==================== block 1
**Block 1: gate-type map**

Scale: 12 px per um.
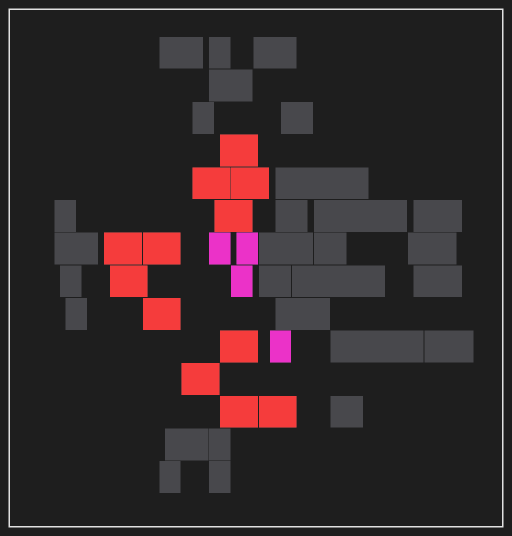

--- config.mk ---
export PLATFORM = sky130hd
export DESIGN_NAME = forward_unit
export DESIGN_NICKNAME = d
export VERILOG_FILES = /design/src/rtl/forward_pkg.sv /design/src/rtl/forward_sel.sv /design/src/rtl/forward_unit.sv
export SDC_FILE = /design/constraint.sdc
export NUM_CORES = 1
export LEC_CHECK = 0
export CAP_MARGIN = 5
export CORE_AREA = 2 2 39 41
export DETAILED_ROUTE_END_ITERATION = 12
export DIE_AREA = 0 0 41 43
export PLACE_DENSITY = 0.61
export SYNTH_ARGS = -nofsm -noshare
export SYNTH_HDL_FRONTEND = slang
export SYNTH_SLANG_ARGS = --single-unit
--- constraint.sdc ---
create_clock -name clk -period 0.8 [get_ports clk]
set_input_delay 0.2 -clock clk [delete_from_list [all_inputs] [get_ports clk]]
set_output_delay 0.2 -clock clk [all_outputs]
set_load 0.02 [all_outputs]
--- src/rtl/forward_pkg.sv ---
// Shared definitions for the operand-forwarding unit: register index width
// and the encoding of the per-operand forwarding select.
package forward_pkg;

  // Width of a register index (8 architectural registers).
  localparam int REG_W = 3;

  // Forwarding select as seen by the ALU operand muxes.
  typedef logic [1:0] fwd_sel_t;

  localparam fwd_sel_t FWD_MEM = 2'd0;  // take the MEM-stage result
  localparam fwd_sel_t FWD_WB  = 2'd1;  // take the WB-stage result
  localparam fwd_sel_t FWD_REG = 2'd2;  // take the register-file value

endpackage : forward_pkg

--- src/rtl/forward_sel.sv ---
// Combinational forwarding decision for a single source operand.
// The MEM stage holds the youngest in-flight result, so it wins over WB.
// Index 0 is matched like any other index, and no valid qualification is
// applied at this level.
module forward_sel
  import forward_pkg::*;
(
  input  logic [REG_W-1:0] rs,
  input  logic [REG_W-1:0] rdMEM,
  input  logic [REG_W-1:0] rdWB,
  output fwd_sel_t         sel
);

  // Priority compare: MEM hit, else WB hit, else register file.
  always_comb begin
    // NOTE: default assignment first, so every path drives sel and no latch is inferred.
    sel = FWD_REG;
    if (rs == rdMEM) begin
      sel = FWD_MEM;
    end else if (rs == rdWB) begin
      sel = FWD_WB;
    end
  end

endmodule : forward_sel

--- src/rtl/forward_unit.sv ---
// Pipeline operand-forwarding selector. Compares both source indices of the
// instruction entering execute with the MEM and WB destination indices and
// registers one select per operand (latency one cycle).
module forward_unit
  import forward_pkg::*;
(
  input  logic             clk,
  input  logic             reset,
  input  logic [REG_W-1:0] rs1,
  input  logic [REG_W-1:0] rs2,
  input  logic [REG_W-1:0] rd,
  input  logic [REG_W-1:0] rdMEM,
  input  logic [REG_W-1:0] rdWB,
  output logic [1:0]       fwd1,
  output logic [1:0]       fwd2
);

  fwd_sel_t sel1;
  fwd_sel_t sel2;

  // rd is carried on the interface for symmetry only; it never affects a select.
  logic unused_rd;
  assign unused_rd = ^rd;

  forward_sel u_sel1 (
    .rs    (rs1),
    .rdMEM (rdMEM),
    .rdWB  (rdWB),
    .sel   (sel1)
  );

  forward_sel u_sel2 (
    .rs    (rs2),
    .rdMEM (rdMEM),
    .rdWB  (rdWB),
    .sel   (sel2)
  );

  // Output registers: reset forces register-file selects, otherwise capture the compare.
  always_ff @(posedge clk) begin
    // NOTE: non-blocking assignments for all registered state.
    if (reset) begin
      fwd1 <= FWD_REG;
      fwd2 <= FWD_REG;
    end else begin
      fwd1 <= sel1;
      fwd2 <= sel2;
    end
  end

endmodule : forward_unit

==================== block 2
`src/rtl/fft_stage_sequencer.sv`:
```
// Owns the sample buffer of one FFT_step: load SAMPLES words, run every butterfly stage, drain in index order.
// Latency: SAMPLES load beats + STAGES*(STEP_LATENCY+1) step cycles + SAMPLES drain beats; stalls on in_valid/out_ready.
// Optional FFT_SEQ_BITREV_EN: load address is bit-reversed idx (decimation-in-time input reorder happens here).
module fft_stage_sequencer #(
    parameter int SAMPLES      = 4,
    parameter int WIDTH        = 32,
    parameter int STEP_LATENCY = 1,
    localparam int STAGES      = $clog2(SAMPLES),
    localparam int SW          = (STAGES > 1) ? $clog2(STAGES) : 1
) (
    input  logic                       clk,
    input  logic                       rst_n,
    input  logic                       start,
    input  logic [WIDTH-1:0]           in_data,
    input  logic                       in_valid,
    output logic                       in_ready,
    output logic [SAMPLES*WIDTH-1:0]   step_in,
    output logic [SW-1:0]              stage_number,
    input  logic [SAMPLES*WIDTH-1:0]   step_out,
    output logic [WIDTH-1:0]           out_data,
    output logic                       out_valid,
    input  logic                       out_ready,
    output logic                       busy,
    output logic                       done
);

    localparam int IW = $clog2(SAMPLES);
    localparam int WW = (STEP_LATENCY > 0) ? $clog2(STEP_LATENCY + 1) : 1;

    localparam logic [IW-1:0] IDX_LAST   = IW'(SAMPLES - 1);
    localparam logic [SW-1:0] STAGE_LAST = SW'(STAGES - 1);
    localparam logic [WW-1:0] WAIT_LAST  = WW'(STEP_LATENCY);

    typedef enum logic [1:0] {
        S_IDLE,
        S_LOAD,
        S_STEP,
        S_DRAIN
    } state_t;

    state_t            state;
    state_t            state_nxt;
    logic [WIDTH-1:0]  buffer [SAMPLES];
    logic [IW-1:0]     idx;
    logic [SW-1:0]     stage;
    logic [WW-1:0]     wait_cnt;
    logic              done_q;
    logic [IW-1:0]     load_addr;
    logic              load_fire;
    logic              drain_fire;
    logic              stage_end;
    logic              last_idx;
    logic              last_stage;

`ifdef FFT_SEQ_BITREV_EN
    function automatic logic [IW-1:0] bit_reverse(input logic [IW-1:0] a);
        logic [IW-1:0] r;
        r = '0;
        for (int b = 0; b < IW; b++) begin
            r[b] = a[IW-1-b];
        end
        return r;
    endfunction

    assign load_addr = bit_reverse(idx);
`else
    assign load_addr = idx;
`endif

    assign last_idx   = (idx == IDX_LAST);
    assign last_stage = (stage == STAGE_LAST);
    assign load_fire  = (state == S_LOAD) && in_valid;
    assign drain_fire = (state == S_DRAIN) && out_ready;
    assign stage_end  = (state == S_STEP) && (wait_cnt == WAIT_LAST);

    always_comb begin
        state_nxt = state;
        in_ready  = 1'b0;
        out_valid = 1'b0;
        case (state)
            S_IDLE: begin
                if (start) begin
                    state_nxt = S_LOAD;
                end
            end
            S_LOAD: begin
                in_ready = 1'b1;
                if (in_valid && last_idx) begin
                    state_nxt = S_STEP;
                end
            end
            S_STEP: begin
                if (stage_end && last_stage) begin
                    state_nxt = S_DRAIN;
                end
            end
            S_DRAIN: begin
                out_valid = 1'b1;
                if (out_ready && last_idx) begin
                    state_nxt = S_IDLE;
                end
            end
            default: state_nxt = S_IDLE;
        endcase
    end

    // The step sees the buffer directly; it only changes at a stage boundary, so it is stable for a whole stage.
    always_comb begin
        step_in = '0;
        for (int j = 0; j < SAMPLES; j++) begin
            step_in[j*WIDTH +: WIDTH] = buffer[j];
        end
    end

    assign out_data     = (state == S_DRAIN) ? buffer[idx] : '0;
    assign stage_number = stage;
    assign busy         = (state != S_IDLE);
    assign done         = done_q;

    always_ff @(posedge clk or negedge rst_n) begin
        if (!rst_n) begin
            state    <= S_IDLE;
            idx      <= '0;
            stage    <= '0;
            wait_cnt <= '0;
            done_q   <= 1'b0;
            for (int j = 0; j < SAMPLES; j++) begin
                buffer[j] <= '0;
            end
        end else begin
            state  <= state_nxt;
            done_q <= drain_fire && last_idx;
            case (state)
                S_IDLE: begin
                    idx      <= '0;
                    stage    <= '0;
                    wait_cnt <= '0;
                end
                S_LOAD: begin
                    if (load_fire) begin
                        buffer[load_addr] <= in_data;
                        idx               <= last_idx ? '0 : idx + IW'(1);
                    end
                end
                S_STEP: begin
                    if (stage_end) begin
                        for (int j = 0; j < SAMPLES; j++) begin
                            buffer[j] <= step_out[j*WIDTH +: WIDTH];
                        end
                        wait_cnt <= '0;
                        // Park the stage index at 0 after the last stage so a 1-stage build never shows 1.
                        stage    <= last_stage ? '0 : stage + SW'(1);
                        idx      <= '0;
                    end else begin
                        wait_cnt <= wait_cnt + WW'(1);
                    end
                end
                S_DRAIN: begin
                    if (drain_fire) begin
                        idx <= last_idx ? '0 : idx + IW'(1);
                    end
                end
                default: begin
                    idx <= '0;
                end
            endcase
        end
    end

endmodule

```
`config.mk`:
```
export PLATFORM = sky130hd
export DESIGN_NAME = fft_stage_sequencer
export DESIGN_NICKNAME = d
export VERILOG_FILES = /design/src/rtl/fft_stage_sequencer.sv
export SDC_FILE = /design/constraint.sdc
export NUM_CORES = 1
export LEC_CHECK = 0
export ABC_CLOCK_PERIOD_IN_PS = 2600
export CORE_ASPECT_RATIO = 0.6
export CORE_MARGIN = 2
export CORE_UTILIZATION = 45
export CTS_BUF_LIST = sky130_fd_sc_hd__clkbuf_4
export CTS_CLUSTER_SIZE = 16
export DETAILED_ROUTE_END_ITERATION = 6
export PLACE_DENSITY = 0.82
export REMOVE_ABC_BUFFERS = 1
export SYNTH_ARGS = -nofsm -noshare
export SYNTH_HDL_FRONTEND = slang
export SYNTH_SLANG_ARGS = --single-unit
```
`constraint.sdc`:
```
create_clock -name clk -period 2.6 [get_ports clk]
set_input_delay 0.65 -clock clk [delete_from_list [all_inputs] [get_ports clk]]
set_output_delay 0.65 -clock clk [all_outputs]
set_load 0.01 [all_outputs]
```
==================== block 3
**config.mk**
```make
export PLATFORM = sky130hd
export DESIGN_NAME = dmem_responder_flat
export DESIGN_NICKNAME = d
export VERILOG_FILES = /design/src/rtl/dmem_responder_if.sv /design/src/rtl/dmem_responder.sv /design/src/flat_wrapper.sv
export SDC_FILE = /design/constraint.sdc
export NUM_CORES = 2
export LEC_CHECK = 0
export CAP_MARGIN = 20
export CORE_UTILIZATION = 40
export CTS_CLUSTER_SIZE = 25
export DETAILED_ROUTE_END_ITERATION = 10
export PLACE_DENSITY = 0.63
export SYNTH_ARGS = -nofsm -noshare
export SYNTH_HDL_FRONTEND = slang
export SYNTH_SLANG_ARGS = --single-unit
export TNS_END_PERCENT = 30
```
**constraint.sdc**
```tcl
create_clock -name clk -period 16.5 [get_ports clk]
set_input_delay 3.3 -clock clk [delete_from_list [all_inputs] [get_ports clk]]
set_output_delay 3.3 -clock clk [all_outputs]
set_load 0.05 [all_outputs]
```
**src/rtl/dmem_responder_if.sv**
```systemverilog
// Request/response bundle between a load/store master and the data-memory responder.
interface dmem_responder_if #(
    parameter int DM_ADDRESS = 9,
    parameter int DATA_W     = 32
);
    logic                  req_valid;
    logic                  req_ready;
    logic                  MemRead;
    logic                  MemWrite;
    logic [DM_ADDRESS-1:0] addr;
    logic [DATA_W-1:0]     wr_data;
    logic [2:0]            func3;
    logic                  rsp_valid;
    logic [DATA_W-1:0]     rd_data;
    logic                  err;
    logic                  busy;

    modport master (
        output req_valid, MemRead, MemWrite, addr, wr_data, func3,
        input  req_ready, rsp_valid, rd_data, err, busy
    );

    modport slave (
        input  req_valid, MemRead, MemWrite, addr, wr_data, func3,
        output req_ready, rsp_valid, rd_data, err, busy
    );
endinterface

```
**src/rtl/dmem_responder.sv**
```systemverilog
// Wait-state data memory with RV32I byte/half/word loads and stores, one access at a time.
// The access (store commit or load sample) happens on the edge that enters RESP.
module dmem_responder #(
    parameter int DM_ADDRESS = 9,
    parameter int DATA_W     = 32,
    parameter int WAIT_CYC   = 2
) (
    input  logic             clk,
    input  logic             reset,
    dmem_responder_if.slave  bus
);
    localparam int DEPTH = 1 << (DM_ADDRESS - 2);

    typedef enum logic [1:0] {IDLE, WAIT, RESP} state_t;

    state_t                state_reg, state_next;
    logic [3:0]            cnt_reg, cnt_next;
    logic                  op_rd_reg, op_wr_reg;
    logic [DM_ADDRESS-1:0] addr_reg;
    logic [2:0]            func3_reg;
    logic [DATA_W-1:0]     wdata_reg;
    logic [DATA_W-1:0]     rd_data_reg;
    logic                  err_reg;

    logic [31:0] mem [DEPTH];

    logic                  accept;
    logic                  enter_resp;
    logic                  eff_rd, eff_wr;
    logic [DM_ADDRESS-1:0] eff_addr;
    logic [2:0]            eff_f3;
    logic [DATA_W-1:0]     eff_wdata;
    logic                  acc_err;
    logic [31:0]           word_rd;
    logic [7:0]            byte_rd;
    logic [15:0]           half_rd;
    logic [31:0]           load_val;
    logic [31:0]           st_src;
    logic [31:0]           st_word;
    logic [3:0]            lane_hit;
    logic [3:0]            byte_we;
    logic                  store_ok;

    assign accept = bus.req_valid & (bus.MemRead | bus.MemWrite) &
                    (state_reg == IDLE) & ~reset;

    always_comb begin
        state_next = state_reg;
        cnt_next   = cnt_reg;
        case (state_reg)
            IDLE: begin
                if (accept) begin
                    if (WAIT_CYC == 0) begin
                        state_next = RESP;
                    end else begin
                        state_next = WAIT;
                        cnt_next   = 4'(WAIT_CYC);
                    end
                end
            end
            WAIT: begin
                if (cnt_reg <= 4'd1) begin
                    state_next = RESP;
                    cnt_next   = 4'd0;
                end else begin
                    cnt_next = cnt_reg - 4'd1;
                end
            end
            RESP:    state_next = IDLE;
            default: state_next = IDLE;
        endcase
    end

    // RESP is always left after one cycle, so a RESP next-state means we are entering it.
    assign enter_resp = (state_next == RESP);

    // With no wait states the access completes on the accept edge, so use the live request.
    always_comb begin
        if (state_reg == IDLE) begin
            eff_rd    = bus.MemRead;
            eff_wr    = bus.MemWrite;
            eff_addr  = bus.addr;
            eff_f3    = bus.func3;
            eff_wdata = bus.wr_data;
        end else begin
            eff_rd    = op_rd_reg;
            eff_wr    = op_wr_reg;
            eff_addr  = addr_reg;
            eff_f3    = func3_reg;
            eff_wdata = wdata_reg;
        end
    end

    always_comb begin
        acc_err = 1'b0;
        if (eff_rd & eff_wr) begin
            acc_err = 1'b1;
        end else begin
            case (eff_f3)
                3'b000:         acc_err = 1'b0;
                3'b001:         acc_err = eff_addr[0];
                3'b010:         acc_err = |eff_addr[1:0];
                3'b100:         acc_err = eff_wr;
                3'b101:         acc_err = eff_wr | eff_addr[0];
                default:        acc_err = 1'b1;
            endcase
        end
    end

    assign word_rd = mem[eff_addr[DM_ADDRESS-1:2]];
    assign byte_rd = word_rd[{eff_addr[1:0], 3'b000} +: 8];
    assign half_rd = word_rd[{eff_addr[1], 4'b0000} +: 16];

    always_comb begin
        case (eff_f3)
            3'b000:  load_val = {{24{byte_rd[7]}}, byte_rd};
            3'b001:  load_val = {{16{half_rd[15]}}, half_rd};
            3'b010:  load_val = word_rd;
            3'b100:  load_val = {24'd0, byte_rd};
            3'b101:  load_val = {16'd0, half_rd};
            default: load_val = 32'd0;
        endcase
    end

    // Store data is replicated across lanes; lane_hit picks which bytes are written.
    assign st_src   = 32'(eff_wdata);
    assign store_ok = eff_wr & ~eff_rd & ~acc_err;

    genvar gi;
    generate
        for (gi = 0; gi < 4; gi++) begin : g_lane
            assign st_word[gi*8 +: 8] = (eff_f3[1:0] == 2'b00) ? st_src[7:0] :
                                        (eff_f3[1:0] == 2'b01) ? st_src[(gi%2)*8 +: 8] :
                                                                 st_src[gi*8 +: 8];
            assign lane_hit[gi] = (eff_f3[1:0] == 2'b00) ? (eff_addr[1:0] == 2'(gi)) :
                                  (eff_f3[1:0] == 2'b01) ? (eff_addr[1] == 1'(gi/2)) :
                                                           1'b1;
            assign byte_we[gi]  = lane_hit[gi] & store_ok;
        end
    endgenerate

    always_ff @(posedge clk) begin
        if (!reset && enter_resp) begin
            for (int i = 0; i < 4; i++) begin
                if (byte_we[i]) begin
                    mem[eff_addr[DM_ADDRESS-1:2]][i*8 +: 8] <= st_word[i*8 +: 8];
                end
            end
        end
    end

    always_ff @(posedge clk) begin
        if (reset) begin
            state_reg   <= IDLE;
            cnt_reg     <= 4'd0;
            op_rd_reg   <= 1'b0;
            op_wr_reg   <= 1'b0;
            addr_reg    <= '0;
            func3_reg   <= 3'd0;
            wdata_reg   <= '0;
            rd_data_reg <= '0;
            err_reg     <= 1'b0;
        end else begin
            state_reg <= state_next;
            cnt_reg   <= cnt_next;
            if (accept) begin
                op_rd_reg <= bus.MemRead;
                op_wr_reg <= bus.MemWrite;
                addr_reg  <= bus.addr;
                func3_reg <= bus.func3;
                wdata_reg <= bus.wr_data;
            end
            if (enter_resp) begin
                err_reg     <= acc_err;
                rd_data_reg <= (!acc_err && eff_rd && !eff_wr) ? DATA_W'(load_val) : '0;
            end
        end
    end

    assign bus.req_ready = (state_reg == IDLE) & ~reset;
    assign bus.busy      = (state_reg != IDLE) & ~reset;
    assign bus.rsp_valid = (state_reg == RESP) & ~reset;
    assign bus.rd_data   = reset ? '0 : rd_data_reg;
    assign bus.err       = err_reg & ~reset;

endmodule

```
**src/flat_wrapper.sv**
```systemverilog
// flat-port wrapper written by rule: the top's interface ports become plain ports
module dmem_responder_flat 
#(
    parameter int DM_ADDRESS = 9,
    parameter int DATA_W     = 32,
    parameter int WAIT_CYC   = 2
)
  (clk, reset, bus_req_valid, bus_MemRead, bus_MemWrite, bus_addr, bus_wr_data, bus_func3, bus_req_ready, bus_rsp_valid, bus_rd_data, bus_err, bus_busy);
  dmem_responder_if #(.DM_ADDRESS(DM_ADDRESS), .DATA_W(DATA_W)) bus_i ();
  input  logic clk;
  input  logic reset;
  input wire logic [$bits(bus_i.req_valid)-1:0] bus_req_valid;
  input wire logic [$bits(bus_i.MemRead)-1:0] bus_MemRead;
  input wire logic [$bits(bus_i.MemWrite)-1:0] bus_MemWrite;
  input wire logic [$bits(bus_i.addr)-1:0] bus_addr;
  input wire logic [$bits(bus_i.wr_data)-1:0] bus_wr_data;
  input wire logic [$bits(bus_i.func3)-1:0] bus_func3;
  output wire logic [$bits(bus_i.req_ready)-1:0] bus_req_ready;
  output wire logic [$bits(bus_i.rsp_valid)-1:0] bus_rsp_valid;
  output wire logic [$bits(bus_i.rd_data)-1:0] bus_rd_data;
  output wire logic [$bits(bus_i.err)-1:0] bus_err;
  output wire logic [$bits(bus_i.busy)-1:0] bus_busy;
  assign bus_i.req_valid = bus_req_valid;
  assign bus_i.MemRead = bus_MemRead;
  assign bus_i.MemWrite = bus_MemWrite;
  assign bus_i.addr = bus_addr;
  assign bus_i.wr_data = bus_wr_data;
  assign bus_i.func3 = bus_func3;
  assign bus_req_ready = bus_i.req_ready;
  assign bus_rsp_valid = bus_i.rsp_valid;
  assign bus_rd_data = bus_i.rd_data;
  assign bus_err = bus_i.err;
  assign bus_busy = bus_i.busy;
  dmem_responder #(.DM_ADDRESS(DM_ADDRESS), .DATA_W(DATA_W), .WAIT_CYC(WAIT_CYC)) u_core (.clk(clk), .reset(reset), .bus(bus_i));
endmodule
```
**Block 2: I/O pins on the die edge**

Scale: 3 px per um. Pins as bars across the die edge, other pins in grey.
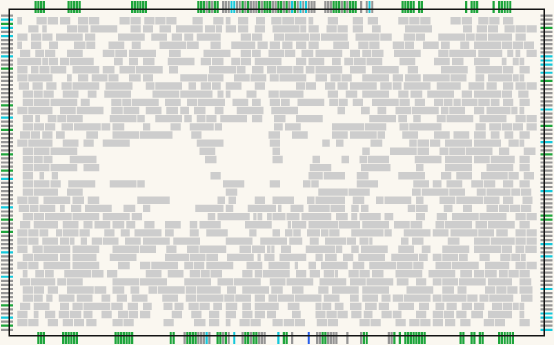
`out_data` -> cyan  # pins 32, direction output, edge 13 east, 10 west, 6 north, 3 south
`busy` -> blue  # pins 1, direction output, edge south
`step_out` -> green  # pins 128, direction input, edge 57 south, 55 north, 10 west, 6 east
all pins by edge = 90 north, 84 south, 78 west, 78 east
Port Buffer Count: 329
die height: 108 um

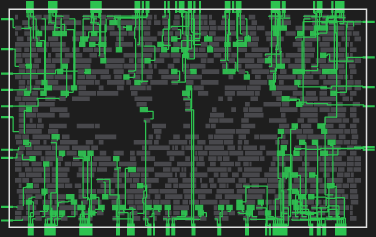
**Above:** block 2 (port wiring).
Scale: 2 px per um.
`step_out` -> green  # bits 128, direction input, edge 57 south, 55 north, 10 west, 6 east, end cells 128, buffers 128, wire 3,920 um
Top Ports: 330

==> results.tsv, block 2 <==
metric	value	unit
inverters	6	
crit-path max FO	6	
yosys stat area	0.00816	mm2
switching power	5310	uW
Slew Viols, Final	0	
dpl cells	1097	
Root Buffer	clkbuf_4	
synth top area cells	dfrtp_1, mux2_4, a22o_1	
violated checks	negative setup slack	
Mapped Cells	551	
most frequent logic cell in the layout	clkdlybuf4s50_1	
Max-Slew Margin vs Limit	60.5	%
worst-skew pair later-pin latency	510	ps
status	finished, violations left	
fin worst setup slack	-146	ps
Top Layout Cells	clkdlybuf4s50_1, dfrtp_1, a22o_1	
die area	0.0193	mm2
global-route wire length before repair	41.2	mm
final setup vio count	23	
Buf/Inv on CP	4	
ys flop type	dfrtp_1	
-- block 2: timing repair --
item,4_1_cts,5_1_grt
hold buffers,0,0
setup endpoints to repair,35,35
buffers inserted,12,3
cloned,4,0
endpoints found under the hold margin,0,0
resized,145,34
pin swaps,12,6
-- block 2: sequential cells by signal, summed over array words and instances (netlist names) --
signal        count
step_in         128
idx               2
state             2
done              1
stage_number      1
wait_cnt          1
-- block 2: power groups by stage --
stage / combinational, uW / clock [uW] / sequential, uW
finish: 9110 / 1840 / 4040
global route: 9640 / 1990 / 4130
CTS: 9080 / 1880 / 4000
detailed placement: 8740 / 0 / 4010
global placement: 8590 / 0 / 4020
floorplan: 4430 / 0 / 4250
-- block 2: routing by layer --
metal,vias to the layer above,GRT usage [%],share of wire [%]
li1,2789,-,-
met1,3358,39.1,44
met5,-,0,0
met4,0,7.38,1.1
met2,321,46.8,47
met3,22,7.17,8.1
-- block 2: kinds of logic after synthesis --
logic type | synth area share (%)
AND-OR/OR-AND | 12.6
AND/OR/NAND/NOR | 3.57
adder cells (fa/ha/maj) | 1.38
XOR/XNOR | 0.107
flip-flops | 41.4
buffers and inverters | 5.38
multiplexers | 35.6
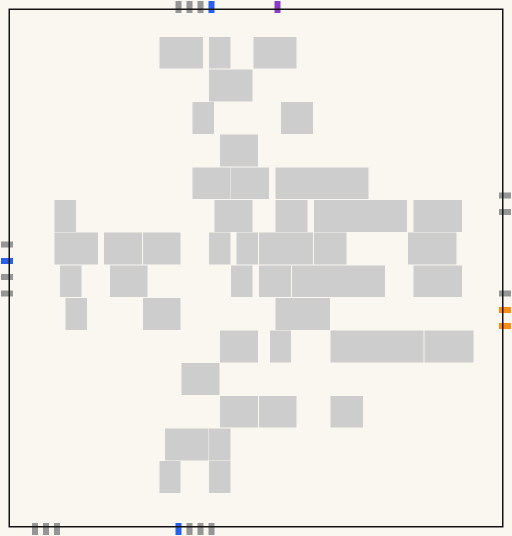
**Above:** block 1 (I/O pins on the die edge).
Scale: 12 px per um. Pins as bars across the die edge, other pins in grey.
`rdMEM` -> blue  # pins 3, direction input, edge 1 west, 1 south, 1 north
`fwd1` -> orange  # pins 2, direction output, edge east
`reset` -> purple  # pins 1, direction input, edge north
all pins by edge = 7 south, 5 east, 5 north, 4 west
die height: 43 um
Die Wd: 41 um
Port Buffer Count: 17

Notes on 'gate-type map' of block 1 above:
xor and xnor cells -> red  # cells 12, where centre
nand cells -> magenta  # cells 4, where centre
Layout Cells excl Fill: 60
most frequent logic cell in the layout: xnor2_1
Comb/total area: 38.6%

==> results.tsv, block 1 <==
metric	value	unit
status	finished, violations left	
violated checks	negative setup slack	
worst-path cell chain	buf_6	
Core Area	0.00138	mm2
cts hold-fix bufs	0	
Sw Ratio	24.7	%
final setup vio count	4	
Synth Net Count	41	
Hold Crit Class	in -> reg	
Pleak	0.000168	uW
Cells on Worst Hold Path	4	
crit path capture type	output pin	
Critical Path End	fwd1[1]	
CP startpoint kind	register	
fin worst setup slack	-59.8	ps
Pint	491	uW
synth top area cells	xnor2_1, dfxtp_1, nor3b_2	
HP Start	rdWB[1]	
GRT Total Usage	7.22	%
Yosys cell types	5	
Max-cap violations	0	
Post-CTS Setup Inserts	0	
CTS Buf Count	3	
DR WL/cell	8.80	um
ys flop type	dfxtp_1	
maximum VDD drop	0.395	mV
Top Layout Cells	xnor2_1, clkbuf_2	
CTS sink count	4	
Buf/Inv on CP	1	
## block 1: layout make-up
type,instances,area [um2]
fillers,156,956
well taps,16,20.0
multi-input cells,20,165
clock buffers,3,22.5
repair buffers,17,135
flip-flops and latches,4,85.1
## block 1: cells by family (layout without fill, tap and decap cells)
logic type | Yosys count | count (layout) | share of synthesized area (%)
xor gates and xnor gates | 12 | 12 | 42.9
DFF | 4 | 4 | 32.7
buffers and inverters | 0 | 20 | 0
AOI/OAI and AO/OA | 2 | 2 | 6.12
and+or+nand+nor | 6 | 6 | 18.4
## block 1: power groups by stage
stage	combinational (uW)	clock [uW]	sequential, uW
after global routing	202	267	223
after floorplan	76.7	0	236
after global placement	212	0	220
final	186	245	222
after detailed placement	212	0	220
after CTS	196	261	222
## block 1: state kept, by name, indices dropped and copies added, names as in the netlist
| name | count |
|---|---|
| fwd2 | 2 |
| fwd1 | 2 |
## block 1: repair_timing
item / in CTS / in global routing
setup endpoints to repair: 8 / 8
pin swaps: 6 / 14
gates resized: 44 / 16
## block 1: layer usage
layer,track usage [%],routed length [um]
met3,1.57,44
met4,8.00,12
met1,5.77,170
met5,0,0
met2,12.2,301
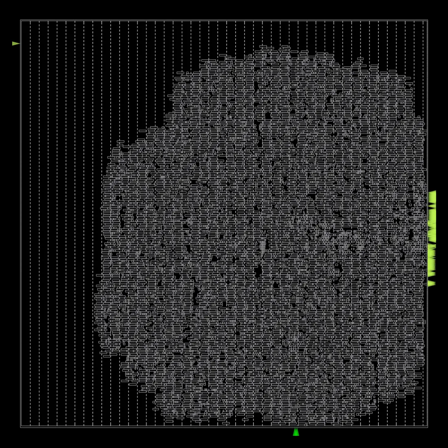
**Above:** block 3 (placed standard cells).
Rows: 230
num sequential: 4,181

==> results.tsv, block 3 <==
metric	value	unit
die area	0.397	mm2
GPL Wtd Cong	0.907	
area fraction in mux cells	0.956	%
Filler cells	33200	
Pre-antenna DRT Iters	7	
most frequent logic cell in the layout	edfxtp_1	
Top cell area share	78.0	%
Top Ports	85	
post-route ant nets	0	
die height	630	um
synth top area cells	edfxtp_1, o22ai_1, nand2_1	
Synth Net Count	9844	
Final Cycle Share	53.9	%
Nets	10100	
Die Wd	630	um
Top non-seq family	AND-OR/OR-AND gates	
number of synthesis warnings	0	
Via density	6.48	
HP Start	u_core.wdata_reg[29]	
Cells on Worst Hold Path	2	
async set-or-reset flop fraction in the synthesized netlist	0	%
WS Path Type	in -> reg	
status	finished clean	
Mapped Cells	9793	
Hold Path End	u_core.wdata_reg[29]	
number of cells in Yosys stat	9793	
met2 Use GR	38.7	%
## block 3: worst max-delay path, cell delays in order
cell             delay, ps
clkdlybuf4s50_1        460
or3b_4                 340
nand2_8                370
buf_12                 400
nand2_4                770
buf_12                 540
buf_4                  620
o221ai_1               260
nor3_1                 170
o22ai_1                120
a2111oi_0             1150
a31oi_1                570
a311oi_1               380
## block 3: final cells by class
class / instances / area (um2) / area share [%]
flip-flops and latches: 4181 / 125000 / 69.2
multi-input cells: 4819 / 30200 / 16.8
clock buffers: 479 / 10400 / 5.80
well taps: 5220 / 6530 / 3.63
repair buffers: 653 / 5480 / 3.04
clock inverters: 256 / 2630 / 1.46
inverters: 17 / 83.8 / 0.0465
diodes: 27 / 67.6 / 0.0375
## block 3: power breakdown
| group | internal, uW | switching (uW) | total (uW) |
|---|---|---|---|
| Clock | 5230 | 4010 | 9240 |
| Combinational | 402 | 1490 | 1890 |
| Sequential | 11900 | 6.44 | 11900 |
## block 3: routing by layer
metal  share of wire, %  up-vias
met5              0.036        -
met4                5.0       30
met3                 14     1264
met2                 45     7911
met1                 36    51500
li1                   -    40700

==================== block 4
**Block 4: gate-type map**

Scale: 4 px per um.
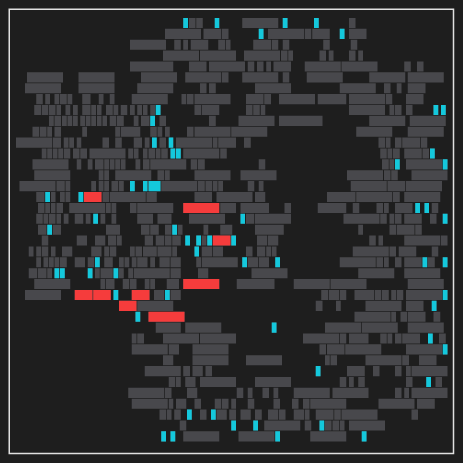

[config.mk]
export PLATFORM = sky130hd
export DESIGN_NAME = fetch_unit
export DESIGN_NICKNAME = d
export VERILOG_FILES = /design/src/rtl/fetch_unit.sv
export SDC_FILE = /design/constraint.sdc
export NUM_CORES = 1
export LEC_CHECK = 0
export ABC_AREA = 1
export CAP_MARGIN = 20
export CORE_UTILIZATION = 45
export CTS_CLUSTER_DIAMETER = 120
export DETAILED_ROUTE_END_ITERATION = 7
export DONT_BUFFER_PORTS = 1
export PLACE_DENSITY = 0.7
export SYNTH_ARGS = -nofsm -noshare
export SYNTH_HDL_FRONTEND = slang
export SYNTH_SLANG_ARGS = --single-unit
[constraint.sdc]
create_clock -name clk -period 2 [get_ports clk]
set_input_delay 0.3 -clock clk [delete_from_list [all_inputs] [get_ports clk]]
set_output_delay 0.3 -clock clk [all_outputs]
set_load 0.02 [all_outputs]
[src/rtl/fetch_unit.sv]
// Instruction fetch stage: owns the PC, keeps at most one memory request in flight,
// buffers returned words in a small prefetch queue and handles redirects.
module fetch_unit #(
  parameter int PC_W    = 6,
  parameter int INSTR_W = 32,
  parameter int DEPTH   = 2
) (
  input  logic               clk,
  input  logic               rst_n,
  output logic               mem_req,
  output logic [PC_W-1:0]    mem_addr,
  input  logic               mem_ack,
  input  logic [INSTR_W-1:0] mem_rdata,
  input  logic               redirect,
  input  logic [PC_W-1:0]    redirect_pc,
  output logic               instr_valid,
  output logic [INSTR_W-1:0] instr,
  output logic [PC_W-1:0]    instr_pc,
  input  logic               instr_ready
);

  localparam int CNT_W = $clog2(DEPTH + 1);

  typedef enum logic [1:0] {IDLE, WAIT, DROP} state_t;

  state_t                        state;
  logic [PC_W-1:0]               fetch_pc;
  logic [PC_W-1:0]               drop_pc;
  logic [CNT_W-1:0]              count;
  logic [CNT_W-1:0]              count_next;
  logic [CNT_W-1:0]              enq_pos;
  logic [DEPTH-1:0]              q_vld;
  logic [DEPTH-1:0]              q_vld_next;
  logic [DEPTH-1:0][INSTR_W-1:0] q_instr;
  logic [DEPTH-1:0][INSTR_W-1:0] q_instr_next;
  logic [DEPTH-1:0][PC_W-1:0]    q_pc;
  logic [DEPTH-1:0][PC_W-1:0]    q_pc_next;
  logic                          enq;
  logic                          deq;
  logic                          can_issue;
  logic [PC_W-1:0]               addr_inc;

  // Entry 0 of the shift-style queue is the head, so the decode-facing outputs are flops.
  assign instr_valid = q_vld[0];
  assign instr       = q_instr[0];
  assign instr_pc    = q_pc[0];

  assign enq        = (state == WAIT) && mem_ack && !redirect;
  assign deq        = q_vld[0] && instr_ready;
  assign count_next = count + CNT_W'(enq) - CNT_W'(deq);
  assign enq_pos    = count - CNT_W'(deq);
  assign can_issue  = count_next < CNT_W'(DEPTH);
  assign addr_inc   = mem_addr + PC_W'(1);

  always_comb begin
    q_vld_next   = q_vld;
    q_instr_next = q_instr;
    q_pc_next    = q_pc;
    if (deq) begin
      for (int i = 0; i < DEPTH - 1; i++) begin
        q_vld_next[i]   = q_vld[i+1];
        q_instr_next[i] = q_instr[i+1];
        q_pc_next[i]    = q_pc[i+1];
      end
      q_vld_next[DEPTH-1] = 1'b0;
    end
    for (int i = 0; i < DEPTH; i++) begin
      if (enq && (enq_pos == CNT_W'(i))) begin
        q_vld_next[i]   = 1'b1;
        q_instr_next[i] = mem_rdata;
        q_pc_next[i]    = mem_addr;
      end
    end
    if (redirect) begin
      q_vld_next = '0;
    end
  end

  always_ff @(posedge clk or negedge rst_n) begin
    if (!rst_n) begin
      q_vld   <= '0;
      q_instr <= '0;
      q_pc    <= '0;
      count   <= '0;
    end else begin
      q_vld   <= q_vld_next;
      q_instr <= q_instr_next;
      q_pc    <= q_pc_next;
      count   <= redirect ? '0 : count_next;
    end
  end

  // Issue only when an ack is guaranteed a free queue slot; a redirect always empties it.
  always_ff @(posedge clk or negedge rst_n) begin
    if (!rst_n) begin
      state    <= IDLE;
      fetch_pc <= '0;
      drop_pc  <= '0;
      mem_req  <= 1'b0;
      mem_addr <= '0;
    end else begin
      case (state)
        IDLE: begin
          if (redirect) begin
            fetch_pc <= redirect_pc;
            mem_req  <= 1'b1;
            mem_addr <= redirect_pc;
            state    <= WAIT;
          end else if (can_issue) begin
            mem_req  <= 1'b1;
            mem_addr <= fetch_pc;
            state    <= WAIT;
          end
        end
        WAIT: begin
          if (redirect) begin
            fetch_pc <= redirect_pc;
            if (mem_ack) begin
              mem_addr <= redirect_pc;
            end else begin
              drop_pc <= redirect_pc;
              state   <= DROP;
            end
          end else if (mem_ack) begin
            fetch_pc <= addr_inc;
            if (can_issue) begin
              mem_addr <= addr_inc;
            end else begin
              mem_req <= 1'b0;
              state   <= IDLE;
            end
          end
        end
        DROP: begin
          // The stale request must complete before the target can be fetched.
          if (redirect) begin
            fetch_pc <= redirect_pc;
            drop_pc  <= redirect_pc;
          end
          if (mem_ack) begin
            mem_addr <= redirect ? redirect_pc : drop_pc;
            state    <= WAIT;
          end
        end
        default: begin
          state   <= IDLE;
          mem_req <= 1'b0;
        end
      endcase
    end
  end

endmodule

==================== block 5
--- src/rtl/demo_pkg.sv ---
// Shared types and constants for the processor SPI capture path.
package demo_pkg;

    typedef enum logic {IDLE, SHIFT} cap_state_t;

    localparam int DEMO_WORD_W = 8;

endpackage

--- src/rtl/sync_fifo.sv ---
// Small synchronous FIFO with a registered head (no fall-through).
// Pointers carry one extra wrap bit so full and empty are told apart by the MSB.
module sync_fifo
    import demo_pkg::*;
#(
    parameter int W     = DEMO_WORD_W,
    parameter int DEPTH = 4
) (
    input  logic         clk,
    input  logic         rst,
    input  logic         push,
    input  logic [W-1:0] wdata,
    input  logic         pop,
    output logic [W-1:0] rdata,
    output logic         full,
    output logic         empty
);

    localparam int AW = $clog2(DEPTH);

    logic [W-1:0]  mem [DEPTH];
    logic [AW:0]   wptr;
    logic [AW:0]   rptr;
    logic          do_push;
    logic          do_pop;

    assign empty   = (wptr == rptr);
    assign full    = (wptr[AW] != rptr[AW]) && (wptr[AW-1:0] == rptr[AW-1:0]);
    assign do_pop  = pop && !empty;
    // A pop in the same cycle frees the slot, so a push while full still lands.
    assign do_push = push && (!full || do_pop);
    assign rdata   = mem[rptr[AW-1:0]];

    always_ff @(posedge clk) begin
        if (rst) begin
            wptr <= '0;
            rptr <= '0;
            for (int i = 0; i < DEPTH; i++) begin
                mem[i] <= '0;
            end
        end else begin
            if (do_push) begin
                mem[wptr[AW-1:0]] <= wdata;
                wptr              <= wptr + {{AW{1'b0}}, 1'b1};
            end
            if (do_pop) begin
                rptr <= rptr + {{AW{1'b0}}, 1'b1};
            end
        end
    end

endmodule

--- src/rtl/spi_capture.sv ---
// Oversampling SPI receiver for the processor's serial port: edge detect,
// MSB-first deserialiser, word FIFO, framing/overflow flags and counters.
//
//  state | meaning
//  IDLE  | chip select inactive; sclk edges ignored
//  SHIFT | frame open; each sclk rise shifts one bit, full words pushed
module spi_capture
    import demo_pkg::*;
#(
    parameter int WORD_W     = DEMO_WORD_W,
    parameter int FIFO_DEPTH = 4,
    parameter bit CS_ACT_LOW = 1'b1
) (
    input  logic              clk,
    input  logic              rst,
    input  logic              sclk_in,
    input  logic              mosi_in,
    input  logic              cs_in,
    input  logic              sync_in,
    output logic [WORD_W-1:0] rd_data,
    output logic              rd_valid,
    input  logic              rd_ready,
    output logic [7:0]        word_cnt,
    output logic              frame_err,
    output logic              overflow,
    output logic [3:0]        sync_cnt
);

    localparam int              BW       = $clog2(WORD_W);
    localparam logic [BW-1:0]   LAST_BIT = BW'(WORD_W - 1);

    cap_state_t        state;
    logic [BW-1:0]     bit_cnt;
    // Only the low WORD_W-1 bits are ever needed: the final bit comes straight from mosi_in.
    logic [WORD_W-2:0] sr;
    logic              sclk_q;
    logic              sync_q;
    logic              cs_act;
    logic              sclk_rise;
    logic              push_word;
    logic [WORD_W-1:0] word;
    logic              fifo_full;
    logic              fifo_empty;
    logic              accept;
    logic              dropped;

    assign cs_act    = CS_ACT_LOW ? !cs_in : cs_in;
    assign sclk_rise = sclk_in && !sclk_q;
    assign push_word = (state == SHIFT) && cs_act && sclk_rise && (bit_cnt == LAST_BIT);
    assign word      = {sr, mosi_in};
    assign accept    = push_word && (!fifo_full || (rd_ready && !fifo_empty));
    assign dropped   = push_word && fifo_full && !rd_ready;
    assign rd_valid  = !fifo_empty;

    always_ff @(posedge clk) begin
        if (rst) begin
            state     <= IDLE;
            bit_cnt   <= '0;
            sr        <= '0;
            sclk_q    <= 1'b0;
            sync_q    <= 1'b0;
            frame_err <= 1'b0;
            overflow  <= 1'b0;
            word_cnt  <= '0;
            sync_cnt  <= '0;
        end else begin
            sclk_q    <= sclk_in;
            sync_q    <= sync_in;
            frame_err <= 1'b0;

            if (sync_in && !sync_q) begin
                sync_cnt <= sync_cnt + 4'd1;
            end
            if (accept) begin
                word_cnt <= word_cnt + 8'd1;
            end
            if (dropped) begin
                overflow <= 1'b1;
            end

            case (state)
                IDLE: begin
                    if (cs_act) begin
                        state   <= SHIFT;
                        bit_cnt <= '0;
                    end
                end
                SHIFT: begin
                    // Chip select release wins over a coincident sclk rise.
                    if (!cs_act) begin
                        state     <= IDLE;
                        frame_err <= (bit_cnt != '0);
                        bit_cnt   <= '0;
                        sr        <= '0;
                    end else if (sclk_rise) begin
                        sr      <= {sr[WORD_W-3:0], mosi_in};
                        bit_cnt <= (bit_cnt == LAST_BIT) ? '0 : bit_cnt + 1'b1;
                    end
                end
                default: state <= IDLE;
            endcase
        end
    end

    sync_fifo #(
        .W     (WORD_W),
        .DEPTH (FIFO_DEPTH)
    ) u_fifo (
        .clk   (clk),
        .rst   (rst),
        .push  (push_word),
        .wdata (word),
        .pop   (rd_ready),
        .rdata (rd_data),
        .full  (fifo_full),
        .empty (fifo_empty)
    );

endmodule

--- config.mk ---
export PLATFORM = sky130hd
export DESIGN_NAME = spi_capture
export DESIGN_NICKNAME = d
export VERILOG_FILES = /design/src/rtl/demo_pkg.sv /design/src/rtl/sync_fifo.sv /design/src/rtl/spi_capture.sv
export SDC_FILE = /design/constraint.sdc
export NUM_CORES = 1
export LEC_CHECK = 0
export CAP_MARGIN = 20
export CORE_MARGIN = 2
export CORE_UTILIZATION = 60
export CTS_CLUSTER_DIAMETER = 30
export DETAILED_ROUTE_END_ITERATION = 8
export GPL_TIMING_DRIVEN = 0
export PLACE_DENSITY = 0.82
export SYNTH_ARGS = -nofsm -noshare
export SYNTH_HDL_FRONTEND = slang
export SYNTH_SLANG_ARGS = --single-unit
--- constraint.sdc ---
create_clock -name clk -period 3.35 [get_ports clk]
set_input_delay 0.5025 -clock clk [delete_from_list [all_inputs] [get_ports clk]]
set_output_delay 0.5025 -clock clk [all_outputs]
set_load 0.05 [all_outputs]
==================== block 6
$ cat src/rtl/tpm_access_ctrl.sv
// Request-side scheduler for the 1RW1R SRAM macro: A owns the read port, C/B share the RW port.
// Optional build macro TPM_RAW_BYPASS_EN forwards same-address C write data to a colliding A read.
module tpm_access_ctrl #(
    parameter int ADDR_W       = 10,
    parameter int DATA_W       = 16,
    parameter int STARVE_LIMIT = 4
) (
    input  logic              clk,
    input  logic              rst,
    input  logic              a_valid,
    output logic              a_ready,
    input  logic [ADDR_W-1:0] a_addr,
    output logic              a_rvalid,
    output logic [DATA_W-1:0] a_rdata,
    input  logic              b_valid,
    output logic              b_ready,
    input  logic [ADDR_W-1:0] b_addr,
    output logic              b_rvalid,
    output logic [DATA_W-1:0] b_rdata,
    input  logic              c_valid,
    output logic              c_ready,
    input  logic [ADDR_W-1:0] c_addr,
    input  logic [DATA_W-1:0] c_wdata,
    output logic              mem_r_valid,
    output logic [ADDR_W-1:0] mem_r_addr,
    input  logic [DATA_W-1:0] mem_r_data,
    output logic              mem_rw_valid,
    output logic              mem_rw_w_en,
    output logic [ADDR_W-1:0] mem_rw_addr,
    output logic [DATA_W-1:0] mem_rw_data_in,
    input  logic [DATA_W-1:0] mem_rw_data
);

    localparam logic [3:0] LIMIT = 4'(STARVE_LIMIT);

    logic [3:0] starve;
    logic       a_pend;
    logic       b_pend;
    logic       at_limit;
    logic       force_b;
    logic       c_grant;
    logic       b_acc;
    logic       a_acc;
    logic       collide;

    // Request side: grants and macro drive are combinational from valids and state
    always_comb begin
        at_limit = (starve == LIMIT);
        force_b  = b_valid && at_limit;
        c_ready  = !rst && !force_b;
        c_grant  = c_valid && c_ready;
        // b_ready uses the limit alone so it never depends on b_valid
        b_ready  = !rst && (at_limit || !c_valid);
        b_acc    = b_valid && b_ready;
        collide  = c_grant && (c_addr == a_addr);
`ifdef TPM_RAW_BYPASS_EN
        a_ready  = !rst;
`else
        a_ready  = !rst && !collide;
`endif
        a_acc    = a_valid && a_ready;

        mem_r_valid    = a_acc;
        mem_r_addr     = a_addr;
        mem_rw_valid   = c_grant || b_acc;
        mem_rw_w_en    = c_grant;
        mem_rw_addr    = c_grant ? c_addr : b_addr;
        mem_rw_data_in = c_wdata;
    end

    // Response side: one-cycle pending flags and the fairness counter
    always_ff @(posedge clk or posedge rst) begin
        if (rst) begin
            starve <= '0;
            a_pend <= 1'b0;
            b_pend <= 1'b0;
        end else begin
            a_pend <= a_acc;
            b_pend <= b_acc;
            if (!b_valid || b_acc)
                starve <= '0;
            else if (c_grant && !at_limit)
                starve <= starve + 4'd1;
        end
    end

    assign a_rvalid = a_pend;
    assign b_rvalid = b_pend;
    assign b_rdata  = mem_rw_data;

`ifdef TPM_RAW_BYPASS_EN
    logic              a_byp;
    logic [DATA_W-1:0] byp_data;

    // The macro's read result is undefined on a collision, so the write data is replayed instead
    always_ff @(posedge clk or posedge rst) begin
        if (rst) begin
            a_byp    <= 1'b0;
            byp_data <= '0;
        end else begin
            a_byp <= a_acc && collide;
            if (a_acc && collide)
                byp_data <= c_wdata;
        end
    end

    assign a_rdata = a_byp ? byp_data : mem_r_data;
`else
    assign a_rdata = mem_r_data;
`endif

endmodule
$ cat config.mk
export PLATFORM = sky130hd
export DESIGN_NAME = tpm_access_ctrl
export DESIGN_NICKNAME = d
export VERILOG_FILES = /design/src/rtl/tpm_access_ctrl.sv
export SDC_FILE = /design/constraint.sdc
export NUM_CORES = 1
export LEC_CHECK = 0
export CAP_MARGIN = 20
export CORE_MARGIN = 2
export CORE_UTILIZATION = 21
export CTS_CLUSTER_DIAMETER = 100
export DETAILED_ROUTE_END_ITERATION = 8
export PLACE_DENSITY = 0.77
export SETUP_SLACK_MARGIN = 0.1
export SKIP_LAST_GASP = 1
export SYNTH_ARGS = -nofsm -noshare
export SYNTH_HDL_FRONTEND = slang
export SYNTH_SLANG_ARGS = --single-unit
$ cat constraint.sdc
create_clock -name clk -period 1.9 [get_ports clk]
set_input_delay 0.285 -clock clk [delete_from_list [all_inputs] [get_ports clk]]
set_output_delay 0.285 -clock clk [all_outputs]
set_load 0.05 [all_outputs]

## Gallery

Port wiring.
shot_01.png
Scale: 4 px per um.
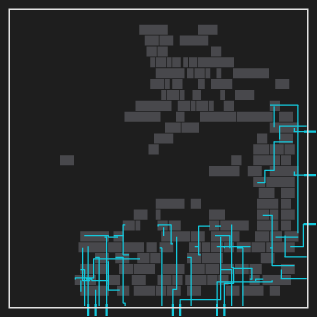
shot_02.png
Scale: 2 px per um.
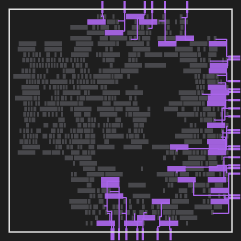
shot_03.png
Scale: 4 px per um.
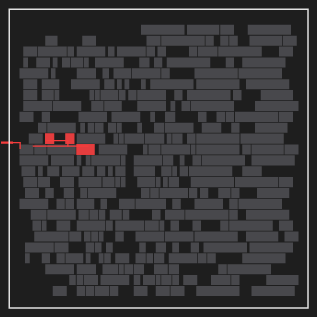
Of these, fewest cells: shot_01.png
For block 6, see shot_01.png.
For block 5, see shot_03.png.
For block 4, see shot_02.png.

Key to shot_01.png:
`mem_r_addr` -> cyan  # bits 10, direction output, edge 7 south, 3 east, end cells 0, buffers 28, wire 472 um

**Block 6: gate-type map**

Scale: 6 px per um.
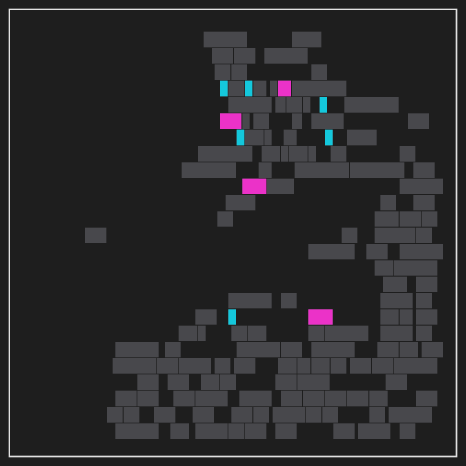
and/or cells -> magenta  # cells 4
inv cells -> cyan  # cells 6
Layout Cells excl Fill: 209
most frequent logic cell in the layout: clkdlybuf4s50_1
Comb/total area: 28.3%

==> results.tsv, block 6 <==
metric	value	unit
Worst EP required	1620	ps
status	finished, violations left	
# clk buffers	3	
Clk network pwr share	25.5	%
async set-or-reset flop fraction in the synthesized netlist	100	%
Biggest Area Class	buffers	
WS Path Type	reg -> out	
fin worst setup slack	-357	ps
GPL Wtd Cong	0.803	
cts hold-fix bufs	0	
final setup vio count	13	
area grow syn2layout	57.1	%
crit path DAT	1970	ps
Port Buffer Count	62	
PostCTS Resize Cnt	2	
switching power	285	uW
critical path's largest stage delay	420	ps
sequential cell fraction of total power	17.3	%
FP Util	21.8	%
HP Start	mem_r_data[15]	
Hold Crit Class	in -> out	
CP top delay family	simple AND/OR/NAND/NOR gates	
via count	742	
worst-margin pin slew	497	ps
violated checks	negative setup slack	
crit-path most repeated cell	buf_4	
ys flop type	dfrtp_1	
-- block 6: kinds of logic (layout without fill, tap and decap cells) --
logic type                 count (synthesis)  after routing  share of synthesized area, %
buffers and inverters                     66             88                          45.7
and+or+nand+nor                           18             19                          9.77
xor gates and xnor gates                  13             13                          11.0
muxes                                     10             10                          14.1
DFF                                        6              6                          14.5
AOI/OAI and AO/OA                          4              4                          2.53
adders and majority gates                  2              2                          2.41
-- block 6: routing by layer --
metal  share of wire (%)  up-vias  GRT usage [%]
met1                  36      329           8.39
li1                    -      371              -
met3                 9.8        8           3.12
met5                   0        -              0
met4                 1.9        0           3.57
met2                  52       34           15.0
-- block 6: power by group through the flow --
stage                     combinational (uW)  sequential, uW  clock (uW)
after floorplan                          501             144           0
after global placement                   440             136           0
after detailed placement                 444             136           0
after CTS                                448             134         207
after global routing                     465             135         214
final                                    445             134         199
-- block 6: metrics by stage --
stage | std cells | instance area (um2)
after global routing | 209 | 1630
final | 209 | 1630
after floorplan | 119 | 1070
after detailed placement | 204 | 1570
after CTS | 208 | 1620
after global placement | 204 | 1570
-- block 6: flip-flops by register name, indices dropped and copies added (netlist names) --
| signal | flops |
|---|---|
| a_rvalid | 1 |
| b_rvalid | 1 |
| starve | 4 |
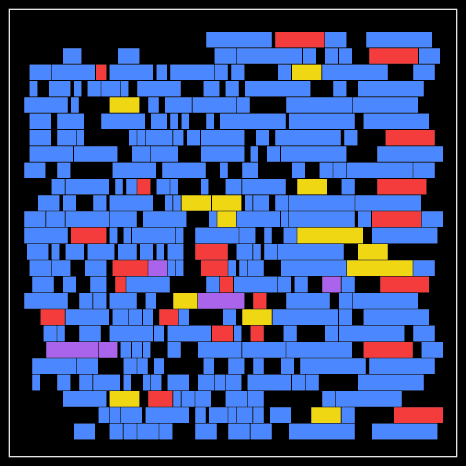
**Above:** block 5 (cells by drive strength).
Scale: 6 px per um.
x3 and x4 -> purple  # cells 5
x6 and larger -> yellow  # cells 13
x2 -> red  # cells 22
x1 and smaller -> blue  # cells 247
fin worst setup slack: 347 ps
Non-clock buffers: 39
area grow syn2layout: 19.8%
fin area: 0.00355 mm2

==> results.tsv, block 5 <==
metric	value	unit
status	finished clean	
Hold Path End	frame_err	
count leader, synth	dfxtp_1	
Comb area	0.00125	mm2
dpl cells	338	
hpwl dp	3.78	mm
Pwr Density	486	mW/mm2
Top non-seq family	simple AND/OR/NAND/NOR gates	
DR WL/cell	15.4	um
crit path DAT	2500	ps
global-route wire length before repair	9.18	mm
Nets	296	
Root Buffer	clkbuf_8	
Post-synth seq share	56.0	%
cts hold-fix bufs	0	
worst reg2reg path endpoint	u_fifo.mem[0][4]	
WS Path Type	reg -> out	
worst hold slack	479	ps
r2r setup slk	790	ps
Pre-antenna DRT Iters	4	
TritonCTS clock tree	built	
crit path capture type	output pin	
pin count of the biggest net entering global routing	14	
Compound Share, Synth	6.28	%
CP top delay family	buffers and inverters	
block 5: per-layer routing:
layer  wire length (um)  global-route usage [%]  part of all wire, %
met5                  0                       0                    0
met2               2690                    38.0                   49
met3                198                    7.45                  3.6
met1               2470                    28.4                   45
met4                 79                    6.94                  1.5
block 5: final cells by class:
class / instances / area share (%)
plain buffers: 11 / 1.41
clock buffers: 9 / 3.48
clock inverters: 7 / 2.82
inverters: 2 / 0.211
multi-input cells: 163 / 35.1
flip-flops and latches: 67 / 46.7
well taps: 67 / 2.36
repair buffers: 28 / 7.88
block 5: layout by cell type (no fill, tap or decap), types with 3 or more instances in the layout:
cell type	instances
edfxtp_1	32
clkbuf_8	9
or3_1	5
nor2_1	23
ha_1	7
clkbuf_1	8
o31ai_1	4
dfxtp_1	35
o21ai_0	4
clkdlybuf4s50_1	28
clkinv_4	3
or2_2	4
a21oi_1	8
nand3_1	6
xor2_1	5
or4_1	3
nand2_1	5
mux4_2	8
nor2b_1	7
nand2b_1	6
and2_1	32
a22oi_1	7
mux2i_1	4
block 5: metrics by stage:
stage	total power (uW)	cell area, um2
after global routing	1780	3550
final	1730	3550
after global placement	989	3330
after CTS	1740	3550
after detailed placement	992	3330
after floorplan	959	2970
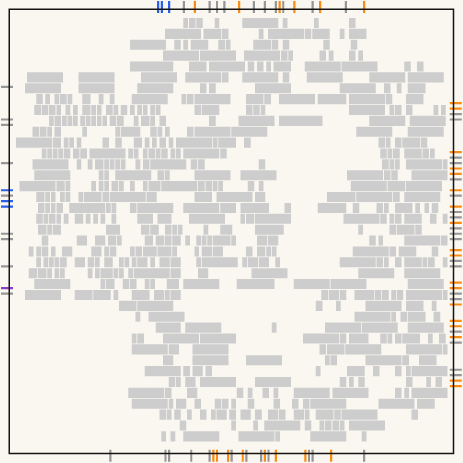
**Above:** block 4 (I/O pins on the die edge).
Scale: 4 px per um. Pins as bars across the die edge, other pins in grey.
`redirect` -> purple  # pins 1, direction input, edge west
`instr` -> orange  # pins 32, direction output, edge 18 east, 8 south, 6 north
`mem_addr` -> blue  # pins 6, direction output, edge 3 west, 3 north
all pins by edge = 37 east, 20 south, 19 north, 13 west
Die Wd: 111 um
Port Buffer Count: 0

About 'gate-type map' of block 4:
fa/ha/maj cells -> red  # cells 9
inv cells -> cyan  # cells 62, where widely spread
Layout Cells excl Fill: 722
most frequent logic cell in the layout: nand2_1
Comb/total area: 37.8%

==> results.tsv, block 4 <==
metric	value	unit
status	finished, violations left	
violated checks	negative hold slack	
final hold violation count	101	
Pwr Density	1580	mW/mm2
crit-path max FO	5	
CP startpoint kind	register	
Rows	39	
Top Ports	89	
Max-Slew Margin vs Limit	70.9	%
Pre-antenna DRT Iters	5	
multi-input gates	375	
clock slew at reported path FFs	70	ps
vias in the first global route	3746	
number of synthesis warnings	0	
worst hold slack	-360	ps
## block 4: state kept, by name (all words and copies together) (netlist names)
name and flops:
count 2, drop_pc 6, fetch_pc 6, instr 32, instr_pc 6, mem_addr 6, mem_req 1, q_instr 32
q_pc 6, q_vld 2, state 2
## block 4: per-stage QoR
| step | setup WS, ps | instances | TNS [ps] |
|---|---|---|---|
| 6_report | 57.6 | 722 | 0 |
| 5_1_grt | -73.5 | 722 | -361 |
| 4_1_cts | 1.82 | 720 | 0 |
| 3_5_place_dp | -32.8 | 700 | -78.8 |
| 3_3_place_gp | 63.6 | 700 | 0 |
| 2_1_floorplan | 16.0 | 610 | 0 |
## block 4: power by group through the flow
stage	clock, uW	sequential (uW)	combinational [uW]
final	1950	4100	2930
after global routing	2070	4210	3320
after CTS	2010	4110	2850
after detailed placement	0	4150	2790
after global placement	0	4110	2690
after floorplan	0	3470	3250
## block 4: worst register-to-register path: stages (launching register included)
cell	delay (ps)
dfrtp_1	390
inv_2	80
ha_4	140
nand3_4	90
ha_4	280
inv_2	40
ha_4	160
inv_2	60
nand2_2	50
nand4_1	110
nand2_2	110
nor2_4	160
inv_2	70
nand2_2	50
nand2_1	60

==================== block 7
===== src/rtl/id_ex_pipe.sv =====
// ID/EX pipeline register: valid tracking, stall hold, flush bubbles,
// destination-register resolution, load-use detection and saturating event counters.
module id_ex_pipe #(
  parameter int              XLEN      = 32,
  parameter int              REG_W     = 5,
  parameter int              OP_W      = 6,
  parameter logic [OP_W-1:0] NOP_OP    = 6'b111111,
  parameter int              MEMRD_BIT = 1,
  parameter int              CNT_W     = 16
) (
  input  logic             clk,
  input  logic             rst,
  input  logic             i_valid,
  input  logic             i_stall,
  input  logic             i_flush,
  input  logic             i_cnt_clr,
  input  logic [REG_W-1:0] i_rs,
  input  logic [REG_W-1:0] i_rt,
  input  logic [REG_W-1:0] i_rd,
  input  logic [1:0]       i_ex,
  input  logic [2:0]       i_m,
  input  logic [1:0]       i_wb,
  input  logic [XLEN-1:0]  i_valA,
  input  logic [XLEN-1:0]  i_valB,
  input  logic [XLEN-1:0]  i_imm,
  input  logic [XLEN-1:0]  i_pc_plus4,
  input  logic [OP_W-1:0]  i_operation,
  output logic [REG_W-1:0] o_rs,
  output logic [REG_W-1:0] o_rt,
  output logic [REG_W-1:0] o_rd,
  output logic [1:0]       o_ex,
  output logic [2:0]       o_m,
  output logic [1:0]       o_wb,
  output logic [XLEN-1:0]  o_valA,
  output logic [XLEN-1:0]  o_valB,
  output logic [XLEN-1:0]  o_imm,
  output logic [XLEN-1:0]  o_pc_plus4,
  output logic [OP_W-1:0]  o_operation,
  output logic [REG_W-1:0] o_dst,
  output logic             o_valid,
  output logic             o_load_use,
  output logic [CNT_W-1:0] o_stall_cnt,
  output logic [CNT_W-1:0] o_flush_cnt
);

  localparam logic [OP_W-1:0]  OP_ADDI  = OP_W'(6'b001000);
  localparam logic [OP_W-1:0]  OP_ADDIU = OP_W'(6'b001001);
  localparam logic [OP_W-1:0]  OP_SLTI  = OP_W'(6'b001010);
  localparam logic [OP_W-1:0]  OP_ANDI  = OP_W'(6'b001100);
  localparam logic [OP_W-1:0]  OP_ORI   = OP_W'(6'b001101);
  localparam logic [OP_W-1:0]  OP_LUI   = OP_W'(6'b001111);
  localparam logic [OP_W-1:0]  OP_LW    = OP_W'(6'b100011);
  localparam logic [OP_W-1:0]  OP_JAL   = OP_W'(6'b000011);
  localparam logic [REG_W-1:0] REG_RA   = REG_W'(5'd31);
  localparam logic [REG_W-1:0] REG_ZERO = {REG_W{1'b0}};
  localparam logic [XLEN-1:0]  XZERO    = {XLEN{1'b0}};
  localparam logic [CNT_W-1:0] CNT_MAX  = {CNT_W{1'b1}};
  localparam logic [CNT_W-1:0] CNT_ZERO = {CNT_W{1'b0}};
  localparam logic [CNT_W-1:0] CNT_ONE  = CNT_W'(1'b1);

  typedef enum logic [1:0] {
    ACT_HOLD   = 2'd0,
    ACT_LOAD   = 2'd1,
    ACT_BUBBLE = 2'd2
  } act_e;

  act_e act_s;

  logic [REG_W-1:0] rs_d, rs_q, rt_d, rt_q, rd_d, rd_q, dst_d, dst_q;
  logic [1:0]       ex_d, ex_q, wb_d, wb_q;
  logic [2:0]       m_d, m_q;
  logic [XLEN-1:0]  vala_d, vala_q, valb_d, valb_q, imm_d, imm_q, pc4_d, pc4_q;
  logic [OP_W-1:0]  op_d, op_q;
  logic             valid_d, valid_q;
  logic [CNT_W-1:0] stall_cnt_d, stall_cnt_q, flush_cnt_d, flush_cnt_q;

  // I-type ALU ops and loads write rt, jal writes the link register, the rest write rd.
  function automatic logic [REG_W-1:0] resolve_dst(input logic [OP_W-1:0]  op,
                                                   input logic [REG_W-1:0] rt,
                                                   input logic [REG_W-1:0] rd);
    logic [REG_W-1:0] r;
    case (op)
      OP_ADDI, OP_ADDIU, OP_SLTI, OP_ANDI, OP_ORI, OP_LUI, OP_LW: r = rt;
      OP_JAL:  r = REG_RA;
      default: r = rd;
    endcase
    return r;
  endfunction

  function automatic logic [CNT_W-1:0] sat_inc(input logic [CNT_W-1:0] v);
    logic [CNT_W-1:0] r;
    if (v == CNT_MAX) begin
      r = v;
    end else begin
      r = v + CNT_ONE;
    end
    return r;
  endfunction

  always_comb begin
    act_s = ACT_HOLD;
    if (i_flush) begin
      act_s = ACT_BUBBLE;
    end else if (i_stall) begin
      act_s = ACT_HOLD;
    end else if (i_valid) begin
      act_s = ACT_LOAD;
    end else begin
      act_s = ACT_BUBBLE;
    end
  end

  always_comb begin
    rs_d    = rs_q;
    rt_d    = rt_q;
    rd_d    = rd_q;
    ex_d    = ex_q;
    m_d     = m_q;
    wb_d    = wb_q;
    vala_d  = vala_q;
    valb_d  = valb_q;
    imm_d   = imm_q;
    pc4_d   = pc4_q;
    op_d    = op_q;
    dst_d   = dst_q;
    valid_d = valid_q;
    case (act_s)
      ACT_LOAD: begin
        rs_d    = i_rs;
        rt_d    = i_rt;
        rd_d    = i_rd;
        ex_d    = i_ex;
        m_d     = i_m;
        wb_d    = i_wb;
        vala_d  = i_valA;
        valb_d  = i_valB;
        imm_d   = i_imm;
        pc4_d   = i_pc_plus4;
        op_d    = i_operation;
        dst_d   = resolve_dst(i_operation, i_rt, i_rd);
        valid_d = 1'b1;
      end
      ACT_BUBBLE: begin
        rs_d    = REG_ZERO;
        rt_d    = REG_ZERO;
        rd_d    = REG_ZERO;
        ex_d    = 2'b00;
        m_d     = 3'b000;
        wb_d    = 2'b00;
        vala_d  = XZERO;
        valb_d  = XZERO;
        imm_d   = XZERO;
        pc4_d   = XZERO;
        op_d    = NOP_OP;
        dst_d   = REG_ZERO;
        valid_d = 1'b0;
      end
      default: begin
        valid_d = valid_q;
      end
    endcase
  end

  // A flush counts only as a flush, even when a stall is requested on the same edge.
  always_comb begin
    stall_cnt_d = stall_cnt_q;
    flush_cnt_d = flush_cnt_q;
    if (i_cnt_clr) begin
      stall_cnt_d = CNT_ZERO;
      flush_cnt_d = CNT_ZERO;
    end else if (i_flush) begin
      flush_cnt_d = sat_inc(flush_cnt_q);
    end else if (i_stall) begin
      stall_cnt_d = sat_inc(stall_cnt_q);
    end else begin
      stall_cnt_d = stall_cnt_q;
    end
  end

  always_ff @(posedge clk or posedge rst) begin
    if (rst) begin
      rs_q        <= REG_ZERO;
      rt_q        <= REG_ZERO;
      rd_q        <= REG_ZERO;
      ex_q        <= 2'b00;
      m_q         <= 3'b000;
      wb_q        <= 2'b00;
      vala_q      <= XZERO;
      valb_q      <= XZERO;
      imm_q       <= XZERO;
      pc4_q       <= XZERO;
      op_q        <= NOP_OP;
      dst_q       <= REG_ZERO;
      valid_q     <= 1'b0;
      stall_cnt_q <= CNT_ZERO;
      flush_cnt_q <= CNT_ZERO;
    end else begin
      rs_q        <= rs_d;
      rt_q        <= rt_d;
      rd_q        <= rd_d;
      ex_q        <= ex_d;
      m_q         <= m_d;
      wb_q        <= wb_d;
      vala_q      <= vala_d;
      valb_q      <= valb_d;
      imm_q       <= imm_d;
      pc4_q       <= pc4_d;
      op_q        <= op_d;
      dst_q       <= dst_d;
      valid_q     <= valid_d;
      stall_cnt_q <= stall_cnt_d;
      flush_cnt_q <= flush_cnt_d;
    end
  end

  // Compared against the instruction currently in decode, so it must not wait for an edge.
  assign o_load_use = valid_q & m_q[MEMRD_BIT] & (dst_q != REG_ZERO) &
                      ((dst_q == i_rs) | (dst_q == i_rt));

  assign o_rs        = rs_q;
  assign o_rt        = rt_q;
  assign o_rd        = rd_q;
  assign o_ex        = ex_q;
  assign o_m         = m_q;
  assign o_wb        = wb_q;
  assign o_valA      = vala_q;
  assign o_valB      = valb_q;
  assign o_imm       = imm_q;
  assign o_pc_plus4  = pc4_q;
  assign o_operation = op_q;
  assign o_dst       = dst_q;
  assign o_valid     = valid_q;
  assign o_stall_cnt = stall_cnt_q;
  assign o_flush_cnt = flush_cnt_q;

endmodule


===== config.mk =====
export PLATFORM = sky130hd
export DESIGN_NAME = id_ex_pipe
export DESIGN_NICKNAME = d
export VERILOG_FILES = /design/src/rtl/id_ex_pipe.sv
export SDC_FILE = /design/constraint.sdc
export NUM_CORES = 1
export LEC_CHECK = 0
export CAP_MARGIN = 20
export CORE_ASPECT_RATIO = 0.9
export CORE_MARGIN = 2
export CORE_UTILIZATION = 30
export CTS_CLUSTER_SIZE = 24
export DETAILED_ROUTE_END_ITERATION = 10
export GPL_TIMING_DRIVEN = 0
export PLACE_DENSITY = 0.69
export SETUP_SLACK_MARGIN = 0.2
export SYNTH_ARGS = -nofsm -noshare
export SYNTH_HDL_FRONTEND = slang
export SYNTH_SLANG_ARGS = --single-unit

===== constraint.sdc =====
create_clock -name clk -period 8 [get_ports clk]
set_input_delay 1.2 -clock clk [delete_from_list [all_inputs] [get_ports clk]]
set_output_delay 1.2 -clock clk [all_outputs]
set_load 0.03 [all_outputs]

==================== block 8
## config.mk

```make
export PLATFORM = sky130hd
export DESIGN_NAME = gemm_stream_ctrl
export DESIGN_NICKNAME = d
export VERILOG_FILES = /design/src/rtl/gemm_stream_ctrl.sv
export SDC_FILE = /design/constraint.sdc
export NUM_CORES = 1
export LEC_CHECK = 0
export CORE_MARGIN = 2
export CORE_UTILIZATION = 53
export DETAILED_ROUTE_END_ITERATION = 12
export HOLD_SLACK_MARGIN = 0.08
export PLACE_DENSITY = 0.89
export SETUP_SLACK_MARGIN = 0.2
export SYNTH_ARGS = -nofsm -noshare
export SYNTH_HDL_FRONTEND = slang
export SYNTH_SLANG_ARGS = --single-unit
```

## constraint.sdc

```tcl
create_clock -name clk -period 4.9 [get_ports clk]
set_input_delay 0.98 -clock clk [delete_from_list [all_inputs] [get_ports clk]]
set_output_delay 0.98 -clock clk [all_outputs]
set_load 0.1 [all_outputs]
```

## src/rtl/gemm_stream_ctrl.sv

```systemverilog
// rtl/gemm_stream_ctrl.sv - byte-stream operand loader and result streamer for the 2x2 gemm core
// Packs 16 operand bytes into A..D, waits out the core latency, then streams Cout back out MSB first.
module gemm_stream_ctrl #(
  parameter int GEMM_LAT = 1
) (
  input  logic        clk,
  input  logic        rst_n,
  input  logic [7:0]  s_data,
  input  logic        s_valid,
  output logic        s_ready,
  output logic [31:0] A_o,
  output logic [31:0] B_o,
  output logic [31:0] C_o,
  output logic [31:0] D_o,
  input  logic [31:0] Cout_i,
  output logic [7:0]  m_data,
  output logic        m_valid,
  input  logic        m_ready,
  output logic        busy
);

  localparam int WAIT_W = (GEMM_LAT < 1) ? 1 : $clog2(GEMM_LAT + 1);
  localparam logic [WAIT_W-1:0] WAIT_LAST = WAIT_W'(GEMM_LAT);

  typedef enum logic [1:0] {
    ST_LOAD,
    ST_COMPUTE,
    ST_SEND
  } state_t;

  state_t            r_state;
  logic [3:0]        r_count;
  logic [WAIT_W-1:0] r_wait;
  logic [1:0]        r_idx;
  logic [127:0]      r_ops;
  logic [31:0]       r_result;
  logic              r_s_ready;
  logic              r_m_valid;

  always_ff @(posedge clk or negedge rst_n) begin
    if (!rst_n) begin
      r_state   <= ST_LOAD;
      r_count   <= 4'd0;
      r_wait    <= '0;
      r_idx     <= 2'd0;
      r_ops     <= 128'd0;
      r_result  <= 32'd0;
      r_s_ready <= 1'b0;
      r_m_valid <= 1'b0;
    end else begin
      case (r_state)
        ST_LOAD: begin
          r_s_ready <= 1'b1;
          if (s_valid && r_s_ready) begin
            // Byte n lands in element n; ~count maps index 0 onto the top byte of A.
            r_ops[{~r_count, 3'b000} +: 8] <= s_data;
            if (r_count == 4'd15) begin
              r_state   <= ST_COMPUTE;
              r_count   <= 4'd0;
              r_wait    <= '0;
              r_s_ready <= 1'b0;
            end else begin
              r_count <= r_count + 4'd1;
            end
          end
        end

        ST_COMPUTE: begin
          if (r_wait == WAIT_LAST) begin
            r_state   <= ST_SEND;
            r_result  <= Cout_i;
            r_idx     <= 2'd0;
            r_m_valid <= 1'b1;
          end else begin
            r_wait <= r_wait + 1'b1;
          end
        end

        ST_SEND: begin
          if (r_m_valid && m_ready) begin
            if (r_idx == 2'd3) begin
              r_state   <= ST_LOAD;
              r_idx     <= 2'd0;
              r_m_valid <= 1'b0;
              r_s_ready <= 1'b1;
            end else begin
              r_idx <= r_idx + 2'd1;
            end
          end
        end

        default: begin
          r_state   <= ST_LOAD;
          r_s_ready <= 1'b0;
          r_m_valid <= 1'b0;
        end
      endcase
    end
  end

  assign s_ready = r_s_ready;
  assign m_valid = r_m_valid;
  assign A_o     = r_ops[127:96];
  assign B_o     = r_ops[95:64];
  assign C_o     = r_ops[63:32];
  assign D_o     = r_ops[31:0];
  assign m_data  = r_result[{~r_idx, 3'b000} +: 8];
  assign busy    = (r_state != ST_LOAD) || (r_count != 4'd0);

endmodule

```

==================== block 9
==> config.mk <==
export PLATFORM = sky130hd
export DESIGN_NAME = fbuf_arbiter
export DESIGN_NICKNAME = d
export VERILOG_FILES = /design/src/rtl/fbuf_arbiter.sv
export SDC_FILE = /design/constraint.sdc
export NUM_CORES = 1
export LEC_CHECK = 0
export ABC_AREA = 0
export CAP_MARGIN = 20
export CORE_AREA = 5 5 65 67
export CTS_BUF_LIST = sky130_fd_sc_hd__clkbuf_2 sky130_fd_sc_hd__clkbuf_4 sky130_fd_sc_hd__clkbuf_8
export DETAILED_ROUTE_END_ITERATION = 7
export DIE_AREA = 0 0 70 72
export PLACE_DENSITY = 0.74
export SYNTH_ARGS = -nofsm -noshare
export SYNTH_HDL_FRONTEND = slang
export SYNTH_SLANG_ARGS = --single-unit
==> constraint.sdc <==
create_clock -name clk -period 1.07 [get_ports clk]
set_input_delay 0.214 -clock clk [delete_from_list [all_inputs] [get_ports clk]]
set_output_delay 0.214 -clock clk [all_outputs]
set_load 0.01 [all_outputs]
==> src/rtl/fbuf_arbiter.sv <==
// -----------------------------------------------------------------------------
// fbuf_arbiter
//
// Shares one single-port 512x16 framebuffer RAM between three masters:
//   - display scanout (word fetches, never stalled)
//   - hardware clear engine (fills the RAM with CLEAR_VALUE during blanking)
//   - Chip-8 CPU (req/ack reads and writes, lowest priority)
//
// Per-cycle fixed priority: display > clear > CPU. Exactly one owner drives
// the RAM port in any cycle.
//
// Build option:
//   FBUF_CLEAR_EN  defined   -> clear engine present.
//                  undefined -> clr_req is ignored, clr_busy/clr_done tie to 0,
//                               priority reduces to display > CPU.
//
// Ports:
//   clk, res                    clock; asynchronous active-low reset
//   beam_outside                1 = beam outside the playfield (clear may run)
//   disp_req/disp_addr          display fetch strobe and address
//   disp_data/disp_valid        fetched word, one cycle after disp_req
//   cpu_req/cpu_we/cpu_addr/cpu_wdata   CPU request, held until cpu_ack
//   cpu_ack                     access performed this cycle (combinational)
//   cpu_rdata/cpu_rvalid        CPU read data, the cycle after a read ack
//   clr_req                     start-clear pulse
//   clr_busy/clr_done           clear running / one-cycle done pulse
//   ram_addr/ram_we/ram_wdata   RAM command port
//   ram_rdata                   RAM read data, 1-cycle latency
//
// Handshake: the CPU raises cpu_req with cpu_we/cpu_addr/cpu_wdata stable and
// holds them until it sees cpu_ack=1; the access happens in that ack cycle.
// A new request may be raised in the cycle after the ack. For reads,
// cpu_rvalid pulses exactly one cycle after the ack. The display side has no
// back-pressure: every disp_req cycle returns disp_valid one cycle later.
//
// All registered state lives in the packed struct `st` (read-owner pipe and,
// when built, the clear FSM state, counter and done flag) so checkers can
// bind to a single signal.
// -----------------------------------------------------------------------------
module fbuf_arbiter #(
  parameter int                ADDR_W      = 9,
  parameter int                DATA_W      = 16,
  parameter logic [DATA_W-1:0] CLEAR_VALUE = '0
) (
  input  logic              clk,
  input  logic              res,
  input  logic              beam_outside,
  input  logic              disp_req,
  input  logic [ADDR_W-1:0] disp_addr,
  output logic [DATA_W-1:0] disp_data,
  output logic              disp_valid,
  input  logic              cpu_req,
  input  logic              cpu_we,
  input  logic [ADDR_W-1:0] cpu_addr,
  input  logic [DATA_W-1:0] cpu_wdata,
  output logic              cpu_ack,
  output logic [DATA_W-1:0] cpu_rdata,
  output logic              cpu_rvalid,
  input  logic              clr_req,
  output logic              clr_busy,
  output logic              clr_done,
  output logic [ADDR_W-1:0] ram_addr,
  output logic              ram_we,
  output logic [DATA_W-1:0] ram_wdata,
  input  logic [DATA_W-1:0] ram_rdata
);

  // Owner of the read issued in the previous cycle; decodes the valids.
  typedef enum logic [1:0] {
    OWN_NONE = 2'd0,
    OWN_DISP = 2'd1,
    OWN_CPU  = 2'd2
  } owner_t;

`ifdef FBUF_CLEAR_EN
  typedef enum logic {
    C_IDLE = 1'b0,
    C_RUN  = 1'b1
  } clr_state_t;

  localparam logic [ADDR_W-1:0] CNT_LAST = '1;
`endif

  typedef struct packed {
    owner_t            rd_owner;
`ifdef FBUF_CLEAR_EN
    clr_state_t        clr_state;
    logic [ADDR_W-1:0] clr_cnt;
    logic              clr_done;
`endif
  } state_t;

  state_t st;
  state_t st_d;

  logic grant_disp;
  logic grant_clr;
  logic grant_cpu;

  // ---------------------------------------------------------------------------
  // Grants. Gated with res so that every output reads 0 while reset is held,
  // even though the inputs may be toggling.
  // ---------------------------------------------------------------------------
`ifdef FBUF_CLEAR_EN
  assign clr_busy = (st.clr_state == C_RUN);
  assign clr_done = st.clr_done;
  // Clear only steals cycles the display does not want, and only in blanking.
  assign grant_clr = res && clr_busy && beam_outside && !disp_req;
`else
  assign clr_busy  = 1'b0;
  assign clr_done  = 1'b0;
  assign grant_clr = 1'b0;

  // The clear inputs and fill value have no function in this build.
  logic                    clr_inputs_unused;
  logic [DATA_W-1:0]       clear_value_unused;
  assign clr_inputs_unused  = clr_req ^ beam_outside;
  assign clear_value_unused = CLEAR_VALUE;
`endif

  assign grant_disp = res && disp_req;
  // clr_busy (not grant_clr) blocks the CPU: it waits for the whole clear.
  assign grant_cpu  = res && cpu_req && !disp_req && !clr_busy;

  // ---------------------------------------------------------------------------
  // State register
  // ---------------------------------------------------------------------------
  always_ff @(posedge clk or negedge res) begin
    if (!res) begin
      st <= '0;
    end else begin
      st <= st_d;
    end
  end

  // ---------------------------------------------------------------------------
  // Next-state logic
  // ---------------------------------------------------------------------------
  always_comb begin
    st_d = st;

    if (grant_disp) begin
      st_d.rd_owner = OWN_DISP;
    end else if (grant_cpu && !cpu_we) begin
      st_d.rd_owner = OWN_CPU;
    end else begin
      st_d.rd_owner = OWN_NONE;
    end

`ifdef FBUF_CLEAR_EN
    st_d.clr_done = 1'b0;
    case (st.clr_state)
      C_IDLE: begin
        if (clr_req) begin
          st_d.clr_state = C_RUN;
        end
      end
      C_RUN: begin
        // clr_req is not looked at here, so a request mid-clear is dropped.
        if (grant_clr) begin
          st_d.clr_cnt = st.clr_cnt + 1'b1;  // wraps to 0 after the last word
          if (st.clr_cnt == CNT_LAST) begin
            st_d.clr_state = C_IDLE;
            st_d.clr_done  = 1'b1;
          end
        end
      end
      default: begin
        st_d.clr_state = C_IDLE;
      end
    endcase
`endif
  end

  // ---------------------------------------------------------------------------
  // Output logic
  // ---------------------------------------------------------------------------
  always_comb begin
    ram_addr  = '0;
    ram_we    = 1'b0;
    ram_wdata = '0;

    if (grant_disp) begin
      ram_addr = disp_addr;
    end else if (grant_clr) begin
`ifdef FBUF_CLEAR_EN
      ram_addr  = st.clr_cnt;
      ram_we    = 1'b1;
      ram_wdata = CLEAR_VALUE;
`endif
    end else if (grant_cpu) begin
      ram_addr = cpu_addr;
      ram_we   = cpu_we;
      if (cpu_we) begin
        ram_wdata = cpu_wdata;
      end
    end
  end

  always_comb begin
    cpu_ack    = grant_cpu;
    disp_valid = (st.rd_owner == OWN_DISP);
    cpu_rvalid = (st.rd_owner == OWN_CPU);
    // Data buses are zero unless their valid is up, so idle outputs stay 0.
    disp_data  = disp_valid ? ram_rdata : '0;
    cpu_rdata  = cpu_rvalid ? ram_rdata : '0;
  end

endmodule

**Block 9: placed standard cells**

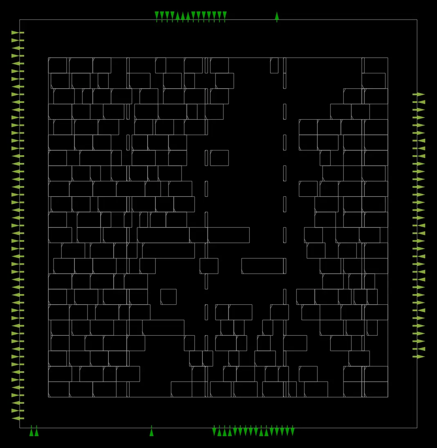
Core Area: 0.00358 mm2
Core Util, Final: 56.2%
num sequential: 2
Seq/total area: 2.49%

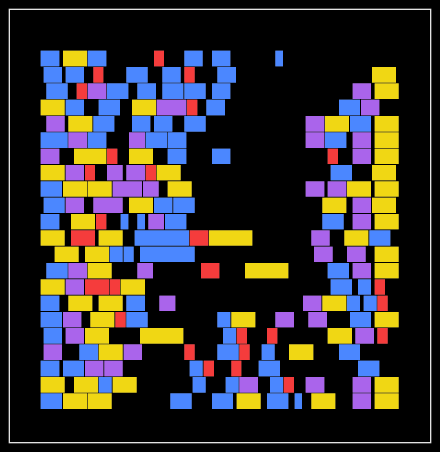
**Above:** block 9 (cells by drive strength).
Scale: 6 px per um.
x2 -> red  # cells 26
x6 and larger -> yellow  # cells 57
x3 and x4 -> purple  # cells 46
x1 and smaller -> blue  # cells 79
Non-clock buffers: 133
fin worst setup slack: -374 ps
area grow syn2layout: 266%
fin area: 0.00201 mm2

==> results.tsv, block 9 <==
metric	value	unit
status	finished, violations left	
violated checks	negative setup slack	
Yosys cell types	13	
Slew Viols, Final	0	
worst hold slack	232	ps
DRT Wirelength	3.54	mm
fraction of layout cells with a size suffix above 1	62.0	%
initial DRC count	2	
die height	72	um
placed cell area	0.00186	mm2
antenna violations before repair	0	
Rows	22	
# clk buffers	3	
final setup vio count	59	
dpl cells	242	
NonClk Buf Share	64.0	%
CTS Buf Count	3	
fin worst setup slack	-374	ps
FF+latch area	50.0	um2
==> block 9: routing by layer <==
| layer | GRT usage, % | up-vias | routed length [um] |
|---|---|---|---|
| met1 | 11.1 | 477 | 1170 |
| met5 | 0 | - | 0 |
| met3 | 8.17 | 4 | 651 |
| met2 | 22.5 | 92 | 1680 |
| li1 | - | 521 | - |
| met4 | 3.40 | 0 | 37 |
==> block 9: critical path, cell delays in order (launching register included) <==
cell	delay, ps
dfrtp_1	360
and2b_2	220
buf_12	140
and2_1	150
buf_2	130
==> block 9: path summary, 6_finish.rpt <==
| path | depth (start not counted) | start | slack [ps] | endpoint |
|---|---|---|---|---|
| max | 4 | st[1] | -370 | cpu_rdata[15] |
| min | 3 | cpu_we | 230 | st[1] |
| max in group asynchronous | 3 | res | 540 | st[1] |
| min in group asynchronous | 3 | res | 410 | st[0] |
==> block 9: cell families (layout without fill, tap and decap cells) <==
logic type      count (synthesis)  in the layout  share of synthesized area, %
simple gates                   56             59                          64.5
compound gates                  9              9                          16.4
buf+inv                         8            136                          9.34
flops                           2              2                          9.11
other cells                     1              2                         0.683
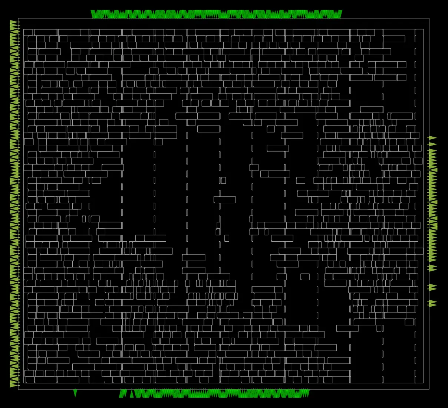
**Above:** block 7 (placed standard cells).
Filler cells: 2,333
Layout Cells excl Fill: 1,351

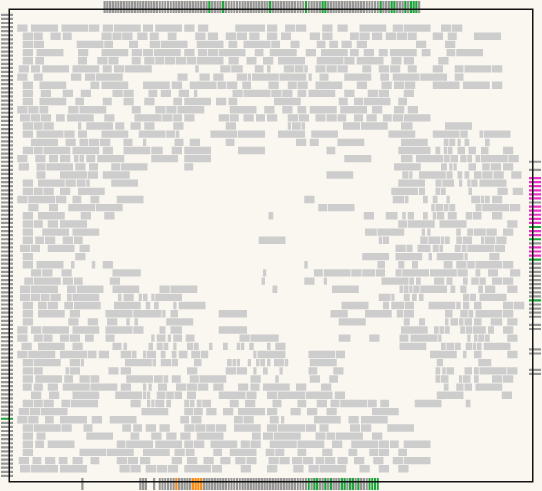
**Above:** block 7 (I/O pins on the die edge).
Scale: 3 px per um. Pins as bars across the die edge, other pins in grey.
`o_flush_cnt` -> magenta  # pins 16, direction output, edge east
`o_pc_plus4` -> green  # pins 32, direction output, edge 14 south, 13 north, 4 east, 1 west
`o_dst` -> orange  # pins 5, direction output, edge south
all pins by edge = 115 north, 114 west, 85 south, 43 east
Port Buffer Count: 356
Die Wd: 174 um
die height: 157 um

==> results.tsv, block 7 <==
metric	value	unit
fin worst setup slack	3550	ps
number of synthesis warnings	0	
Slew Viols, Final	0	
Core Area	0.0253	mm2
EDFF count, synth	0	
Post-CTS Setup Inserts	0	
H-tree Lvls	4	
DRT Wirelength	25.6	mm
status	finished clean	
Pre-antenna DRT Iters	4	
gr busiest metal	met2	
Buf/Inv on CP	5	
CP top delay family	buffers and inverters	
crit path launch	i_flush	
critical path's largest stage delay	700	ps
CTS Buf Count	17	
final setup vio count	0	
## block 7: cell type report
class                      count  area [um2]
clock inverter                14         169
clock buffer                  17         425
buffer                        45         189
inverter                       7        33.8
timing repair buffer         357        3590
sequential                   194        4860
multi-input combinational    375        2730
fill                        2333       12900
tap                          342         428
## block 7: per-layer routing
layer,vias to the layer above,part of all wire [%]
li1,3114,-
met1,3319,43
met2,233,49
met3,24,6.8
met4,0,1.4
met5,-,0
## block 7: tightest hold or removal path: stages (launching register included)
cell and delay [ps]:
dfstp_2 370, inv_1 50, a21oi_1 60
## block 7: cell families (layout without fill, tap and decap cells)
kind of cell             count (synthesis)  in the layout  share of synthesized area, %
AND-OR/OR-AND                          221            221                          22.6
flip-flops                             194            194                          62.3
AND/OR/NAND/NOR                        132            132                          9.45
buffers and inverters                   52            440                          2.76
XOR/XNOR                                10             10                          1.12
multiplexers                             9              9                          1.27
adder cells (fa/ha/maj)                  3              3                         0.481
## block 7: registers in the layout (all words and copies together) (netlist names), 6 cells and up
signal,count
o_flush_cnt,16
o_valB,32
o_imm,32
o_operation,6
o_valA,32
o_pc_plus4,32
o_stall_cnt,16
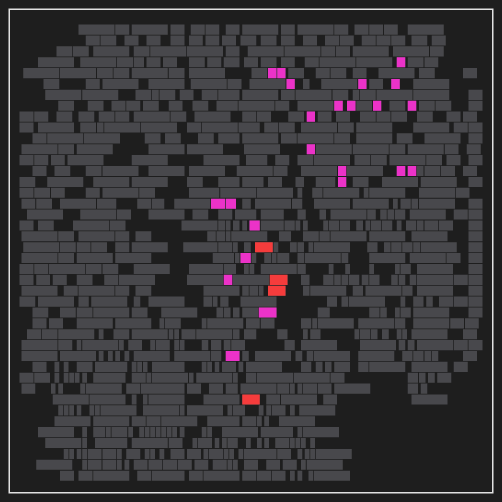
**Above:** block 8 (gate-type map).
Scale: 4 px per um.
fa/ha/maj cells -> red  # cells 4, where centre
and/or cells -> magenta  # cells 23
most frequent logic cell in the layout: clkdlybuf4s50_1
Comb/total area: 28.4%

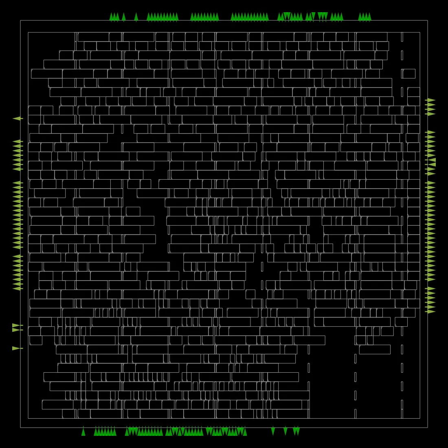
**Above:** block 8 (placed standard cells).
Seq/total area: 44.1%
Filler cells: 865

==> results.tsv, block 8 <==
metric	value	unit
dpl ws	1320	ps
Hold Crit Class	reg -> reg	
Max-Slew Margin vs Limit	29.2	%
PostCTS Resize Cnt	0	
WP depth	2	
leading registers by flop count	r_ops: 128 flops, r_result: 32 flops, r_count: 4 flops	
Compound Share, Synth	6.71	%
Tap Count	176	
status	finished clean	
Die Wd	121	um
number of cells in Yosys stat	580	
fin area	0.00970	mm2
CTS Buf Count	17	
TritonCTS clock tree	built	
post-route ant nets	0	
[block 8: Yosys cell counts, types with 2 or more instances]
| library cell | number | area share (%) |
|---|---|---|
| a21oi_1 | 2 | 0.14 |
| a22o_1 | 2 | 0.24 |
| and2_1 | 16 | 1.4 |
| buf_1 | 2 | 0.10 |
| buf_2 | 4 | 0.28 |
| buf_4 | 3 | 0.31 |
| clkbuf_1 | 29 | 1.5 |
| dfrtp_1 | 171 | 59 |
| ha_1 | 4 | 0.70 |
| inv_1 | 3 | 0.16 |
| mux2_1 | 2 | 0.31 |
| mux2_2 | 86 | 13 |
| mux2_4 | 9 | 1.9 |
| mux4_2 | 8 | 2.5 |
| nand2_1 | 120 | 6.3 |
| nand2b_1 | 2 | 0.17 |
| nand3_1 | 6 | 0.42 |
| nand3b_1 | 2 | 0.21 |
| nand4_1 | 4 | 0.35 |
| nor2_1 | 9 | 0.47 |
| nor2_2 | 2 | 0.17 |
| nor3_1 | 2 | 0.14 |
| nor4b_4 | 2 | 0.66 |
| o21ai_0 | 38 | 2.6 |
| o31ai_1 | 32 | 3.3 |
| or4_1 | 2 | 0.21 |
| xnor2_1 | 3 | 0.37 |

==================== block 10
**Block 10: port wiring**

Scale: 1 px per um.
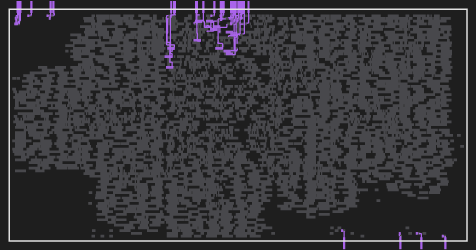

`src/rtl/fpio_mchan_pkg.sv`:
```
// Shared register map, IRQ cause bit positions and STATUS layout for fpio_mchan.
package fpio_mchan_pkg;
  typedef enum logic [2:0] {
    OFF_TXDATA  = 3'd0,
    OFF_RXDATA  = 3'd1,
    OFF_STATUS  = 3'd2,
    OFF_IRQEN   = 3'd3,
    OFF_IRQSTAT = 3'd4,
    OFF_RXTHR   = 3'd5
  } off_e;

  localparam int IRQ_W       = 4;
  localparam int IRQ_RXTH    = 0;
  localparam int IRQ_TXEMPTY = 1;
  localparam int IRQ_TXOVF   = 2;
  localparam int IRQ_RXUDF   = 3;

  localparam int ST_TX_LSB = 0;
  localparam int ST_RX_LSB = 8;
  localparam int ST_FW     = 8;

  function automatic logic [31:0] status_word(input logic [ST_FW-1:0] tx, input logic [ST_FW-1:0] rx);
    logic [31:0] w;
    w = '0;
    w[ST_TX_LSB +: ST_FW] = tx;
    w[ST_RX_LSB +: ST_FW] = rx;
    return w;
  endfunction
endpackage

```
`src/rtl/fpio_mchan_fifo.sv`:
```
// Synchronous FIFO; push when full and pop when empty are silently refused.
module fpio_mchan_fifo #(
  parameter int DW = 8,
  parameter int AW = 4
) (
  input  logic          clk,
  input  logic          rstn,
  input  logic          i_push,
  input  logic          i_pop,
  input  logic [DW-1:0] i_wdata,
  output logic [DW-1:0] o_rdata,
  output logic [AW:0]   o_count,
  output logic          o_full,
  output logic          o_empty
);
  logic [DW-1:0] r_mem [2**AW];
  logic [AW-1:0] r_wp, r_rp;
  logic [AW:0]   r_cnt;
  logic          w_push, w_pop;

  assign o_full  = (r_cnt == (AW+1)'(2**AW));
  assign o_empty = (r_cnt == '0);
  assign w_push  = i_push && !o_full;
  assign w_pop   = i_pop && !o_empty;
  assign o_rdata = r_mem[r_rp];
  assign o_count = r_cnt;

  always_ff @(posedge clk) begin
    if (!rstn) begin
      r_wp  <= '0;
      r_rp  <= '0;
      r_cnt <= '0;
    end else begin
      if (w_push) r_wp <= r_wp + 1'b1;
      if (w_pop)  r_rp <= r_rp + 1'b1;
      case ({w_push, w_pop})
        2'b10:   r_cnt <= r_cnt + 1'b1;
        2'b01:   r_cnt <= r_cnt - 1'b1;
        default: r_cnt <= r_cnt;
      endcase
    end
  end

  // Storage needs no reset: pointers alone define what is valid.
  always_ff @(posedge clk) begin
    if (w_push) r_mem[r_wp] <= i_wdata;
  end
endmodule

```
`src/rtl/fpio_mchan.sv`:
```
// Multi-channel host-mapped stream bridge: per channel a TX and an RX FIFO plus IRQ registers.
module fpio_mchan
  import fpio_mchan_pkg::*;
#(
  parameter int NUM_CHANNELS = 4,
  parameter int DATA_WIDTH   = 8,
  parameter int FIFO_BITS    = 4,
  localparam int CHB = (NUM_CHANNELS > 1) ? $clog2(NUM_CHANNELS) : 1
) (
  input  logic                               clk,
  input  logic                               rstn,
  input  logic [CHB+2:0]                     host_addr,
  input  logic                               host_write_en,
  input  logic                               host_read_en,
  input  logic [31:0]                        host_write_data,
  output logic [31:0]                        host_read_data,
  output logic [NUM_CHANNELS-1:0]            tx_valid,
  output logic [NUM_CHANNELS*DATA_WIDTH-1:0] tx_data,
  input  logic [NUM_CHANNELS-1:0]            tx_ready,
  input  logic [NUM_CHANNELS-1:0]            rx_valid,
  input  logic [NUM_CHANNELS*DATA_WIDTH-1:0] rx_data,
  output logic [NUM_CHANNELS-1:0]            rx_ready,
  output logic                               irq
);
  localparam int CW = FIFO_BITS + 1;

  logic [CHB-1:0] w_ch;
  off_e           w_off;
  logic           w_chok;
  logic [31:0]    w_rdata;
  logic           w_unused;

  logic [NUM_CHANNELS-1:0][CW-1:0]         w_txcnt, w_rxcnt;
  logic [NUM_CHANNELS-1:0][DATA_WIDTH-1:0] w_rxhead;
  logic [NUM_CHANNELS-1:0]                 w_txfull, w_txempty, w_rxfull, w_rxempty;
  logic [NUM_CHANNELS-1:0][IRQ_W-1:0]      r_en, r_stat;
  logic [NUM_CHANNELS-1:0][CW-1:0]         r_thr;

  assign w_ch     = host_addr[CHB+2:3];
  assign w_off    = off_e'(host_addr[2:0]);
  assign w_chok   = ({1'b0, w_ch} < (CHB+1)'(NUM_CHANNELS));
  assign w_unused = &{1'b0, host_write_data};

  for (genvar c = 0; c < NUM_CHANNELS; c++) begin : g_ch
    logic             w_sel, w_txpush, w_rxpop, w_wr;
    logic [IRQ_W-1:0] w_set, w_clr;

    assign w_sel    = w_chok && (w_ch == CHB'(c));
    assign w_wr     = host_write_en && w_sel;
    assign w_txpush = w_wr && (w_off == OFF_TXDATA);
    assign w_rxpop  = host_read_en && w_sel && (w_off == OFF_RXDATA);

    fpio_mchan_fifo #(.DW(DATA_WIDTH), .AW(FIFO_BITS)) u_tx (
      .clk(clk), .rstn(rstn),
      .i_push(w_txpush), .i_pop(tx_valid[c] && tx_ready[c]),
      .i_wdata(host_write_data[DATA_WIDTH-1:0]),
      .o_rdata(tx_data[c*DATA_WIDTH +: DATA_WIDTH]),
      .o_count(w_txcnt[c]), .o_full(w_txfull[c]), .o_empty(w_txempty[c])
    );

    fpio_mchan_fifo #(.DW(DATA_WIDTH), .AW(FIFO_BITS)) u_rx (
      .clk(clk), .rstn(rstn),
      .i_push(rx_valid[c]), .i_pop(w_rxpop),
      .i_wdata(rx_data[c*DATA_WIDTH +: DATA_WIDTH]),
      .o_rdata(w_rxhead[c]),
      .o_count(w_rxcnt[c]), .o_full(w_rxfull[c]), .o_empty(w_rxempty[c])
    );

    assign tx_valid[c] = !w_txempty[c];
    assign rx_ready[c] = !w_rxfull[c];

    always_comb begin
      w_set              = '0;
      w_set[IRQ_RXTH]    = (r_thr[c] != '0) && (w_rxcnt[c] >= r_thr[c]);
      w_set[IRQ_TXEMPTY] = w_txempty[c];
      w_set[IRQ_TXOVF]   = w_txpush && w_txfull[c];
      w_set[IRQ_RXUDF]   = w_rxpop && w_rxempty[c];
      w_clr = (w_wr && (w_off == OFF_IRQSTAT)) ? host_write_data[IRQ_W-1:0] : '0;
    end

    // Clear first, then OR in this cycle's causes so a fresh event is never lost.
    always_ff @(posedge clk) begin
      if (!rstn) begin
        r_en[c]   <= '0;
        r_stat[c] <= '0;
        r_thr[c]  <= '0;
      end else begin
        r_stat[c] <= (r_stat[c] & ~w_clr) | w_set;
        if (w_wr && (w_off == OFF_IRQEN)) r_en[c]  <= host_write_data[IRQ_W-1:0];
        if (w_wr && (w_off == OFF_RXTHR)) r_thr[c] <= host_write_data[CW-1:0];
      end
    end
  end

  always_comb begin
    w_rdata = '0;
    if (w_chok) begin
      case (w_off)
        OFF_RXDATA:  w_rdata = w_rxempty[w_ch] ? '0 : 32'(w_rxhead[w_ch]);
        OFF_STATUS:  w_rdata = status_word(ST_FW'(w_txcnt[w_ch]), ST_FW'(w_rxcnt[w_ch]));
        OFF_IRQEN:   w_rdata = 32'(r_en[w_ch]);
        OFF_IRQSTAT: w_rdata = 32'(r_stat[w_ch]);
        OFF_RXTHR:   w_rdata = 32'(r_thr[w_ch]);
        default:     w_rdata = '0;
      endcase
    end
  end

  always_ff @(posedge clk) begin
    if (!rstn) begin
      host_read_data <= '0;
      irq            <= 1'b0;
    end else begin
      if (host_read_en) host_read_data <= w_rdata;
      irq <= |(r_stat & r_en);
    end
  end
endmodule

```
`config.mk`:
```
export PLATFORM = sky130hd
export DESIGN_NAME = fpio_mchan
export DESIGN_NICKNAME = d
export VERILOG_FILES = /design/src/rtl/fpio_mchan_pkg.sv /design/src/rtl/fpio_mchan_fifo.sv /design/src/rtl/fpio_mchan.sv
export SDC_FILE = /design/constraint.sdc
export NUM_CORES = 1
export LEC_CHECK = 0
export ABC_CLOCK_PERIOD_IN_PS = 8600
export CORE_ASPECT_RATIO = 0.5
export CORE_MARGIN = 2
export CORE_UTILIZATION = 50
export DETAILED_ROUTE_END_ITERATION = 12
export GPL_TIMING_DRIVEN = 0
export PLACE_DENSITY_LB_ADDON = 0.3
export SLEW_MARGIN = 20
export SYNTH_ARGS = -nofsm -noshare
export SYNTH_HDL_FRONTEND = slang
export SYNTH_HIERARCHICAL = 1
export SYNTH_SLANG_ARGS = --single-unit
```
`constraint.sdc`:
```
create_clock -name clk -period 8.6 [get_ports clk]
set_input_delay 0.86 -clock clk [delete_from_list [all_inputs] [get_ports clk]]
set_output_delay 0.86 -clock clk [all_outputs]
set_load 0.05 [all_outputs]
```
==================== block 11
<file path="config.mk">
export PLATFORM = sky130hd
export DESIGN_NAME = uart_fifo_periph
export DESIGN_NICKNAME = d
export VERILOG_FILES = /design/src/rtl/uart_fifo_periph_pkg.sv /design/src/rtl/uart_fifo_periph_sync_fifo.sv /design/src/rtl/uart_fifo_periph.sv
export SDC_FILE = /design/constraint.sdc
export NUM_CORES = 1
export LEC_CHECK = 0
export ABC_AREA = 1
export CORE_MARGIN = 1.5
export CORE_UTILIZATION = 25
export CTS_CLUSTER_DIAMETER = 100
export DETAILED_ROUTE_END_ITERATION = 10
export PLACE_DENSITY = 0.43
export SLEW_MARGIN = 20
export SYNTH_ARGS = -nofsm -noshare
export SYNTH_HDL_FRONTEND = slang
export SYNTH_SLANG_ARGS = --single-unit
</file>
<file path="constraint.sdc">
create_clock -name clk -period 3.9 [get_ports clk]
set_input_delay 0.39 -clock clk [delete_from_list [all_inputs] [get_ports clk]]
set_output_delay 0.39 -clock clk [all_outputs]
set_load 0.03 [all_outputs]
</file>
<file path="src/rtl/uart_fifo_periph_pkg.sv">
`default_nettype none
// ============================================================================
// Package     : uart_pkg
// Description : Shared constants for the FIFO-buffered UART peripheral:
//               register indices, CTRL/STATUS bit positions and the
//               TX/RX state encodings.
// Revision    : 1.0 - initial release
// ============================================================================
package uart_pkg;

    // Register indices on reg_num
    localparam logic [2:0] c_REG_TXDATA = 3'd0;
    localparam logic [2:0] c_REG_RXDATA = 3'd1;
    localparam logic [2:0] c_REG_CTRL   = 3'd2;
    localparam logic [2:0] c_REG_BAUD   = 3'd3;
    localparam logic [2:0] c_REG_STATUS = 3'd4;
    localparam logic [2:0] c_REG_IRQ_EN = 3'd5;

    // CTRL bit positions
    localparam int c_CTRL_TX_EN     = 0;
    localparam int c_CTRL_RX_EN     = 1;
    localparam int c_CTRL_PAR_EN    = 2;
    localparam int c_CTRL_PAR_ODD   = 3;
    localparam int c_CTRL_STOP2     = 4;
    localparam int c_CTRL_NBITS_LSB = 5;

    // STATUS bit positions (sticky, write-1-to-clear)
    localparam int c_STAT_PAR_ERR = 4;
    localparam int c_STAT_FRM_ERR = 5;
    localparam int c_STAT_OVR     = 6;

    // TX state encoding
    localparam logic [2:0] c_TX_IDLE   = 3'd0;
    localparam logic [2:0] c_TX_START  = 3'd1;
    localparam logic [2:0] c_TX_DATA   = 3'd2;
    localparam logic [2:0] c_TX_PARITY = 3'd3;
    localparam logic [2:0] c_TX_STOP   = 3'd4;

    // RX state encoding
    localparam logic [2:0] c_RX_IDLE   = 3'd0;
    localparam logic [2:0] c_RX_START  = 3'd1;
    localparam logic [2:0] c_RX_DATA   = 3'd2;
    localparam logic [2:0] c_RX_PARITY = 3'd3;
    localparam logic [2:0] c_RX_STOP   = 3'd4;

endpackage
`default_nettype wire

</file>
<file path="src/rtl/uart_fifo_periph_sync_fifo.sv">
`default_nettype none
// ============================================================================
// Module      : sync_fifo
// Description : Single-clock FIFO. A push on a full FIFO succeeds only when
//               a pop happens in the same cycle; a pop on an empty FIFO is
//               ignored. o_dout shows the head entry (undefined when empty).
// Ports       : clk, rst_n (async active-low) ; i_push/i_din write side ;
//               i_pop read side ; o_dout head ; o_full/o_empty/o_count.
// Revision    : 1.0 - initial release
// ============================================================================
module sync_fifo #(
    parameter int WIDTH = 8,
    parameter int DEPTH = 8
) (
    input  logic                           clk,
    input  logic                           rst_n,
    input  logic                           i_push,
    input  logic [WIDTH-1:0]               i_din,
    input  logic                           i_pop,
    output logic [WIDTH-1:0]               o_dout,
    output logic                           o_full,
    output logic                           o_empty,
    output logic [$clog2(DEPTH+1)-1:0]     o_count
);

    localparam int c_PTR_W = $clog2(DEPTH);
    localparam int c_CNT_W = $clog2(DEPTH + 1);
    localparam logic [c_CNT_W-1:0] c_FULL = c_CNT_W'(DEPTH);

    logic [WIDTH-1:0]   r_mem [DEPTH];
    logic [c_PTR_W-1:0] r_wptr;
    logic [c_PTR_W-1:0] r_rptr;
    logic [c_CNT_W-1:0] r_count;
    logic               w_do_pop;
    logic               w_do_push;

    assign w_do_pop  = i_pop && (r_count != '0);
    // A full FIFO still accepts a push when the head leaves in the same cycle
    assign w_do_push = i_push && ((r_count != c_FULL) || w_do_pop);

    always_ff @(posedge clk) begin
        if (w_do_push) begin
            r_mem[r_wptr] <= i_din;
        end
    end

    always_ff @(posedge clk or negedge rst_n) begin
        if (!rst_n) begin
            r_wptr  <= '0;
            r_rptr  <= '0;
            r_count <= '0;
        end else begin
            if (w_do_push) r_wptr <= r_wptr + 1'b1;
            if (w_do_pop)  r_rptr <= r_rptr + 1'b1;
            case ({w_do_push, w_do_pop})
                2'b10:   r_count <= r_count + 1'b1;
                2'b01:   r_count <= r_count - 1'b1;
                default: r_count <= r_count;
            endcase
        end
    end

    assign o_dout  = r_mem[r_rptr];
    assign o_full  = (r_count == c_FULL);
    assign o_empty = (r_count == '0);
    assign o_count = r_count;

endmodule
`default_nettype wire

</file>
<file path="src/rtl/uart_fifo_periph.sv">
`default_nettype none
// ============================================================================
// Module      : uart_fifo_periph
// Description : Memory-mapped UART with TX/RX FIFOs, programmable baud
//               divisor and frame format, sticky error flags and a level IRQ.
// Ports       : clk, rst_n (async active-low)
//               we/re/reg_num/wd/rd : register bus (rd combinational)
//               rx (async serial in), tx (serial out), irq (level)
// Revision    : 1.0 - initial release
// ============================================================================
module uart_fifo_periph
    import uart_pkg::*;
#(
    parameter int              DATA_W     = 8,
    parameter int              FIFO_DEPTH = 8,
    parameter int              DIV_W      = 16,
    parameter logic [DIV_W-1:0] RESET_DIV = 16'd127
) (
    input  logic        clk,
    input  logic        rst_n,
    input  logic        we,
    input  logic        re,
    input  logic [2:0]  reg_num,
    input  logic [31:0] wd,
    output logic [31:0] rd,
    input  logic        rx,
    output logic        tx,
    output logic        irq
);

    localparam logic [3:0] c_NBITS_MAX = 4'(DATA_W);
    localparam int         c_CNT_W     = $clog2(FIFO_DEPTH + 1);

    // ---------------- Register file ----------------
    logic             r_tx_en, r_rx_en, r_par_en, r_par_odd, r_stop2;
    logic [3:0]       r_nbits;
    logic [DIV_W-1:0] r_baud;
    logic [6:0]       r_irq_en;
    logic             r_par_err, r_frm_err, r_ovr;

    logic [3:0] w_nbits_in;
    logic       w_nbits_ok, w_w1c;
    assign w_nbits_in = wd[c_CTRL_NBITS_LSB +: 4];
    assign w_nbits_ok = (w_nbits_in >= 4'd5) && (w_nbits_in <= c_NBITS_MAX);
    assign w_w1c      = we && (reg_num == c_REG_STATUS);

    // ---------------- FIFOs ----------------
    logic              w_tx_push, w_tx_pop, w_tx_full, w_tx_empty;
    logic [DATA_W-1:0] w_tx_dout;
    logic              w_rx_push, w_rx_pop, w_rx_full, w_rx_empty;
    logic [DATA_W-1:0] w_rx_dout, w_rx_push_data;
    logic [c_CNT_W-1:0] w_tx_count, w_rx_count;

    assign w_tx_push = we && (reg_num == c_REG_TXDATA);
    assign w_rx_pop  = re && (reg_num == c_REG_RXDATA) && !w_rx_empty;

    sync_fifo #(.WIDTH(DATA_W), .DEPTH(FIFO_DEPTH)) u_tx_fifo (
        .clk(clk), .rst_n(rst_n), .i_push(w_tx_push), .i_din(wd[DATA_W-1:0]),
        .i_pop(w_tx_pop), .o_dout(w_tx_dout), .o_full(w_tx_full),
        .o_empty(w_tx_empty), .o_count(w_tx_count)
    );

    sync_fifo #(.WIDTH(DATA_W), .DEPTH(FIFO_DEPTH)) u_rx_fifo (
        .clk(clk), .rst_n(rst_n), .i_push(w_rx_push), .i_din(w_rx_push_data),
        .i_pop(w_rx_pop), .o_dout(w_rx_dout), .o_full(w_rx_full),
        .o_empty(w_rx_empty), .o_count(w_rx_count)
    );

    // FIFO occupancy and the upper write-data bits are not part of the map
    logic w_unused;
    assign w_unused = ^{w_tx_count, w_rx_count, wd};

    // ---------------- TX path ----------------
    logic [2:0]        r_tx_state;
    logic [DIV_W-1:0]  r_tx_cnt, r_tx_div;
    logic [3:0]        r_tx_bit, r_tx_nbits;
    logic [DATA_W-1:0] r_tx_shift;
    logic              r_tx_par, r_tx_par_en, r_tx_par_odd, r_tx_stop2, r_tx_stop_left, r_tx;
    logic              w_tx_done, w_tx_start, w_tx_busy;

    assign w_tx_done  = (r_tx_cnt == '0);
    // A waiting byte starts right out of the last stop bit, with no idle gap
    assign w_tx_start = r_tx_en && !w_tx_empty &&
                        ((r_tx_state == c_TX_IDLE) ||
                         ((r_tx_state == c_TX_STOP) && w_tx_done && !r_tx_stop_left));
    assign w_tx_pop   = w_tx_start;
    assign w_tx_busy  = (r_tx_state != c_TX_IDLE);
    assign tx         = r_tx;

    always_ff @(posedge clk or negedge rst_n) begin
        if (!rst_n) begin
            r_tx_state <= c_TX_IDLE;  r_tx <= 1'b1;
            r_tx_cnt <= '0;  r_tx_div <= '0;  r_tx_bit <= '0;  r_tx_nbits <= '0;
            r_tx_shift <= '0;  r_tx_par <= 1'b0;  r_tx_par_en <= 1'b0;
            r_tx_par_odd <= 1'b0;  r_tx_stop2 <= 1'b0;  r_tx_stop_left <= 1'b0;
        end else if (w_tx_start) begin
            // Frame format is latched here so mid-frame register writes wait
            r_tx_state <= c_TX_START;  r_tx <= 1'b0;
            r_tx_cnt <= r_baud;  r_tx_div <= r_baud;  r_tx_nbits <= r_nbits;
            r_tx_par_en <= r_par_en;  r_tx_par_odd <= r_par_odd;  r_tx_stop2 <= r_stop2;
            r_tx_shift <= w_tx_dout;
        end else if (r_tx_state == c_TX_IDLE) begin
            r_tx <= 1'b1;
        end else if (!w_tx_done) begin
            r_tx_cnt <= r_tx_cnt - 1'b1;
        end else begin
            r_tx_cnt <= r_tx_div;
            case (r_tx_state)
                c_TX_START: begin
                    r_tx_state <= c_TX_DATA;  r_tx_bit <= '0;
                    r_tx <= r_tx_shift[0];  r_tx_par <= r_tx_shift[0];
                    r_tx_shift <= r_tx_shift >> 1;
                end
                c_TX_DATA: begin
                    if (r_tx_bit == r_tx_nbits - 4'd1) begin
                        if (r_tx_par_en) begin
                            r_tx_state <= c_TX_PARITY;  r_tx <= r_tx_par ^ r_tx_par_odd;
                        end else begin
                            r_tx_state <= c_TX_STOP;  r_tx <= 1'b1;  r_tx_stop_left <= r_tx_stop2;
                        end
                    end else begin
                        r_tx_bit <= r_tx_bit + 4'd1;  r_tx <= r_tx_shift[0];
                        r_tx_par <= r_tx_par ^ r_tx_shift[0];
                        r_tx_shift <= r_tx_shift >> 1;
                    end
                end
                c_TX_PARITY: begin
                    r_tx_state <= c_TX_STOP;  r_tx <= 1'b1;  r_tx_stop_left <= r_tx_stop2;
                end
                c_TX_STOP: begin
                    if (r_tx_stop_left) r_tx_stop_left <= 1'b0;
                    else                r_tx_state <= c_TX_IDLE;
                end
                default: begin
                    r_tx_state <= c_TX_IDLE;  r_tx <= 1'b1;
                end
            endcase
        end
    end

    // ---------------- RX path ----------------
    logic              r_rx_s1, r_rx_s2, r_rx_prev;
    logic [2:0]        r_rx_state;
    logic [DIV_W-1:0]  r_rx_cnt, r_rx_div;
    logic [3:0]        r_rx_bit, r_rx_nbits;
    logic [DATA_W-1:0] r_rx_shift;
    logic              r_rx_par, r_rx_par_en, r_rx_par_odd, r_rx_perr;
    logic              w_rx_done, w_rx_fall;

    assign w_rx_done = (r_rx_cnt == '0);
    assign w_rx_fall = r_rx_prev && !r_rx_s2;
    assign w_rx_push = (r_rx_state == c_RX_STOP) && w_rx_done;
    // Bits enter at the MSB; short frames are shifted down to bit 0
    assign w_rx_push_data = r_rx_shift >> (c_NBITS_MAX - r_rx_nbits);

    always_ff @(posedge clk or negedge rst_n) begin
        if (!rst_n) begin
            r_rx_s1 <= 1'b1;  r_rx_s2 <= 1'b1;  r_rx_prev <= 1'b1;
            r_rx_state <= c_RX_IDLE;  r_rx_cnt <= '0;  r_rx_div <= '0;
            r_rx_bit <= '0;  r_rx_nbits <= '0;  r_rx_shift <= '0;
            r_rx_par <= 1'b0;  r_rx_par_en <= 1'b0;  r_rx_par_odd <= 1'b0;  r_rx_perr <= 1'b0;
        end else begin
            r_rx_s1 <= rx;  r_rx_s2 <= r_rx_s1;  r_rx_prev <= r_rx_s2;
            if (r_rx_state == c_RX_IDLE) begin
                if (r_rx_en && w_rx_fall) begin
                    r_rx_state <= c_RX_START;  r_rx_cnt <= r_baud >> 1;
                    r_rx_div <= r_baud;  r_rx_nbits <= r_nbits;
                    r_rx_par_en <= r_par_en;  r_rx_par_odd <= r_par_odd;  r_rx_perr <= 1'b0;
                end
            end else if (!w_rx_done) begin
                r_rx_cnt <= r_rx_cnt - 1'b1;
            end else begin
                r_rx_cnt <= r_rx_div;
                case (r_rx_state)
                    c_RX_START: begin
                        // Line back high at mid-start: treat as a glitch
                        if (r_rx_s2) r_rx_state <= c_RX_IDLE;
                        else begin
                            r_rx_state <= c_RX_DATA;  r_rx_bit <= '0;
                            r_rx_shift <= '0;  r_rx_par <= 1'b0;
                        end
                    end
                    c_RX_DATA: begin
                        r_rx_shift <= {r_rx_s2, r_rx_shift[DATA_W-1:1]};
                        r_rx_par   <= r_rx_par ^ r_rx_s2;
                        if (r_rx_bit == r_rx_nbits - 4'd1)
                            r_rx_state <= r_rx_par_en ? c_RX_PARITY : c_RX_STOP;
                        else
                            r_rx_bit <= r_rx_bit + 4'd1;
                    end
                    c_RX_PARITY: begin
                        r_rx_perr  <= r_rx_s2 ^ r_rx_par ^ r_rx_par_odd;
                        r_rx_state <= c_RX_STOP;
                    end
                    default: r_rx_state <= c_RX_IDLE;
                endcase
            end
        end
    end

    // ---------------- Registers and sticky flags ----------------
    always_ff @(posedge clk or negedge rst_n) begin
        if (!rst_n) begin
            r_tx_en <= 1'b0;  r_rx_en <= 1'b0;  r_par_en <= 1'b0;
            r_par_odd <= 1'b0;  r_stop2 <= 1'b0;  r_nbits <= c_NBITS_MAX;
            r_baud <= RESET_DIV;  r_irq_en <= '0;
            r_par_err <= 1'b0;  r_frm_err <= 1'b0;  r_ovr <= 1'b0;
        end else begin
            if (we && (reg_num == c_REG_CTRL)) begin
                r_tx_en   <= wd[c_CTRL_TX_EN];
                r_rx_en   <= wd[c_CTRL_RX_EN];
                r_par_en  <= wd[c_CTRL_PAR_EN];
                r_par_odd <= wd[c_CTRL_PAR_ODD];
                r_stop2   <= wd[c_CTRL_STOP2];
                r_nbits   <= w_nbits_ok ? w_nbits_in : c_NBITS_MAX;
            end
            if (we && (reg_num == c_REG_BAUD))
                r_baud <= (wd[DIV_W-1:0] == '0) ? {{(DIV_W-1){1'b0}}, 1'b1} : wd[DIV_W-1:0];
            if (we && (reg_num == c_REG_IRQ_EN))
                r_irq_en <= wd[6:0];
            // Hardware set is OR-ed in after the clear so it wins a collision
            r_par_err <= (r_par_err & ~(w_w1c & wd[c_STAT_PAR_ERR])) | (w_rx_push & r_rx_perr);
            r_frm_err <= (r_frm_err & ~(w_w1c & wd[c_STAT_FRM_ERR])) | (w_rx_push & ~r_rx_s2);
            r_ovr     <= (r_ovr & ~(w_w1c & wd[c_STAT_OVR])) | (w_rx_push & w_rx_full & ~w_rx_pop);
        end
    end

    logic [7:0] w_status;
    assign w_status = {w_tx_busy, r_ovr, r_frm_err, r_par_err,
                       w_rx_full, ~w_rx_empty, w_tx_full, w_tx_empty};
    assign irq = |(w_status[6:0] & r_irq_en);

    always_comb begin
        rd = '0;
        case (reg_num)
            c_REG_RXDATA: rd = w_rx_empty ? 32'd0 : 32'(w_rx_dout);
            c_REG_CTRL:   rd = {23'd0, r_nbits, r_stop2, r_par_odd, r_par_en, r_rx_en, r_tx_en};
            c_REG_BAUD:   rd = 32'(r_baud);
            c_REG_STATUS: rd = {24'd0, w_status};
            c_REG_IRQ_EN: rd = {25'd0, r_irq_en};
            default:      rd = '0;
        endcase
    end

endmodule
`default_nettype wire

</file>
==================== block 12
--- src/rtl/mdu_pkg.sv ---
// mdu_pkg: shared types for the multicycle multiply/divide unit.
//   mdu_op_t    - operation code driven on the op port
//   mdu_state_t - control FSM state encoding
//   is_div()    - true for DIV/DIVU
package mdu_pkg;

    typedef enum logic [1:0] {
        MDU_MULT  = 2'b00,
        MDU_MULTU = 2'b01,
        MDU_DIV   = 2'b10,
        MDU_DIVU  = 2'b11
    } mdu_op_t;

    typedef enum logic [1:0] {
        IDLE = 2'b00,
        CALC = 2'b01,
        FIX  = 2'b10,
        DONE = 2'b11
    } mdu_state_t;

    function automatic logic is_div(input mdu_op_t op);
        return (op == MDU_DIV) || (op == MDU_DIVU);
    endfunction

endpackage

--- src/rtl/mult_div_unit.sv ---
// mult_div_unit: multicycle multiply/divide unit holding architectural HI/LO.
// One shift-add (multiply) or restoring (divide) iteration per clock on
// unsigned magnitudes; signs are re-applied in a single FIX cycle.
// Ports:
//   Clk       rising-edge clock
//   reset     asynchronous active-low reset
//   start     request an operation (sampled only when ready)
//   op        mdu_op_t operation code
//   lhs, rhs  multiplicand/dividend, multiplier/divisor
//   hi_we     MTHI write enable, lo_we MTLO write enable, wdata their data
//   hi_out    HI register, lo_out LO register
//   busy      operation in progress (CALC/FIX)
//   done      one-cycle completion pulse
//   div_zero  divide-by-zero flag, valid with done
module mult_div_unit
    import mdu_pkg::*;
#(
    parameter int WIDTH = 32,
    parameter int CNT_W = $clog2(WIDTH + 1)
) (
    input  logic             Clk,
    input  logic             reset,
    input  logic             start,
    input  logic [1:0]       op,
    input  logic [WIDTH-1:0] lhs,
    input  logic [WIDTH-1:0] rhs,
    input  logic             hi_we,
    input  logic             lo_we,
    input  logic [WIDTH-1:0] wdata,
    output logic [WIDTH-1:0] hi_out,
    output logic [WIDTH-1:0] lo_out,
    output logic             busy,
    output logic             done,
    output logic             div_zero
);

    mdu_state_t           state_q;
    logic [2*WIDTH-1:0]   acc_q;      // mult: {partial hi, multiplier}; div: {rem, quot}
    logic [WIDTH-1:0]     opb_q;      // multiplicand (mult) or divisor (div)
    logic [CNT_W-1:0]     cnt_q;
    logic                 is_div_q;
    logic                 neg_res_q;  // negate product / quotient in FIX
    logic                 neg_rem_q;  // negate remainder in FIX
    logic [WIDTH-1:0]     hi_q, lo_q;
    logic                 busy_q, done_q, div_zero_q;

    mdu_op_t              op_in;
    logic                 signed_op, ready, accept, div_by_zero;
    logic [WIDTH-1:0]     lhs_abs, rhs_abs;
    logic [WIDTH:0]       mul_sum;
    logic [WIDTH:0]       rem_sh;
    logic [WIDTH+1:0]     trial;
    logic [2*WIDTH-1:0]   mul_acc_d, div_acc_d, prod_d;
    logic [WIDTH-1:0]     quot_d, rem_d;

    always_comb begin
        op_in       = mdu_op_t'(op);
        signed_op   = ~op[0];
        ready       = (state_q == IDLE) || (state_q == DONE);
        accept      = ready & start;
        div_by_zero = is_div(op_in) && (rhs == '0);
        lhs_abs     = (signed_op && lhs[WIDTH-1]) ? -lhs : lhs;
        rhs_abs     = (signed_op && rhs[WIDTH-1]) ? -rhs : rhs;

        // Shift-add step: carry out of the upper-half add becomes the new MSB.
        mul_sum   = {1'b0, acc_q[2*WIDTH-1:WIDTH]} + (acc_q[0] ? {1'b0, opb_q} : '0);
        mul_acc_d = {mul_sum, acc_q[WIDTH-1:1]};

        // Restoring step: the shifted remainder can need WIDTH+1 bits, so the
        // trial subtract carries one extra bit to expose the sign.
        rem_sh    = acc_q[2*WIDTH-1:WIDTH-1];
        trial     = {1'b0, rem_sh} - {2'b00, opb_q};
        div_acc_d = trial[WIDTH+1] ? {acc_q[2*WIDTH-2:0], 1'b0}
                                   : {trial[WIDTH-1:0], acc_q[WIDTH-2:0], 1'b1};

        prod_d = neg_res_q ? -acc_q : acc_q;
        quot_d = neg_res_q ? -acc_q[WIDTH-1:0] : acc_q[WIDTH-1:0];
        rem_d  = neg_rem_q ? -acc_q[2*WIDTH-1:WIDTH] : acc_q[2*WIDTH-1:WIDTH];
    end

    always_ff @(posedge Clk or negedge reset) begin
        if (!reset) begin
            state_q    <= IDLE;
            acc_q      <= '0;
            opb_q      <= '0;
            cnt_q      <= '0;
            is_div_q   <= 1'b0;
            neg_res_q  <= 1'b0;
            neg_rem_q  <= 1'b0;
            hi_q       <= '0;
            lo_q       <= '0;
            busy_q     <= 1'b0;
            done_q     <= 1'b0;
            div_zero_q <= 1'b0;
        end else begin
            case (state_q)
                IDLE, DONE: begin
                    state_q    <= IDLE;
                    done_q     <= 1'b0;
                    div_zero_q <= 1'b0;
                    if (accept) begin
                        acc_q     <= {{WIDTH{1'b0}}, is_div(op_in) ? lhs_abs : rhs_abs};
                        opb_q     <= is_div(op_in) ? rhs_abs : lhs_abs;
                        is_div_q  <= is_div(op_in);
                        neg_res_q <= signed_op & (lhs[WIDTH-1] ^ rhs[WIDTH-1]);
                        neg_rem_q <= signed_op & lhs[WIDTH-1];
                        cnt_q     <= CNT_W'(WIDTH);
                        if (div_by_zero) begin
                            // HI/LO keep their values; report straight away.
                            state_q    <= DONE;
                            done_q     <= 1'b1;
                            div_zero_q <= 1'b1;
                        end else begin
                            state_q <= CALC;
                            busy_q  <= 1'b1;
                        end
                    end else begin
                        // MTHI/MTLO only land when no operation is being started.
                        if (hi_we) hi_q <= wdata;
                        if (lo_we) lo_q <= wdata;
                    end
                end
                CALC: begin
                    acc_q <= is_div_q ? div_acc_d : mul_acc_d;
                    cnt_q <= cnt_q - CNT_W'(1);
                    if (cnt_q == CNT_W'(1)) state_q <= FIX;
                end
                FIX: begin
                    if (is_div_q) begin
                        hi_q <= rem_d;
                        lo_q <= quot_d;
                    end else begin
                        hi_q <= prod_d[2*WIDTH-1:WIDTH];
                        lo_q <= prod_d[WIDTH-1:0];
                    end
                    state_q <= DONE;
                    busy_q  <= 1'b0;
                    done_q  <= 1'b1;
                end
                default: state_q <= IDLE;
            endcase
        end
    end

    assign hi_out   = hi_q;
    assign lo_out   = lo_q;
    assign busy     = busy_q;
    assign done     = done_q;
    assign div_zero = div_zero_q;

endmodule

--- config.mk ---
export PLATFORM = sky130hd
export DESIGN_NAME = mult_div_unit
export DESIGN_NICKNAME = d
export VERILOG_FILES = /design/src/rtl/mdu_pkg.sv /design/src/rtl/mult_div_unit.sv
export SDC_FILE = /design/constraint.sdc
export NUM_CORES = 1
export LEC_CHECK = 0
export ABC_AREA = 1
export CAP_MARGIN = 20
export CORE_AREA = 2 2 166 290
export CTS_BUF_LIST = sky130_fd_sc_hd__clkbuf_16
export DETAILED_ROUTE_END_ITERATION = 8
export DIE_AREA = 0 0 168 292
export PLACE_DENSITY_LB_ADDON = 0.08
export SETUP_SLACK_MARGIN = 0.05
export SLEW_MARGIN = 20
export SYNTH_ARGS = -nofsm -noshare
export SYNTH_HDL_FRONTEND = slang
export SYNTH_SLANG_ARGS = --single-unit
export TNS_END_PERCENT = 10
--- constraint.sdc ---
create_clock -name Clk -period 5.18 [get_ports Clk]
set_input_delay 1.295 -clock Clk [delete_from_list [all_inputs] [get_ports Clk]]
set_output_delay 1.295 -clock Clk [all_outputs]
set_load 0.05 [all_outputs]

==> notes/layouts.md <==
Pictures saved along the way, in no particular order.

Placed standard cells.
picture 1
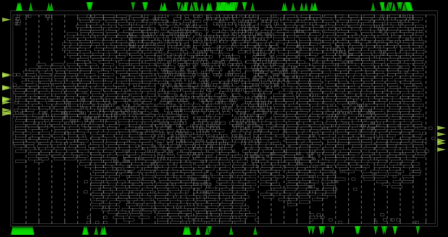
picture 2
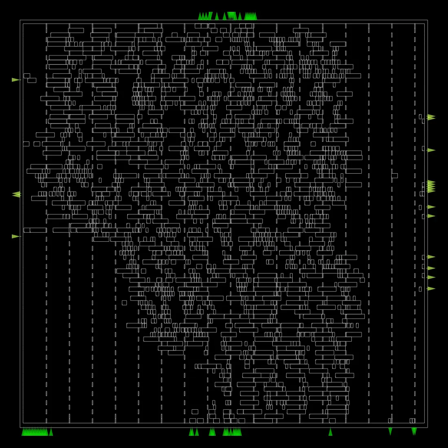
picture 3
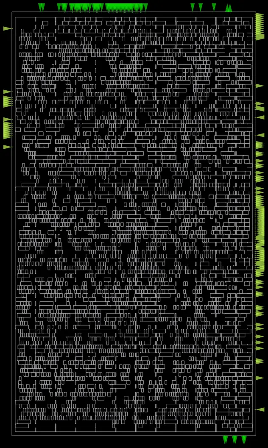
- block 12 = picture 3
- block 11 = picture 2
- block 10 = picture 1

**Block 12: I/O pins on the die edge**

Scale: 2 px per um. Pins as bars across the die edge, other pins in grey.
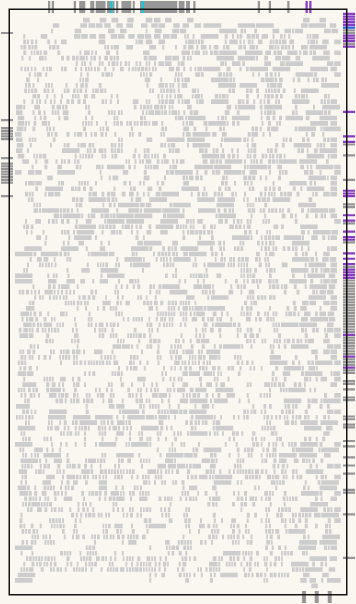
`lo_out` -> purple  # pins 32, direction output, edge 30 east, 2 north
`busy` -> blue  # pins 1, direction output, edge east
`op` -> cyan  # pins 2, direction input, edge north
all pins by edge = 92 east, 55 north, 17 west, 6 south
die height: 292 um
Port Buffer Count: 169
Die Wd: 168 um

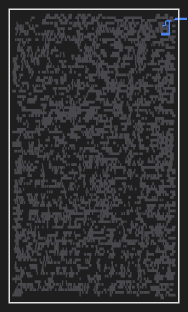
**Above:** block 12 (port wiring).
Scale: 1 px per um.
`busy` -> blue  # bits 1, direction output, edge east, end cells 1, buffers 1, wire 30.4 um
Top Ports: 170

==> results.tsv, block 12 <==
metric	value	unit
most frequent logic cell in the layout	nand2_1	
RSZ-0062 raised after global routing	no	
worst r2r src	acc_q[0]	
clk tree area frac	2.89	%
Non-clock buffers	200	
DR WL/cell	22.3	um
critical path's slowest cell	dfrtp_1	
global route total overflow	0	
critical path's largest stage delay	570	ps
Max-Slew Margin vs Limit	33.6	%
fin area	0.0213	mm2
Power Total	14400	uW
global-route wire length before repair	128	mm
EDFF count, synth	0	
status	finished clean	
worst-margin pin slew	989	ps
Hold Crit Class	reg -> reg	
Final Cycle Share	66.1	%
clock slew at reported path FFs	80	ps
Biggest Area Class	combinational gates	
fin worst setup slack	1760	ps
inverters	470	
dpl cells	3884	
path depth of the worst reg2reg path	13	
WS Path Type	reg -> reg	
die area	0.0491	mm2
antenna violations before repair	0	
num sequential	174	
-- block 12: per-layer routing --
metal / GRT usage (%) / vias up / wire length (um)
met5: 0 / - / 0
met1: 36.7 / 9995 / 30900
met2: 63.5 / 928 / 44000
li1: - / 10600 / -
met4: 28.9 / 0 / 8520
met3: 3.37 / 288 / 3980
-- block 12: critical path: cells and delay by family, from the launching register on --
kind	cells	cell delay, ps
simple gates	4	510
flops	1	570
buf+inv	4	740
xor+xnor	1	190
fa+ha+maj	1	160
compound gates	3	1100
-- block 12: Yosys cell counts (10+ instances only) --
cell,count
o221ai_1,15
a21oi_1,233
inv_1,453
nand3b_1,15
or2_2,14
o21ai_1,10
nand2_1,958
buf_2,16
dfrtp_1,174
nand3_1,380
a31oi_1,20
nand4_1,57
nor2_1,369
inv_2,13
clkbuf_1,66
xor2_1,39
nor3_1,23
a22oi_1,16
o21ai_0,130
o211ai_1,26
ha_1,73
buf_1,19
o21bai_1,13
-- block 12: where the power goes --
| part | switching (uW) | internal, uW | total [uW] |
|---|---|---|---|
| combinational | 7040 | 3040 | 10100 |
| sequential | 841 | 2010 | 2850 |
| clock | 723 | 701 | 1420 |
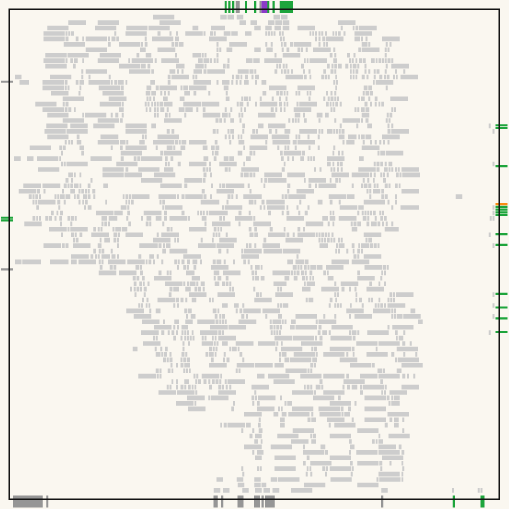
**Above:** block 11 (I/O pins on the die edge).
Scale: 2 px per um. Pins as bars across the die edge, other pins in grey.
`tx` -> orange  # pins 1, direction output, edge east
`rd` -> green  # pins 32, direction output, edge 14 north, 13 east, 3 south, 2 west
`reg_num` -> purple  # pins 3, direction input, edge north
die height: 244 um
Port Buffer Count: 41
Die Wd: 244 um

==> results.tsv, block 11 <==
metric	value	unit
Sw Ratio	40.0	%
global route total overflow	0	
Top Ports	74	
fin crit period	3460	ps
global-route wire length before repair	63.5	mm
yosys adder share	1.68	%
dpl ws	417	ps
Layout Cells excl Fill	2506	
count leader, synth	nand2_1	
crit path DAT	3070	ps
status	finished clean	
clock slew at reported path FFs	60	ps
XORs/XNORs by Area	2.05	%
CP startpoint kind	register	
Yosys reg bits	298	
Core Area	0.0576	mm2
HP Start	rx	
fin worst setup slack	439	ps
WS Path Type	reg -> out	
worst-margin pin slew	1000	ps
-- block 11: area by class of cell --
type / count / area (um2)
Fill cell: 6100 / 40600
Sequential cell: 298 / 8110
Multi-Input combinational cell: 1130 / 5510
Clock buffer: 47 / 962
Tap cell: 765 / 957
Timing Repair Buffer: 81 / 717
Inverter: 168 / 631
Clock inverter: 17 / 126
-- block 11: power by group through the flow --
stage	Combinational [uW]	Clock, uW	Sequential, uW
after floorplan	3280	0	4530
after global placement	4440	0	4750
after detailed placement	4480	0	4750
after CTS	4490	3280	4700
after global routing	5090	3400	4800
final	4400	3180	4700
-- block 11: flip-flops by register name (all words and copies together), names as in the netlist, 7 cells and up --
signal	flops
r_baud	16
r_irq_en	7
r_rx_cnt	16
r_rx_div	16
r_rx_shift	8
r_tx_cnt	16
r_tx_div	16
r_tx_shift	8
u_rx_fifo.r_mem	64
u_tx_fifo.r_mem	64
-- block 11: layer usage --
layer  wire length [um]  global-route usage [%]  vias to the layer above
met4               1330                    5.27                        0
met5                  0                       0                        -
met1              17800                    17.1                     5404
met2              19900                    23.6                      158
li1                   -                       -                     5566
met3               1170                    1.99                       54
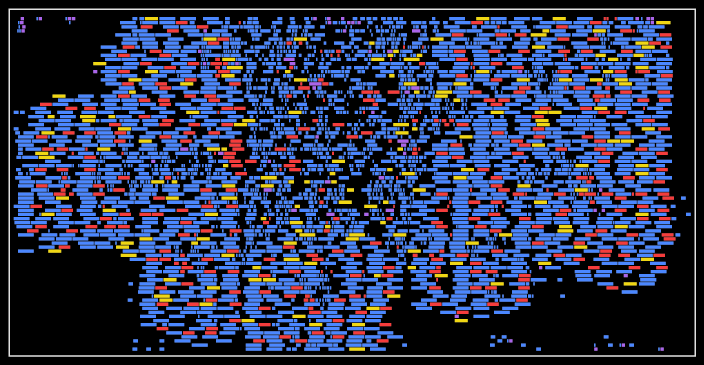
**Above:** block 10 (cells by drive strength).
Scale: 1.5 px per um.
x3 and x4 -> purple  # cells 61
x1 and smaller -> blue  # cells 2,749
x6 and larger -> yellow  # cells 164
x2 -> red  # cells 405
Non-clock buffers: 319
fin worst setup slack: 4180 ps
area grow syn2layout: 13.2%
fin area: 0.0579 mm2

About 'port wiring' of block 10:
`host_read_data` -> purple  # bits 32, direction output, edge 28 north, 4 south, end cells 32, buffers 32, wire 758 um
Top Ports: 154
Port Buffer Count: 108

==> results.tsv, block 10 <==
metric	value	unit
worst-margin pin slew	1070	ps
number of cells in Yosys stat	3051	
yosys stat area	0.0511	mm2
GRT Total Usage	21.6	%
Pleak	0.0188	uW
Post-CTS Setup Inserts	0	
OpenROAD warning count	75	
Top cell area share	60.1	%
Routed met2 length	54.9	mm
WP depth	6	
Top non-seq family	multiplexers	
worst reg2reg path endpoint	g_ch[0].u_tx/o_count[4]	
fraction of layout cells with a size suffix above 1	18.6	%
cts hold-fix bufs	0	
HP Start	r_en[10]	
cell type with the largest total area	edfxtp_1	
# DRC	0	
crit-path max FO	10	
worst r2r src	g_ch[0].u_tx/o_count[2]	
worst-path cell chain	clkbuf_1 > buf_2 > mux4_2 > a22oi_1 > nand2_1 > clkdlybuf4s50_1	
DR WL/cell	23.9	um
initial DRC count	2643	
CTS sink count	1226	
crit path DAT	3560	ps
critical path's largest stage delay	720	ps
status	finished clean	
dpl cells	4527	
via count	27900	
## block 10: stage by stage
step / setup slack [ps] / total power [uW] / util (%) / hold slack (ps)
5_1_grt: 4010 / 12300 / 57.4 / 522
3_3_place_gp: 3990 / 7050 / 53.6 / 480
6_report: 4180 / 11900 / 57.4 / 501
3_5_place_dp: 3850 / 7060 / 53.8 / 492
2_1_floorplan: 4930 / 6850 / - / 459
4_1_cts: 4120 / 12000 / 57.4 / 502
## block 10: worst register-to-register path, stage by stage, from the launching register on
cell	delay [ps]
dfxtp_1	320
buf_2	170
or4_4	490
buf_6	150
nor2_1	290
nor2b_1	200
o21ai_4	140
inv_1	70
ha_1	200
clkbuf_1	200
xor2_1	180
ha_1	210
inv_1	90
o221ai_1	120
a221oi_1	330
mux2i_1	220
## block 10: area by class of cell
| cell class | instances | area (um2) |
|---|---|---|
| antenna | 1 | 2.50 |
| fill | 7578 | 42900 |
| timing repair buffer | 114 | 1170 |
| sequential | 1226 | 34800 |
| inverter | 89 | 334 |
| multi-input combinational | 1549 | 15100 |
| tap | 1344 | 1680 |
| buffer | 205 | 1100 |
| clock inverter | 52 | 703 |
| clock buffer | 144 | 2950 |


==> layout pictures side by side <==
Port wiring.
image #1
Scale: 2 px per um.
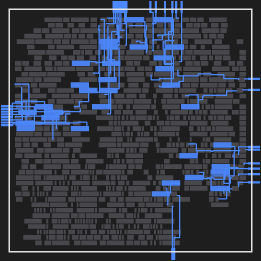
image #2
Scale: 6 px per um.
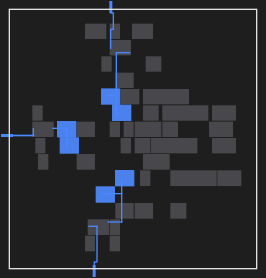
image #3
Scale: 4 px per um.
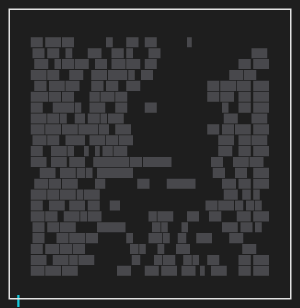
image #4
Scale: 1.5 px per um.
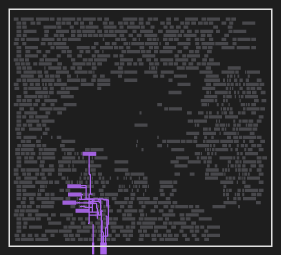
image #5
Scale: 1 px per um.
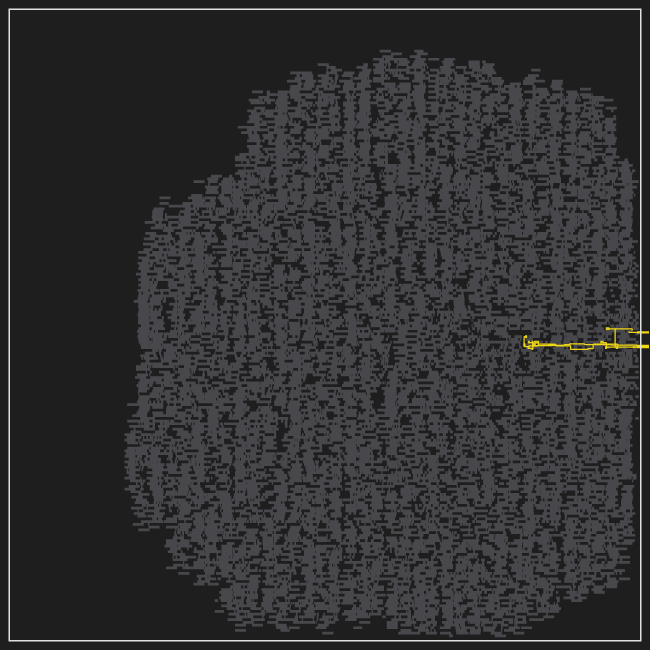
image #6
Scale: 1 px per um.
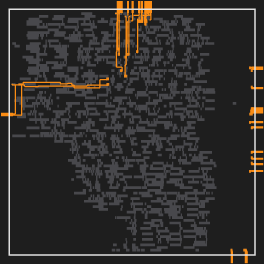
For block 7, see image #4.
For block 1, see image #2.
For block 11, see image #6.
For block 3, see image #5.
For block 9, see image #3.
For block 8, see image #1.
- largest die: image #5
- fewest cells: image #2


==> screenshots <==
Gate-type map.
Plate I
Scale: 1.5 px per um.
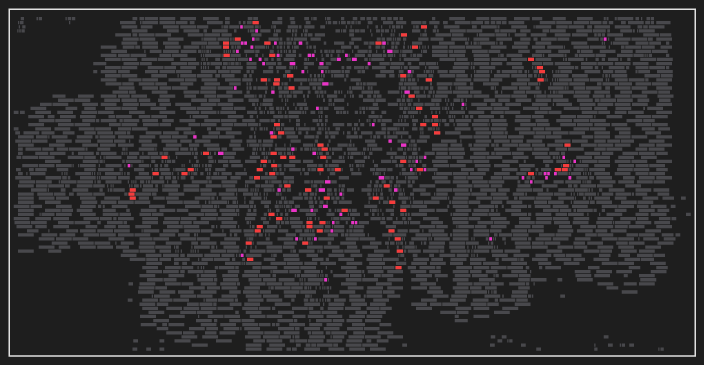
Plate II
Scale: 3 px per um.
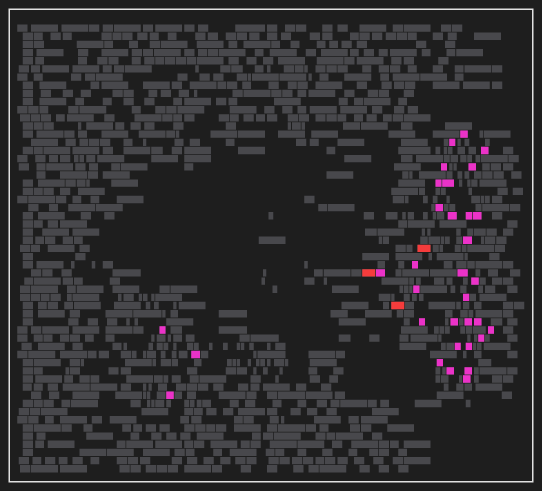
Plate III
Scale: 2 px per um.
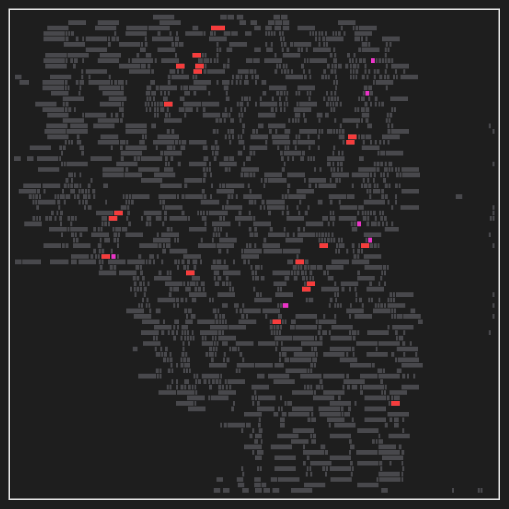
Plate IV
Scale: 3 px per um.
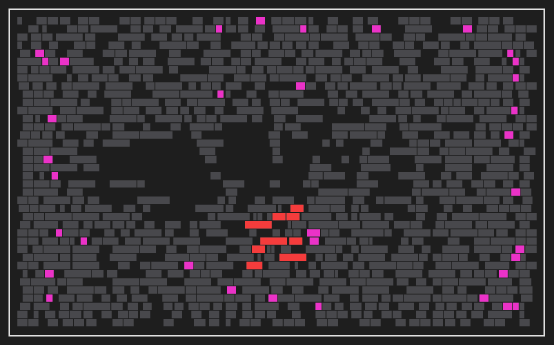
Plate V
Scale: 2 px per um.
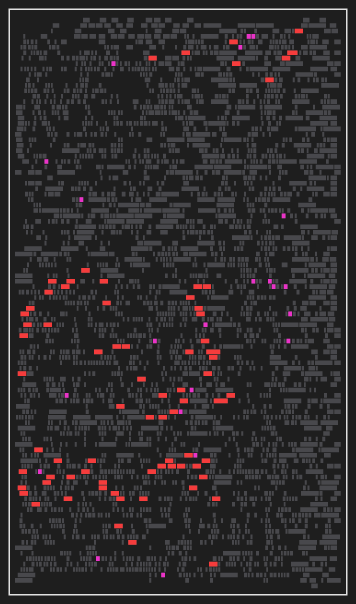
Plate VI
Scale: 6 px per um.
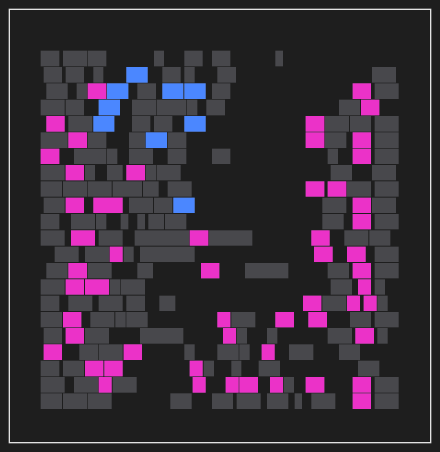
- block 11 = Plate III
- block 7 = Plate II
- block 12 = Plate V
- block 9 = Plate VI
- block 10 = Plate I
- block 2 = Plate IV
Of these, fewest cells: Plate VI
Of these, largest die: Plate I

No activity file was given, so power comes from the tool's default toggle rates.
